==================== design 1
**Design 1: where the registers sit**

Other sequential cells in the stronger grey, the rest of the logic in the fainter grey.
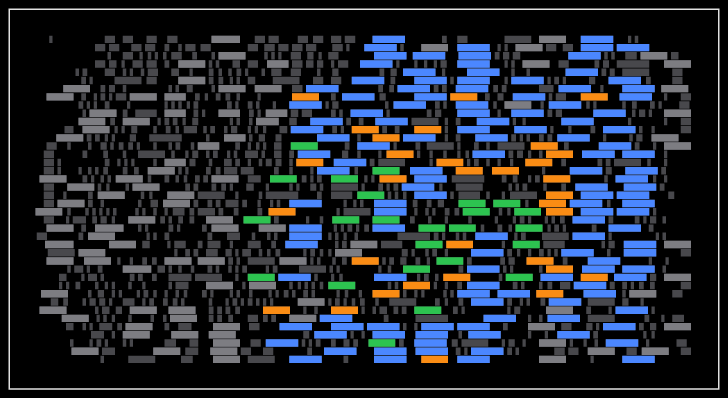

## config.mk

```make
export PLATFORM = sky130hd
export DESIGN_NAME = uart_rx
export DESIGN_NICKNAME = d
export VERILOG_FILES = /design/src/rtl/uart_rx_pkg.sv /design/src/rtl/ip_uart_rx_fifo.sv /design/src/rtl/uart_rx.sv
export SDC_FILE = /design/constraint.sdc
export NUM_CORES = 1
export LEC_CHECK = 0
export ABC_AREA = 1
export CELL_PAD_IN_SITES_DETAIL_PLACEMENT = 1
export CELL_PAD_IN_SITES_GLOBAL_PLACEMENT = 1
export CORE_ASPECT_RATIO = 0.5
export CORE_MARGIN = 8
export CORE_UTILIZATION = 48
export DETAILED_ROUTE_END_ITERATION = 12
export PLACE_DENSITY_LB_ADDON = 0.1
export SLEW_MARGIN = 20
export SYNTH_ARGS = -nofsm -noshare
export SYNTH_HDL_FRONTEND = slang
export SYNTH_HIERARCHICAL = 1
export SYNTH_SLANG_ARGS = --single-unit
export TNS_END_PERCENT = 100
```

## constraint.sdc

```tcl
create_clock -name clk -period 5.6 [get_ports clk]
set_input_delay 0.84 -clock clk [delete_from_list [all_inputs] [get_ports clk]]
set_output_delay 0.84 -clock clk [all_outputs]
set_load 0.02 [all_outputs]
```

## src/rtl/uart_rx_pkg.sv

```systemverilog
// Shared definitions for the UART receiver: bus address map, AHB encodings,
// receiver FSM states and the status-word layout.
package uart_rx_pkg;

    localparam int WORD_WIDTH = 32;

    localparam logic [WORD_WIDTH-1:0] BUS_ADDR_UART_RECVDATA = 32'h4000_1008;
    localparam logic [WORD_WIDTH-1:0] BUS_ADDR_UART_RXSTATUS = 32'h4000_100C;

    localparam logic [1:0] HTRANS_NONSEQ = 2'b10;
    localparam logic [1:0] HRESP_OKAY    = 2'b00;
    localparam logic [1:0] HRESP_ERROR   = 2'b01;

    typedef enum logic [2:0] {
        RX_IDLE,
        RX_START,
        RX_DATA,
        RX_CHECK,
        RX_STOP
    } rx_state_t;

    // flags = {timeout, overflow, frame_err, parity_err}, landing in [8:5]
    function automatic logic [WORD_WIDTH-1:0] pack_status(
        input logic       empty,
        input logic       full,
        input logic [2:0] usedw,
        input logic [3:0] flags,
        input logic       busy
    );
        return {22'd0, busy, flags, usedw, full, empty};
    endfunction

endpackage

```

## src/rtl/ip_uart_rx_fifo.sv

```systemverilog
// 32-bit x 4 show-ahead FIFO: q always presents the head word, rdreq advances it.
module ip_uart_rx_fifo (
    input  logic        clock,
    input  logic [31:0] data,
    input  logic        rdreq,
    input  logic        sclr,
    input  logic        wrreq,
    output logic        empty,
    output logic        full,
    output logic [31:0] q,
    output logic [2:0]  usedw
);

    logic [31:0] mem [4];
    logic [1:0]  rd_ptr;
    logic [1:0]  wr_ptr;
    logic [2:0]  count;
    logic        do_wr;
    logic        do_rd;

    assign empty = (count == 3'd0);
    assign full  = (count == 3'd4);
    assign usedw = count;
    assign q     = mem[rd_ptr];

    assign do_wr = wrreq && !full;
    assign do_rd = rdreq && !empty;

    always_ff @(posedge clock) begin
        if (sclr) begin
            rd_ptr <= 2'd0;
            wr_ptr <= 2'd0;
            count  <= 3'd0;
        end else begin
            if (do_wr) begin
                mem[wr_ptr] <= data;
                wr_ptr      <= wr_ptr + 2'd1;
            end
            if (do_rd) begin
                rd_ptr <= rd_ptr + 2'd1;
            end
            case ({do_wr, do_rd})
                2'b10:   count <= count + 3'd1;
                2'b01:   count <= count - 3'd1;
                default: count <= count;
            endcase
        end
    end

endmodule

```

## src/rtl/uart_rx.sv

```systemverilog
// UART receiver with AHB-lite slave: deserialises checked frames, packs four
// bytes little-endian into a word FIFO, and reports status/errors/interrupt.
module uart_rx
    import uart_rx_pkg::*;
#(
    parameter int BPS_115200        = 434,
    parameter int UART_SYMBOL_WIDTH = 11,
    parameter int IDLE_TIMEOUT_BITS = 32
) (
    input  logic                  clk,
    input  logic                  rst_n,
    input  logic                  hsel_rx,
    input  logic [WORD_WIDTH-1:0] HADDR,
    input  logic                  HWRITE,
    input  logic [2:0]            HSIZE,
    input  logic [2:0]            HBURST,
    input  logic [1:0]            HTRANS,
    input  logic                  HMASTLOCK,
    input  logic [WORD_WIDTH-1:0] HWDATA,
    input  logic                  uartRx_int_clear,
    input  logic                  RX,
    output logic [WORD_WIDTH-1:0] HRDATA,
    output logic                  HREADY,
    output logic [1:0]            HRESP,
    output logic                  irq_uartRx
);

    localparam int                CNT_W      = $clog2(BPS_115200);
    localparam logic [CNT_W-1:0]  HALF_END   = CNT_W'(BPS_115200 / 2 - 1);
    localparam logic [CNT_W-1:0]  BIT_END    = CNT_W'(BPS_115200 - 1);
    localparam int                DATA_BITS  = UART_SYMBOL_WIDTH - 3;
    localparam logic [2:0]        LAST_BIT   = 3'(DATA_BITS - 1);
    localparam int                TMO_CYCLES = IDLE_TIMEOUT_BITS * BPS_115200;
    localparam int                TMO_W      = $clog2(TMO_CYCLES);
    localparam logic [TMO_W-1:0]  TMO_END    = TMO_W'(TMO_CYCLES - 1);

    logic rx_meta, rx_sync, rx_prev, fall;

    rx_state_t        state, state_next;
    logic [CNT_W-1:0] cnt;
    logic [2:0]       bit_cnt;
    logic             sample;
    logic [7:0]       shift;
    logic             check_bit;

    logic [1:0]       byte_idx;
    logic [23:0]      lanes;
    logic [TMO_W-1:0] idle_cnt;
    logic             push_q;
    logic [31:0]      push_word;

    logic flag_parity, flag_frame, flag_overflow, flag_timeout;
    logic stop_sample, par_ok, byte_good, word_done, tmo_hit;
    logic set_parity, set_frame, set_overflow, set_timeout;
    logic [3:0] w1c;
    logic       stat_wr_q;
    logic       irq_set;

    logic        fifo_rdreq, fifo_empty, fifo_full, fifo_sclr;
    logic [31:0] fifo_q;
    logic [2:0]  fifo_usedw;

    logic xfer, hit_data, hit_stat;
    logic [WORD_WIDTH-1:0] status_word;

    logic unused_ok;
    assign unused_ok = ^{HSIZE, HBURST, HMASTLOCK, HWDATA[31:9], HWDATA[4:0]};

    always_ff @(posedge clk or negedge rst_n) begin
        if (!rst_n) begin
            rx_meta <= 1'b1;
            rx_sync <= 1'b1;
            rx_prev <= 1'b1;
        end else begin
            rx_meta <= RX;
            rx_sync <= rx_meta;
            rx_prev <= rx_sync;
        end
    end

    assign fall = rx_prev && !rx_sync;

    always_ff @(posedge clk or negedge rst_n) begin
        if (!rst_n) state <= RX_IDLE;
        else        state <= state_next;
    end

    always_comb begin
        state_next = state;
        sample     = 1'b0;
        unique case (state)
            RX_IDLE:  if (fall) state_next = RX_START;
            RX_START: if (cnt == HALF_END) begin
                sample     = 1'b1;
                state_next = rx_sync ? RX_IDLE : RX_DATA;
            end
            RX_DATA:  if (cnt == BIT_END) begin
                sample = 1'b1;
                if (bit_cnt == LAST_BIT) state_next = RX_CHECK;
            end
            RX_CHECK: if (cnt == BIT_END) begin
                sample     = 1'b1;
                state_next = RX_STOP;
            end
            RX_STOP:  if (cnt == BIT_END) begin
                sample     = 1'b1;
                state_next = RX_IDLE;
            end
            default:  state_next = RX_IDLE;
        endcase
    end

    always_ff @(posedge clk or negedge rst_n) begin
        if (!rst_n) begin
            cnt       <= '0;
            bit_cnt   <= 3'd0;
            shift     <= 8'd0;
            check_bit <= 1'b0;
        end else begin
            cnt <= (state == RX_IDLE || sample) ? '0 : cnt + 1'b1;
            if (state == RX_DATA && sample) begin
                shift   <= {rx_sync, shift[7:1]};
                bit_cnt <= bit_cnt + 3'd1;
            end
            if (state == RX_CHECK && sample) check_bit <= rx_sync;
        end
    end

    assign stop_sample  = (state == RX_STOP) && sample;
    assign par_ok       = (check_bit == ^shift);
    assign byte_good    = stop_sample && par_ok && rx_sync;
    assign set_parity   = stop_sample && !par_ok;
    assign set_frame    = stop_sample && !rx_sync;
    assign word_done    = byte_good && (byte_idx == 2'd3);
    assign set_overflow = word_done && fifo_full;
    assign tmo_hit      = (state == RX_IDLE) && (byte_idx != 2'd0) && rx_sync
                          && (idle_cnt == TMO_END);
    assign set_timeout  = tmo_hit;

    // Any error or timeout abandons the partial word so the next good byte is lane 0.
    always_ff @(posedge clk or negedge rst_n) begin
        if (!rst_n) begin
            byte_idx  <= 2'd0;
            lanes     <= 24'd0;
            idle_cnt  <= '0;
            push_q    <= 1'b0;
            push_word <= 32'd0;
        end else begin
            push_q <= word_done && !fifo_full;
            if (word_done) push_word <= {shift, lanes};
            if (set_parity || set_frame || tmo_hit) begin
                byte_idx <= 2'd0;
            end else if (byte_good) begin
                case (byte_idx)
                    2'd0:    lanes[7:0]   <= shift;
                    2'd1:    lanes[15:8]  <= shift;
                    2'd2:    lanes[23:16] <= shift;
                    default: lanes        <= lanes;
                endcase
                byte_idx <= byte_idx + 2'd1;
            end
            if (state == RX_IDLE && byte_idx != 2'd0 && rx_sync && !tmo_hit)
                idle_cnt <= idle_cnt + 1'b1;
            else
                idle_cnt <= '0;
        end
    end

    assign w1c = stat_wr_q ? HWDATA[8:5] : 4'd0;

    always_ff @(posedge clk or negedge rst_n) begin
        if (!rst_n) begin
            flag_parity   <= 1'b0;
            flag_frame    <= 1'b0;
            flag_overflow <= 1'b0;
            flag_timeout  <= 1'b0;
            irq_uartRx    <= 1'b0;
        end else begin
            flag_parity   <= set_parity   || (flag_parity   && !w1c[0]);
            flag_frame    <= set_frame    || (flag_frame    && !w1c[1]);
            flag_overflow <= set_overflow || (flag_overflow && !w1c[2]);
            flag_timeout  <= set_timeout  || (flag_timeout  && !w1c[3]);
            irq_uartRx    <= irq_set || (irq_uartRx && !uartRx_int_clear);
        end
    end

    assign irq_set = push_q
                     || (set_parity   && !flag_parity)
                     || (set_frame    && !flag_frame)
                     || (set_overflow && !flag_overflow)
                     || (set_timeout  && !flag_timeout);

    // A transfer is taken in its address phase; HREADY/HRESP/HRDATA answer it
    // one cycle later, and a RECVDATA read pops the FIFO in the address phase.
    assign xfer       = hsel_rx && (HTRANS == HTRANS_NONSEQ);
    assign hit_data   = (HADDR == BUS_ADDR_UART_RECVDATA);
    assign hit_stat   = (HADDR == BUS_ADDR_UART_RXSTATUS);
    assign fifo_rdreq = xfer && !HWRITE && hit_data && !fifo_empty;
    assign fifo_sclr  = !rst_n;

    assign status_word = pack_status(fifo_empty, fifo_full, fifo_usedw,
                                     {flag_timeout, flag_overflow, flag_frame, flag_parity},
                                     state != RX_IDLE);

    always_ff @(posedge clk or negedge rst_n) begin
        if (!rst_n) begin
            HRDATA    <= '0;
            HREADY    <= 1'b0;
            HRESP     <= HRESP_ERROR;
            stat_wr_q <= 1'b0;
        end else begin
            stat_wr_q <= xfer && HWRITE && hit_stat;
            HREADY    <= 1'b1;
            HRESP     <= HRESP_OKAY;
            HRDATA    <= '0;
            if (xfer) begin
                if (hit_data && HWRITE) begin
                    HREADY <= 1'b0;
                    HRESP  <= HRESP_ERROR;
                end else if (hit_data && !fifo_empty) begin
                    HRDATA <= fifo_q;
                end else if (hit_stat && !HWRITE) begin
                    HRDATA <= status_word;
                end
            end
        end
    end

    ip_uart_rx_fifo u_fifo (
        .clock (clk),
        .data  (push_word),
        .rdreq (fifo_rdreq),
        .sclr  (fifo_sclr),
        .wrreq (push_q),
        .empty (fifo_empty),
        .full  (fifo_full),
        .q     (fifo_q),
        .usedw (fifo_usedw)
    );

endmodule

```

==================== design 2
### src/rtl/fir_tap_sequencer_if.sv
`default_nettype none
// ============================================================================
// Module   : fir_tap_sequencer_if
// Brief    : Sample/coefficient/result bundle between the audio path, the
//            equalizer tap generator and the FIR tap sequencer.
// Revision : 1.0 - initial release
// ============================================================================
interface fir_tap_sequencer_if #(
  parameter int DW = 16,
  parameter int CW = 16
);
  logic signed [DW-1:0] sample_in;
  logic                 sample_valid;
  logic [7:0]           tapnum;
  logic signed [CW-1:0] desiredTap;
  logic signed [DW-1:0] sample_out;
  logic                 out_valid;
  logic                 busy;
  logic                 drop_err;

  modport master (
    output sample_in, sample_valid, desiredTap,
    input  tapnum, sample_out, out_valid, busy, drop_err
  );

  modport slave (
    input  sample_in, sample_valid, desiredTap,
    output tapnum, sample_out, out_valid, busy, drop_err
  );
endinterface
`default_nettype wire

### src/rtl/fir_tap_sequencer.sv
`default_nettype none
// ============================================================================
// Module   : fir_tap_sequencer
// Brief    : Circular-delay-line FIR that walks all taps with one MAC per
//            cycle and emits a rounded, saturated sample per input.
// Revision : 1.0 - initial release
// ============================================================================
module fir_tap_sequencer #(
  parameter int NTAPS = 32,
  parameter int DW    = 16,
  parameter int CW    = 16,
  parameter int ACCW  = 40
) (
  input  wire logic            clk,
  input  wire logic            reset,
  fir_tap_sequencer_if.slave   bus
);

  localparam int AW = $clog2(NTAPS);
  localparam logic signed [ACCW-1:0] C_RND     = ACCW'(1) << 14;
  localparam logic signed [ACCW-1:0] C_SAT_MAX = ACCW'((1 << (DW-1)) - 1);
  localparam logic signed [ACCW-1:0] C_SAT_MIN = ~C_SAT_MAX;

  typedef enum logic [1:0] {
    S_IDLE  = 2'd0,
    S_RUN   = 2'd1,
    S_FLUSH = 2'd2,
    S_DONE  = 2'd3
  } state_t;

  state_t                state_q, state_d;
  logic [AW-1:0]         wptr_q, wptr_d;
  logic [AW-1:0]         base_q, base_d;
  logic [AW-1:0]         k_q, k_d;
  logic [AW-1:0]         didx_q, didx_d;
  logic                  mac_en_q, mac_en_d;
  logic signed [ACCW-1:0] acc_q, acc_d;
  logic signed [DW-1:0]  delay_q [NTAPS];
  logic signed [DW-1:0]  delay_d [NTAPS];
  logic signed [DW-1:0]  sample_out_q, sample_out_d;
  logic                  out_valid_q, out_valid_d;
  logic                  busy_q, busy_d;
  logic                  drop_err_q, drop_err_d;

  logic                      w_accept;
  logic signed [DW-1:0]      w_tap_sample;
  logic signed [DW+CW-1:0]   w_prod;
  logic signed [ACCW-1:0]    w_prod_ext;
  logic signed [ACCW-1:0]    w_acc_rnd;
  logic signed [ACCW-1:0]    w_acc_shr;

  // busy also covers the out_valid cycle, so a sample there is dropped
  assign w_accept     = bus.sample_valid && !busy_q;
  assign w_tap_sample = delay_q[didx_q];
  assign w_prod       = $signed({{CW{w_tap_sample[DW-1]}}, w_tap_sample}) *
                        $signed({{DW{bus.desiredTap[CW-1]}}, bus.desiredTap});
  assign w_prod_ext   = {{(ACCW-DW-CW){w_prod[DW+CW-1]}}, w_prod};
  assign w_acc_rnd    = acc_q + C_RND;
  assign w_acc_shr    = w_acc_rnd >>> 15;

  always_comb begin
    state_d      = state_q;
    wptr_d       = wptr_q;
    base_d       = base_q;
    k_d          = k_q;
    didx_d       = didx_q;
    mac_en_d     = 1'b0;
    acc_d        = acc_q;
    delay_d      = delay_q;
    sample_out_d = sample_out_q;
    out_valid_d  = 1'b0;
    busy_d       = busy_q;
    drop_err_d   = drop_err_q;

    if (bus.sample_valid && busy_q) begin
      drop_err_d = 1'b1;
    end

    // Coefficient for the previously issued tap is on desiredTap now
    if (mac_en_q) begin
      acc_d = acc_q + w_prod_ext;
    end

    if (w_accept) begin
      busy_d = 1'b1;
    end else if (out_valid_q) begin
      busy_d = 1'b0;
    end

    case (state_q)
      S_IDLE: begin
        if (w_accept) begin
          delay_d[wptr_q] = bus.sample_in;
          base_d          = wptr_q;
          wptr_d          = wptr_q + 1'b1;
          acc_d           = '0;
          k_d             = '0;
          state_d         = S_RUN;
        end
      end
      S_RUN: begin
        didx_d   = base_q - k_q;
        mac_en_d = 1'b1;
        k_d      = k_q + 1'b1;
        if (k_q == AW'(NTAPS-1)) begin
          state_d = S_FLUSH;
        end
      end
      S_FLUSH: begin
        state_d = S_DONE;
      end
      S_DONE: begin
        if (w_acc_shr > C_SAT_MAX) begin
          sample_out_d = C_SAT_MAX[DW-1:0];
        end else if (w_acc_shr < C_SAT_MIN) begin
          sample_out_d = C_SAT_MIN[DW-1:0];
        end else begin
          sample_out_d = w_acc_shr[DW-1:0];
        end
        out_valid_d = 1'b1;
        state_d     = S_IDLE;
      end
      default: begin
        state_d = S_IDLE;
      end
    endcase
  end

  always_ff @(posedge clk) begin
    if (!reset) begin
      state_q      <= S_IDLE;
      wptr_q       <= '0;
      base_q       <= '0;
      k_q          <= '0;
      didx_q       <= '0;
      mac_en_q     <= 1'b0;
      acc_q        <= '0;
      sample_out_q <= '0;
      out_valid_q  <= 1'b0;
      busy_q       <= 1'b0;
      drop_err_q   <= 1'b0;
      for (int i = 0; i < NTAPS; i++) begin
        delay_q[i] <= '0;
      end
    end else begin
      state_q      <= state_d;
      wptr_q       <= wptr_d;
      base_q       <= base_d;
      k_q          <= k_d;
      didx_q       <= didx_d;
      mac_en_q     <= mac_en_d;
      acc_q        <= acc_d;
      sample_out_q <= sample_out_d;
      out_valid_q  <= out_valid_d;
      busy_q       <= busy_d;
      drop_err_q   <= drop_err_d;
      delay_q      <= delay_d;
    end
  end

  assign bus.tapnum     = (state_q == S_RUN) ? 8'(k_q) : 8'd0;
  assign bus.sample_out = sample_out_q;
  assign bus.out_valid  = out_valid_q;
  assign bus.busy       = busy_q;
  assign bus.drop_err   = drop_err_q;

endmodule
`default_nettype wire

### src/flat_wrapper.sv
// flat-port wrapper written by rule: the top's interface ports become plain ports
module fir_tap_sequencer_flat 
#(
  parameter int NTAPS = 32,
  parameter int DW    = 16,
  parameter int CW    = 16,
  parameter int ACCW  = 40
)
  (clk, reset, bus_sample_in, bus_sample_valid, bus_desiredTap, bus_tapnum, bus_sample_out, bus_out_valid, bus_busy, bus_drop_err);
  fir_tap_sequencer_if #(.DW(DW), .CW(CW)) bus_i ();
  input  wire logic clk;
  input  wire logic reset;
  input wire logic [$bits(bus_i.sample_in)-1:0] bus_sample_in;
  input wire logic [$bits(bus_i.sample_valid)-1:0] bus_sample_valid;
  input wire logic [$bits(bus_i.desiredTap)-1:0] bus_desiredTap;
  output wire logic [$bits(bus_i.tapnum)-1:0] bus_tapnum;
  output wire logic [$bits(bus_i.sample_out)-1:0] bus_sample_out;
  output wire logic [$bits(bus_i.out_valid)-1:0] bus_out_valid;
  output wire logic [$bits(bus_i.busy)-1:0] bus_busy;
  output wire logic [$bits(bus_i.drop_err)-1:0] bus_drop_err;
  assign bus_i.sample_in = bus_sample_in;
  assign bus_i.sample_valid = bus_sample_valid;
  assign bus_i.desiredTap = bus_desiredTap;
  assign bus_tapnum = bus_i.tapnum;
  assign bus_sample_out = bus_i.sample_out;
  assign bus_out_valid = bus_i.out_valid;
  assign bus_busy = bus_i.busy;
  assign bus_drop_err = bus_i.drop_err;
  fir_tap_sequencer #(.NTAPS(NTAPS), .DW(DW), .CW(CW), .ACCW(ACCW)) u_core (.clk(clk), .reset(reset), .bus(bus_i));
endmodule
### config.mk
export PLATFORM = sky130hd
export DESIGN_NAME = fir_tap_sequencer_flat
export DESIGN_NICKNAME = d
export VERILOG_FILES = /design/src/rtl/fir_tap_sequencer_if.sv /design/src/rtl/fir_tap_sequencer.sv /design/src/flat_wrapper.sv
export SDC_FILE = /design/constraint.sdc
export NUM_CORES = 2
export LEC_CHECK = 0
export CAP_MARGIN = 20
export CORE_ASPECT_RATIO = 0.8
export CORE_UTILIZATION = 65
export DETAILED_ROUTE_END_ITERATION = 16
export PLACE_DENSITY = 0.82
export SETUP_SLACK_MARGIN = 0.2
export SYNTH_ARGS = -nofsm -noshare
export SYNTH_HDL_FRONTEND = slang
export SYNTH_SLANG_ARGS = --single-unit
### constraint.sdc
create_clock -name clk -period 11.7 [get_ports clk]
set_input_delay 2.34 -clock clk [delete_from_list [all_inputs] [get_ports clk]]
set_output_delay 2.34 -clock clk [all_outputs]
set_load 0.03 [all_outputs]
==================== design 3
**src/rtl/serial_compare_pkg.sv**
```systemverilog
// Shared ALU package for the serial magnitude comparator.
// Holds the nibble width and the FSM state encodings used by the
// comparator top and its nibble-equality sub-module.
package serial_compare_pkg;

  localparam int NIBBLE_W = 4;

  typedef enum logic [1:0] {
    IDLE = 2'd0,
    RUN  = 2'd1,
    DONE = 2'd2
  } state_t;

endpackage : serial_compare_pkg

```
**src/rtl/serial_compare_equal.sv**
```systemverilog
// equal: 4-bit equality comparator.
// Ports:
//   i_a, i_b : nibbles to compare
//   o_eq     : 1 when i_a == i_b (combinational)
module equal
  import serial_compare_pkg::*;
(
  input  logic [NIBBLE_W-1:0] i_a,
  input  logic [NIBBLE_W-1:0] i_b,
  output logic                o_eq
);

  assign o_eq = (i_a == i_b);

endmodule : equal

```
**src/rtl/serial_compare.sv**
```systemverilog
// serial_compare: compares two unsigned operands one nibble per cycle,
// most-significant nibble first, exiting as soon as a nibble differs.
// Ports:
//   clk        : clock, all state updates on the rising edge
//   rst_n      : synchronous active-low reset
//   start      : begin a comparison (only honoured in IDLE)
//   x, y       : operands A and B, captured when start is accepted
//   busy       : high while a comparison is in RUN or DONE
//   done       : one-cycle pulse, eq/gt/lt are valid
//   eq, gt, lt : registered result, held until the next accepted start
module serial_compare
  import serial_compare_pkg::*;
#(
  parameter int NIBBLES = 4
) (
  input  logic                      clk,
  input  logic                      rst_n,
  input  logic                      start,
  input  logic [4*NIBBLES-1:0]      x,
  input  logic [4*NIBBLES-1:0]      y,
  output logic                      busy,
  output logic                      done,
  output logic                      eq,
  output logic                      gt,
  output logic                      lt
);

  localparam int W     = NIBBLE_W * NIBBLES;
  localparam int CNT_W = $clog2(NIBBLES) + 1;
  localparam logic [CNT_W-1:0] CNT_LOAD = CNT_W'(NIBBLES - 1);
  localparam logic [CNT_W-1:0] CNT_ONE  = CNT_W'(1);

  state_t             r_state;
  logic [W-1:0]       r_a;
  logic [W-1:0]       r_b;
  logic [CNT_W-1:0]   r_cnt;
  logic               r_done;
  logic               r_eq;
  logic               r_gt;
  logic               r_lt;

  logic [NIBBLE_W-1:0] w_nib_a;
  logic [NIBBLE_W-1:0] w_nib_b;
  logic                w_nib_eq;

  // The unprocessed nibble pair always sits at the top of the shift registers.
  assign w_nib_a = r_a[W-1 -: NIBBLE_W];
  assign w_nib_b = r_b[W-1 -: NIBBLE_W];

  equal u_equal (
    .i_a  (w_nib_a),
    .i_b  (w_nib_b),
    .o_eq (w_nib_eq)
  );

  always_ff @(posedge clk) begin
    if (!rst_n) begin
      r_state <= IDLE;
      r_a     <= '0;
      r_b     <= '0;
      r_cnt   <= '0;
      r_done  <= 1'b0;
      r_eq    <= 1'b0;
      r_gt    <= 1'b0;
      r_lt    <= 1'b0;
    end else begin
      // done is raised only on the transition into DONE, so it lasts one cycle.
      r_done <= 1'b0;
      case (r_state)
        IDLE: begin
          if (start) begin
            r_a     <= x;
            r_b     <= y;
            r_cnt   <= CNT_LOAD;
            r_eq    <= 1'b0;
            r_gt    <= 1'b0;
            r_lt    <= 1'b0;
            r_state <= RUN;
          end
        end
        RUN: begin
          if (!w_nib_eq) begin
            // First differing nibble decides the magnitude; no need to look further.
            r_gt    <= (w_nib_a > w_nib_b);
            r_lt    <= !(w_nib_a > w_nib_b);
            r_eq    <= 1'b0;
            r_done  <= 1'b1;
            r_state <= DONE;
          end else if (r_cnt != '0) begin
            r_a     <= r_a << NIBBLE_W;
            r_b     <= r_b << NIBBLE_W;
            r_cnt   <= r_cnt - CNT_ONE;
          end else begin
            r_eq    <= 1'b1;
            r_done  <= 1'b1;
            r_state <= DONE;
          end
        end
        DONE: begin
          r_state <= IDLE;
        end
        default: begin
          r_state <= IDLE;
        end
      endcase
    end
  end

  assign busy = (r_state != IDLE);
  assign done = r_done;
  assign eq   = r_eq;
  assign gt   = r_gt;
  assign lt   = r_lt;

endmodule : serial_compare
```
**config.mk**
```make
export PLATFORM = sky130hd
export DESIGN_NAME = serial_compare
export DESIGN_NICKNAME = d
export VERILOG_FILES = /design/src/rtl/serial_compare_pkg.sv /design/src/rtl/serial_compare_equal.sv /design/src/rtl/serial_compare.sv
export SDC_FILE = /design/constraint.sdc
export NUM_CORES = 1
export LEC_CHECK = 0
export ABC_AREA = 1
export CORE_MARGIN = 10
export CORE_UTILIZATION = 25
export CTS_CLUSTER_SIZE = 30
export DETAILED_ROUTE_END_ITERATION = 10
export PLACE_DENSITY = 0.5
export REMOVE_ABC_BUFFERS = 1
export SETUP_SLACK_MARGIN = 0.5
export SKIP_CTS_REPAIR_TIMING = 1
export SLEW_MARGIN = 0
export SYNTH_ARGS = -nofsm -noshare
export SYNTH_HDL_FRONTEND = slang
export SYNTH_SLANG_ARGS = --single-unit
```
**constraint.sdc**
```tcl
create_clock -name clk -period 2.8 [get_ports clk]
set_input_delay 0.42 -clock clk [delete_from_list [all_inputs] [get_ports clk]]
set_output_delay 0.42 -clock clk [all_outputs]
set_load 0.02 [all_outputs]
```
==================== design 4
==> src/rtl/inst_fetch.sv <==
// IF stage: assembles each 32-bit instruction from four little-endian byte reads; 5 cycles minimum per instruction with single-cycle memory.
// stall_i holds the presented pair and branch_i redirects from any state; define INST_BUF_EN for a one-entry prefetch buffer.
module inst_fetch #(
  parameter int                    ADDR_WIDTH = 32,
  parameter logic [ADDR_WIDTH-1:0] RESET_PC   = '0
) (
  input  logic                  clk,
  input  logic                  rst,
  input  logic                  rdy_i,
  input  logic                  stall_i,
  input  logic                  branch_i,
  input  logic [ADDR_WIDTH-1:0] branch_target_i,
  output logic                  mem_req_o,
  output logic [ADDR_WIDTH-1:0] mem_addr_o,
  input  logic [7:0]            mem_rdata_i,
  input  logic                  mem_rvalid_i,
  output logic                  inst_valid_o,
  output logic [31:0]           inst_o,
  output logic [ADDR_WIDTH-1:0] pc_o
);

  typedef enum logic [1:0] {S_IDLE, S_FETCH, S_PRESENT, S_FLUSH} state_t;

  state_t                r_state, w_state_nxt;
  logic [ADDR_WIDTH-1:0] r_pc, w_pc_nxt;
  logic [1:0]            r_cnt, w_cnt_nxt;
  logic [23:0]           r_asm, w_asm_nxt, w_asm_cap;
  logic [31:0]           r_inst, w_inst_nxt;
  logic [ADDR_WIDTH-1:0] r_pc_o, w_pc_o_nxt;
  logic                  r_valid, w_valid_nxt;
  logic                  w_req, w_take, w_last, w_handoff;
  logic [31:0]           w_word;
  logic [ADDR_WIDTH-1:0] w_pc_inc;
  logic                  w_unused;
`ifdef INST_BUF_EN
  logic                  r_buf_vld, w_buf_vld_nxt;
  logic [31:0]           r_buf_inst, w_buf_inst_nxt;
  logic [ADDR_WIDTH-1:0] r_buf_pc, w_buf_pc_nxt;
`endif

  assign w_unused  = ^branch_target_i[1:0];
  assign w_word    = {mem_rdata_i, r_asm};
  assign w_pc_inc  = r_pc + ADDR_WIDTH'(4);
  assign w_handoff = r_valid && !stall_i;
`ifdef INST_BUF_EN
  assign w_req     = (r_state == S_FETCH) || ((r_state == S_PRESENT) && !r_buf_vld);
`else
  assign w_req     = (r_state == S_FETCH);
`endif
  assign w_take    = w_req && mem_rvalid_i;
  assign w_last    = w_take && (r_cnt == 2'd3);

  assign mem_req_o    = w_req;
  assign mem_addr_o   = w_req ? (r_pc + ADDR_WIDTH'(r_cnt)) : '0;
  assign inst_valid_o = r_valid;
  assign inst_o       = r_inst;
  assign pc_o         = r_pc_o;

  always_comb begin
    w_asm_cap = r_asm;
    case (r_cnt)
      2'd0:    w_asm_cap[7:0]   = mem_rdata_i;
      2'd1:    w_asm_cap[15:8]  = mem_rdata_i;
      2'd2:    w_asm_cap[23:16] = mem_rdata_i;
      default: w_asm_cap        = r_asm;
    endcase
  end

  always_comb begin
    w_state_nxt = r_state;
    w_pc_nxt    = r_pc;
    w_cnt_nxt   = r_cnt;
    w_asm_nxt   = r_asm;
    w_inst_nxt  = r_inst;
    w_pc_o_nxt  = r_pc_o;
    w_valid_nxt = r_valid;
`ifdef INST_BUF_EN
    w_buf_vld_nxt  = r_buf_vld;
    w_buf_inst_nxt = r_buf_inst;
    w_buf_pc_nxt   = r_buf_pc;
`endif
    if (branch_i) begin
      // redirect wins over stall and drops any byte returning this cycle
      w_state_nxt = S_FLUSH;
      w_pc_nxt    = {branch_target_i[ADDR_WIDTH-1:2], 2'b00};
      w_cnt_nxt   = '0;
      w_valid_nxt = 1'b0;
`ifdef INST_BUF_EN
      w_buf_vld_nxt = 1'b0;
`endif
    end else begin
      if (w_take) begin
        w_asm_nxt = w_asm_cap;
        w_cnt_nxt = r_cnt + 2'd1;
      end
      case (r_state)
        S_IDLE: begin
          w_state_nxt = S_FETCH;
          w_cnt_nxt   = '0;
        end
        S_FETCH: begin
          if (w_last) begin
            w_inst_nxt  = w_word;
            w_pc_o_nxt  = r_pc;
            w_valid_nxt = 1'b1;
            w_state_nxt = S_PRESENT;
`ifdef INST_BUF_EN
            w_pc_nxt    = w_pc_inc;
`endif
          end
        end
        S_PRESENT: begin
`ifdef INST_BUF_EN
          // r_pc already points past the presented word; it tracks the prefetch
          if (w_handoff) begin
            if (r_buf_vld) begin
              w_inst_nxt    = r_buf_inst;
              w_pc_o_nxt    = r_buf_pc;
              w_buf_vld_nxt = 1'b0;
            end else if (w_last) begin
              w_inst_nxt = w_word;
              w_pc_o_nxt = r_pc;
              w_pc_nxt   = w_pc_inc;
            end else begin
              w_valid_nxt = 1'b0;
              w_state_nxt = S_FETCH;
            end
          end else if (w_last) begin
            w_buf_inst_nxt = w_word;
            w_buf_pc_nxt   = r_pc;
            w_buf_vld_nxt  = 1'b1;
            w_pc_nxt       = w_pc_inc;
          end
`else
          if (w_handoff) begin
            w_pc_nxt    = w_pc_inc;
            w_valid_nxt = 1'b0;
            w_cnt_nxt   = '0;
            w_state_nxt = S_FETCH;
          end
`endif
        end
        default: w_state_nxt = S_FETCH; // S_FLUSH: request dropped for one cycle
      endcase
    end
  end

  always_ff @(posedge clk or posedge rst) begin
    if (rst) begin
      r_state <= S_IDLE;
      r_pc    <= RESET_PC;
      r_cnt   <= '0;
      r_asm   <= '0;
      r_inst  <= '0;
      r_pc_o  <= '0;
      r_valid <= 1'b0;
`ifdef INST_BUF_EN
      r_buf_vld  <= 1'b0;
      r_buf_inst <= '0;
      r_buf_pc   <= '0;
`endif
    end else if (rdy_i) begin
      r_state <= w_state_nxt;
      r_pc    <= w_pc_nxt;
      r_cnt   <= w_cnt_nxt;
      r_asm   <= w_asm_nxt;
      r_inst  <= w_inst_nxt;
      r_pc_o  <= w_pc_o_nxt;
      r_valid <= w_valid_nxt;
`ifdef INST_BUF_EN
      r_buf_vld  <= w_buf_vld_nxt;
      r_buf_inst <= w_buf_inst_nxt;
      r_buf_pc   <= w_buf_pc_nxt;
`endif
    end
  end

endmodule
==> config.mk <==
export PLATFORM = sky130hd
export DESIGN_NAME = inst_fetch
export DESIGN_NICKNAME = d
export VERILOG_FILES = /design/src/rtl/inst_fetch.sv
export SDC_FILE = /design/constraint.sdc
export NUM_CORES = 1
export LEC_CHECK = 0
export CORE_UTILIZATION = 28
export DETAILED_ROUTE_END_ITERATION = 7
export PLACE_DENSITY = 0.47
export REMOVE_ABC_BUFFERS = 1
export SETUP_SLACK_MARGIN = 0.15
export SLEW_MARGIN = 10
export SYNTH_ARGS = -nofsm -noshare
export SYNTH_HDL_FRONTEND = slang
export SYNTH_SLANG_ARGS = --single-unit
export TNS_END_PERCENT = 50
==> constraint.sdc <==
create_clock -name clk -period 6.15 [get_ports clk]
set_clock_uncertainty 0.05 [all_clocks]
set_input_delay 1.5375 -clock clk [delete_from_list [all_inputs] [get_ports clk]]
set_output_delay 1.5375 -clock clk [all_outputs]
set_load 0.005 [all_outputs]
**Design 3: where the registers sit**

Other sequential cells in the stronger grey, the rest of the logic in the fainter grey.
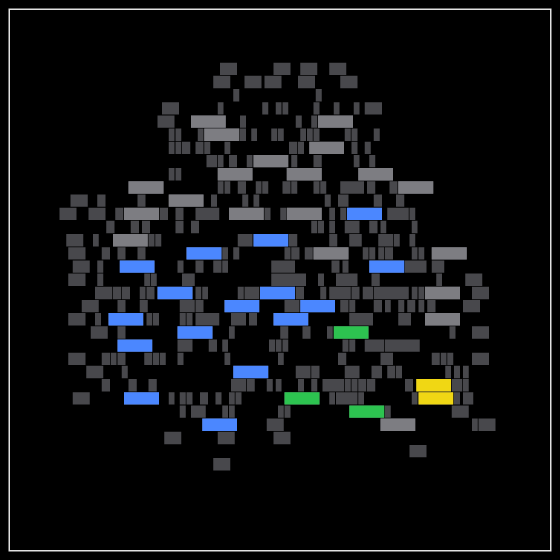
colour	signal	sequential cells
green	r_cnt	3
yellow	r_state	2
blue	r_a	16

==> impl_metrics.json, design 3 <==
{
  "final-instance-count-excl-fill": 433,
  "worstPathRequired_ps": 3040,
  "nFillCells": 945,
  "pre_cts_ws_ps": 801,
  "status": "complete, no violations",
  "critPathMaxFanout": 28,
  "synthMuxAreaShare_pct": 0,
  "xor_share_pct": 0.419,
  "fp.dieH_um": 111,
  "viasPerCell": 4.28,
  "nMultiInputCombCells": 221,
  "core-area_um2": 8180,
  "track_usage_pct": 8.41,
  "fin_hold_ws_ps": 447,
  "met3_usage_pct": 3.33,
  "cts_sinks": 41,
  "place.gp.congestion": 0.751,
  "most-common-layout-cells": "118 x nand2_1, 44 x nand3_1, 41 x dfxtp_1",
  "synthesis.area_um2": 2090,
  "crit_buf_inv": 1,
  "drive_gt1_share_pct": 9.76,
  "startpoint_type": "flop",
  "clock_latency_ps": 300,
  "fin_crit_ps": 1810,
  "ys_sh_simple_pct": 38.6,
  "fp-utilization_pct": 25.6,
  "post-synth-top-area-cell": "dfxtp_1"
}
[design 3: registers in the layout, indices dropped and copies added (netlist names)]
| name | flops |
|---|---|
| r_b | 16 |
| lt | 1 |
| r_state | 2 |
| gt | 1 |
| r_a | 16 |
| r_cnt | 3 |
| eq | 1 |
| done | 1 |
[design 3: cell usage after synthesis]
cell        n
a21oi_1    19
a21oi_2    11
buf_1       1
buf_2       6
buf_4       3
buf_6       4
clkbuf_1    3
dfxtp_1    41
ha_1        6
inv_1      12
inv_2       2
inv_4       1
nand2_1   118
nand2_2     3
nand2_8     2
nand3_1    44
nand3b_1    1
nor2_1      9
nor2_2      2
nor2_4      1
nor2_8      1
o21ai_0     3
xnor2_1     1
[design 3: worst register-to-register path: stages, from the launching register on]
cell	delay [ps]
dfxtp_1	340
inv_1	50
ha_1	280
nand2_1	170
nor2_8	70
nand2_8	180
nand2_8	190
nor2_2	330
nand2_1	100
nand2_1	60
[design 3: worst paths after layout]
check,slack [ps],start,endpoint,cells after the start
max,990,r_b[13],r_b[5],9
min reg2reg,450,r_b[11],r_b[11],2
min,450,r_b[11],r_b[11],2
max reg2reg,990,r_b[13],r_b[5],9
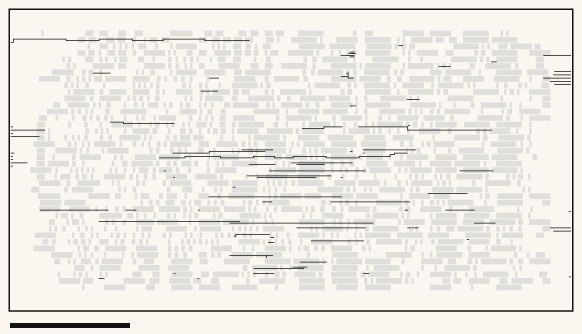
**Above:** design 1 (metal 3).
Bar = 50 µm. Cells faint in the background.
longest straight run	59.8 µm
nets with wire on the layer	48
share of all routed wire	3.9%
wire length on this layer	1,140 µm
main direction	horizontal

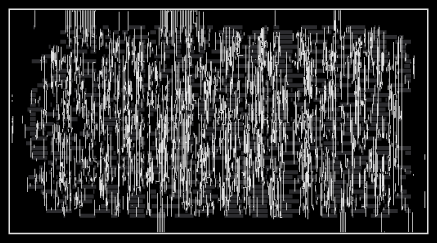
**Above:** design 1 (met2 routing).
Cells faint in the background.
longest straight run	83.6 µm
main direction	vertical

## Picture notes: 'where the registers sit' of design 1
colour	signal	sequential cells
orange	push_word	32
green	lanes	24
blue	u_fifo/mem	128

==> impl_metrics.json, design 1 <==
{
  "viasPerCell": 5.40,
  "cp.arrival_ps": 3790,
  "rsz0062_at_grt": "false",
  "use_met2_pct": 33.6,
  "setup_violations": 0,
  "synthFlopType": "dfrtp_1",
  "post-synth-top-area-cell": "edfxtp_1",
  "synth_async_sr_flop_share_pct": 50.5,
  "synth_cell_types": 41,
  "route.top_layer_used": "met4",
  "clock_latency_ps": 550,
  "startpoint_type": "primary input",
  "path_class": "primary input to flop",
  "cts_tree": "built",
  "status": "complete, no violations",
  "cts_inserted_buffers": 26,
  "dp_hpwl_mm": 17.7,
  "grt_pass1_wl_mm": 46.0,
  "period_used_pct": 59.9,
  "edf_count": 128,
  "antenna_found_initial": 0
}
-- design 1: through the flow --
step	utilization (%)	setup WS [ps]	cell area [µm²]	hold WS (ps)
4_1_cts	56.4	2280	13400	160
6_report	56.4	2240	13400	170
3_5_place_dp	52.5	1780	12500	355
5_1_grt	56.4	2010	13400	169
3_3_place_gp	52.5	1870	12500	350
2_1_floorplan	-	2710	11500	345
-- design 1: critical path, stage by stage --
cell and delay, ps:
clkdlybuf4s50_1 410, nor4_1 320, nand3b_1 210, nor3_1 240
nand2_1 80, buf_4 230, nor2_1 220, nand2_1 100
inv_1 100, ha_1 190, inv_1 80, fa_1 390
inv_1 70, nand2_1 50, nand3_1 90, nand2_1 60
nand2_1 50, nor2_1 40
-- design 1: layout make-up --
class | instances | area [µm²]
clock inverter | 17 | 245
timing repair buffer | 89 | 865
clock buffer | 31 | 679
tap | 315 | 394
sequential | 277 | 7530
multi-input combinational | 692 | 3360
fill | 2604 | 10300
inverter | 78 | 300
-- design 1: placed cells by master, fill, tap and decap left out, types with 30 or more instances in the layout --
master,count
clkdlybuf4s50_1,77
nor2_1,140
o21ai_0,114
inv_1,71
nand2_1,227
edfxtp_1,128
a21oi_1,30
o22ai_1,32
dfrtp_1,136
nand3_1,42
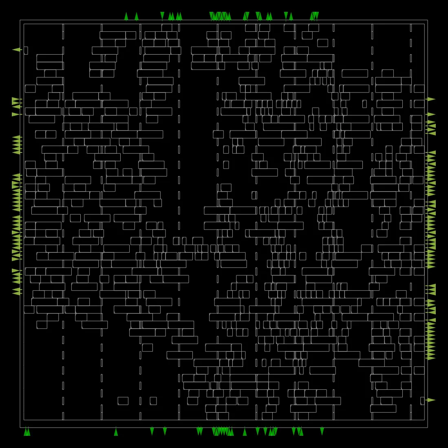
**Above:** design 4 (placed standard cells).
Seq area share: 38.0%
fin util: 39.4%
# Taps: 270
fillcell total: 1,966
core area: 20,200 µm²

==> impl_metrics.json, design 4 <==
{
  "top_cell": "dfrtp_1",
  "startpoint_type": "flop",
  "grt.overflow.total": 0,
  "route.top_layer_used": "met5",
  "grt_pass1_wl_mm": 26.8,
  "ctsRootBufferMaster": "clkbuf_16",
  "fin_area_um2": 7980,
  "postCtsHoldBufs": 0,
  "crit_chain": "clkinv_1 > nor3_1 > clkdlybuf4s50_1",
  "tool_warnings": 30,
  "drt-pass1-iter-count": 7,
  "ff_latch_area_um2": 3030,
  "max_freq_ghz": 0.221,
  "max_slew_margin_pct": 30.1,
  "status": "complete, no violations",
  "drc": 0,
  "synthesis.area_um2": 5770,
  "nNetsFinal": 693,
  "die-area_um2": 21200,
  "setup_violations": 0,
  "dp.cells": 893,
  "htreeDepth": 4,
  "period_used_pct": 73.5,
  "top_area_share_pct": 52.5,
  "hp-class": "flop to flop",
  "grt_pass1_vias": 4699,
  "ys_warn_count": 0,
  "use_met2_pct": 25.9,
  "final-instance-count-excl-fill": 925,
  "post-synth-top-area-cell": "dfrtp_1",
  "track_usage_pct": 16.5,
  "drv_slew": 0,
  "crit_path_end_kind": "output port",
  "slowest_stage": "dfrtp_1",
  "largest_reg_flops": 32,
  "fp.dieH_um": 146,
  "viasPerCell": 4.96,
  "vias": 4584
}
## design 4: final cells by class
type / count / area share [%]
sequential: 121 / 38.0
multi-input combinational: 344 / 31.7
timing repair buffer: 144 / 17.9
clock buffer: 17 / 5.33
tap: 270 / 4.24
clock inverter: 15 / 2.21
inverter: 14 / 0.690
## design 4: worst paths after layout
kind / startpoint / to / slack (ps) / cells past startpoint
max: r_state[0] / mem_addr_o[29] / 1630 / 3
min: r_asm[3] / r_asm[3] / 450 / 1
max reg2reg: r_state[0] / inst_o[9] / 2680 / 6
min reg2reg: r_asm[3] / r_asm[3] / 450 / 1
max in group asynchronous: rst / r_asm[18] / 3220 / 3
min in group asynchronous: rst / r_pc[31] / 1610 / 2
## design 4: worst reg2reg max path, delay by kind of cell, from the launching register on
kind          cells  cell delay (ps)
simple gates      3             1010
flops             1              920
buf+inv           2              990
mux               1              380
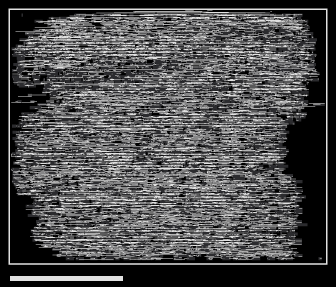
**Above:** design 2 (M1 wires).
Bar = 100 µm. Cells faint in the background.
main direction	horizontal
nets with wire on the layer	4,514

==> impl_metrics.json, design 2 <==
{
  "ys_warn_count": 0,
  "setup_violations": 0,
  "clock_area_share_pct": 4.36,
  "clock_latency_ps": 640,
  "edf_count": 0,
  "fp-utilization_pct": 66.3,
  "topCombFamilyByArea": "adder cells",
  "nClkBuffers": 79,
  "cp.arrival_ps": 10230,
  "areaGrowthSynthToFinish_pct": 7.13,
  "dp.cells": 5013,
  "cp-startpoint": "u_core.didx_q[0]",
  "ys_area_um2": 39900,
  "place.gp.congestion": 0.950,
  "pin_count": 62,
  "dr_wl_met2_mm": 46.8,
  "grtUsageMet1_pct": 53.6,
  "flops": 594,
  "skew_ps": 36.1,
  "core-area_um2": 60200,
  "htreeDepth": 2,
  "largest_reg_flops": 512,
  "fp.dieW_um": 279,
  "fin_tns_setup_ps": 0,
  "tool_warnings": 42,
  "logic_area_um2": 25200,
  "drv_cap": 0,
  "final_util_pct": 71.0,
  "synth_cell_types": 78,
  "post-synth-top-area-cell": "dfxtp_1",
  "ff_latch_area_um2": 11900,
  "holdCritStartpoint": "u_core.delay_q[220]",
  "hold_viol": 0,
  "fin_hold_ws_ps": 463,
  "worstPathRequired_ps": 12230,
  "met3WireLength_mm": 13.5,
  "status": "complete, no violations"
}
[design 2: logic make-up after synthesis]
family	Yosys count
simple gates	1640
compound gates	706
buf+inv	698
flops	594
fa+ha+maj	461
mux	200
xor+xnor	48
other cells	1
[design 2: critical path: stages (launching register included)]
cell	delay (ps)
dfxtp_4	880
buf_12	380
mux4_2	650
mux4_2	540
mux2i_2	790
nor2b_1	170
fa_1	550
inv_1	60
fa_1	490
fa_1	510
inv_1	50
fa_1	480
fa_1	540
inv_1	60
fa_1	570
inv_1	60
ha_1	380
and3_1	260
nand4_1	120
a211oi_1	520
o211ai_1	340
and2_1	290
o21ai_0	440
o21ai_0	150
a211o_1	270
[design 2: path summary, 6_finish.rpt]
path / depth (start not counted) / slack, ps / endpoint
max: 24 / 2000 / u_core.acc_q[38]
min: 2 / 460 / u_core.delay_q[220]
max reg2reg: 24 / 2000 / u_core.acc_q[38]
min reg2reg: 2 / 460 / u_core.delay_q[220]

==================== design 5
**Design 5: where the registers sit**

Other sequential cells in the stronger grey, the rest of the logic in the fainter grey.
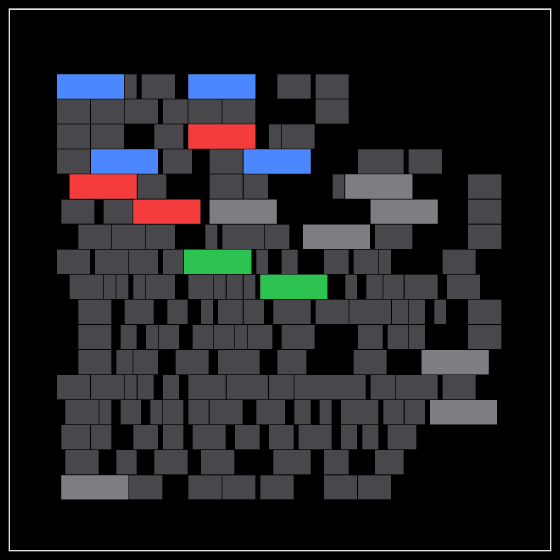

### src/rtl/acc_control_if.sv
// Signal bundle between acc_control and its instruction ROM, ALU and I/O ports.
// The master side is the control unit; the slave side is the surrounding datapath.
interface acc_control_if;
  logic        [3:0] imem_addr;
  logic        [7:0] imem_data;
  logic        [3:0] alu_op;
  logic signed [3:0] alu_a;
  logic signed [3:0] alu_b;
  logic signed [3:0] alu_out;
  logic        [3:0] in_data;
  logic              in_valid;
  logic              in_ready;
  logic        [3:0] out_data;
  logic              out_valid;
  logic signed [3:0] acc;
  logic              zero;
  logic              neg;
  logic              halted;

  modport master (
    output imem_addr, alu_op, alu_a, alu_b, in_ready,
           out_data, out_valid, acc, zero, neg, halted,
    input  imem_data, alu_out, in_data, in_valid
  );

  modport slave (
    input  imem_addr, alu_op, alu_a, alu_b, in_ready,
           out_data, out_valid, acc, zero, neg, halted,
    output imem_data, alu_out, in_data, in_valid
  );
endinterface

### src/rtl/acc_control.sv
// Control unit for the 4-bit accumulator machine: fetch/exec sequencing, accumulator
// and flags, branch resolution, blocking input port and one-cycle output pulses.
module acc_control #(
  parameter logic [3:0] RESET_PC = 4'd0
) (
  input  logic          clk,
  input  logic          rst,
  acc_control_if.master bus
);

  typedef enum logic [1:0] {
    FETCH,
    EXEC,
    IN_WAIT,
    HALT
  } state_e;

  typedef enum logic [3:0] {
    OP_ADD  = 4'd0,
    OP_SUB  = 4'd1,
    OP_AND  = 4'd2,
    OP_OR   = 4'd3,
    OP_XOR  = 4'd4,
    OP_NOT  = 4'd5,
    OP_SHL  = 4'd6,
    OP_SHR  = 4'd7,
    OP_LDI  = 4'd8,
    OP_OUT  = 4'd9,
    OP_JMP  = 4'd10,
    OP_JZ   = 4'd11,
    OP_JN   = 4'd12,
    OP_IN   = 4'd13,
    OP_NOP  = 4'd14,
    OP_HALT = 4'd15
  } opcode_e;

  localparam logic [3:0] ALU_IDLE = 4'd15;

  state_e            state_q, state_d;
  logic        [3:0] pc_q, pc_d;
  logic signed [3:0] acc_q, acc_d;
  logic              zero_q, zero_d;
  logic              neg_q, neg_d;
  logic        [3:0] out_data_q, out_data_d;
  logic              out_valid_q, out_valid_d;

  opcode_e           opcode;
  logic        [3:0] imm;
  logic        [3:0] pc_inc;
  logic              acc_we;
  logic signed [3:0] acc_wdata;

  // The ROM word is only meaningful in EXEC; decoding it elsewhere is harmless.
  assign opcode = opcode_e'(bus.imem_data[7:4]);
  assign imm    = bus.imem_data[3:0];
  assign pc_inc = pc_q + 4'd1;

  // NOTE: every signal written here gets a default first, so no path through the
  // case statements can leave one unassigned and infer a latch.
  always_comb begin
    state_d     = state_q;
    pc_d        = pc_q;
    out_data_d  = out_data_q;
    out_valid_d = 1'b0;
    acc_we      = 1'b0;
    acc_wdata   = 4'sd0;

    case (state_q)
      FETCH: state_d = EXEC;

      EXEC: begin
        state_d = FETCH;
        pc_d    = pc_inc;
        case (opcode)
          OP_ADD, OP_SUB, OP_AND, OP_OR, OP_XOR,
          OP_NOT, OP_SHL, OP_SHR, OP_LDI: begin
            acc_we    = 1'b1;
            acc_wdata = bus.alu_out;
          end
          OP_OUT: begin
            out_data_d  = acc_q;
            out_valid_d = 1'b1;
          end
          OP_JMP: pc_d = imm;
          OP_JZ:  if (zero_q) pc_d = imm;
          OP_JN:  if (neg_q)  pc_d = imm;
          OP_IN: begin
            pc_d    = pc_q;
            state_d = IN_WAIT;
          end
          OP_NOP: ;
          OP_HALT: begin
            pc_d    = pc_q;
            state_d = HALT;
          end
        endcase
      end

      IN_WAIT: begin
        if (bus.in_valid) begin
          acc_we    = 1'b1;
          acc_wdata = $signed(bus.in_data);
          pc_d      = pc_inc;
          state_d   = FETCH;
        end
      end

      HALT: ;
    endcase
  end

  // Flags follow the accumulator write port so branches always see the last write.
  always_comb begin
    acc_d  = acc_q;
    zero_d = zero_q;
    neg_d  = neg_q;
    if (acc_we) begin
      acc_d  = acc_wdata;
      zero_d = (acc_wdata == 4'sd0);
      neg_d  = acc_wdata[3];
    end
  end

  // NOTE: state registers use non-blocking assignments so every register samples
  // the pre-edge values; blocking here would let later statements see new values.
  always_ff @(posedge clk) begin
    if (rst) begin
      state_q     <= FETCH;
      pc_q        <= RESET_PC;
      acc_q       <= 4'sd0;
      zero_q      <= 1'b1;
      neg_q       <= 1'b0;
      out_data_q  <= 4'd0;
      out_valid_q <= 1'b0;
    end else begin
      state_q     <= state_d;
      pc_q        <= pc_d;
      acc_q       <= acc_d;
      zero_q      <= zero_d;
      neg_q       <= neg_d;
      out_data_q  <= out_data_d;
      out_valid_q <= out_valid_d;
    end
  end

  assign bus.imem_addr = pc_q;
  assign bus.alu_op    = (state_q == EXEC) ? bus.imem_data[7:4] : ALU_IDLE;
  assign bus.alu_a     = $signed(imm);
  assign bus.alu_b     = acc_q;
  assign bus.in_ready  = (state_q == IN_WAIT);
  assign bus.halted    = (state_q == HALT);
  assign bus.out_data  = out_data_q;
  assign bus.out_valid = out_valid_q;
  assign bus.acc       = acc_q;
  assign bus.zero      = zero_q;
  assign bus.neg       = neg_q;

endmodule

### src/flat_wrapper.sv
// flat-port wrapper written by rule: the top's interface ports become plain ports
module acc_control_flat 
#(
  parameter logic [3:0] RESET_PC = 4'd0
)
  (clk, rst, bus_imem_addr, bus_alu_op, bus_alu_a, bus_alu_b, bus_in_ready, bus_out_data, bus_out_valid, bus_acc, bus_zero, bus_neg, bus_halted, bus_imem_data, bus_alu_out, bus_in_data, bus_in_valid);
  acc_control_if bus_i ();
  input  logic clk;
  input  logic rst;
  output wire logic [$bits(bus_i.imem_addr)-1:0] bus_imem_addr;
  output wire logic [$bits(bus_i.alu_op)-1:0] bus_alu_op;
  output wire logic [$bits(bus_i.alu_a)-1:0] bus_alu_a;
  output wire logic [$bits(bus_i.alu_b)-1:0] bus_alu_b;
  output wire logic [$bits(bus_i.in_ready)-1:0] bus_in_ready;
  output wire logic [$bits(bus_i.out_data)-1:0] bus_out_data;
  output wire logic [$bits(bus_i.out_valid)-1:0] bus_out_valid;
  output wire logic [$bits(bus_i.acc)-1:0] bus_acc;
  output wire logic [$bits(bus_i.zero)-1:0] bus_zero;
  output wire logic [$bits(bus_i.neg)-1:0] bus_neg;
  output wire logic [$bits(bus_i.halted)-1:0] bus_halted;
  input wire logic [$bits(bus_i.imem_data)-1:0] bus_imem_data;
  input wire logic [$bits(bus_i.alu_out)-1:0] bus_alu_out;
  input wire logic [$bits(bus_i.in_data)-1:0] bus_in_data;
  input wire logic [$bits(bus_i.in_valid)-1:0] bus_in_valid;
  assign bus_imem_addr = bus_i.imem_addr;
  assign bus_alu_op = bus_i.alu_op;
  assign bus_alu_a = bus_i.alu_a;
  assign bus_alu_b = bus_i.alu_b;
  assign bus_in_ready = bus_i.in_ready;
  assign bus_out_data = bus_i.out_data;
  assign bus_out_valid = bus_i.out_valid;
  assign bus_acc = bus_i.acc;
  assign bus_zero = bus_i.zero;
  assign bus_neg = bus_i.neg;
  assign bus_halted = bus_i.halted;
  assign bus_i.imem_data = bus_imem_data;
  assign bus_i.alu_out = bus_alu_out;
  assign bus_i.in_data = bus_in_data;
  assign bus_i.in_valid = bus_in_valid;
  acc_control #(.RESET_PC(RESET_PC)) u_core (.clk(clk), .rst(rst), .bus(bus_i));
endmodule
### config.mk
export PLATFORM = sky130hd
export DESIGN_NAME = acc_control_flat
export DESIGN_NICKNAME = d
export VERILOG_FILES = /design/src/rtl/acc_control_if.sv /design/src/rtl/acc_control.sv /design/src/flat_wrapper.sv
export SDC_FILE = /design/constraint.sdc
export NUM_CORES = 1
export LEC_CHECK = 0
export CAP_MARGIN = 20
export CORE_MARGIN = 5
export CORE_UTILIZATION = 44
export CTS_CLUSTER_SIZE = 28
export DETAILED_ROUTE_END_ITERATION = 8
export PLACE_DENSITY = 0.85
export SYNTH_ARGS = -nofsm -noshare
export SYNTH_HDL_FRONTEND = slang
export SYNTH_SLANG_ARGS = --single-unit
### constraint.sdc
create_clock -name clk -period 3.05 [get_ports clk]
set_clock_uncertainty 0.05 [all_clocks]
set_input_delay 0.7625 -clock clk [delete_from_list [all_inputs] [get_ports clk]]
set_output_delay 0.7625 -clock clk [all_outputs]
set_load 0.01 [all_outputs]
==================== design 6
[config.mk]
export PLATFORM = sky130hd
export DESIGN_NAME = eth_tx_arb_flat
export DESIGN_NICKNAME = d
export VERILOG_FILES = /design/src/rtl/eth_tx_arb_if.sv /design/src/rtl/eth_tx_arb.sv /design/src/flat_wrapper.sv
export SDC_FILE = /design/constraint.sdc
export NUM_CORES = 1
export LEC_CHECK = 0
export ABC_AREA = 1
export CAP_MARGIN = 20
export CORE_AREA = 2 2 91 93
export CTS_CLUSTER_DIAMETER = 60
export DETAILED_ROUTE_END_ITERATION = 12
export DIE_AREA = 0 0 93 95
export PLACE_DENSITY = 0.76
export SETUP_SLACK_MARGIN = 0.02
export SLEW_MARGIN = 5
export SYNTH_ARGS = -nofsm -noshare
export SYNTH_HDL_FRONTEND = slang
export SYNTH_SLANG_ARGS = --single-unit
export TNS_END_PERCENT = 20
[constraint.sdc]
create_clock -name ETH_CLK -period 1.8 [get_ports ETH_CLK]
set_clock_uncertainty 0.15 [all_clocks]
set_input_delay 0.45 -clock ETH_CLK [delete_from_list [all_inputs] [get_ports ETH_CLK]]
set_output_delay 0.45 -clock ETH_CLK [all_outputs]
set_load 0.005 [all_outputs]
[src/rtl/eth_tx_arb_if.sv]
// Byte-stream bundle between the NUM_SRC TX requesters, the arbiter and the MAC TX input.
// The arbiter takes the master side because it drives the m_* stream towards the MAC.
interface eth_tx_arb_if #(
    parameter int NUM_SRC = 4
) ();
    logic [NUM_SRC-1:0]   src_valid;
    logic [NUM_SRC-1:0]   src_ready;
    logic [8*NUM_SRC-1:0] src_data;
    logic [NUM_SRC-1:0]   src_last;
    logic                 m_valid;
    logic                 m_ready;
    logic [7:0]           m_data;
    logic                 m_last;

    modport master (
        input  src_valid, src_data, src_last, m_ready,
        output src_ready, m_valid, m_data, m_last
    );

    modport slave (
        output src_valid, src_data, src_last, m_ready,
        input  src_ready, m_valid, m_data, m_last
    );
endinterface

[src/rtl/eth_tx_arb.sv]
// Frame-granular round-robin arbiter feeding the MAC TX stream from NUM_SRC requesters.
// Over-length frames get a forced m_last at MAX_FRAME bytes; the source tail is then drained.
module eth_tx_arb #(
    parameter int NUM_SRC   = 4,
    parameter int MAX_FRAME = 512,
    parameter int CNT_W     = 16
) (
    input  logic                       ETH_CLK,
    input  logic                       ETH_RSTn,
    eth_tx_arb_if.master               bus,
    output logic [$clog2(NUM_SRC)-1:0] grant_id,
    output logic                       busy,
    output logic [CNT_W-1:0]           frame_cnt,
    output logic [CNT_W-1:0]           trunc_cnt
);
    localparam int GW = $clog2(NUM_SRC);
    localparam int BW = $clog2(MAX_FRAME + 1);
    localparam logic [GW-1:0] LAST_SRC  = GW'(NUM_SRC - 1);
    localparam logic [BW-1:0] LAST_BYTE = BW'(MAX_FRAME - 1);

    typedef enum logic [1:0] {
        IDLE = 2'd0,
        PASS = 2'd1,
        DROP = 2'd2
    } state_t;

    // Counter increment that sticks at all-ones instead of wrapping.
    function automatic logic [CNT_W-1:0] sat_inc(input logic [CNT_W-1:0] v);
        if (&v) begin
            return v;
        end else begin
            return v + CNT_W'(1);
        end
    endfunction

    state_t            state_r, state_s;
    logic [GW-1:0]     grant_id_r, grant_id_s;
    logic [GW-1:0]     last_grant_r, last_grant_s;
    logic [BW-1:0]     byte_cnt_r, byte_cnt_s;
    logic [CNT_W-1:0]  frame_cnt_r, frame_cnt_s;
    logic [CNT_W-1:0]  trunc_cnt_r, trunc_cnt_s;

    logic [GW-1:0]      cand_s;
    logic [GW-1:0]      win_s;
    logic               found_s;
    logic               valid_g_s;
    logic               last_g_s;
    logic [7:0]         data_g_s;
    logic               hs_s;
    logic               at_max_s;
    logic [NUM_SRC-1:0] grant_mask_s;

    assign valid_g_s    = bus.src_valid[grant_id_r];
    assign last_g_s     = bus.src_last[grant_id_r];
    assign data_g_s     = bus.src_data[{grant_id_r, 3'b000} +: 8];
    assign hs_s         = (state_r == PASS) && valid_g_s && bus.m_ready;
    assign at_max_s     = (byte_cnt_r == LAST_BYTE);
    assign grant_mask_s = NUM_SRC'(1) << grant_id_r;

    assign grant_id  = grant_id_r;
    assign busy      = (state_r != IDLE);
    assign frame_cnt = frame_cnt_r;
    assign trunc_cnt = trunc_cnt_r;

    // Round-robin search: first requester strictly after last_grant, wrapping at NUM_SRC.
    always_comb begin
        found_s = 1'b0;
        win_s   = {GW{1'b0}};
        cand_s  = last_grant_r;
        for (int i = 0; i < NUM_SRC; i++) begin
            cand_s = (cand_s == LAST_SRC) ? {GW{1'b0}} : cand_s + GW'(1);
            if (!found_s && bus.src_valid[cand_s]) begin
                found_s = 1'b1;
                win_s   = cand_s;
            end else begin
                found_s = found_s;
            end
        end
    end

    // Next-state, counter updates and the combinational byte path to the MAC.
    always_comb begin
        state_s       = state_r;
        grant_id_s    = grant_id_r;
        last_grant_s  = last_grant_r;
        byte_cnt_s    = byte_cnt_r;
        frame_cnt_s   = frame_cnt_r;
        trunc_cnt_s   = trunc_cnt_r;
        bus.src_ready = {NUM_SRC{1'b0}};
        bus.m_valid   = 1'b0;
        bus.m_data    = 8'h00;
        bus.m_last    = 1'b0;
        case (state_r)
            IDLE: begin
                if (found_s) begin
                    grant_id_s   = win_s;
                    last_grant_s = win_s;
                    byte_cnt_s   = {BW{1'b0}};
                    state_s      = PASS;
                end else begin
                    state_s = IDLE;
                end
            end
            PASS: begin
                bus.m_valid   = valid_g_s;
                bus.m_data    = data_g_s;
                bus.m_last    = last_g_s | at_max_s;
                bus.src_ready = bus.m_ready ? grant_mask_s : {NUM_SRC{1'b0}};
                if (hs_s) begin
                    byte_cnt_s = byte_cnt_r + BW'(1);
                    // A genuine last byte wins over truncation at the limit.
                    if (last_g_s) begin
                        frame_cnt_s = sat_inc(frame_cnt_r);
                        state_s     = IDLE;
                    end else if (at_max_s) begin
                        frame_cnt_s = sat_inc(frame_cnt_r);
                        trunc_cnt_s = sat_inc(trunc_cnt_r);
                        state_s     = DROP;
                    end else begin
                        state_s = PASS;
                    end
                end else begin
                    state_s = PASS;
                end
            end
            DROP: begin
                bus.src_ready = grant_mask_s;
                if (valid_g_s && last_g_s) begin
                    state_s = IDLE;
                end else begin
                    state_s = DROP;
                end
            end
            default: begin
                state_s = IDLE;
            end
        endcase
    end

    // State and counter registers.
    always_ff @(posedge ETH_CLK or negedge ETH_RSTn) begin
        if (!ETH_RSTn) begin
            state_r      <= IDLE;
            grant_id_r   <= {GW{1'b0}};
            last_grant_r <= LAST_SRC;
            byte_cnt_r   <= {BW{1'b0}};
            frame_cnt_r  <= {CNT_W{1'b0}};
            trunc_cnt_r  <= {CNT_W{1'b0}};
        end else begin
            state_r      <= state_s;
            grant_id_r   <= grant_id_s;
            last_grant_r <= last_grant_s;
            byte_cnt_r   <= byte_cnt_s;
            frame_cnt_r  <= frame_cnt_s;
            trunc_cnt_r  <= trunc_cnt_s;
        end
    end
endmodule

[src/flat_wrapper.sv]
// flat-port wrapper written by rule: the top's interface ports become plain ports
module eth_tx_arb_flat 
#(
    parameter int NUM_SRC   = 4,
    parameter int MAX_FRAME = 512,
    parameter int CNT_W     = 16
)
  (ETH_CLK, ETH_RSTn, grant_id, busy, frame_cnt, trunc_cnt, bus_src_valid, bus_src_data, bus_src_last, bus_m_ready, bus_src_ready, bus_m_valid, bus_m_data, bus_m_last);
  eth_tx_arb_if #(.NUM_SRC(NUM_SRC)) bus_i ();
  input  logic ETH_CLK;
  input  logic ETH_RSTn;
  output logic [$clog2(NUM_SRC)-1:0] grant_id;
  output logic busy;
  output logic [CNT_W-1:0] frame_cnt;
  output logic [CNT_W-1:0] trunc_cnt;
  input wire logic [$bits(bus_i.src_valid)-1:0] bus_src_valid;
  input wire logic [$bits(bus_i.src_data)-1:0] bus_src_data;
  input wire logic [$bits(bus_i.src_last)-1:0] bus_src_last;
  input wire logic [$bits(bus_i.m_ready)-1:0] bus_m_ready;
  output wire logic [$bits(bus_i.src_ready)-1:0] bus_src_ready;
  output wire logic [$bits(bus_i.m_valid)-1:0] bus_m_valid;
  output wire logic [$bits(bus_i.m_data)-1:0] bus_m_data;
  output wire logic [$bits(bus_i.m_last)-1:0] bus_m_last;
  assign bus_i.src_valid = bus_src_valid;
  assign bus_i.src_data = bus_src_data;
  assign bus_i.src_last = bus_src_last;
  assign bus_i.m_ready = bus_m_ready;
  assign bus_src_ready = bus_i.src_ready;
  assign bus_m_valid = bus_i.m_valid;
  assign bus_m_data = bus_i.m_data;
  assign bus_m_last = bus_i.m_last;
  eth_tx_arb #(.NUM_SRC(NUM_SRC), .MAX_FRAME(MAX_FRAME), .CNT_W(CNT_W)) u_core (.ETH_CLK(ETH_CLK), .ETH_RSTn(ETH_RSTn), .bus(bus_i), .grant_id(grant_id), .busy(busy), .frame_cnt(frame_cnt), .trunc_cnt(trunc_cnt));
endmodule
==================== design 7
`src/rtl/us_eth_pkg.sv`:
```
// Ethernet framing constants, transmit-framer state encoding and byte-lane helpers.
package us_eth_pkg;

    localparam int          ETH_HDR_BYTES       = 14;
    localparam int          ETH_MIN_FRAME_BYTES = 60;
    localparam logic [15:0] ETH_TYPE_ARP        = 16'h0806;
    localparam logic [15:0] ETH_TYPE_IPV4       = 16'h0800;

    typedef enum logic [2:0] {
        ST_IDLE = 3'd0,
        ST_HDR0 = 3'd1,
        ST_HDR1 = 3'd2,
        ST_BODY = 3'd3,
        ST_TAIL = 3'd4,
        ST_PAD  = 3'd5
    } tx_state_e;

    // Number of valid bytes in a contiguous-from-bit-0 keep vector.
    function automatic logic [3:0] keep_to_count(input logic [7:0] keep);
        logic [3:0] n;
        n = 4'd0;
        for (int i = 0; i < 8; i++) begin
            n = n + {3'b000, keep[i]};
        end
        return n;
    endfunction

    // Contiguous keep vector for n valid bytes (n saturates at 8).
    function automatic logic [7:0] count_to_keep(input logic [3:0] n);
        logic [8:0] t;
        if (n >= 4'd8) begin
            t = 9'h0ff;
        end else begin
            t = (9'd1 << n) - 9'd1;
        end
        return t[7:0];
    endfunction

    // Expands a keep vector into a 64-bit byte mask.
    function automatic logic [63:0] keep_to_mask(input logic [7:0] keep);
        logic [63:0] m;
        for (int i = 0; i < 8; i++) begin
            m[i*8 +: 8] = {8{keep[i]}};
        end
        return m;
    endfunction

endpackage

```
`src/rtl/us_mac_tx_framer.sv`:
```
// Ethernet transmit framer: prepends dst MAC, src MAC and EtherType to a 64-bit
// AXI-Stream payload, realigns the payload by 6 bytes, and zero-pads short frames.
module us_mac_tx_framer
    import us_eth_pkg::*;
#(
    parameter bit PAD_EN          = 1'b1,
    parameter int MIN_FRAME_BYTES = ETH_MIN_FRAME_BYTES
) (
    input  logic        tx_axis_aclk,
    input  logic        tx_axis_areset,
    input  logic [63:0] s_axis_tdata,
    input  logic [7:0]  s_axis_tkeep,
    input  logic        s_axis_tvalid,
    input  logic        s_axis_tlast,
    output logic        s_axis_tready,
    input  logic [47:0] dst_mac_addr,
    input  logic [47:0] src_mac_addr,
    input  logic [15:0] eth_type,
    output logic [63:0] m_axis_tdata,
    output logic [7:0]  m_axis_tkeep,
    output logic        m_axis_tvalid,
    output logic        m_axis_tlast,
    input  logic        m_axis_tready,
    output logic        frame_busy
);

    localparam logic [16:0] MIN17 = 17'(MIN_FRAME_BYTES);

    tx_state_e   state, state_nxt;
    logic [47:0] dst_q, src_q;
    logic [15:0] type_q;
    logic [47:0] carry_q;
    logic [15:0] count_q;
    logic [2:0]  tail_q;

    logic        out_ready;
    logic [63:0] cur_data;
    logic [3:0]  cur_bytes;
    logic [63:0] hdr0_word;
    logic [47:0] hdr1_low;
    logic [16:0] total;
    logic [16:0] room;
    logic [16:0] count_sum;

    logic        latch_en, load, carry_en, s_ready;
    logic [63:0] ld_data;
    logic [3:0]  ld_bytes, beat_bytes;
    logic        ld_last, beat_final;
    logic [2:0]  tail_nxt;

    // The output register can take a new beat when empty or being drained.
    assign out_ready = !m_axis_tvalid || m_axis_tready;

    // Invalid input lanes are zeroed here so carry and tail bytes are always clean.
    assign cur_bytes = keep_to_count(s_axis_tkeep);
    assign cur_data  = s_axis_tdata & keep_to_mask(s_axis_tkeep);

    // Header words in wire order: byte 0 of a beat is tdata[7:0], MSB of each field first.
    assign hdr0_word = {src_q[39:32], src_q[47:40],
                        dst_q[7:0], dst_q[15:8], dst_q[23:16],
                        dst_q[31:24], dst_q[39:32], dst_q[47:40]};
    assign hdr1_low  = {type_q[7:0], type_q[15:8],
                        src_q[7:0], src_q[15:8], src_q[23:16], src_q[31:24]};

    // Running-count arithmetic used for the padding decision and the count update.
    assign total     = {1'b0, count_q} + {13'b0, beat_bytes};
    assign room      = MIN17 - {1'b0, count_q};
    assign count_sum = {1'b0, count_q} + {13'b0, ld_bytes};

    assign s_axis_tready = s_ready;
    assign frame_busy    = (state != ST_IDLE) || (m_axis_tvalid && m_axis_tlast);

    // Next-state and beat-build logic; padding overrides the final data beat.
    always_comb begin
        // NOTE: every signal gets a default first so no latch can be inferred.
        state_nxt  = state;
        latch_en   = 1'b0;
        load       = 1'b0;
        carry_en   = 1'b0;
        s_ready    = 1'b0;
        ld_data    = '0;
        beat_bytes = 4'd0;
        beat_final = 1'b0;
        tail_nxt   = tail_q;
        ld_bytes   = 4'd0;
        ld_last    = 1'b0;

        case (state)
            ST_IDLE: begin
                if (s_axis_tvalid) begin
                    latch_en  = 1'b1;
                    state_nxt = ST_HDR0;
                end
            end
            ST_HDR0: begin
                if (out_ready) begin
                    load       = 1'b1;
                    ld_data    = hdr0_word;
                    beat_bytes = 4'd8;
                    state_nxt  = ST_HDR1;
                end
            end
            ST_HDR1, ST_BODY: begin
                s_ready = out_ready;
                if (s_axis_tvalid && out_ready) begin
                    load       = 1'b1;
                    carry_en   = 1'b1;
                    ld_data    = {cur_data[15:0], ((state == ST_HDR1) ? hdr1_low : carry_q)};
                    beat_bytes = 4'd8;
                    state_nxt  = ST_BODY;
                    if (s_axis_tlast) begin
                        if (cur_bytes > 4'd2) begin
                            tail_nxt  = 3'(cur_bytes - 4'd2);
                            state_nxt = ST_TAIL;
                        end else begin
                            beat_bytes = 4'd6 + cur_bytes;
                            beat_final = 1'b1;
                        end
                    end
                end
            end
            ST_TAIL: begin
                if (out_ready) begin
                    load       = 1'b1;
                    ld_data    = {16'h0000, carry_q};
                    beat_bytes = {1'b0, tail_q};
                    beat_final = 1'b1;
                end
            end
            ST_PAD: begin
                if (out_ready) begin
                    load       = 1'b1;
                    beat_final = 1'b1;
                end
            end
            default: state_nxt = ST_IDLE;
        endcase

        ld_bytes = beat_bytes;
        if (beat_final) begin
            ld_last   = 1'b1;
            state_nxt = ST_IDLE;
            if (PAD_EN && (total < MIN17)) begin
                if (room <= 17'd8) begin
                    ld_bytes = room[3:0];
                end else begin
                    ld_bytes  = 4'd8;
                    ld_last   = 1'b0;
                    state_nxt = ST_PAD;
                end
            end
        end
    end

    // State register.
    always_ff @(posedge tx_axis_aclk or posedge tx_axis_areset) begin
        // NOTE: sequential state uses non-blocking assignments so all registers see pre-edge values.
        if (tx_axis_areset) begin
            state <= ST_IDLE;
        end else begin
            state <= state_nxt;
        end
    end

    // Per-frame context: latched header fields, 6-byte carry, tail size and byte count.
    always_ff @(posedge tx_axis_aclk or posedge tx_axis_areset) begin
        if (tx_axis_areset) begin
            dst_q   <= '0;
            src_q   <= '0;
            type_q  <= '0;
            carry_q <= '0;
            count_q <= '0;
            tail_q  <= '0;
        end else begin
            if (latch_en) begin
                dst_q   <= dst_mac_addr;
                src_q   <= src_mac_addr;
                type_q  <= eth_type;
                count_q <= '0;
            end else if (load) begin
                count_q <= count_sum[16] ? 16'hffff : count_sum[15:0];
            end
            if (carry_en) begin
                carry_q <= cur_data[63:16];
            end
            tail_q <= tail_nxt;
        end
    end

    // Registered output beat; contents are held until the sink accepts them.
    always_ff @(posedge tx_axis_aclk or posedge tx_axis_areset) begin
        if (tx_axis_areset) begin
            m_axis_tvalid <= 1'b0;
            m_axis_tdata  <= '0;
            m_axis_tkeep  <= '0;
            m_axis_tlast  <= 1'b0;
        end else if (load) begin
            m_axis_tvalid <= 1'b1;
            m_axis_tdata  <= ld_data;
            m_axis_tkeep  <= count_to_keep(ld_bytes);
            m_axis_tlast  <= ld_last;
        end else if (m_axis_tready) begin
            m_axis_tvalid <= 1'b0;
            m_axis_tlast  <= 1'b0;
        end
    end

endmodule

```
`config.mk`:
```
export PLATFORM = sky130hd
export DESIGN_NAME = us_mac_tx_framer
export DESIGN_NICKNAME = d
export VERILOG_FILES = /design/src/rtl/us_eth_pkg.sv /design/src/rtl/us_mac_tx_framer.sv
export SDC_FILE = /design/constraint.sdc
export NUM_CORES = 1
export LEC_CHECK = 0
export CORE_ASPECT_RATIO = 0.5
export CORE_MARGIN = 2
export CORE_UTILIZATION = 30
export DETAILED_ROUTE_END_ITERATION = 10
export MAX_ROUTING_LAYER = met4
export PLACE_DENSITY = 0.61
export SLEW_MARGIN = 20
export SYNTH_ARGS = -nofsm -noshare
export SYNTH_HDL_FRONTEND = slang
export SYNTH_SLANG_ARGS = --single-unit
```
`constraint.sdc`:
```
create_clock -name tx_axis_aclk -period 8.31 [get_ports tx_axis_aclk]
set_input_delay 0.831 -clock tx_axis_aclk [delete_from_list [all_inputs] [get_ports tx_axis_aclk]]
set_output_delay 0.831 -clock tx_axis_aclk [all_outputs]
set_load 0.1 [all_outputs]
```
**Design 5: met2 routing**

Cells faint in the background.
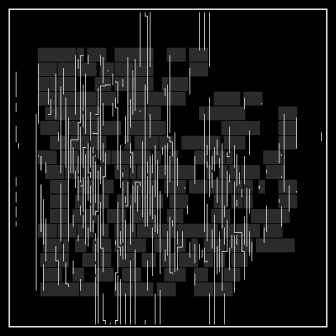
wire length on this layer	1,340 µm
nets with wire on the layer	159
longest straight run	32.6 µm
share of all routed wire	47%

About 'where the registers sit' of design 5:
colour	signal	sequential cells
green	u_core.state_q	2
blue	u_core.bus.out_data	4
red	u_core.bus.acc	3

==> impl_metrics.json, design 5 <==
{
  "grt_pass1_vias": 1010,
  "dp_hpwl_mm": 2.27,
  "vdd_drop_max_uv": 275,
  "max_freq_ghz": 0.349,
  "post-synth-top-area-cell": "dfxtp_1",
  "pre_cts_ws_ps": 200,
  "p_total_uw": 500,
  "drive_gt1_share_pct": 10.1,
  "cp_common_cell": "clkdlybuf4s50_1",
  "synthCells": 117,
  "reg2reg_depth": 6,
  "avgSynthCellArea_um2": 8.89,
  "yosysCellCount": 117,
  "htreeDepth": 1,
  "io_buffers": 47,
  "hp-class": "flop to flop",
  "postCtsHoldBufs": 0,
  "fin_area_um2": 1510,
  "n_antenna_cell": 0,
  "fp-utilization_pct": 46.6,
  "fp_nets": 140,
  "grt_max_degree": 15,
  "r2r-start": "u_core.state_q[1]",
  "fp.dieH_um": 58.6,
  "status": "complete, no violations",
  "crit_buf_inv": 2,
  "met3WireLength_um": 230,
  "tightest_slew_ps": 475,
  "place.gp.congestion": 0.875,
  "min_to": "u_core.bus.out_data[3]",
  "aoi_share_pct": 21.1,
  "synthTopCellsByArea": "dfxtp_1 31%, buf_4 7.2%, mux2i_1 5.8%",
  "grt.busiest_layer": "met2",
  "synthesis.area_um2": 1040,
  "post_cts_resized": 0,
  "p_sw_share_pct": 27.7,
  "drv_cap": 0,
  "ys_sh_simple_pct": 25.4,
  "cts_tree": "built",
  "topCombFamilyByArea": "simple AND/OR/NAND/NOR gates",
  "fp.dieW_um": 58.6,
  "cts_inserted_buffers": 3
}
==> design 5: final cells by class <==
class                      instances  share of cell area (%)
tap                               28                    2.31
sequential                        16                    21.2
inverter                           2                   0.496
clock buffer                       4                    2.40
multi-input combinational         87                    41.1
timing repair buffer              50                    32.6
==> design 5: stage by stage <==
stage / utilization [%] / hold WS (ps)
final: 67.8 / 460
after CTS: 67.8 / 458
after detailed placement: 66.2 / 437
after global placement: 66.2 / 426
after global routing: 67.8 / 483
after floorplan: - / 432
==> design 5: power by group through the flow <==
stage               clock network (mW)  registers [mW]  logic [mW]
global placement                     0           0.228       0.126
global route                     0.160           0.226       0.140
detailed placement                   0           0.229       0.129
finish                           0.147           0.224       0.129
floorplan                            0           0.230      0.0651
CTS                              0.153           0.224       0.130
==> design 5: worst max-delay path by stage <==
stage	start	end	slack, ps	cells after the start
CTS	bus_imem_data[4]	bus_alu_op[0]	190	3
detailed placement	bus_imem_data[4]	bus_alu_op[0]	200	3
floorplan	bus_imem_data[5]	u_core.bus.imem_addr[2]	730	6
global route	bus_imem_data[6]	bus_alu_op[2]	130	3
global placement	bus_imem_data[4]	bus_alu_op[0]	230	3
finish	bus_imem_data[4]	bus_alu_op[0]	190	3
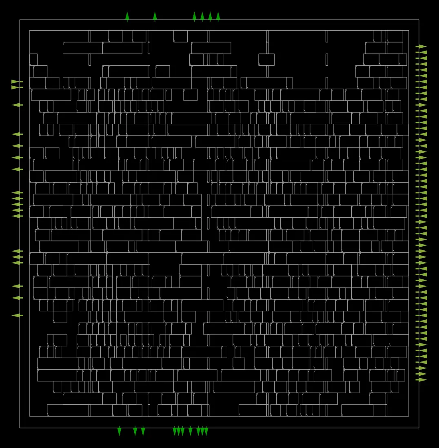
**Above:** design 6 (placed standard cells).
core area: 7930 µm²
# Taps: 105
fin util: 70.9%
number of sequential cells: 48
Cell Rows: 33

==> impl_metrics.json, design 6 <==
{
  "worstPathRequired_ps": 1200,
  "finalWorstSetupSlack_ps": -412,
  "viasPerCell": 5.08,
  "met3_usage_pct": 3.99,
  "violations": "setup timing",
  "route.top_layer_used": "met4",
  "cts.clk_slew.worst_paths_ps": 80,
  "hp-class": "flop to flop",
  "ys_sh_simple_pct": 33.7,
  "synthesis.area_um2": 3430,
  "wl_met1_mm": 4.60,
  "p_sw_share_pct": 44.6,
  "status": "complete, but fails checks",
  "setup_violations": 61,
  "yosysCellCount": 484
}
design 6: layout by cell type, fill, tap and decap left out, types with 2 or more instances in the layout:
cell type	Yosys	final
buf_6	1	21
nand3_4	1	4
xnor2_1	10	10
inv_1	57	43
nand4_1	17	17
o21ai_4	0	2
nor2_4	3	6
buf_12	0	3
dfstp_2	2	2
o21ai_2	8	10
nand3_2	1	4
ha_1	8	3
clkbuf_8	0	7
dfrtp_1	46	39
buf_4	2	70
buf_2	5	15
nor2_2	2	6
nor2_1	43	37
nor3_1	11	11
nand3_1	22	17
a21oi_2	0	3
ha_2	0	2
dfrtp_2	0	7
o21ai_0	10	6
nand2_2	2	22
o21ai_1	12	12
clkdlybuf4s50_1	0	39
a22oi_1	16	3
a21oi_1	12	9
xor2_1	25	25
inv_2	2	11
nand2_1	154	124
ha_4	0	3
dlygate4sd2_1	0	35
nand2_4	0	10
a22oi_2	0	13
inv_4	0	5
design 6: flip-flops by register name, summed over array words and instances (netlist names):
name / count
u_core.frame_cnt: 16
u_core.trunc_cnt: 16
u_core.byte_cnt_r: 10
u_core.grant_id: 2
u_core.last_grant_r: 2
u_core.state_r: 2
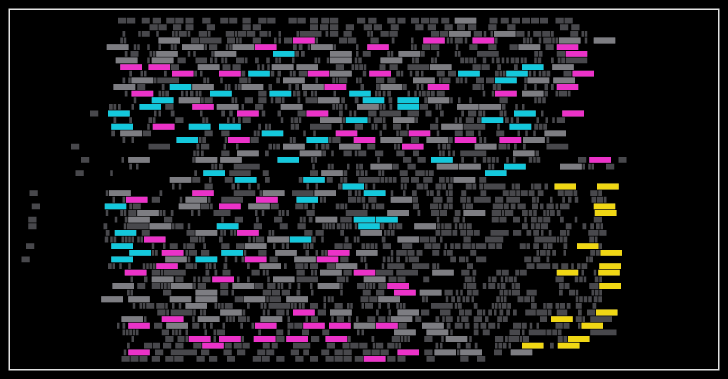
**Above:** design 7 (where the registers sit).
Other sequential cells in the stronger grey, the rest of the logic in the fainter grey.
colour	signal	sequential cells
cyan	carry_q	48
magenta	m_axis_tdata	64
yellow	count_q	16

==> impl_metrics.json, design 7 <==
{
  "fin_tns_setup_ps": 0,
  "period_used_pct": 94.2,
  "largest-register": "m_axis_tdata",
  "post-synth-top-area-cell": "dfrtp_1",
  "place.gp.congestion": 0.891,
  "grt_pass1_wl_mm": 63.2,
  "pin_count": 265,
  "fp.dieH_um": 147,
  "post_synth_most_frequent_cells": "573 x nand2_1, 256 x dfrtp_1, 81 x o21ai_0, 76 x clkbuf_1, 64 x nand3_1",
  "areaGrowthSynthToFinish_pct": 34.0,
  "fp.dieW_um": 290,
  "grt_max_degree": 153,
  "aoi_share_pct": 15.1,
  "status": "complete, no violations",
  "ys_warn_count": 0,
  "cp_common_cell": "fa_1",
  "grt.busiest_layer": "met2",
  "ys_area_um2": 12300,
  "grt_pass1_vias": 11100,
  "track_usage_pct": 19.2,
  "top_area_share_pct": 52.1,
  "critPathMaxFanout": 16
}
design 7: cell type report:
| class | instances | area share (%) |
|---|---|---|
| multi-input cells | 1046 | 32.8 |
| well taps | 540 | 4.10 |
| repair buffers | 299 | 17.7 |
| diodes | 9 | 0.137 |
| clock buffers | 38 | 4.65 |
| inverters | 26 | 0.638 |
| flip-flops and latches | 256 | 38.9 |
| clock inverters | 12 | 1.09 |
design 7: per-stage QoR:
stage	power, mW	instances	utilization, %	setup WS (ps)
final	6.60	2226	40.8	482
after global routing	7.01	2226	40.8	10.2
after CTS	6.64	2217	40.7	537
after detailed placement	5.31	2167	38.4	-50.8
after global placement	5.28	2167	38.4	15.7
after floorplan	4.39	1431	-	437
design 7: worst min-delay path: stages (launching register included):
cell	delay (ps)
dfrtp_1	340
nand2_1	50
nand2_1	50
design 7: worst max path at each step:
stage,endpoint,cells after the start
3_3_place_gp,count_q[10],34
2_1_floorplan,carry_q[0],1
4_1_cts,count_q[10],33
5_1_grt,count_q[10],35
6_report,count_q[10],34
3_5_place_dp,count_q[10],33
design 7: where the power goes:
group / internal, mW / switching, mW
Combinational: 0.943 / 2.23
Sequential: 1.76 / 0.355
Clock: 0.772 / 0.537

==> notes/layouts.md <==
Pictures saved along the way, in no particular order.

Metal 3.
panel A
Bar = 20 µm. Cells faint in the background.
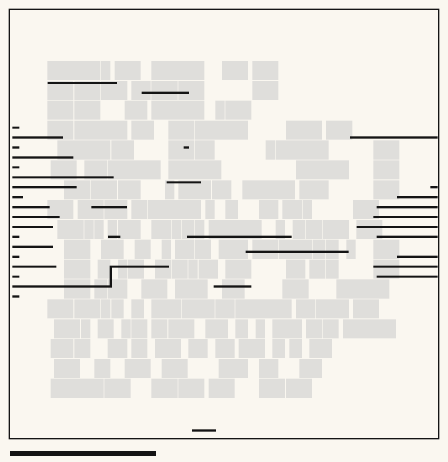
panel B
Bar = 100 µm. Cells faint in the background.
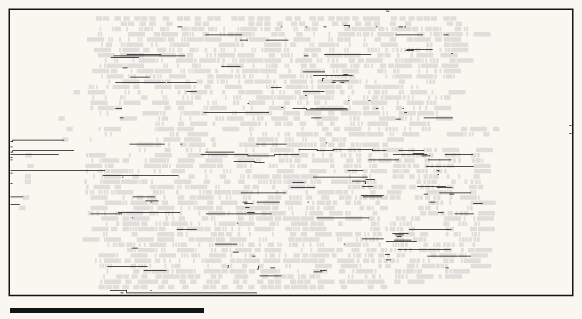
panel C
Bar = 20 µm. Cells faint in the background.
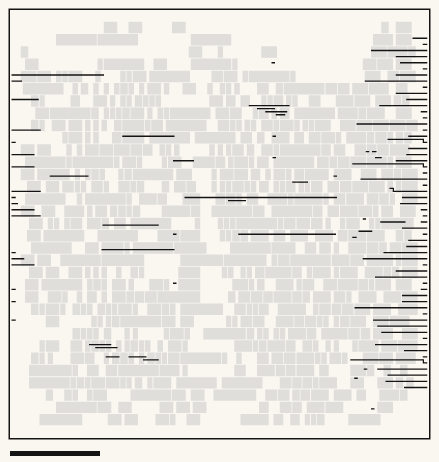
design 6 -> panel C
design 7 -> panel B
design 5 -> panel A

Key to panel C:
nets with wire on the layer	97
main direction	horizontal
share of all routed wire	5.3%
longest straight run	33.6 µm
wire length on this layer	597 µm


==================== design 8
[src/rtl/archel_run_ctrl.sv]
// Run/step sequencer: debounced PAUSE/STEP drive free-run or burst generation requests to the core.
// Latency: input change to debounced level DEB_CYCLES+2 edges; WAIT entry to GEN_REQ (RATE+1)<<PRE_SHIFT cycles.
// Backpressure: GEN_REQ holds until GEN_DONE; the run timer is frozen while a request is outstanding.

module archel_run_ctrl_deb #(
    parameter int DEB_CYCLES = 500000
) (
    input  logic CLK,
    input  logic RST,
    input  logic raw,
    output logic deb
);
    localparam int DW = (DEB_CYCLES > 1) ? $clog2(DEB_CYCLES) : 1;
    localparam logic [DW-1:0] LAST = DW'(DEB_CYCLES - 1);
    localparam logic [DW-1:0] ONE  = DW'(1);

    logic          sync1;
    logic          sync2;
    logic [DW-1:0] cnt;
    logic [DW-1:0] cnt_nxt;
    logic          deb_nxt;

    // Count consecutive cycles of disagreement; flip when the count would reach DEB_CYCLES
    always_comb begin
        deb_nxt = deb;
        cnt_nxt = '0;
        if (sync2 != deb) begin
            if (cnt == LAST) begin
                deb_nxt = sync2;
            end else begin
                cnt_nxt = cnt + ONE;
            end
        end
    end

    // Two-flop synchroniser followed by the debounce state
    always_ff @(posedge CLK or posedge RST) begin
        if (RST) begin
            sync1 <= 1'b0;
            sync2 <= 1'b0;
            cnt   <= '0;
            deb   <= 1'b0;
        end else begin
            sync1 <= raw;
            sync2 <= sync1;
            cnt   <= cnt_nxt;
            deb   <= deb_nxt;
        end
    end
endmodule

module archel_run_ctrl #(
    parameter int DEB_CYCLES = 500000,
    parameter int RATE_W     = 4,
    parameter int PRE_SHIFT  = 20,
    parameter int STEP_BURST = 1,
    parameter int CNT_W      = 16
) (
    input  logic              CLK,
    input  logic              RST,
    input  logic              PAUSE,
    input  logic              STEP,
    input  logic [RATE_W-1:0] RATE,
    input  logic              GEN_DONE,
    output logic              GEN_REQ,
    output logic              RUNNING,
    output logic              BUSY,
    output logic [CNT_W-1:0]  GEN_COUNT
);
    localparam int TW = RATE_W + PRE_SHIFT;
    localparam int BW = $clog2(STEP_BURST + 1);
    localparam logic [TW:0]    WONE       = (TW + 1)'(1);
    localparam logic [TW-1:0]  TONE       = TW'(1);
    localparam logic [BW-1:0]  BONE       = BW'(1);
    localparam logic [BW-1:0]  BURST_INIT = BW'(STEP_BURST - 1);
    localparam logic [CNT_W-1:0] CONE     = CNT_W'(1);

    typedef enum logic [1:0] {
        S_PAUSED = 2'd0,
        S_WAIT   = 2'd1,
        S_REQ    = 2'd2,
        S_GAP    = 2'd3
    } state_t;

    state_t            state;
    state_t            state_nxt;
    logic              pause_deb;
    logic              step_deb;
    logic              step_prev;
    logic              step_evt;
    logic              run_en;
    logic [TW-1:0]     timer;
    logic [TW-1:0]     timer_load;
    logic [BW-1:0]     burst_left;
    logic [CNT_W-1:0]  gen_count;

    archel_run_ctrl_deb #(.DEB_CYCLES(DEB_CYCLES)) u_deb_pause (
        .CLK (CLK),
        .RST (RST),
        .raw (PAUSE),
        .deb (pause_deb)
    );

    archel_run_ctrl_deb #(.DEB_CYCLES(DEB_CYCLES)) u_deb_step (
        .CLK (CLK),
        .RST (RST),
        .raw (STEP),
        .deb (step_deb)
    );

    assign step_evt = step_deb & ~step_prev;

    // ((RATE+1)<<PRE_SHIFT)-1 split as (RATE<<PRE_SHIFT) | ((1<<PRE_SHIFT)-1): same value, never overflows TW bits
    assign timer_load = (TW'(RATE) << PRE_SHIFT) | TW'((WONE << PRE_SHIFT) - WONE);

    // Edge-detect history for STEP and the post-reset enable that lets RUNNING rise
    always_ff @(posedge CLK or posedge RST) begin
        if (RST) begin
            step_prev <= 1'b0;
            run_en    <= 1'b0;
        end else begin
            step_prev <= step_deb;
            run_en    <= 1'b1;
        end
    end

    // State register
    always_ff @(posedge CLK or posedge RST) begin
        if (RST) begin
            state <= S_PAUSED;
        end else begin
            state <= state_nxt;
        end
    end

    // Next-state: step beats pause release, pause beats timer expiry, a request always completes
    always_comb begin
        state_nxt = state;
        case (state)
            S_PAUSED: begin
                if (step_evt) begin
                    state_nxt = S_REQ;
                end else if (!pause_deb) begin
                    state_nxt = S_WAIT;
                end
            end
            S_WAIT: begin
                if (pause_deb) begin
                    state_nxt = S_PAUSED;
                end else if (timer == '0) begin
                    state_nxt = S_REQ;
                end
            end
            S_REQ: begin
                if (GEN_DONE) begin
                    if (burst_left != '0) begin
                        state_nxt = S_GAP;
                    end else if (pause_deb) begin
                        state_nxt = S_PAUSED;
                    end else begin
                        state_nxt = S_WAIT;
                    end
                end
            end
            S_GAP:   state_nxt = S_REQ;
            default: state_nxt = S_PAUSED;
        endcase
    end

    // Run timer, burst counter and completed-generation counter
    always_ff @(posedge CLK or posedge RST) begin
        if (RST) begin
            timer      <= '0;
            burst_left <= '0;
            gen_count  <= '0;
        end else begin
            if (state_nxt == S_WAIT && state != S_WAIT) begin
                timer <= timer_load;
            end else if (state == S_WAIT && state_nxt == S_WAIT) begin
                timer <= timer - TONE;
            end

            if (state == S_PAUSED && step_evt) begin
                burst_left <= BURST_INIT;
            end else if (state == S_WAIT && state_nxt == S_REQ) begin
                burst_left <= '0;
            end else if (state == S_REQ && state_nxt == S_GAP) begin
                burst_left <= burst_left - BONE;
            end

            if (state == S_REQ && GEN_DONE) begin
                gen_count <= gen_count + CONE;
            end
        end
    end

    // Output decode straight from registers
    always_comb begin
        GEN_REQ   = (state == S_REQ);
        BUSY      = (state == S_REQ) || (state == S_GAP);
        RUNNING   = run_en & ~pause_deb;
        GEN_COUNT = gen_count;
    end
endmodule

[config.mk]
export PLATFORM = sky130hd
export DESIGN_NAME = archel_run_ctrl
export DESIGN_NICKNAME = d
export VERILOG_FILES = /design/src/rtl/archel_run_ctrl.sv
export SDC_FILE = /design/constraint.sdc
export NUM_CORES = 1
export LEC_CHECK = 0
export ABC_AREA = 1
export ABC_CLOCK_PERIOD_IN_PS = 3000
export CORE_ASPECT_RATIO = 1.5
export CORE_UTILIZATION = 40
export CTS_BUF_LIST = sky130_fd_sc_hd__clkbuf_4 sky130_fd_sc_hd__clkbuf_8
export DETAILED_ROUTE_END_ITERATION = 6
export HOLD_SLACK_MARGIN = 0.15
export PLACE_DENSITY_LB_ADDON = 0.05
export SKIP_CTS_REPAIR_TIMING = 1
export SLEW_MARGIN = 20
export SYNTH_ARGS = -nofsm -noshare
export SYNTH_HDL_FRONTEND = slang
export SYNTH_SLANG_ARGS = --single-unit
[constraint.sdc]
create_clock -name CLK -period 3 [get_ports CLK]
set_input_delay 0.6 -clock CLK [delete_from_list [all_inputs] [get_ports CLK]]
set_output_delay 0.6 -clock CLK [all_outputs]
set_load 0.05 [all_outputs]
==================== design 9
[src/rtl/div_unit.sv]
// Multicycle signed divider: restoring shift-subtract on operand magnitudes,
// one quotient bit per cycle, sign fix-up in a final cycle.
//
// state  | meaning
// -------+--------------------------------------------------------------
// IDLE   | waiting for div_start; zero divisor flagged without leaving
// CALC   | WIDTH shift-subtract steps on magnitudes, count runs down
// FIX    | apply signs, publish hi_out/lo_out, pulse div_done
module div_unit #(
    parameter int WIDTH = 32
) (
    input  logic             clk,
    input  logic             reset,
    input  logic             div_start,
    input  logic [WIDTH-1:0] dividend,
    input  logic [WIDTH-1:0] divisor,
    output logic [WIDTH-1:0] hi_out,
    output logic [WIDTH-1:0] lo_out,
    output logic             div_busy,
    output logic             div_done,
    output logic             div_zero
);

    localparam int CW = $clog2(WIDTH) + 1;

    localparam logic [1:0] S_IDLE = 2'd0;
    localparam logic [1:0] S_CALC = 2'd1;
    localparam logic [1:0] S_FIX  = 2'd2;

    logic [1:0]       state_q, state_d;
    logic [CW-1:0]    count_q, count_d;
    logic [WIDTH-1:0] rem_q, rem_d;
    logic [WIDTH-1:0] quo_q, quo_d;
    logic [WIDTH-1:0] dvs_q, dvs_d;
    logic             neg_quo_q, neg_quo_d;
    logic             neg_rem_q, neg_rem_d;
    logic [WIDTH-1:0] hi_q, hi_d;
    logic [WIDTH-1:0] lo_q, lo_d;
    logic             done_q, done_d;
    logic             zero_q, zero_d;

    // Partial remainder shifted left with the next dividend bit; the extra
    // top bit keeps the compare against the divisor from overflowing.
    logic [WIDTH:0]   trial;

    // Next-state and datapath for all three states.
    always_comb begin
        state_d   = state_q;
        count_d   = count_q;
        rem_d     = rem_q;
        quo_d     = quo_q;
        dvs_d     = dvs_q;
        neg_quo_d = neg_quo_q;
        neg_rem_d = neg_rem_q;
        hi_d      = hi_q;
        lo_d      = lo_q;
        done_d    = 1'b0;
        zero_d    = 1'b0;
        trial     = {rem_q, quo_q[WIDTH-1]};

        case (state_q)
            S_IDLE: begin
                if (div_start) begin
                    if (divisor == '0) begin
                        zero_d = 1'b1;
                    end else begin
                        neg_quo_d = dividend[WIDTH-1] ^ divisor[WIDTH-1];
                        neg_rem_d = dividend[WIDTH-1];
                        rem_d     = '0;
                        // -(-2^(W-1)) wraps to itself, which is the correct
                        // unsigned magnitude.
                        quo_d     = dividend[WIDTH-1] ? -dividend : dividend;
                        dvs_d     = divisor[WIDTH-1] ? -divisor : divisor;
                        count_d   = CW'(WIDTH);
                        state_d   = S_CALC;
                    end
                end
            end
            S_CALC: begin
                quo_d = {quo_q[WIDTH-2:0], 1'b0};
                if (trial >= {1'b0, dvs_q}) begin
                    rem_d    = trial[WIDTH-1:0] - dvs_q;
                    quo_d[0] = 1'b1;
                end else begin
                    rem_d = trial[WIDTH-1:0];
                end
                count_d = count_q - CW'(1);
                if (count_q == CW'(1)) begin
                    state_d = S_FIX;
                end
            end
            S_FIX: begin
                lo_d    = neg_quo_q ? -quo_q : quo_q;
                hi_d    = neg_rem_q ? -rem_q : rem_q;
                done_d  = 1'b1;
                state_d = S_IDLE;
            end
            default: begin
                state_d = S_IDLE;
            end
        endcase
    end

    // State and result registers; reset aborts any divide in flight.
    always_ff @(posedge clk or posedge reset) begin
        if (reset) begin
            state_q   <= S_IDLE;
            count_q   <= '0;
            rem_q     <= '0;
            quo_q     <= '0;
            dvs_q     <= '0;
            neg_quo_q <= 1'b0;
            neg_rem_q <= 1'b0;
            hi_q      <= '0;
            lo_q      <= '0;
            done_q    <= 1'b0;
            zero_q    <= 1'b0;
        end else begin
            state_q   <= state_d;
            count_q   <= count_d;
            rem_q     <= rem_d;
            quo_q     <= quo_d;
            dvs_q     <= dvs_d;
            neg_quo_q <= neg_quo_d;
            neg_rem_q <= neg_rem_d;
            hi_q      <= hi_d;
            lo_q      <= lo_d;
            done_q    <= done_d;
            zero_q    <= zero_d;
        end
    end

    assign hi_out   = hi_q;
    assign lo_out   = lo_q;
    assign div_busy = (state_q == S_CALC) || (state_q == S_FIX);
    assign div_done = done_q;
    assign div_zero = zero_q;

endmodule
[config.mk]
export PLATFORM = sky130hd
export DESIGN_NAME = div_unit
export DESIGN_NICKNAME = d
export VERILOG_FILES = /design/src/rtl/div_unit.sv
export SDC_FILE = /design/constraint.sdc
export NUM_CORES = 1
export LEC_CHECK = 0
export ABC_AREA = 1
export CAP_MARGIN = 10
export CORE_MARGIN = 1
export CORE_UTILIZATION = 30
export DETAILED_ROUTE_END_ITERATION = 8
export PLACE_DENSITY_LB_ADDON = 0.12
export SETUP_SLACK_MARGIN = 0.05
export SLEW_MARGIN = 15
export SYNTH_ARGS = -nofsm -noshare
export SYNTH_HDL_FRONTEND = slang
export SYNTH_SLANG_ARGS = --single-unit
export TNS_END_PERCENT = 30
[constraint.sdc]
create_clock -name clk -period 8.8 [get_ports clk]
set_input_delay 1.32 -clock clk [delete_from_list [all_inputs] [get_ports clk]]
set_output_delay 1.32 -clock clk [all_outputs]
set_load 0.01 [all_outputs]
**Design 9: met2 routing**

Cells faint in the background.
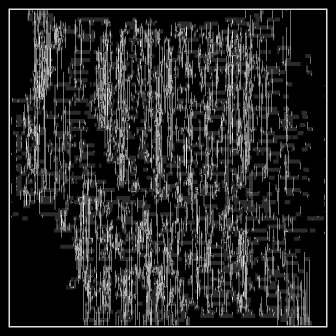
wire length on this layer	17,200 µm
main direction	vertical
longest straight run	65.8 µm

==> impl_metrics.json, design 9 <==
{
  "antenna_found_initial": 0,
  "p_total_mw": 5.95,
  "met3WireLength_mm": 1.82,
  "io_buffers": 133,
  "status": "complete, no violations",
  "startpoint_type": "primary input",
  "path_class": "primary input to flop",
  "fin_tns_setup_ps": 0,
  "n_antenna_cell": 0,
  "final-instance-count-excl-fill": 2751,
  "yosysCellCount": 2056,
  "p_comb_mw": 3.67,
  "max_freq_ghz": 0.257,
  "drv_slew": 0,
  "synthesis.area_um2": 13200
}
[design 9: cells by family (layout without fill, tap and decap cells)]
| logic type | count (synthesis) | count (layout) | synth area share, % |
|---|---|---|---|
| buffers and inverters | 352 | 462 | 10.9 |
| AND/OR/NAND/NOR | 1195 | 1195 | 38.4 |
| flip-flops | 172 | 172 | 32.6 |
| AND-OR/OR-AND | 211 | 211 | 8.54 |
| XOR/XNOR | 84 | 84 | 5.58 |
| adder cells (fa/ha/maj) | 42 | 42 | 4.04 |
[design 9: state kept, by name, indices dropped and copies added, names as in the netlist, 2 cells and up]
signal / count
rem_q: 32
state_q: 2
quo_q: 32
dvs_q: 32
lo_out: 32
hi_out: 32
count_q: 6
[design 9: stage by stage]
stage                     setup WS, ps  area [µm²]
after floorplan                   2820       13200
after global placement            4470       15000
after detailed placement          4400       15000
after CTS                         4890       15600
after global routing              4640       15600
final                             4920       15600
[design 9: worst max-delay path: stages]
cell,delay (ps)
clkdlybuf4s50_1,390
buf_4,250
clkinv_4,130
nand2_1,70
nor3_2,220
nand2_1,140
o21ai_2,180
nand2_2,100
nand2_2,60
buf_4,500
inv_2,500
nand3_1,210
o21ai_1,80
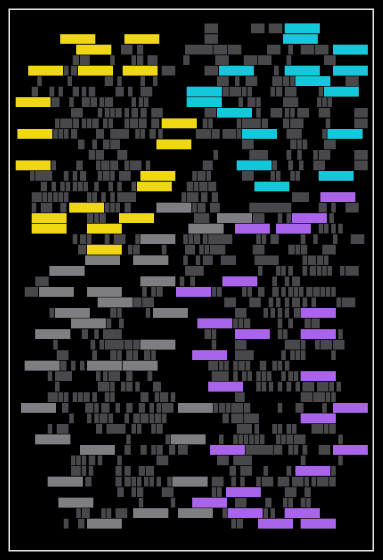
**Above:** design 8 (where the registers sit).
Other sequential cells in the stronger grey, the rest of the logic in the fainter grey.
colour	signal	sequential cells
cyan	GEN_COUNT	16
yellow	u_deb_step.cnt	19
purple	timer	24
not coloured	30

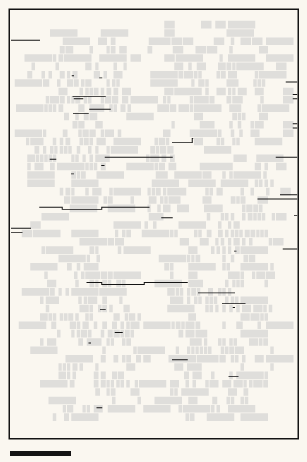
**Above:** design 8 (metal 3).
Bar = 20 µm. Cells faint in the background.
nets with wire on the layer	23
longest straight run	21.8 µm
main direction	horizontal

==> impl_metrics.json, design 8 <==
{
  "crit_path_end_kind": "output port",
  "ant_nets": 0,
  "fp.dieH_um": 139,
  "whs_path_depth": 0,
  "pre_cts_ws_ps": 647,
  "power_leader": "registers",
  "avgSynthCellArea_um2": 7.82,
  "rows": 49,
  "slowest_stage": "clkdlybuf4s50_1",
  "skew_ps": 12.2,
  "viasPerCell": 4.98,
  "yosysCellCount": 644,
  "reg_top3": "timer: 24 flops, u_deb_pause.cnt: 19 flops, u_deb_step.cnt: 19 flops",
  "ys_warn_count": 0,
  "ys_seq_share_pct": 44.2,
  "seq_power_share_pct": 44.4,
  "grt.overflow.total": 0,
  "drt-pass1-iter-count": 4,
  "track_usage_pct": 19.0,
  "fp-utilization_pct": 41.5,
  "nNonClkBuffers": 30,
  "clock_latency_ps": 370,
  "wl_per_cell_um": 13.3,
  "clkPwrFrac_pct": 22.6,
  "status": "complete, no violations",
  "vias": 4148,
  "ys.flops": 89,
  "critPathMaxFanout": 5,
  "crit_end": "RUNNING",
  "vdd_drop_max_uv": 267,
  "path_class": "flop to output port",
  "grt_max_degree": 90,
  "largestClassByArea": "combinational gates",
  "synthesis.area_um2": 5030,
  "dp.cells": 818,
  "p_clk_uw": 850,
  "drv_cap": 0,
  "reg2reg_slack_ps": 930,
  "clock_area_share_pct": 3.51,
  "route.top_layer_used": "met4",
  "final-instance-count-excl-fill": 833,
  "comb_share_pct": 43.8,
  "nMultiInputCombCells": 477,
  "wl_met1_mm": 4.79
}
design 8: kinds of logic after synthesis:
logic type	Yosys count	synth area share (%)
and+or+nand+nor	381	34.6
DFF	89	44.2
buffers and inverters	78	6.44
xor gates and xnor gates	48	8.35
AOI/OAI and AO/OA	43	5.29
adders and majority gates	4	0.994
other	1	0.0745
design 8: layout by cell type (no fill, tap or decap), types with 2 or more instances in the layout:
master           instances
ha_1                     4
clkbuf_8                10
or2_2                    4
a31oi_1                  2
nand2_4                  4
nor3_1                  31
nor2_2                   4
dfrtp_1                 89
a21oi_1                  6
nand4_1                 21
buf_4                    2
nor2_1                 119
inv_1                   67
nor3b_1                  6
nand3_1                 37
nand2_2                  4
nand2_1                140
nor2_4                   5
nor4_1                   2
o21ai_0                 18
clkdlybuf4s50_1         27
o21ai_1                  2
clkinvlp_4               2
xor2_1                  30
o21ai_2                  9
xnor2_1                 18
nand3_4                  2
design 8: per-stage QoR:
step                utilization (%)  instance area (µm²)  total power, mW
floorplan                         -                 5030             2.69
global placement               45.0                 5470             2.92
detailed placement             45.0                 5470             2.95
CTS                            46.7                 5670             3.83
global route                   46.7                 5670             4.09
finish                         46.7                 5670             3.77

==================== design 10
**Design 10: M1 wires**

Bar = 20 µm. Cells faint in the background.
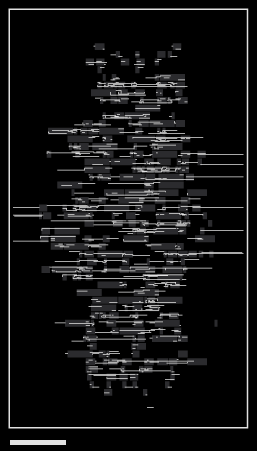

$ cat src/rtl/dsp_pkg.sv
`default_nettype none
// ============================================================================
// Module      : dsp_pkg
// Description : Shared constants and helpers for the DSP slice pipeline regs.
// Revision    : 1.0 - initial release
// ============================================================================
package dsp_pkg;

    localparam int DEPTH_MAX = 8;

    // Width of the latency tap selector: enough to encode 0..depth, never 0.
    function automatic int lat_w(input int depth);
        return ($clog2(depth + 1) < 1) ? 1 : $clog2(depth + 1);
    endfunction

    function automatic bit depth_ok(input int depth);
        return (depth >= 0) && (depth <= DEPTH_MAX);
    endfunction

endpackage : dsp_pkg
`default_nettype wire

$ cat src/rtl/dsp_pipe_stage.sv
`default_nettype none
// ============================================================================
// Module      : dsp_pipe_stage
// Description : One pipeline register stage: data word plus valid tag.
// Revision    : 1.0 - initial release
// ============================================================================
module dsp_pipe_stage #(
    parameter int            DW      = 18,
    parameter logic [DW-1:0] RST_VAL = '0
) (
    input  logic          clk,
    input  logic          rst,
    input  logic          sclr,
    input  logic          ce,
    input  logic          d_valid,
    input  logic [DW-1:0] d_data,
    output logic          q_valid,
    output logic [DW-1:0] q_data,
    output logic          nxt_valid
);

    always_ff @(posedge clk or posedge rst) begin
        if (rst) begin
            q_valid <= 1'b0;
            q_data  <= RST_VAL;
        end else if (sclr) begin
            q_valid <= 1'b0;
            q_data  <= RST_VAL;
        end else if (ce) begin
            q_valid <= d_valid;
            q_data  <= d_data;
        end
    end

    // Next-state valid, exported so the top can register occupancy in step.
    assign nxt_valid = sclr ? 1'b0 : (ce ? d_valid : q_valid);

endmodule : dsp_pipe_stage
`default_nettype wire

$ cat src/rtl/dsp_pipe_reg.sv
`default_nettype none
// ============================================================================
// Module      : dsp_pipe_reg
// Description : Multi-channel DEPTH-stage delay line with valid tag and tap mux.
// Revision    : 1.0 - initial release
// ============================================================================
module dsp_pipe_reg
    import dsp_pkg::*;
#(
    parameter int               WIDTH    = 18,
    parameter int               CHANNELS = 1,
    parameter int               DEPTH    = 2,
    parameter logic [WIDTH-1:0] RST_VAL  = '0,
    parameter int               LW       = lat_w(DEPTH)
) (
    input  logic                      clk,
    input  logic                      rst,
    input  logic                      ce,
    input  logic                      sclr,
    input  logic [LW-1:0]             lat_sel,
    input  logic                      in_valid,
    input  logic [CHANNELS*WIDTH-1:0] in_data,
    output logic                      out_valid,
    output logic [CHANNELS*WIDTH-1:0] out_data,
    output logic [3:0]                occupancy
);

    localparam int                DW        = CHANNELS * WIDTH;
    localparam int                NV        = (DEPTH > 0) ? DEPTH : 1;
    localparam logic [DW-1:0]     RST_WORD  = {CHANNELS{RST_VAL}};
    localparam logic [LW-1:0]     DEPTH_SEL = LW'(DEPTH);

    generate
        if (!depth_ok(DEPTH)) begin : g_depth_bad
            $error("dsp_pipe_reg: DEPTH %0d outside 0..%0d", DEPTH, DEPTH_MAX);
        end
    endgenerate

    // Index 0 is the unregistered input; index k is stage k.
    logic [DW-1:0] tap_data [0:DEPTH];
    logic [DEPTH:0] tap_valid;
    logic [NV-1:0]  nxt_valid;
    logic [LW-1:0]  sel_eff;

    assign tap_data[0]  = in_data;
    assign tap_valid[0] = in_valid;

    generate
        for (genvar k = 1; k <= DEPTH; k++) begin : g_stage
            dsp_pipe_stage #(
                .DW      (DW),
                .RST_VAL (RST_WORD)
            ) u_stage (
                .clk       (clk),
                .rst       (rst),
                .sclr      (sclr),
                .ce        (ce),
                .d_valid   (tap_valid[k-1]),
                .d_data    (tap_data[k-1]),
                .q_valid   (tap_valid[k]),
                .q_data    (tap_data[k]),
                .nxt_valid (nxt_valid[k-1])
            );
        end
    endgenerate

    assign sel_eff = (lat_sel > DEPTH_SEL) ? DEPTH_SEL : lat_sel;

    always_comb begin
        out_data  = tap_data[0];
        out_valid = tap_valid[0];
        for (int k = 1; k <= DEPTH; k++) begin
            if (sel_eff == LW'(k)) begin
                out_data  = tap_data[k];
                out_valid = tap_valid[k];
            end
        end
    end

    generate
        if (DEPTH == 0) begin : g_occ_none
            assign nxt_valid = '0;
            assign occupancy = 4'd0;
        end else begin : g_occ
            logic [3:0] occ_nxt;

            always_comb begin
                occ_nxt = 4'd0;
                for (int k = 0; k < DEPTH; k++) begin
                    occ_nxt = occ_nxt + {3'b000, nxt_valid[k]};
                end
            end

            always_ff @(posedge clk or posedge rst) begin
                if (rst) begin
                    occupancy <= 4'd0;
                end else begin
                    occupancy <= occ_nxt;
                end
            end
        end
    endgenerate

endmodule : dsp_pipe_reg
`default_nettype wire

$ cat config.mk
export PLATFORM = sky130hd
export DESIGN_NAME = dsp_pipe_reg
export DESIGN_NICKNAME = d
export VERILOG_FILES = /design/src/rtl/dsp_pkg.sv /design/src/rtl/dsp_pipe_stage.sv /design/src/rtl/dsp_pipe_reg.sv
export SDC_FILE = /design/constraint.sdc
export NUM_CORES = 1
export LEC_CHECK = 0
export CAP_MARGIN = 20
export CORE_ASPECT_RATIO = 2
export CORE_MARGIN = 10
export CORE_UTILIZATION = 25
export DETAILED_ROUTE_END_ITERATION = 6
export PLACE_DENSITY = 0.48
export SYNTH_ARGS = -nofsm -noshare
export SYNTH_HDL_FRONTEND = slang
export SYNTH_SLANG_ARGS = --single-unit
$ cat constraint.sdc
create_clock -name clk -period 1.5 [get_ports clk]
set_clock_uncertainty 0.2 [all_clocks]
set_input_delay 0.3 -clock clk [delete_from_list [all_inputs] [get_ports clk]]
set_output_delay 0.3 -clock clk [all_outputs]
set_load 0.005 [all_outputs]
==================== design 11
### config.mk
export PLATFORM = sky130hd
export DESIGN_NAME = uart_tx_core
export DESIGN_NICKNAME = d
export VERILOG_FILES = /design/src/rtl/uart_tx_core.sv
export SDC_FILE = /design/constraint.sdc
export NUM_CORES = 1
export LEC_CHECK = 0
export ABC_AREA = 0
export CAP_MARGIN = 10
export CELL_PAD_IN_SITES_DETAIL_PLACEMENT = 0
export CELL_PAD_IN_SITES_GLOBAL_PLACEMENT = 1
export CORE_MARGIN = 3
export CORE_UTILIZATION = 38
export DETAILED_ROUTE_END_ITERATION = 12
export GPL_ROUTABILITY_DRIVEN = 0
export PLACE_DENSITY = 0.77
export SKIP_CTS_REPAIR_TIMING = 1
export SYNTH_ARGS = -nofsm -noshare
export SYNTH_HDL_FRONTEND = slang
export SYNTH_SLANG_ARGS = --single-unit
### constraint.sdc
create_clock -name clk_in -period 2.05 [get_ports clk_in]
set_clock_uncertainty 0.15 [all_clocks]
set_input_delay 0.3075 -clock clk_in [delete_from_list [all_inputs] [get_ports clk_in]]
set_output_delay 0.3075 -clock clk_in [all_outputs]
set_load 0.02 [all_outputs]
### src/rtl/uart_tx_core.sv
// uart_tx_core
//   Frame serialiser for the serial transmit path. Takes parallel words over a
//   valid/ready handshake and shifts them out as start bit, DATA_BITS data
//   bits (LSB first) and STOP_BITS stop bits. Bit timing comes from a
//   one-cycle baud strobe supplied by the upstream divider; everything runs
//   on the single system clock.
//
// Ports
//   clk_in    system clock, all state on the rising edge
//   rst       synchronous reset, active-high
//   baud_en   one-cycle strobe per bit period (may be held high)
//   tx_data   word to transmit, sampled only at acceptance
//   tx_valid  tx_data is valid
//   tx_ready  block can accept a word this cycle (high only while idle)
//   tx        registered serial line, idle high
//   busy      a frame is pending or in progress
module uart_tx_core #(
  parameter int DATA_BITS = 8,
  parameter int STOP_BITS = 1
) (
  input  logic                 clk_in,
  input  logic                 rst,
  input  logic                 baud_en,
  input  logic [DATA_BITS-1:0] tx_data,
  input  logic                 tx_valid,
  output logic                 tx_ready,
  output logic                 tx,
  output logic                 busy
);

  localparam int               IDX_W     = $clog2(DATA_BITS);
  localparam logic [IDX_W-1:0] LAST_IDX  = IDX_W'(DATA_BITS - 1);
  localparam logic             LAST_STOP = (STOP_BITS == 2);

  typedef enum logic [2:0] {
    IDLE,
    ALIGN,
    START,
    DATA,
    STOP
  } state_t;

  state_t               state;
  logic [DATA_BITS-1:0] shift;
  logic [IDX_W-1:0]     bit_idx;
  logic                 stop_cnt;

  // Handshake flags are pure decodes of the state register, so tx_ready
  // drops the cycle after acceptance and returns the cycle after the last
  // stop strobe.
  assign tx_ready = (state == IDLE);
  assign busy     = (state != IDLE);

  // The line level is loaded together with the state transition, so each
  // new level appears the cycle after the baud strobe that caused it.
  always_ff @(posedge clk_in) begin
    if (rst) begin
      state    <= IDLE;
      tx       <= 1'b1;
      shift    <= '0;
      bit_idx  <= '0;
      stop_cnt <= 1'b0;
    end else begin
      case (state)
        IDLE: begin
          tx <= 1'b1;
          // A strobe coinciding with acceptance is deliberately ignored.
          if (tx_valid) begin
            shift <= tx_data;
            state <= ALIGN;
          end
        end

        // Wait for a fresh strobe so the start bit gets a full period.
        ALIGN: begin
          if (baud_en) begin
            state <= START;
            tx    <= 1'b0;
          end
        end

        START: begin
          if (baud_en) begin
            state   <= DATA;
            bit_idx <= '0;
            tx      <= shift[0];
          end
        end

        DATA: begin
          if (baud_en) begin
            if (bit_idx == LAST_IDX) begin
              state    <= STOP;
              stop_cnt <= 1'b0;
              tx       <= 1'b1;
            end else begin
              // shift[1] becomes shift[0] after this shift, so present it now.
              shift   <= shift >> 1;
              bit_idx <= bit_idx + IDX_W'(1);
              tx      <= shift[1];
            end
          end
        end

        STOP: begin
          tx <= 1'b1;
          if (baud_en) begin
            if (stop_cnt != LAST_STOP) begin
              stop_cnt <= stop_cnt + 1'b1;
            end else begin
              state <= IDLE;
            end
          end
        end

        default: begin
          state <= IDLE;
          tx    <= 1'b1;
        end
      endcase
    end
  end

endmodule

==================== design 12
===== config.mk =====
export PLATFORM = sky130hd
export DESIGN_NAME = qupls4_stomp_event_counters
export DESIGN_NICKNAME = d
export VERILOG_FILES = /design/src/rtl/qupls4_stomp_event_counters.sv
export SDC_FILE = /design/constraint.sdc
export NUM_CORES = 1
export LEC_CHECK = 0
export CORE_UTILIZATION = 30
export DETAILED_ROUTE_END_ITERATION = 8
export SLEW_MARGIN = 40
export SYNTH_ARGS = -nofsm -noshare
export SYNTH_HDL_FRONTEND = slang
export SYNTH_SLANG_ARGS = --single-unit

===== constraint.sdc =====
create_clock -name clk -period 13.6 [get_ports clk]
set_clock_uncertainty 0.1 [all_clocks]
set_input_delay 1.36 -clock clk [delete_from_list [all_inputs] [get_ports clk]]
set_output_delay 1.36 -clock clk [all_outputs]
set_load 0.01 [all_outputs]

===== src/rtl/qupls4_stomp_event_counters.sv =====
// Commit-stage performance counters: stomped ROB entries, commits and stomped commits.
// Two-stage pipeline (popcount, then accumulate) with a snapshot read port, sticky overflow and threshold irq.
module qupls4_stomp_event_counters #(
  parameter int unsigned WID         = 40,
  parameter int unsigned ROB_ENTRIES = 32,
  parameter int unsigned CMT_WIDTH   = 4,
  parameter int unsigned SATURATE    = 0,
  localparam int unsigned CW         = $clog2(CMT_WIDTH + 1),
  localparam int unsigned SW         = $clog2(ROB_ENTRIES + 1)
) (
  input  logic                   clk,
  input  logic                   rst,
  input  logic                   ce,
  input  logic [CW-1:0]          cmtcnt,
  input  logic [CMT_WIDTH-1:0]   cmt_stomped,
  input  logic [ROB_ENTRIES-1:0] stomp,
  input  logic                   mode_edge,
  input  logic                   freeze,
  input  logic                   clr,
  input  logic [WID-1:0]         thresh,
  input  logic                   rd_req,
  input  logic [1:0]             rd_sel,
  output logic                   rd_ack,
  output logic [WID-1:0]         rd_data,
  output logic [2:0]             ovf,
  output logic                   irq
);

  logic [ROB_ENTRIES-1:0] stomp_q;
  logic [ROB_ENTRIES-1:0] stomp_sel;
  logic [CW-1:0]          cmt_clamped;
  logic [CMT_WIDTH-1:0]   slot_mask;
  logic [SW-1:0]          inc_s_d, inc_s_q;
  logic [CW-1:0]          inc_c_d, inc_c_q;
  logic [CW-1:0]          inc_cs_d, inc_cs_q;

  logic [WID-1:0] inc_ext [3];
  logic [WID:0]   sum     [3];
  logic [WID-1:0] cnt_q   [3];
  logic [WID-1:0] cnt_d   [3];
  logic [2:0]     ovf_q, ovf_d;
  logic           irq_q, irq_d;
  logic           rd_ack_q;
  logic [WID-1:0] rd_data_q, rd_mux;

  // ---------------- stage 1: per-cycle increments ----------------
  assign stomp_sel   = mode_edge ? (stomp & ~stomp_q) : stomp;
  assign cmt_clamped = (cmtcnt > CW'(CMT_WIDTH)) ? CW'(CMT_WIDTH) : cmtcnt;

  // Only head slots below the (clamped) commit count carry a meaningful stomped flag.
  for (genvar gi = 0; gi < int'(CMT_WIDTH); gi++) begin : g_slot
    assign slot_mask[gi] = (CW'(gi) < cmt_clamped) && cmt_stomped[gi];
  end

  always_comb begin
    inc_s_d  = '0;
    inc_cs_d = '0;
    for (int i = 0; i < int'(ROB_ENTRIES); i++)
      inc_s_d = inc_s_d + SW'(stomp_sel[i]);
    for (int i = 0; i < int'(CMT_WIDTH); i++)
      inc_cs_d = inc_cs_d + CW'(slot_mask[i]);
    if (!ce) inc_cs_d = '0;
    inc_c_d = ce ? cmt_clamped : '0;
  end

  // ---------------- stage 2: accumulate ----------------
  assign inc_ext[0] = WID'(inc_s_q);
  assign inc_ext[1] = WID'(inc_c_q);
  assign inc_ext[2] = WID'(inc_cs_q);

  for (genvar gi = 0; gi < 3; gi++) begin : g_cnt
    assign sum[gi] = {1'b0, cnt_q[gi]} + {1'b0, inc_ext[gi]};
    always_comb begin
      cnt_d[gi] = cnt_q[gi];
      ovf_d[gi] = ovf_q[gi];
      if (!freeze) begin
        ovf_d[gi] = ovf_q[gi] | sum[gi][WID];
        if (sum[gi][WID] && (SATURATE != 0))
          cnt_d[gi] = '1;
        else
          cnt_d[gi] = sum[gi][WID-1:0];
      end
    end
  end

  // Threshold looks at the stomp counter's next value so irq rises with the counter.
  assign irq_d = irq_q | ((thresh != '0) && (cnt_d[0] >= thresh));

  always_comb begin
    rd_mux = '0;
    case (rd_sel)
      2'd0:    rd_mux = cnt_q[0];
      2'd1:    rd_mux = cnt_q[1];
      2'd2:    rd_mux = cnt_q[2];
      default: rd_mux = WID'({ovf_q, irq_q});
    endcase
  end

  always_ff @(posedge clk or negedge rst) begin
    if (!rst) begin
      stomp_q   <= '0;
      inc_s_q   <= '0;
      inc_c_q   <= '0;
      inc_cs_q  <= '0;
      for (int i = 0; i < 3; i++) cnt_q[i] <= '0;
      ovf_q     <= '0;
      irq_q     <= 1'b0;
      rd_ack_q  <= 1'b0;
      rd_data_q <= '0;
    end else begin
      stomp_q  <= stomp;
      rd_ack_q <= rd_req;
      if (rd_req) rd_data_q <= rd_mux;
      if (clr) begin
        inc_s_q  <= '0;
        inc_c_q  <= '0;
        inc_cs_q <= '0;
        for (int i = 0; i < 3; i++) cnt_q[i] <= '0;
        ovf_q    <= '0;
        irq_q    <= 1'b0;
      end else begin
        inc_s_q  <= inc_s_d;
        inc_c_q  <= inc_c_d;
        inc_cs_q <= inc_cs_d;
        for (int i = 0; i < 3; i++) cnt_q[i] <= cnt_d[i];
        ovf_q    <= ovf_d;
        irq_q    <= irq_d;
      end
    end
  end

  assign rd_ack  = rd_ack_q;
  assign rd_data = rd_data_q;
  assign ovf     = ovf_q;
  assign irq     = irq_q;

endmodule


==================== design 13
<file path="src/rtl/pipe_ctrl_pkg.sv">
// rtl/pipe_ctrl_pkg.sv - shared types and constants for the pipeline sequencing controller
package pipe_ctrl_pkg;

  typedef enum logic {
    ST_RUN = 1'b0,
    ST_MD  = 1'b1
  } md_state_e;

  localparam logic MD_OP_MUL = 1'b0;
  localparam logic MD_OP_DIV = 1'b1;

endpackage

</file>
<file path="src/rtl/md_timer.sv">
// rtl/md_timer.sv - mult/div occupancy down-counter with zero flag
module md_timer #(
  parameter int W = 6
) (
  input  logic         clk,
  input  logic         rst,
  input  logic         i_load,
  input  logic [W-1:0] i_load_val,
  output logic         o_zero
);

  logic [W-1:0] r_cnt;

  // Counts down freely, even while the pipeline is frozen, and parks at zero.
  always_ff @(posedge clk or posedge rst) begin
    if (rst) begin
      r_cnt <= '0;
    end else if (i_load) begin
      r_cnt <= i_load_val;
    end else if (r_cnt != '0) begin
      r_cnt <= r_cnt - 1'b1;
    end
  end

  assign o_zero = (r_cnt == '0);

endmodule

</file>
<file path="src/rtl/pipe_hazard_ctrl.sv">
// rtl/pipe_hazard_ctrl.sv - stall/flush sequencing for load-use, branches, mult/div and memory waits
module pipe_hazard_ctrl
  import pipe_ctrl_pkg::*;
#(
  parameter int MUL_CYCLES = 4,
  parameter int DIV_CYCLES = 32
) (
  input  logic       clk,
  input  logic       rst,
  input  logic [4:0] id_rs,
  input  logic [4:0] id_rt,
  input  logic       id_use_rs,
  input  logic       id_use_rt,
  input  logic       ex_mem_read,
  input  logic [4:0] ex_wnum,
  input  logic       id_md_start,
  input  logic       id_md_op,
  input  logic       id_reads_hilo,
  input  logic       ex_branch_taken,
  input  logic       ext_stall,
  output logic       pc_en,
  output logic       if_id_en,
  output logic       id_ex_en,
  output logic       back_en,
  output logic       if_id_flush,
  output logic       id_ex_flush,
  output logic       md_start,
  output logic       md_busy
);

  localparam int CW = $clog2(DIV_CYCLES + 1);
  localparam logic [CW-1:0] MUL_LOAD = CW'(MUL_CYCLES - 1);
  localparam logic [CW-1:0] DIV_LOAD = CW'(DIV_CYCLES - 1);

  md_state_e   r_state;
  md_state_e   w_state_nxt;
  logic        r_md_start;
  logic        w_luse;
  logic        w_mdhaz;
  logic        w_hold;
  logic        w_issue;
  logic        w_cnt_zero;
  logic [CW-1:0] w_load_val;

  assign w_luse = ex_mem_read && (ex_wnum != 5'd0) &&
                  ((id_use_rs && (id_rs == ex_wnum)) || (id_use_rt && (id_rt == ex_wnum)));
  assign w_mdhaz = (r_state == ST_MD) && (id_reads_hilo || id_md_start);
  assign w_hold  = w_luse || w_mdhaz;
  assign w_issue = id_md_start && !ext_stall && !ex_branch_taken && !w_hold;
  assign w_load_val = (id_md_op == MD_OP_DIV) ? DIV_LOAD : MUL_LOAD;

  md_timer #(.W(CW)) u_timer (
    .clk        (clk),
    .rst        (rst),
    .i_load     (w_issue),
    .i_load_val (w_load_val),
    .o_zero     (w_cnt_zero)
  );

  always_ff @(posedge clk or posedge rst) begin
    if (rst) begin
      r_state    <= ST_RUN;
      r_md_start <= 1'b0;
    end else begin
      r_state    <= w_state_nxt;
      r_md_start <= w_issue;
    end
  end

  // Expiry is honoured even under ext_stall so the busy window never stretches.
  always_comb begin
    w_state_nxt = r_state;
    case (r_state)
      ST_RUN:  if (w_issue) w_state_nxt = ST_MD;
      ST_MD:   if (w_cnt_zero) w_state_nxt = ST_RUN;
      default: w_state_nxt = ST_RUN;
    endcase
  end

  always_comb begin
    pc_en       = 1'b1;
    if_id_en    = 1'b1;
    id_ex_en    = 1'b1;
    back_en     = 1'b1;
    if_id_flush = 1'b0;
    id_ex_flush = 1'b0;
    if (ext_stall) begin
      pc_en    = 1'b0;
      if_id_en = 1'b0;
      id_ex_en = 1'b0;
      back_en  = 1'b0;
    end else if (ex_branch_taken) begin
      if_id_flush = 1'b1;
      id_ex_flush = 1'b1;
    end else if (w_hold) begin
      pc_en       = 1'b0;
      if_id_en    = 1'b0;
      id_ex_flush = 1'b1;
    end
    md_start = r_md_start;
    md_busy  = (r_state == ST_MD);
  end

endmodule

</file>
<file path="config.mk">
export PLATFORM = sky130hd
export DESIGN_NAME = pipe_hazard_ctrl
export DESIGN_NICKNAME = d
export VERILOG_FILES = /design/src/rtl/pipe_ctrl_pkg.sv /design/src/rtl/md_timer.sv /design/src/rtl/pipe_hazard_ctrl.sv
export SDC_FILE = /design/constraint.sdc
export NUM_CORES = 1
export LEC_CHECK = 0
export ABC_AREA = 1
export ABC_CLOCK_PERIOD_IN_PS = 1400
export CAP_MARGIN = 25
export CELL_PAD_IN_SITES_DETAIL_PLACEMENT = 1
export CELL_PAD_IN_SITES_GLOBAL_PLACEMENT = 2
export CORE_ASPECT_RATIO = 1.25
export CORE_MARGIN = 8
export CORE_UTILIZATION = 18
export DETAILED_ROUTE_END_ITERATION = 7
export GPL_ROUTABILITY_DRIVEN = 0
export GPL_TIMING_DRIVEN = 1
export PLACE_DENSITY_LB_ADDON = 0.25
export SLEW_MARGIN = 20
export SYNTH_ARGS = -nofsm -noshare
export SYNTH_HDL_FRONTEND = slang
export SYNTH_SLANG_ARGS = --single-unit
</file>
<file path="constraint.sdc">
create_clock -name clk -period 1.4 [get_ports clk]
set_input_delay 0.28 -clock clk [delete_from_list [all_inputs] [get_ports clk]]
set_output_delay 0.28 -clock clk [all_outputs]
set_load 0.03 [all_outputs]
</file>
**Design 10: metal 3**

Bar = 20 µm. Cells faint in the background.
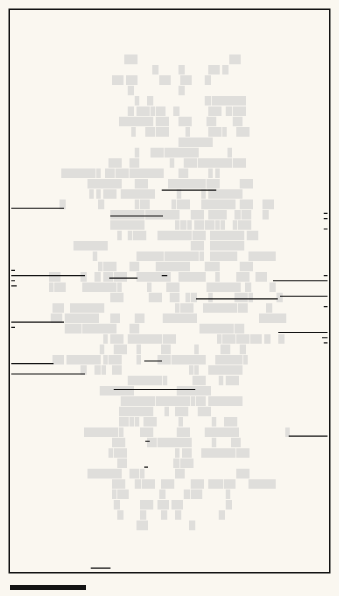
share of all routed wire	4.1%
longest straight run	21.2 µm
main direction	horizontal
nets with wire on the layer	25

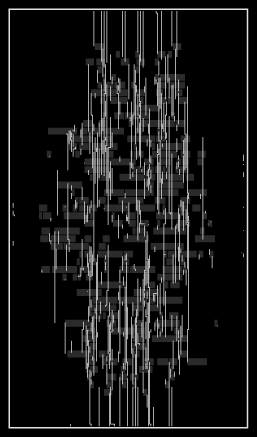
**Above:** design 10 (met2 routing).
Cells faint in the background.
share of all routed wire	55%
main direction	vertical
longest straight run	38.8 µm

## Picture notes: 'M1 wires' of design 10
nets with wire on the layer	263
longest straight run	27.1 µm
main direction	horizontal

==> impl_metrics.json, design 10 <==
{
  "status": "complete, but fails checks",
  "violations": "setup timing",
  "max_freq_ghz": 0.646,
  "io_buffers": 45,
  "p_int_mw": 2.04,
  "cpPeakStageDelay_ps": 390,
  "nWellTaps": 96,
  "met3_usage_pct": 2.20,
  "ys_seq_share_pct": 49.2,
  "setup_violations": 6,
  "use_met2_pct": 16.8,
  "path_class": "flop to output port",
  "p_per_area_nw_per_um2": 925,
  "period_used_pct": 103,
  "grt_pass1_wl_mm": 9.02,
  "finalWorstSetupSlack_ps": -48.0,
  "fp-utilization_pct": 25.6,
  "post_cts_resized": 109,
  "grt_max_degree": 35,
  "topCombFamilyByArea": "multiplexers",
  "largestClassByArea": "registers",
  "largest-register": "g_stage.u_stage.q_data",
  "reg2reg_slack_ps": 80,
  "power_leader": "registers",
  "reg2reg_depth": 5,
  "nFillCells": 831,
  "synthMuxAreaShare_pct": 28.0,
  "n_antenna_cell": 0,
  "clock_area_share_pct": 5.06,
  "nNonClkBuffers": 84,
  "fin_hold_ws_ps": 84.1,
  "ys_area_um2": 2040,
  "drc": 0,
  "inverters": 1,
  "cts_inserted_buffers": 5,
  "ant_nets": 0,
  "final_util_pct": 36.5,
  "grtUsageMet1_pct": 9.16,
  "htreeDepth": 2,
  "layout_top_cell": "mux2i_1",
  "p_clk_mw": 1.06,
  "hp-class": "primary input to async pin",
  "p_leak_nw": 1.54
}
-- design 10: how the worst max path moves through the flow --
stage | from | end | slack [ps] | depth (start not counted)
floorplan | sclr | occupancy[0] | 60 | 4
global placement | lat_sel[0] | out_data[11] | -880 | 5
detailed placement | lat_sel[0] | out_data[11] | -890 | 5
CTS | lat_sel[0] | out_data[11] | -120 | 6
global route | g_stage[1].u_stage.q_data[11] | out_data[11] | -150 | 3
finish | g_stage[1].u_stage.q_data[11] | out_data[11] | -50 | 3
-- design 10: stage by stage --
step / std cells / setup TNS, ps / setup slack (ps) / instance area, µm² / power [mW]
detailed placement: 344 / -18110 / -894 / 2730 / 1.66
global route: 365 / -1100 / -150 / 2900 / 2.81
CTS: 359 / -784 / -125 / 2860 / 2.72
finish: 365 / -121 / -48.0 / 2900 / 2.68
floorplan: 193 / 0 / 57.5 / 2040 / 1.41
global placement: 344 / -17760 / -876 / 2730 / 1.65
-- design 10: synthesized netlist by cell type --
master and n:
mux2i_1 57, dfrtp_1 40, nor2_1 38, nand2_1 19, o21ai_1 19, buf_2 4, buf_4 3, clkbuf_1 3
buf_12 2, buf_6 2, buf_1 1, buf_8 1, conb_1 1, ha_1 1, inv_1 1
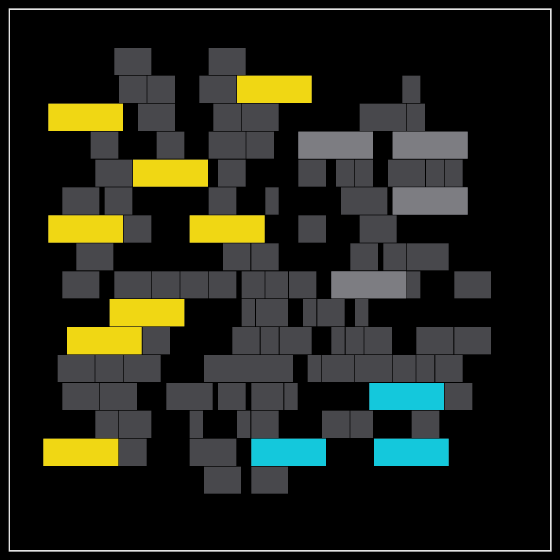
**Above:** design 11 (where the registers sit).
Other sequential cells in the stronger grey, the rest of the logic in the fainter grey.
colour	signal	sequential cells
cyan	state	3
yellow	shift	8

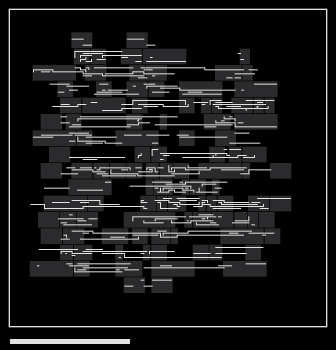
**Above:** design 11 (M1 wires).
Bar = 20 µm. Cells faint in the background.
share of all routed wire	49%
longest straight run	16.1 µm
nets with wire on the layer	108
wire length on this layer	911 µm

==> impl_metrics.json, design 11 <==
{
  "synthesis.area_um2": 826,
  "synth_cell_types": 32,
  "fin_area_um2": 1050,
  "nWellTaps": 27,
  "synth_async_sr_flop_share_pct": 0,
  "status": "complete, no violations",
  "pin_count": 15,
  "ys.flops": 15,
  "most-common-layout-cells": "15 x a211oi_1, 15 x dfxtp_1, 12 x clkdlybuf4s50_1",
  "comb_share_pct": 43.8,
  "nClkBuffers": 4,
  "ys_warn_count": 0,
  "flops": 15,
  "logic_area_um2": 458,
  "nMultiInputCombCells": 59,
  "drv_slew": 0,
  "whs_path_depth": 2,
  "hold_viol": 0,
  "rsz0062_at_grt": "false",
  "topCombFamilyByArea": "AND-OR/OR-AND gates",
  "grt_max_degree": 16,
  "drt-pass1-iter-count": 4
}
[design 11: layer usage]
layer / routed length [µm] / global-route usage [%]
met1: 910 / 21.0
met2: 834 / 22.7
met3: 86 / 2.56
met4: 12 / 6.38
met5: 0 / 0
[design 11: worst max-delay path: stages, from the launching register on]
cell     delay [ps]
dfxtp_1         330
ha_1            200
ha_1            250
and2_1          220
or4b_1          540
a21oi_1         160
[design 11: power by group]
group / leakage, nW / switching (mW) / internal (mW)
Sequential: 0.123 / 0.0107 / 0.313
Combinational: 0.300 / 0.0706 / 0.0763
Clock: 0.0150 / 0.0952 / 0.0754
[design 11: flip-flops by register name, summed over array words and instances (netlist names)]
register,count
tx,1
state,3
shift,8
bit_idx,3
[design 11: metrics by stage]
step / instances / utilization [%] / hold WS (ps) / total power, mW / setup WS [ps]
after floorplan: 85 / - / 230 / 0.417 / 306
after global placement: 128 / 50.7 / 317 / 0.476 / 149
after detailed placement: 128 / 50.7 / 331 / 0.479 / 72.8
after CTS: 132 / 52.0 / 347 / 0.648 / -105
after global routing: 132 / 52.3 / 364 / 0.677 / 55.9
final: 132 / 52.3 / 342 / 0.641 / 134
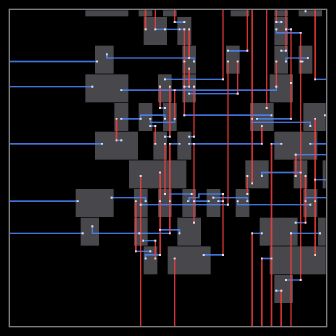
**Above:** design 13 (a small window of the routed layout).
Region (3, 6) to (33, 36) µm. Cells in grey, sequential cells in the stronger grey; small squares are vias.
colour	layer
red	metal 2
blue	metal 1
cells with their middle in the window	39
most frequent	nand2_1 (14)
sequential cells in the window	0

==> impl_metrics.json, design 13 <==
{
  "htreeDepth": 1,
  "synthFlopType": "dfrtp_1",
  "largestClassByArea": "combinational gates",
  "fin_tns_setup_ps": -190,
  "comb_share_pct": 34.6,
  "p_leak_nw": 0.715,
  "pin_count": 33,
  "crit_buf_inv": 3,
  "period_used_pct": 105,
  "combPwrFrac_pct": 55.4,
  "n_antenna_cell": 0,
  "ff_latch_area_um2": 200,
  "status": "complete, but fails checks",
  "synth_cell_types": 19,
  "met3WireLength_um": 120,
  "nNonClkBuffers": 43,
  "finalWorstSetupSlack_ps": -69.6,
  "setup_violations": 3,
  "violations": "setup timing",
  "drv_slew": 0,
  "io_buffers": 32,
  "fin_hold_ws_ps": 307,
  "cts_sinks": 8,
  "fin_crit_ps": 1470
}
-- design 13: kinds of logic (layout without fill, tap and decap cells) --
kind of cell / Yosys count / count (layout) / share of synthesized area [%]
AND-OR/OR-AND: 6 / 6 / 4.53
XOR/XNOR: 3 / 3 / 3.81
adder cells (fa/ha/maj): 1 / 1 / 1.81
buffers and inverters: 29 / 73 / 16.8
flip-flops: 8 / 8 / 29.0
AND/OR/NAND/NOR: 73 / 73 / 44.0
-- design 13: Yosys cell counts (2+ instances only) --
master	count	area [µm²]
nand4_1	2	12.5
inv_2	2	7.51
buf_4	2	15.0
inv_1	25	93.8
nand3_1	4	20.0
nand2_1	51	191
o21ai_0	2	10.0
o21ai_1	2	10.0
nor2_1	12	45.0
xnor2_1	2	17.5
dfrtp_1	8	200
-- design 13: power by group through the flow --
stage / registers, mW / logic [mW] / clock network [mW]
2_1_floorplan: 0.434 / 0.488 / 0
3_3_place_gp: 0.424 / 0.812 / 0
3_5_place_dp: 0.426 / 0.840 / 0
4_1_cts: 0.424 / 0.847 / 0.276
5_1_grt: 0.447 / 0.994 / 0.297
6_report: 0.430 / 0.872 / 0.273
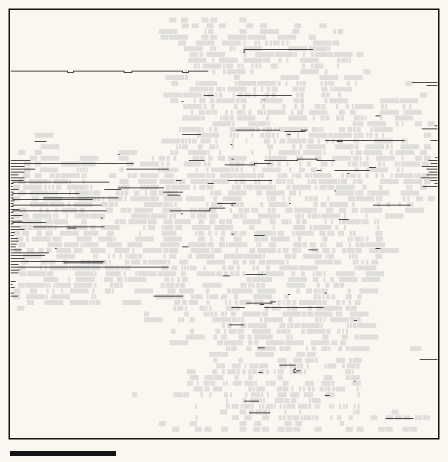
**Above:** design 12 (metal 3).
Bar = 50 µm. Cells faint in the background.
longest straight run	74.3 µm
share of all routed wire	4.3%
main direction	horizontal
wire length on this layer	1,370 µm
nets with wire on the layer	102

==> impl_metrics.json, design 12 <==
{
  "vdd_drop_max_uv": 92.1,
  "rows": 72,
  "htreeDepth": 1,
  "dp_hpwl_mm": 23.5,
  "r2r-start": "stomp_q[7]",
  "cts_sinks": 209,
  "status": "complete, no violations",
  "synth_cell_types": 59,
  "avgSynthCellArea_um2": 9.66,
  "layout_top_cell": "dfrtp_1",
  "seq_power_share_pct": 37.8,
  "setup_violations": 0,
  "reg2reg_depth": 15,
  "cpPeakStageDelay_ps": 550,
  "p_per_area_nw_per_um2": 120,
  "met3_usage_pct": 2.66,
  "grt_pass1_wl_mm": 50.7,
  "ys.flops": 209
}
design 12: final cells by class:
cell class / instances / area (µm²)
clock inverter: 8 / 52.6
multi-input combinational: 904 / 6280
clock buffer: 37 / 721
fill: 3935 / 24400
timing repair buffer: 144 / 1410
tap: 518 / 648
inverter: 79 / 297
sequential: 209 / 5230
design 12: critical path, delay by kind of cell:
family,cells,cell delay [ps]
adders and majority gates,8,3690
AOI/OAI and AO/OA,3,630
and+or+nand+nor,1,50
xor gates and xnor gates,1,150
buffers and inverters,3,580
design 12: state kept, by name (all words and copies together), names as in the netlist:
| signal | count |
|---|---|
| inc_c_q | 3 |
| inc_s_q | 6 |
| irq | 1 |
| rd_ack | 1 |
| cnt_q | 120 |
| rd_data | 40 |
| ovf | 3 |
| inc_cs_q | 3 |
| stomp_q | 32 |
design 12: kinds of logic after synthesis:
kind of cell | Yosys count | synth area share, %
xor gates and xnor gates | 112 | 8.18
DFF | 209 | 43.6
buffers and inverters | 128 | 4.05
muxes | 50 | 4.63
AOI/OAI and AO/OA | 172 | 8.59
and+or+nand+nor | 481 | 19.9
adders and majority gates | 89 | 11.0

## Gallery

Placed standard cells.
shot_01.png
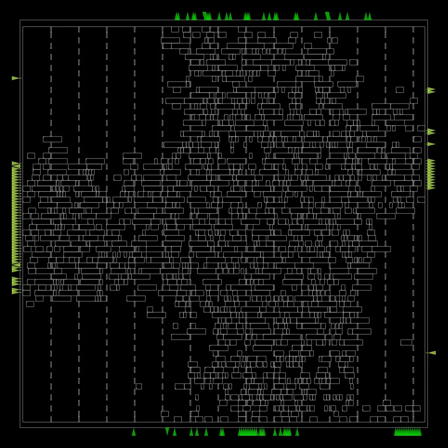
shot_02.png
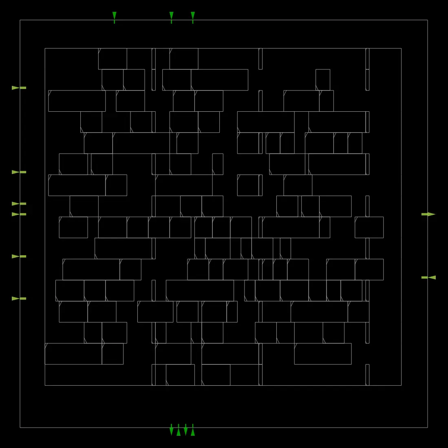
shot_03.png
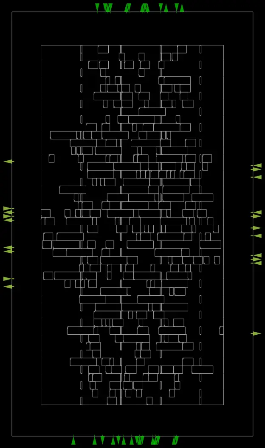
shot_04.png
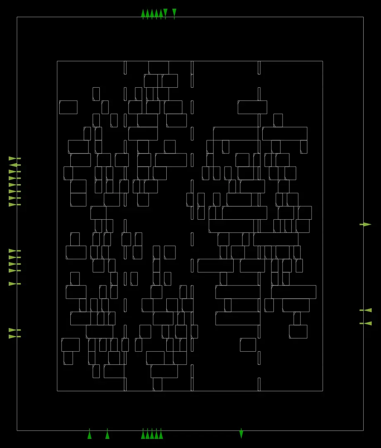
- shot_02.png = design 11
- shot_04.png = design 13
- shot_01.png = design 12
- shot_03.png = design 10


==================== design 14
**Design 14: placed standard cells**

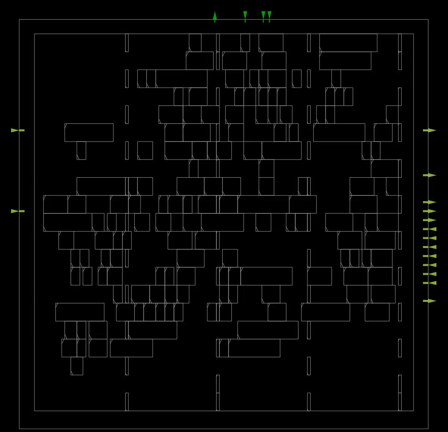

[src/rtl/output_arbiter_3op.sv]
// Fixed-priority (LOCAL > FSM1 > FSM2) packet arbiter for a 3-requester output port.
// A connection is held until a tail flit transfers or the stall watchdog fires.
module output_arbiter_3op #(
   parameter int unsigned PORTS   = 3,
   parameter int unsigned TIMEOUT = 64,
   parameter int unsigned CNT_W   = 7
) (
   input  logic             clk,
   input  logic             rst,
   input  logic [PORTS-1:0] req_i,
   input  logic [PORTS-1:0] valid_i,
   input  logic [PORTS-1:0] tail_i,
   input  logic             ready_i,
   output logic [PORTS-1:0] grant_o,
   output logic [1:0]       sel_o,
   output logic             busy_o,
   output logic             timeout_o
);

   typedef enum logic [0:0] {StIdle, StBusy} state_e;

   state_e           r_state, w_state_next;
   logic [PORTS-1:0] r_grant, w_grant_next;
   logic [CNT_W-1:0] r_cnt, w_cnt_next;
   logic             r_timeout, w_timeout_next;

   logic [PORTS-1:0] w_req_first;
   logic             w_xfer;
   logic             w_tail_xfer;
   logic             w_stall_limit;

   // Isolate the lowest set request bit.
   assign w_req_first   = req_i & (~req_i + PORTS'(1));

   // Grant is one-hot, so masking selects only the granted requester's signals.
   assign w_xfer        = (|(r_grant & valid_i)) & ready_i;
   assign w_tail_xfer   = w_xfer & (|(r_grant & valid_i & tail_i));
   assign w_stall_limit = (r_cnt == CNT_W'(TIMEOUT - 1));

   always_ff @(posedge clk) begin
      if (rst) begin
         r_state   <= StIdle;
         r_grant   <= '0;
         r_cnt     <= '0;
         r_timeout <= 1'b0;
      end else begin
         r_state   <= w_state_next;
         r_grant   <= w_grant_next;
         r_cnt     <= w_cnt_next;
         r_timeout <= w_timeout_next;
      end
   end

   always_comb begin
      w_state_next   = r_state;
      w_grant_next   = r_grant;
      w_cnt_next     = r_cnt;
      w_timeout_next = 1'b0;
      unique case (r_state)
         StIdle: begin
            if (|req_i) begin
               w_grant_next = w_req_first;
               w_cnt_next   = '0;
               w_state_next = StBusy;
            end
         end
         StBusy: begin
            if (w_tail_xfer) begin
               w_grant_next = '0;
               w_cnt_next   = '0;
               w_state_next = StIdle;
            end else if (w_xfer) begin
               w_cnt_next = '0;
            end else if (w_stall_limit) begin
               w_grant_next   = '0;
               w_cnt_next     = '0;
               w_timeout_next = 1'b1;
               w_state_next   = StIdle;
            end else if (r_cnt != {CNT_W{1'b1}}) begin
               w_cnt_next = r_cnt + CNT_W'(1);
            end
         end
         default: begin
            w_state_next = StIdle;
            w_grant_next = '0;
            w_cnt_next   = '0;
         end
      endcase
   end

   always_comb begin
      sel_o = 2'd0;
      if (r_grant[1]) begin
         sel_o = 2'd1;
      end else if (r_grant[2]) begin
         sel_o = 2'd2;
      end
   end

   assign grant_o   = r_grant;
   assign busy_o    = (r_state == StBusy);
   assign timeout_o = r_timeout;

endmodule
[config.mk]
export PLATFORM = sky130hd
export DESIGN_NAME = output_arbiter_3op
export DESIGN_NICKNAME = d
export VERILOG_FILES = /design/src/rtl/output_arbiter_3op.sv
export SDC_FILE = /design/constraint.sdc
export NUM_CORES = 1
export LEC_CHECK = 0
export ABC_AREA = 1
export CAP_MARGIN = 5
export CELL_PAD_IN_SITES_DETAIL_PLACEMENT = 0
export CELL_PAD_IN_SITES_GLOBAL_PLACEMENT = 2
export CORE_MARGIN = 2
export CORE_UTILIZATION = 22
export DETAILED_ROUTE_END_ITERATION = 16
export HOLD_SLACK_MARGIN = 0.05
export MAX_ROUTING_LAYER = met4
export PLACE_DENSITY = 0.78
export RECOVER_POWER = 25
export SYNTH_ARGS = -nofsm -noshare
export SYNTH_HDL_FRONTEND = slang
export SYNTH_SLANG_ARGS = --single-unit
export TNS_END_PERCENT = 50
[constraint.sdc]
create_clock -name clk -period 1.3 [get_ports clk]
set_clock_uncertainty 0.1 [all_clocks]
set_input_delay 0.26 -clock clk [delete_from_list [all_inputs] [get_ports clk]]
set_output_delay 0.26 -clock clk [all_outputs]
set_load 0.02 [all_outputs]
==================== design 15
--- config.mk ---
export PLATFORM = sky130hd
export DESIGN_NAME = cic_rate_controller
export DESIGN_NICKNAME = d
export VERILOG_FILES = /design/src/rtl/cic_rate_controller.sv
export SDC_FILE = /design/constraint.sdc
export NUM_CORES = 1
export LEC_CHECK = 0
export ABC_AREA = 1
export CORE_ASPECT_RATIO = 1.2
export CORE_MARGIN = 4
export CORE_UTILIZATION = 30
export CTS_CLUSTER_DIAMETER = 80
export DETAILED_ROUTE_END_ITERATION = 6
export PLACE_DENSITY = 0.61
export RECOVER_POWER = 25
export SYNTH_ARGS = -nofsm -noshare
export SYNTH_HDL_FRONTEND = slang
export SYNTH_SLANG_ARGS = --single-unit
--- constraint.sdc ---
create_clock -name clk -period 2.68 [get_ports clk]
set_input_delay 0.67 -clock clk [delete_from_list [all_inputs] [get_ports clk]]
set_output_delay 0.67 -clock clk [all_outputs]
set_load 0.03 [all_outputs]
--- src/rtl/cic_rate_controller.sv ---
// CIC decimator sequencing: clear, settle and run control with
// integrator/comb clock enables, ratio reconfiguration and output handshake.
module cic_rate_controller #(
    parameter int RATIO_WIDTH   = 8,
    parameter int DEFAULT_RATIO = 2,
    parameter int M             = 2
) (
    input  logic                   clk,
    input  logic                   rst,
    input  logic                   enable,
    input  logic                   cfg_valid,
    input  logic [RATIO_WIDTH-1:0] cfg_ratio,
    output logic                   cfg_ready,
    input  logic                   in_valid,
    output logic                   int_ce,
    output logic                   comb_ce,
    output logic                   stage_clr,
    output logic                   out_valid,
    input  logic                   out_ready,
    output logic                   overflow,
    output logic [RATIO_WIDTH-1:0] active_ratio,
    output logic                   busy
);

    localparam int SW = (M < 2) ? 1 : $clog2(M + 1);

    typedef enum logic [1:0] {
        S_IDLE,
        S_CLEAR,
        S_SETTLE,
        S_RUN
    } state_t;

    state_t                 r_state;
    state_t                 w_next;
    logic                   r_in_valid_d;
    logic [RATIO_WIDTH-1:0] r_ratio;
    logic [RATIO_WIDTH-1:0] r_dec_cnt;
    logic [SW-1:0]          r_settle_cnt;
    logic                   r_out_valid;
    logic                   r_overflow;

    logic                   w_cfg_ready;
    logic                   w_active;
    logic                   w_cfg_hs;
    logic                   w_int_ce;
    logic                   w_last;
    logic                   w_comb_ce;
    logic                   w_settle_last;
    logic                   w_flush;
    logic                   w_run_strobe;

    assign w_cfg_hs      = cfg_valid & w_cfg_ready;
    assign w_int_ce      = r_in_valid_d & w_active;
    assign w_last        = (r_dec_cnt >= (r_ratio - RATIO_WIDTH'(1)));
    assign w_comb_ce     = w_int_ce & w_last;
    assign w_settle_last = (r_settle_cnt == SW'(M - 1));
    assign w_flush       = (w_next == S_IDLE) || (w_next == S_CLEAR);
    assign w_run_strobe  = w_comb_ce && (r_state == S_RUN);

    always_ff @(posedge clk or posedge rst) begin
        if (rst) begin
            r_state <= S_IDLE;
        end else begin
            r_state <= w_next;
        end
    end

    // Dropping enable overrides every other transition.
    always_comb begin
        w_next = r_state;
        if (!enable) begin
            w_next = S_IDLE;
        end else begin
            case (r_state)
                S_IDLE:   w_next = S_CLEAR;
                S_CLEAR:  w_next = S_SETTLE;
                S_SETTLE: begin
                    if (w_comb_ce && w_settle_last) begin
                        w_next = S_RUN;
                    end
                end
                S_RUN: begin
                    if (w_cfg_hs) begin
                        w_next = S_CLEAR;
                    end
                end
                default:  w_next = S_IDLE;
            endcase
        end
    end

    always_comb begin
        w_cfg_ready = 1'b0;
        stage_clr   = 1'b0;
        busy        = 1'b0;
        w_active    = 1'b0;
        case (r_state)
            S_IDLE:   w_cfg_ready = 1'b1;
            S_CLEAR: begin
                stage_clr = 1'b1;
                busy      = 1'b1;
            end
            S_SETTLE: begin
                busy     = 1'b1;
                w_active = 1'b1;
            end
            S_RUN: begin
                w_cfg_ready = 1'b1;
                w_active    = 1'b1;
            end
            default: w_cfg_ready = 1'b0;
        endcase
    end

    always_ff @(posedge clk or posedge rst) begin
        if (rst) begin
            r_in_valid_d <= 1'b0;
            r_ratio      <= RATIO_WIDTH'(DEFAULT_RATIO);
        end else begin
            r_in_valid_d <= in_valid;
            if (w_cfg_hs) begin
                r_ratio <= (cfg_ratio == '0) ? RATIO_WIDTH'(1) : cfg_ratio;
            end
        end
    end

    always_ff @(posedge clk or posedge rst) begin
        if (rst) begin
            r_dec_cnt    <= '0;
            r_settle_cnt <= '0;
        end else if (w_flush || (r_state == S_CLEAR)) begin
            r_dec_cnt    <= '0;
            r_settle_cnt <= '0;
        end else if (w_int_ce) begin
            r_dec_cnt <= w_last ? '0 : r_dec_cnt + RATIO_WIDTH'(1);
            if (w_comb_ce && (r_state == S_SETTLE)) begin
                r_settle_cnt <= r_settle_cnt + SW'(1);
            end
        end
    end

    // A strobe landing on an unaccepted output replaces it and flags the loss.
    always_ff @(posedge clk or posedge rst) begin
        if (rst) begin
            r_out_valid <= 1'b0;
            r_overflow  <= 1'b0;
        end else begin
            if (w_flush) begin
                r_out_valid <= 1'b0;
            end else if (w_run_strobe) begin
                r_out_valid <= 1'b1;
            end else if (out_ready) begin
                r_out_valid <= 1'b0;
            end
            if (w_cfg_hs || (w_next == S_CLEAR)) begin
                r_overflow <= 1'b0;
            end else if (w_run_strobe && r_out_valid && !out_ready) begin
                r_overflow <= 1'b1;
            end
        end
    end

    assign cfg_ready    = w_cfg_ready;
    assign int_ce       = w_int_ce;
    assign comb_ce      = w_comb_ce;
    assign out_valid    = r_out_valid;
    assign overflow     = r_overflow;
    assign active_ratio = r_ratio;

endmodule

==================== design 16
`src/rtl/persist_integrator_pkg.sv`:
```
// Shared definitions for the persist integrator.
// Holds the state encodings, the default accumulator width and the saturation limits
// for the default 16-bit output.
package persist_integrator_pkg;

  // Window state encodings
  localparam logic [0:0] IDLE  = 1'b0;
  localparam logic [0:0] ACCUM = 1'b1;

  localparam int unsigned ACC_WIDTH_DEFAULT = 32;
  localparam int unsigned OUT_WIDTH_DEFAULT = 16;

  // Saturation limits for the default output width
  localparam logic signed [ACC_WIDTH_DEFAULT-1:0] SAT_MAX_DEFAULT = 32'sd32767;
  localparam logic signed [ACC_WIDTH_DEFAULT-1:0] SAT_MIN_DEFAULT = -32'sd32768;

endpackage

```
`src/rtl/persist_integrator_sat_shift.sv`:
```
// Combinational post-processing of a window sum.
// Arithmetic right shift (floor toward -inf), then clamp to the signed OUT_DATA_WIDTH range.
// Optional ReLU after saturation when PERSIST_INTEGRATOR_RELU_EN is defined.
//
// Ports:
//   sum    - signed window sum, ACC_WIDTH bits
//   shift  - arithmetic right-shift amount
//   result - saturated (optionally rectified) result, OUT_DATA_WIDTH bits
module persist_integrator_sat_shift
  import persist_integrator_pkg::*;
#(
  parameter int unsigned ACC_WIDTH      = ACC_WIDTH_DEFAULT,
  parameter int unsigned OUT_DATA_WIDTH = OUT_WIDTH_DEFAULT
) (
  input  logic signed [ACC_WIDTH-1:0]      sum,
  input  logic        [4:0]                shift,
  output logic signed [OUT_DATA_WIDTH-1:0] result
);

  localparam logic signed [ACC_WIDTH-1:0] SatMax =
      ACC_WIDTH'((longint'(1) <<< (OUT_DATA_WIDTH - 1)) - longint'(1));
  // Two's complement: -(max) - 1 == ~max
  localparam logic signed [ACC_WIDTH-1:0] SatMin = ~SatMax;

  logic signed [ACC_WIDTH-1:0]      shifted;
  logic signed [OUT_DATA_WIDTH-1:0] sat;

  always_comb begin
    // >>> on a signed operand rounds toward -inf
    shifted = sum >>> shift;
    if (shifted > SatMax) begin
      sat = SatMax[OUT_DATA_WIDTH-1:0];
    end else if (shifted < SatMin) begin
      sat = SatMin[OUT_DATA_WIDTH-1:0];
    end else begin
      sat = shifted[OUT_DATA_WIDTH-1:0];
    end
  end

`ifdef PERSIST_INTEGRATOR_RELU_EN
  assign result = sat[OUT_DATA_WIDTH-1] ? '0 : sat;
`else
  assign result = sat;
`endif

endmodule

```
`src/rtl/persist_integrator.sv`:
```
// Persist-window integrator.
// Sums persist_cycle_length valid beats of the averaged sample stream, scales the sum by
// 2^-avg_shift (floor), saturates, and emits one result per window through a one-entry
// valid/ready output register.
// Optional macro PERSIST_INTEGRATOR_RELU_EN: clamp negative results to zero.
//
// Ports:
//   clk, rst             - clock, asynchronous active-high reset
//   start_signal         - one-cycle pulse, arms/restarts a window
//   persist_cycle_length - beats per window, sampled on start_signal
//   avg_shift            - right-shift amount, sampled on start_signal
//   s_tdata, s_tvalid    - input samples (no backpressure)
//   m_tdata, m_tvalid    - window result
//   m_tready             - consumer accepts result
//   busy                 - high while accumulating
//   overflow             - sticky: an unconsumed result was overwritten
module persist_integrator
  import persist_integrator_pkg::*;
#(
  parameter int unsigned IN_DATA_WIDTH  = 16,
  parameter int unsigned OUT_DATA_WIDTH = OUT_WIDTH_DEFAULT,
  parameter int unsigned ACC_WIDTH      = ACC_WIDTH_DEFAULT
) (
  input  logic                             clk,
  input  logic                             rst,
  input  logic                             start_signal,
  input  logic        [15:0]               persist_cycle_length,
  input  logic        [4:0]                avg_shift,
  input  logic signed [IN_DATA_WIDTH-1:0]  s_tdata,
  input  logic                             s_tvalid,
  output logic signed [OUT_DATA_WIDTH-1:0] m_tdata,
  output logic                             m_tvalid,
  input  logic                             m_tready,
  output logic                             busy,
  output logic                             overflow
);

  logic        [0:0]                state_q, state_d;
  logic signed [ACC_WIDTH-1:0]      acc_q, acc_d;
  logic        [15:0]               count_q, count_d;
  logic        [15:0]               len_q, len_d;
  logic        [4:0]                shift_q, shift_d;
  logic signed [OUT_DATA_WIDTH-1:0] m_tdata_q, m_tdata_d;
  logic                             m_tvalid_q, m_tvalid_d;
  logic                             overflow_q, overflow_d;

  logic signed [ACC_WIDTH-1:0]      sample_ext;
  logic signed [ACC_WIDTH-1:0]      sum;
  logic signed [OUT_DATA_WIDTH-1:0] result;
  logic                             beat;
  logic                             last_beat;

  assign sample_ext = {{(ACC_WIDTH - IN_DATA_WIDTH){s_tdata[IN_DATA_WIDTH-1]}}, s_tdata};
  assign sum        = acc_q + sample_ext;
  assign beat       = (state_q == ACCUM) && s_tvalid;
  // A start on the last beat wins, so that beat never completes the window
  assign last_beat  = beat && !start_signal && (count_q == len_q - 16'd1);

  persist_integrator_sat_shift #(
    .ACC_WIDTH      (ACC_WIDTH),
    .OUT_DATA_WIDTH (OUT_DATA_WIDTH)
  ) u_sat_shift (
    .sum    (sum),
    .shift  (shift_q),
    .result (result)
  );

  // Window control
  always_comb begin
    state_d    = state_q;
    acc_d      = acc_q;
    count_d    = count_q;
    len_d      = len_q;
    shift_d    = shift_q;
    if (start_signal) begin
      len_d   = persist_cycle_length;
      shift_d = avg_shift;
      acc_d   = '0;
      count_d = '0;
      state_d = (persist_cycle_length != 16'd0) ? ACCUM : IDLE;
    end else if (last_beat) begin
      acc_d   = '0;
      count_d = '0;
      state_d = IDLE;
    end else if (beat) begin
      acc_d   = sum;
      count_d = count_q + 16'd1;
    end
  end

  // Output register and overflow tracking
  always_comb begin
    m_tdata_d  = m_tdata_q;
    m_tvalid_d = m_tvalid_q;
    overflow_d = overflow_q;
    if (start_signal) begin
      overflow_d = 1'b0;
    end
    if (last_beat) begin
      m_tdata_d  = result;
      m_tvalid_d = 1'b1;
      // Only an unconsumed result counts as lost; a same-cycle transfer is fine
      if (m_tvalid_q && !m_tready) begin
        overflow_d = 1'b1;
      end
    end else if (m_tvalid_q && m_tready) begin
      m_tvalid_d = 1'b0;
    end
  end

  always_ff @(posedge clk or posedge rst) begin
    if (rst) begin
      state_q    <= IDLE;
      acc_q      <= '0;
      count_q    <= '0;
      len_q      <= '0;
      shift_q    <= '0;
      m_tdata_q  <= '0;
      m_tvalid_q <= 1'b0;
      overflow_q <= 1'b0;
    end else begin
      state_q    <= state_d;
      acc_q      <= acc_d;
      count_q    <= count_d;
      len_q      <= len_d;
      shift_q    <= shift_d;
      m_tdata_q  <= m_tdata_d;
      m_tvalid_q <= m_tvalid_d;
      overflow_q <= overflow_d;
    end
  end

  assign m_tdata  = m_tdata_q;
  assign m_tvalid = m_tvalid_q;
  assign overflow = overflow_q;
  assign busy     = (state_q == ACCUM);

endmodule

```
`config.mk`:
```
export PLATFORM = sky130hd
export DESIGN_NAME = persist_integrator
export DESIGN_NICKNAME = d
export VERILOG_FILES = /design/src/rtl/persist_integrator_pkg.sv /design/src/rtl/persist_integrator_sat_shift.sv /design/src/rtl/persist_integrator.sv
export SDC_FILE = /design/constraint.sdc
export NUM_CORES = 1
export LEC_CHECK = 0
export CORE_MARGIN = 5
export CORE_UTILIZATION = 52
export DETAILED_ROUTE_END_ITERATION = 10
export GPL_ROUTABILITY_DRIVEN = 0
export GPL_TIMING_DRIVEN = 0
export PLACE_DENSITY_LB_ADDON = 0.3
export RECOVER_POWER = 25
export SETUP_SLACK_MARGIN = 0.2
export SYNTH_ARGS = -nofsm -noshare
export SYNTH_HDL_FRONTEND = slang
export SYNTH_SLANG_ARGS = --single-unit
```
`constraint.sdc`:
```
create_clock -name clk -period 6.52 [get_ports clk]
set_input_delay 1.304 -clock clk [delete_from_list [all_inputs] [get_ports clk]]
set_output_delay 1.304 -clock clk [all_outputs]
set_load 0.02 [all_outputs]
```
==================== design 17
==> src/rtl/game_sequencer_if.sv <==
// ---------------------------------------------------------------------------
// game_sequencer_if
// Groups the signals between the Flappy Bird game sequencer and the rest of
// the datapath.
//   Inputs to the sequencer : flap, pause_sw, collide, out_of_bounds
//   Outputs of the sequencer: state[1:0], round_clr, flap_en, gravity_en,
//                             scroll_en, spawn_en, hs_commit, blank
// Modports:
//   slave  - the sequencer itself (consumes inputs, drives controls)
//   master - the surrounding logic / testbench (drives inputs, sees controls)
// ---------------------------------------------------------------------------
interface game_sequencer_if;
  logic       flap;
  logic       pause_sw;
  logic       collide;
  logic       out_of_bounds;
  logic [1:0] state;
  logic       round_clr;
  logic       flap_en;
  logic       gravity_en;
  logic       scroll_en;
  logic       spawn_en;
  logic       hs_commit;
  logic       blank;

  modport slave (
    input  flap, pause_sw, collide, out_of_bounds,
    output state, round_clr, flap_en, gravity_en, scroll_en, spawn_en,
           hs_commit, blank
  );

  modport master (
    output flap, pause_sw, collide, out_of_bounds,
    input  state, round_clr, flap_en, gravity_en, scroll_en, spawn_en,
           hs_commit, blank
  );
endinterface

==> src/rtl/game_sequencer.sv <==
// ---------------------------------------------------------------------------
// game_sequencer
// Top-level game controller for the 8x8 Flappy Bird datapath. A single FSM
// (IDLE/PLAY/PAUSED/OVER) generates the gravity, scroll and spawn ticks, the
// round-clear level, the gated flap, a one-shot high-score commit and the
// game-over blink. Every output is registered.
//
// Ports:
//   clk    - divided system clock
//   reset  - synchronous, active-low reset (0 = reset)
//   bus    - game_sequencer_if.slave (flap/pause_sw/collide/out_of_bounds in;
//            state/round_clr/flap_en/gravity_en/scroll_en/spawn_en/
//            hs_commit/blank out)
//
// Optional feature (macro SEQ_SPEEDUP_EN): when defined, the scroll period
// starts at SCROLL_DIV, shrinks by one after every 8 spawn ticks down to a
// floor of SCROLL_DIV/2, and returns to SCROLL_DIV whenever round_clr is set.
// When undefined the scroll period is the constant SCROLL_DIV.
// ---------------------------------------------------------------------------
module game_sequencer #(
  parameter int GRAVITY_DIV = 8,
  parameter int SCROLL_DIV  = 24,
  parameter int SPAWN_DIV   = 4,
  parameter int OVER_HOLD   = 64,
  parameter int BLINK_DIV   = 8
) (
  input  logic             clk,
  input  logic             reset,
  game_sequencer_if.slave  bus
);

  localparam int GW = $clog2(GRAVITY_DIV) + 1;
  localparam int SW = $clog2(SCROLL_DIV) + 1;
  localparam int PW = $clog2(SPAWN_DIV) + 1;
  localparam int HW = $clog2(OVER_HOLD) + 1;
  localparam int BW = $clog2(BLINK_DIV) + 1;

  typedef enum logic [1:0] {
    IDLE   = 2'd0,
    PLAY   = 2'd1,
    PAUSED = 2'd2,
    OVER   = 2'd3
  } state_t;

  state_t          st_q, st_d;
  logic [GW-1:0]   grav_q, grav_d;
  logic [SW-1:0]   scroll_q, scroll_d;
  logic [PW-1:0]   spawn_q, spawn_d;
  logic [HW-1:0]   hold_q, hold_d;
  logic [BW-1:0]   blink_q, blink_d;
  logic            round_clr_q, round_clr_d;
  logic            flap_en_q, flap_en_d;
  logic            gravity_en_q, gravity_en_d;
  logic            scroll_en_q, scroll_en_d;
  logic            spawn_en_q, spawn_en_d;
  logic            hs_commit_q, hs_commit_d;
  logic            blank_q, blank_d;
  logic            crash;
  logic [SW-1:0]   scroll_last;

`ifdef SEQ_SPEEDUP_EN
  logic [SW-1:0]   period_q, period_d;
  logic [2:0]      speed_cnt_q, speed_cnt_d;

  // The scroll counter wraps one below the current (shrinking) period.
  assign scroll_last = period_q - SW'(1);
`else
  assign scroll_last = SW'(SCROLL_DIV - 1);
`endif

  assign crash = bus.collide | bus.out_of_bounds;

  // NOTE: sequential state uses non-blocking assignments only, so every
  // register samples the pre-edge value of every other register.
  always_ff @(posedge clk) begin
    // NOTE: reset is synchronous; it only acts on a rising clock edge.
    if (!reset) begin
      st_q         <= IDLE;
      grav_q       <= '0;
      scroll_q     <= '0;
      spawn_q      <= '0;
      hold_q       <= '0;
      blink_q      <= '0;
      round_clr_q  <= 1'b1;
      flap_en_q    <= 1'b0;
      gravity_en_q <= 1'b0;
      scroll_en_q  <= 1'b0;
      spawn_en_q   <= 1'b0;
      hs_commit_q  <= 1'b0;
      blank_q      <= 1'b0;
`ifdef SEQ_SPEEDUP_EN
      period_q     <= SW'(SCROLL_DIV);
      speed_cnt_q  <= '0;
`endif
    end else begin
      st_q         <= st_d;
      grav_q       <= grav_d;
      scroll_q     <= scroll_d;
      spawn_q      <= spawn_d;
      hold_q       <= hold_d;
      blink_q      <= blink_d;
      round_clr_q  <= round_clr_d;
      flap_en_q    <= flap_en_d;
      gravity_en_q <= gravity_en_d;
      scroll_en_q  <= scroll_en_d;
      spawn_en_q   <= spawn_en_d;
      hs_commit_q  <= hs_commit_d;
      blank_q      <= blank_d;
`ifdef SEQ_SPEEDUP_EN
      period_q     <= period_d;
      speed_cnt_q  <= speed_cnt_d;
`endif
    end
  end

  always_comb begin
    // NOTE: every signal gets a default before the case so no path can
    // leave it unassigned and infer a latch.
    st_d         = st_q;
    grav_d       = grav_q;
    scroll_d     = scroll_q;
    spawn_d      = spawn_q;
    hold_d       = hold_q;
    blink_d      = blink_q;
    blank_d      = blank_q;
    flap_en_d    = 1'b0;
    gravity_en_d = 1'b0;
    scroll_en_d  = 1'b0;
    spawn_en_d   = 1'b0;
    hs_commit_d  = 1'b0;
`ifdef SEQ_SPEEDUP_EN
    period_d     = period_q;
    speed_cnt_d  = speed_cnt_q;
`endif

    case (st_q)
      IDLE: begin
        // Round counters sit at zero; the start flap is consumed here.
        grav_d   = '0;
        scroll_d = '0;
        spawn_d  = '0;
        hold_d   = '0;
        blink_d  = '0;
        blank_d  = 1'b0;
`ifdef SEQ_SPEEDUP_EN
        period_d    = SW'(SCROLL_DIV);
        speed_cnt_d = '0;
`endif
        if (bus.flap) st_d = PLAY;
      end

      PLAY: begin
        if (crash) begin
          // Crash wins over pause and flap; tick counters freeze so the
          // crash frame stays on screen.
          st_d        = OVER;
          hs_commit_d = 1'b1;
          hold_d      = '0;
          blink_d     = '0;
          blank_d     = 1'b0;
        end else if (bus.pause_sw) begin
          st_d = PAUSED;
        end else begin
          flap_en_d = bus.flap;

          if (grav_q == GW'(GRAVITY_DIV - 1)) begin
            grav_d       = '0;
            gravity_en_d = 1'b1;
          end else begin
            grav_d = grav_q + GW'(1);
          end

          if (scroll_q == scroll_last) begin
            scroll_d    = '0;
            scroll_en_d = 1'b1;
            if (spawn_q == PW'(SPAWN_DIV - 1)) begin
              spawn_d    = '0;
              spawn_en_d = 1'b1;
`ifdef SEQ_SPEEDUP_EN
              // Every eighth spawn shortens the scroll period by one.
              speed_cnt_d = speed_cnt_q + 3'd1;
              if (speed_cnt_q == 3'd7 && period_q > SW'(SCROLL_DIV / 2))
                period_d = period_q - SW'(1);
`endif
            end else begin
              spawn_d = spawn_q + PW'(1);
            end
          end else begin
            scroll_d = scroll_q + SW'(1);
          end
        end
      end

      PAUSED: begin
        // Counters hold so play resumes without losing tick phase.
        if (!bus.pause_sw) st_d = PLAY;
      end

      OVER: begin
        if (bus.flap && hold_q == HW'(OVER_HOLD - 1)) begin
          st_d     = IDLE;
          blank_d  = 1'b0;
          grav_d   = '0;
          scroll_d = '0;
          spawn_d  = '0;
          hold_d   = '0;
          blink_d  = '0;
        end else begin
          if (hold_q != HW'(OVER_HOLD - 1)) hold_d = hold_q + HW'(1);
          if (blink_q == BW'(BLINK_DIV - 1)) begin
            blink_d = '0;
            blank_d = ~blank_q;
          end else begin
            blink_d = blink_q + BW'(1);
          end
        end
      end

      default: st_d = IDLE;
    endcase

    round_clr_d = (st_d == IDLE);
  end

  assign bus.state      = st_q;
  assign bus.round_clr  = round_clr_q;
  assign bus.flap_en    = flap_en_q;
  assign bus.gravity_en = gravity_en_q;
  assign bus.scroll_en  = scroll_en_q;
  assign bus.spawn_en   = spawn_en_q;
  assign bus.hs_commit  = hs_commit_q;
  assign bus.blank      = blank_q;

endmodule

==> src/flat_wrapper.sv <==
// flat-port wrapper written by rule: the top's interface ports become plain ports
module game_sequencer_flat 
#(
  parameter int GRAVITY_DIV = 8,
  parameter int SCROLL_DIV  = 24,
  parameter int SPAWN_DIV   = 4,
  parameter int OVER_HOLD   = 64,
  parameter int BLINK_DIV   = 8
)
  (clk, reset, bus_flap, bus_pause_sw, bus_collide, bus_out_of_bounds, bus_state, bus_round_clr, bus_flap_en, bus_gravity_en, bus_scroll_en, bus_spawn_en, bus_hs_commit, bus_blank);
  game_sequencer_if bus_i ();
  input  logic clk;
  input  logic reset;
  input wire logic [$bits(bus_i.flap)-1:0] bus_flap;
  input wire logic [$bits(bus_i.pause_sw)-1:0] bus_pause_sw;
  input wire logic [$bits(bus_i.collide)-1:0] bus_collide;
  input wire logic [$bits(bus_i.out_of_bounds)-1:0] bus_out_of_bounds;
  output wire logic [$bits(bus_i.state)-1:0] bus_state;
  output wire logic [$bits(bus_i.round_clr)-1:0] bus_round_clr;
  output wire logic [$bits(bus_i.flap_en)-1:0] bus_flap_en;
  output wire logic [$bits(bus_i.gravity_en)-1:0] bus_gravity_en;
  output wire logic [$bits(bus_i.scroll_en)-1:0] bus_scroll_en;
  output wire logic [$bits(bus_i.spawn_en)-1:0] bus_spawn_en;
  output wire logic [$bits(bus_i.hs_commit)-1:0] bus_hs_commit;
  output wire logic [$bits(bus_i.blank)-1:0] bus_blank;
  assign bus_i.flap = bus_flap;
  assign bus_i.pause_sw = bus_pause_sw;
  assign bus_i.collide = bus_collide;
  assign bus_i.out_of_bounds = bus_out_of_bounds;
  assign bus_state = bus_i.state;
  assign bus_round_clr = bus_i.round_clr;
  assign bus_flap_en = bus_i.flap_en;
  assign bus_gravity_en = bus_i.gravity_en;
  assign bus_scroll_en = bus_i.scroll_en;
  assign bus_spawn_en = bus_i.spawn_en;
  assign bus_hs_commit = bus_i.hs_commit;
  assign bus_blank = bus_i.blank;
  game_sequencer #(.GRAVITY_DIV(GRAVITY_DIV), .SCROLL_DIV(SCROLL_DIV), .SPAWN_DIV(SPAWN_DIV), .OVER_HOLD(OVER_HOLD), .BLINK_DIV(BLINK_DIV)) u_core (.clk(clk), .reset(reset), .bus(bus_i));
endmodule
==> config.mk <==
export PLATFORM = sky130hd
export DESIGN_NAME = game_sequencer_flat
export DESIGN_NICKNAME = d
export VERILOG_FILES = /design/src/rtl/game_sequencer_if.sv /design/src/rtl/game_sequencer.sv /design/src/flat_wrapper.sv
export SDC_FILE = /design/constraint.sdc
export NUM_CORES = 1
export LEC_CHECK = 0
export CORE_ASPECT_RATIO = 0.75
export CORE_MARGIN = 2
export CORE_UTILIZATION = 51
export CTS_CLUSTER_SIZE = 12
export DETAILED_ROUTE_END_ITERATION = 10
export PLACE_DENSITY = 0.75
export SYNTH_ARGS = -nofsm -noshare
export SYNTH_HDL_FRONTEND = slang
export SYNTH_SLANG_ARGS = --single-unit
==> constraint.sdc <==
create_clock -name clk -period 1.5 [get_ports clk]
set_input_delay 0.225 -clock clk [delete_from_list [all_inputs] [get_ports clk]]
set_output_delay 0.225 -clock clk [all_outputs]
set_load 0.02 [all_outputs]
**Design 14: M1 wires**

Bar = 20 µm. Cells faint in the background.
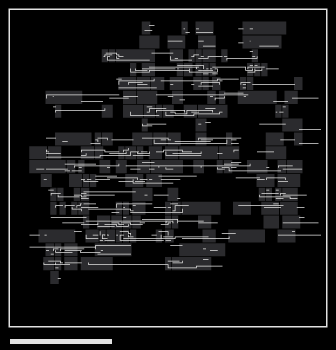
nets with wire on the layer	150
longest straight run	24.4 µm

About 'placed standard cells' of design 14:
Cell Rows: 21
core area: 3280 µm²

==> impl_metrics.json, design 14 <==
{
  "status": "complete, but fails checks",
  "violations": "setup timing",
  "fp-utilization_pct": 22.6,
  "grt_pass1_wl_mm": 3.24,
  "cts_sinks": 12,
  "cp-startpoint": "req_i[0]",
  "nMultiInputCombCells": 90,
  "synthTopCellsByArea": "dfxtp_1 32%, nand2_1 17%, nand3_1 9.5%",
  "finalWorstSetupSlack_ps": -61.2,
  "fp_nets": 131,
  "most-common-layout-cells": "28 x nand2_1, 21 x buf_4, 15 x nor2_1",
  "reg2reg_slack_ps": -60,
  "routed_wl_mm": 2.06,
  "postCtsHoldBufs": 0,
  "setup_violations": 8,
  "drv_slew": 0,
  "synth_async_sr_flop_share_pct": 0
}
[design 14: worst max-delay path, delay by kind of cell]
family        cells  cell delay, ps
buf+inv           3             570
simple gates      6             600
[design 14: kinds of logic after synthesis]
kind of cell | share of synthesized area, %
buf+inv | 8.78
simple gates | 51.7
fa+ha+maj | 1.69
compound gates | 5.41
flops | 32.4
[design 14: power breakdown]
group          switching, mW  internal, mW
Clock                  0.131         0.107
Combinational          0.191         0.161
Sequential            0.0249         0.392
Total                  0.347         0.661
[design 14: routing by layer]
layer	GRT usage, %	vias up	routed length (µm)
met1	14.5	376	947
met5	-	-	0
met4	4.56	0	29
met3	2.69	4	140
li1	-	461	-
met2	18.9	25	945
[design 14: metrics by stage]
| stage | worst slack, ps | util, % |
|---|---|---|
| floorplan | 12.2 | - |
| CTS | -78.9 | 36.9 |
| global placement | -406 | 34.2 |
| global route | -148 | 38.6 |
| finish | -61.2 | 38.6 |
| detailed placement | -414 | 34.2 |
[design 14: registers in the layout, summed over array words and instances, names as in the netlist]
signal,flops
r_cnt,7
grant_o,3
busy_o,1
timeout_o,1
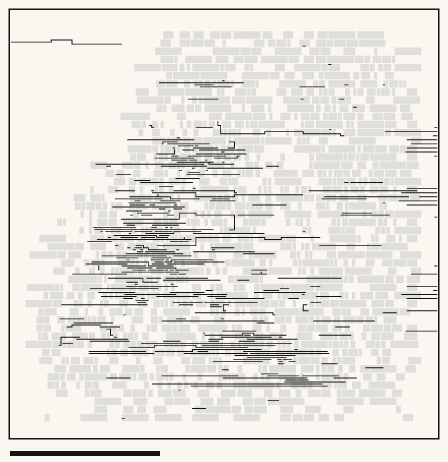
**Above:** design 16 (metal 3).
Bar = 50 µm. Cells faint in the background.
main direction	horizontal
share of all routed wire	9.9%

==> impl_metrics.json, design 16 <==
{
  "reg2reg_slack_ps": 1550,
  "fin_crit_ps": 5940,
  "ys.flops": 88,
  "grt_max_degree": 70,
  "grt.busiest_layer": "met2",
  "ys_sh_simple_pct": 20.4,
  "top_cell": "nor2_1",
  "max_freq_ghz": 0.168,
  "crit_end": "m_tdata[5]",
  "htreeDepth": 3,
  "placed_cell_area_um2": 10100,
  "track_usage_pct": 28.5,
  "post-synth-top-area-cell": "dfrtp_1",
  "use_met2_pct": 44.7,
  "cp-startpoint": "s_tdata[0]",
  "whs_path_depth": 2,
  "max_slew_margin_pct": -122,
  "io_buffers": 60,
  "hold_viol": 0,
  "top_area_share_pct": 23.9,
  "drv_slew": 70,
  "cts_sinks": 88,
  "fp_nets": 1133,
  "violations": "capacitance limit, slew limit",
  "synth_async_sr_flop_share_pct": 100,
  "tightest_slew_ps": 3330,
  "drt-pass1-iter-count": 6,
  "dp.cells": 1343,
  "die-area_um2": 20400,
  "cpPeakStageDelay_ps": 500,
  "drc": 0,
  "clock_latency_ps": 360,
  "dp_hpwl_mm": 22.3,
  "p_int_mw": 1.33,
  "ys_sh_adder_pct": 4.71,
  "status": "complete, but fails checks",
  "drv_cap": 1
}
design 16: per-layer routing:
layer | vias up | part of all wire, %
met2 | 504 | 45
met4 | 0 | 3.6
met3 | 109 | 9.9
li1 | 4156 | -
met5 | - | 0
met1 | 4367 | 41
design 16: power groups by stage:
| stage | logic (mW) | registers, mW | clock network, mW |
|---|---|---|---|
| 3_5_place_dp | 1.18 | 0.624 | 0 |
| 3_3_place_gp | 1.16 | 0.624 | 0 |
| 2_1_floorplan | 0.876 | 0.615 | 0 |
| 5_1_grt | 1.31 | 0.620 | 0.545 |
| 6_report | 1.22 | 0.616 | 0.524 |
| 4_1_cts | 1.18 | 0.614 | 0.524 |
design 16: area by class of cell:
cell class | instances | share of cell area [%]
Timing Repair Buffer | 62 | 5.90
Clock buffer | 9 | 2.17
Tap cell | 225 | 2.71
Buffer | 72 | 5.00
Multi-Input combinational cell | 869 | 61.5
Clock inverter | 7 | 0.530
Sequential cell | 88 | 21.2
Inverter | 28 | 1.02
design 16: flip-flops by register name, summed over array words and instances (netlist names):
signal / flops
overflow: 1
len_q: 16
busy: 1
count_q: 16
shift_q: 5
acc_q: 32
m_tvalid: 1
m_tdata: 16
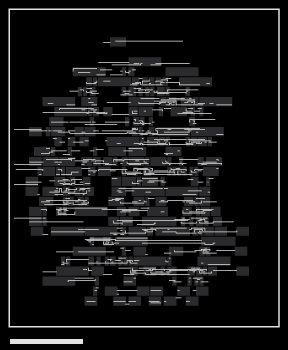
**Above:** design 15 (M1 wires).
Bar = 20 µm. Cells faint in the background.
wire length on this layer	1,430 µm
share of all routed wire	44%
longest straight run	23.5 µm
main direction	horizontal
nets with wire on the layer	239

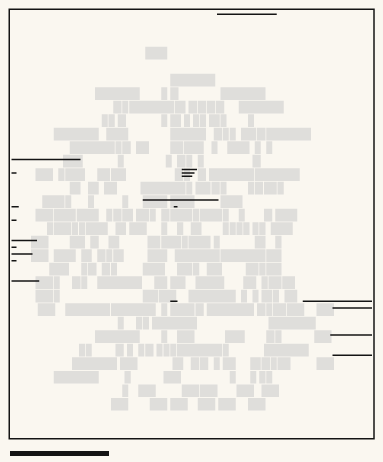
**Above:** design 15 (metal 3).
Bar = 20 µm. Cells faint in the background.
main direction	horizontal
nets with wire on the layer	18
longest straight run	14.9 µm

==> impl_metrics.json, design 15 <==
{
  "ant_nets": 0,
  "ctsRootBufferMaster": "clkbuf_8",
  "synthFlopType": "dfrtp_1",
  "grt.busiest_layer": "met2",
  "ys.flops": 23,
  "finalWorstSetupSlack_ps": -257,
  "period_used_pct": 110,
  "whs_path_depth": 2,
  "dp_hpwl_mm": 2.70,
  "crit_chain": "nor2_1 > nand2_4 > nor3_4 > xor2_1 > inv_1 > ha_4 > nand2_4 > nor2_4 > nand4_1 > nand3_2 > nand2_2 > inv_4 > buf_6",
  "p_leak_nw": 1.03,
  "final_util_pct": 42.6,
  "synthCells": 191,
  "p_per_area_nw_per_um2": 720,
  "crit_end": "comb_ce",
  "setup_violations": 1,
  "status": "complete, but fails checks",
  "fin_crit_ps": 2940,
  "violations": "setup timing",
  "worstPathRequired_ps": 2010,
  "cts_inserted_buffers": 3,
  "holdCritStartpoint": "r_settle_cnt[1]",
  "met3_usage_pct": 1.74,
  "ys_sh_adder_pct": 13.1
}
[design 15: flip-flops by register name (all words and copies together) (netlist names)]
signal,flops
r_state,2
active_ratio,8
out_valid,1
r_in_valid_d,1
r_dec_cnt,8
r_settle_cnt,2
overflow,1
[design 15: metrics by stage]
| stage | area [µm²] | hold WS [ps] |
|---|---|---|
| 6_report | 2100 | 549 |
| 5_1_grt | 2100 | 606 |
| 4_1_cts | 2030 | 558 |
| 3_5_place_dp | 1980 | 542 |
| 3_3_place_gp | 1980 | 544 |
| 2_1_floorplan | 1550 | 503 |
[design 15: report_power, final]
part	leakage (nW)	internal (mW)	switching [mW]	total, mW
Clock	0.0228	0.106	0.109	0.215
Combinational	0.705	0.359	0.473	0.832
Sequential	0.297	0.409	0.0580	0.467
[design 15: cell type report]
class	instances	area share [%]
tap	60	3.57
clock buffer	4	2.14
sequential	23	27.6
inverter	40	7.50
multi-input combinational	127	40.9
timing repair buffer	42	18.3
[design 15: per-layer routing]
layer  vias to the layer above  routed length, µm
li1                        694                  -
met1                       606               1430
met2                        23               1700
met3                         4                103
met4                         0                 56
met5                         -                  0
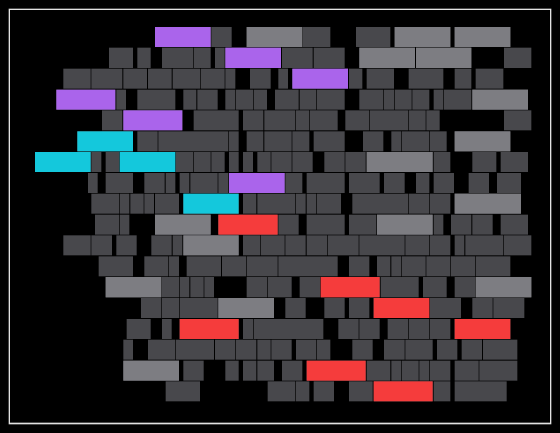
**Above:** design 17 (where the registers sit).
Other sequential cells in the stronger grey, the rest of the logic in the fainter grey.
colour	signal	sequential cells
purple	u_core.scroll_q	6
cyan	u_core.grav_q	4
red	u_core.hold_q	7
not coloured	16

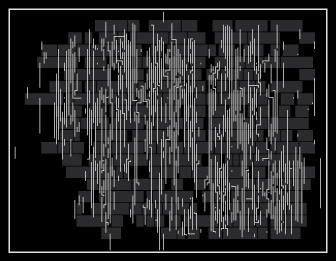
**Above:** design 17 (met2 routing).
Cells faint in the background.
share of all routed wire	48%
wire length on this layer	2,310 µm
longest straight run	24.5 µm
main direction	vertical
nets with wire on the layer	221

==> impl_metrics.json, design 17 <==
{
  "top_cell": "dfxtp_1",
  "cts_tree": "built",
  "p_switching_uw": 542,
  "post-synth-top-area-cell": "dfxtp_1",
  "grtUsageMet1_pct": 29.5,
  "p_sw_share_pct": 26.8,
  "setup_violations": 18,
  "vdd_drop_max_uv": 508,
  "p_per_area_nw_per_um2": 842,
  "met3_usage_pct": 5.99,
  "violations": "setup timing",
  "slowest_stage": "dfxtp_2",
  "edf_count": 0,
  "cpPeakStageDelay_ps": 370,
  "largest_reg_flops": 7,
  "place.gp.congestion": 0.822,
  "status": "complete, but fails checks",
  "final-instance-count-excl-fill": 280,
  "inverters": 4,
  "top_area_share_pct": 39.1,
  "finalWorstSetupSlack_ps": -84.9,
  "cts.path.max_buffers": 2,
  "nNonClkBuffers": 56,
  "reg_top3": "u_core.hold_q: 7 flops, u_core.scroll_q: 6 flops",
  "max_freq_ghz": 0.631,
  "drt-pass1-iter-count": 4,
  "ctsRootBufferMaster": "clkbuf_8",
  "nClkBuffers": 7,
  "max_slew_margin_pct": 77.6,
  "p_int_mw": 1.48,
  "min_to": "u_core.bus.flap_en",
  "largestClassByArea": "combinational gates"
}
design 17: kinds of logic (layout without fill, tap and decap cells):
| logic type | Yosys count | after routing | synth area share, % |
|---|---|---|---|
| AND-OR/OR-AND | 51 | 51 | 24.0 |
| XOR/XNOR | 1 | 1 | 0.519 |
| adder cells (fa/ha/maj) | 5 | 5 | 3.70 |
| buffers and inverters | 15 | 68 | 4.81 |
| flip-flops | 33 | 33 | 39.1 |
| multiplexers | 3 | 3 | 1.78 |
| AND/OR/NAND/NOR | 78 | 79 | 26.1 |
design 17: repair_timing:
action                                  4_1_cts  5_1_grt
pin swaps                                     3       12
resized                                      15       33
endpoints found under the setup margin       18       23
cloned                                        0        2
setup buffers                                 0        7
design 17: power by group through the flow:
| stage | combinational, mW | clock (mW) | sequential [mW] |
|---|---|---|---|
| final | 0.355 | 0.758 | 0.909 |
| after global routing | 0.375 | 0.806 | 0.911 |
| after CTS | 0.313 | 0.758 | 0.909 |
| after detailed placement | 0.304 | 0 | 0.927 |
| after global placement | 0.294 | 0 | 0.927 |
| after floorplan | 0.161 | 0 | 0.935 |


==> screenshots <==
M1 wires.
Plate I
Bar = 20 µm. Cells faint in the background.
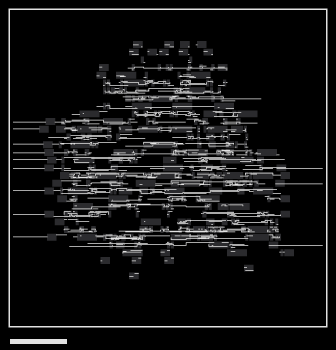
Plate II
Bar = 20 µm. Cells faint in the background.
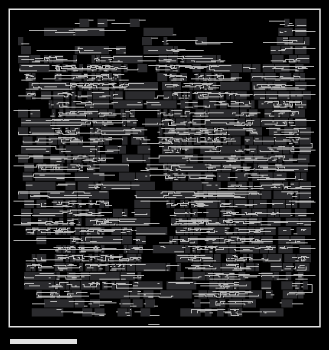
Plate III
Bar = 20 µm. Cells faint in the background.
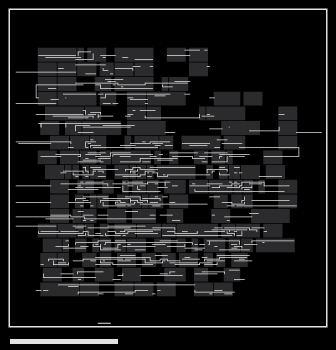
Plate IV
Bar = 20 µm. Cells faint in the background.
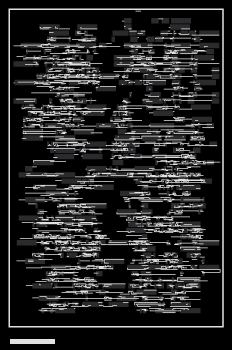
Plate V
Bar = 50 µm. Cells faint in the background.
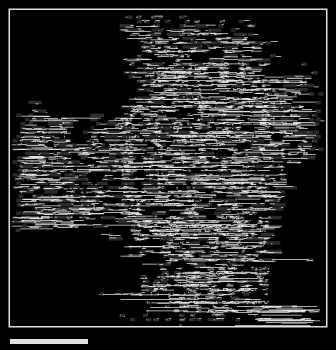
Plate VI
Bar = 20 µm. Cells faint in the background.
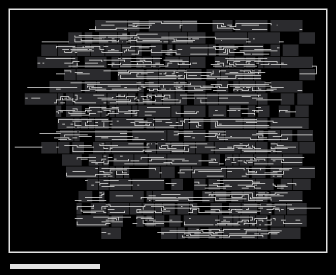
The one with the largest die is Plate V.
design 12 -> Plate V
design 6 -> Plate II
design 17 -> Plate VI
design 5 -> Plate III
design 8 -> Plate IV
design 3 -> Plate I


==> gallery <==
Placed standard cells.
(a)
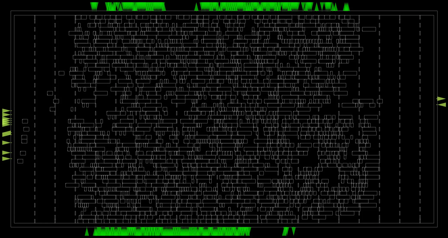
(b)
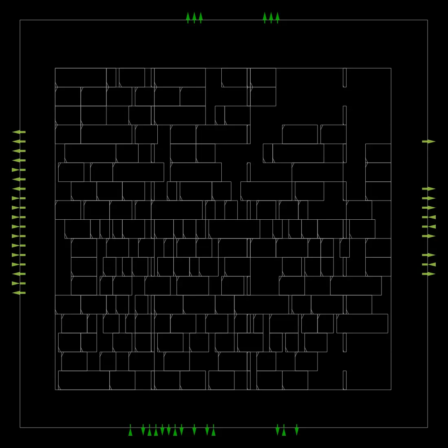
(c)
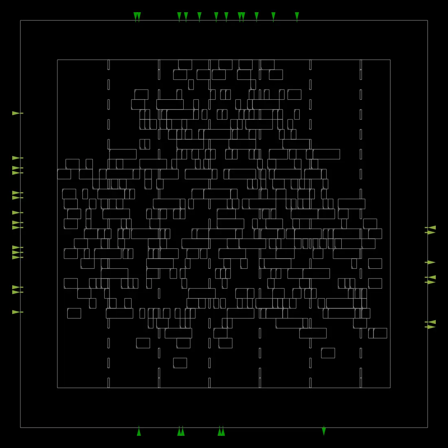
(d)
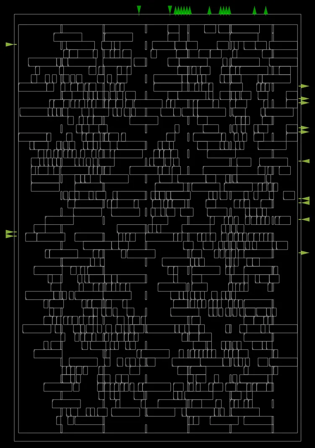
(e)
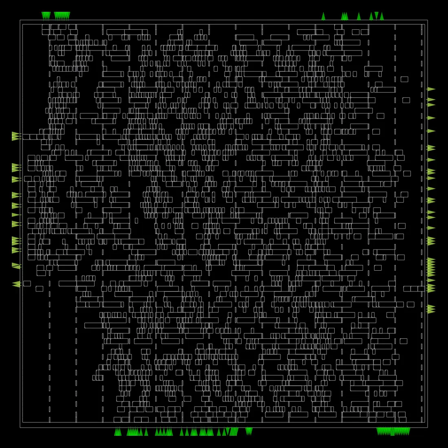
(f)
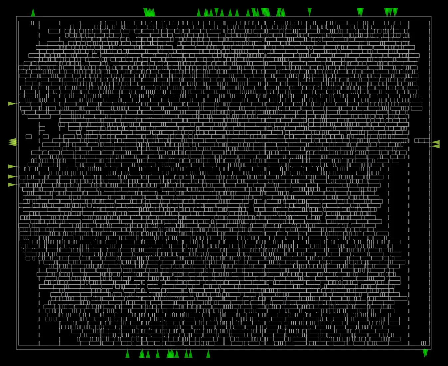
| from | picture |
|---|---|
| design 9 | (e) |
| design 2 | (f) |
| design 3 | (c) |
| design 5 | (b) |
| design 8 | (d) |
| design 7 | (a) |

No activity file was given, so power comes from the tool's default toggle rates.
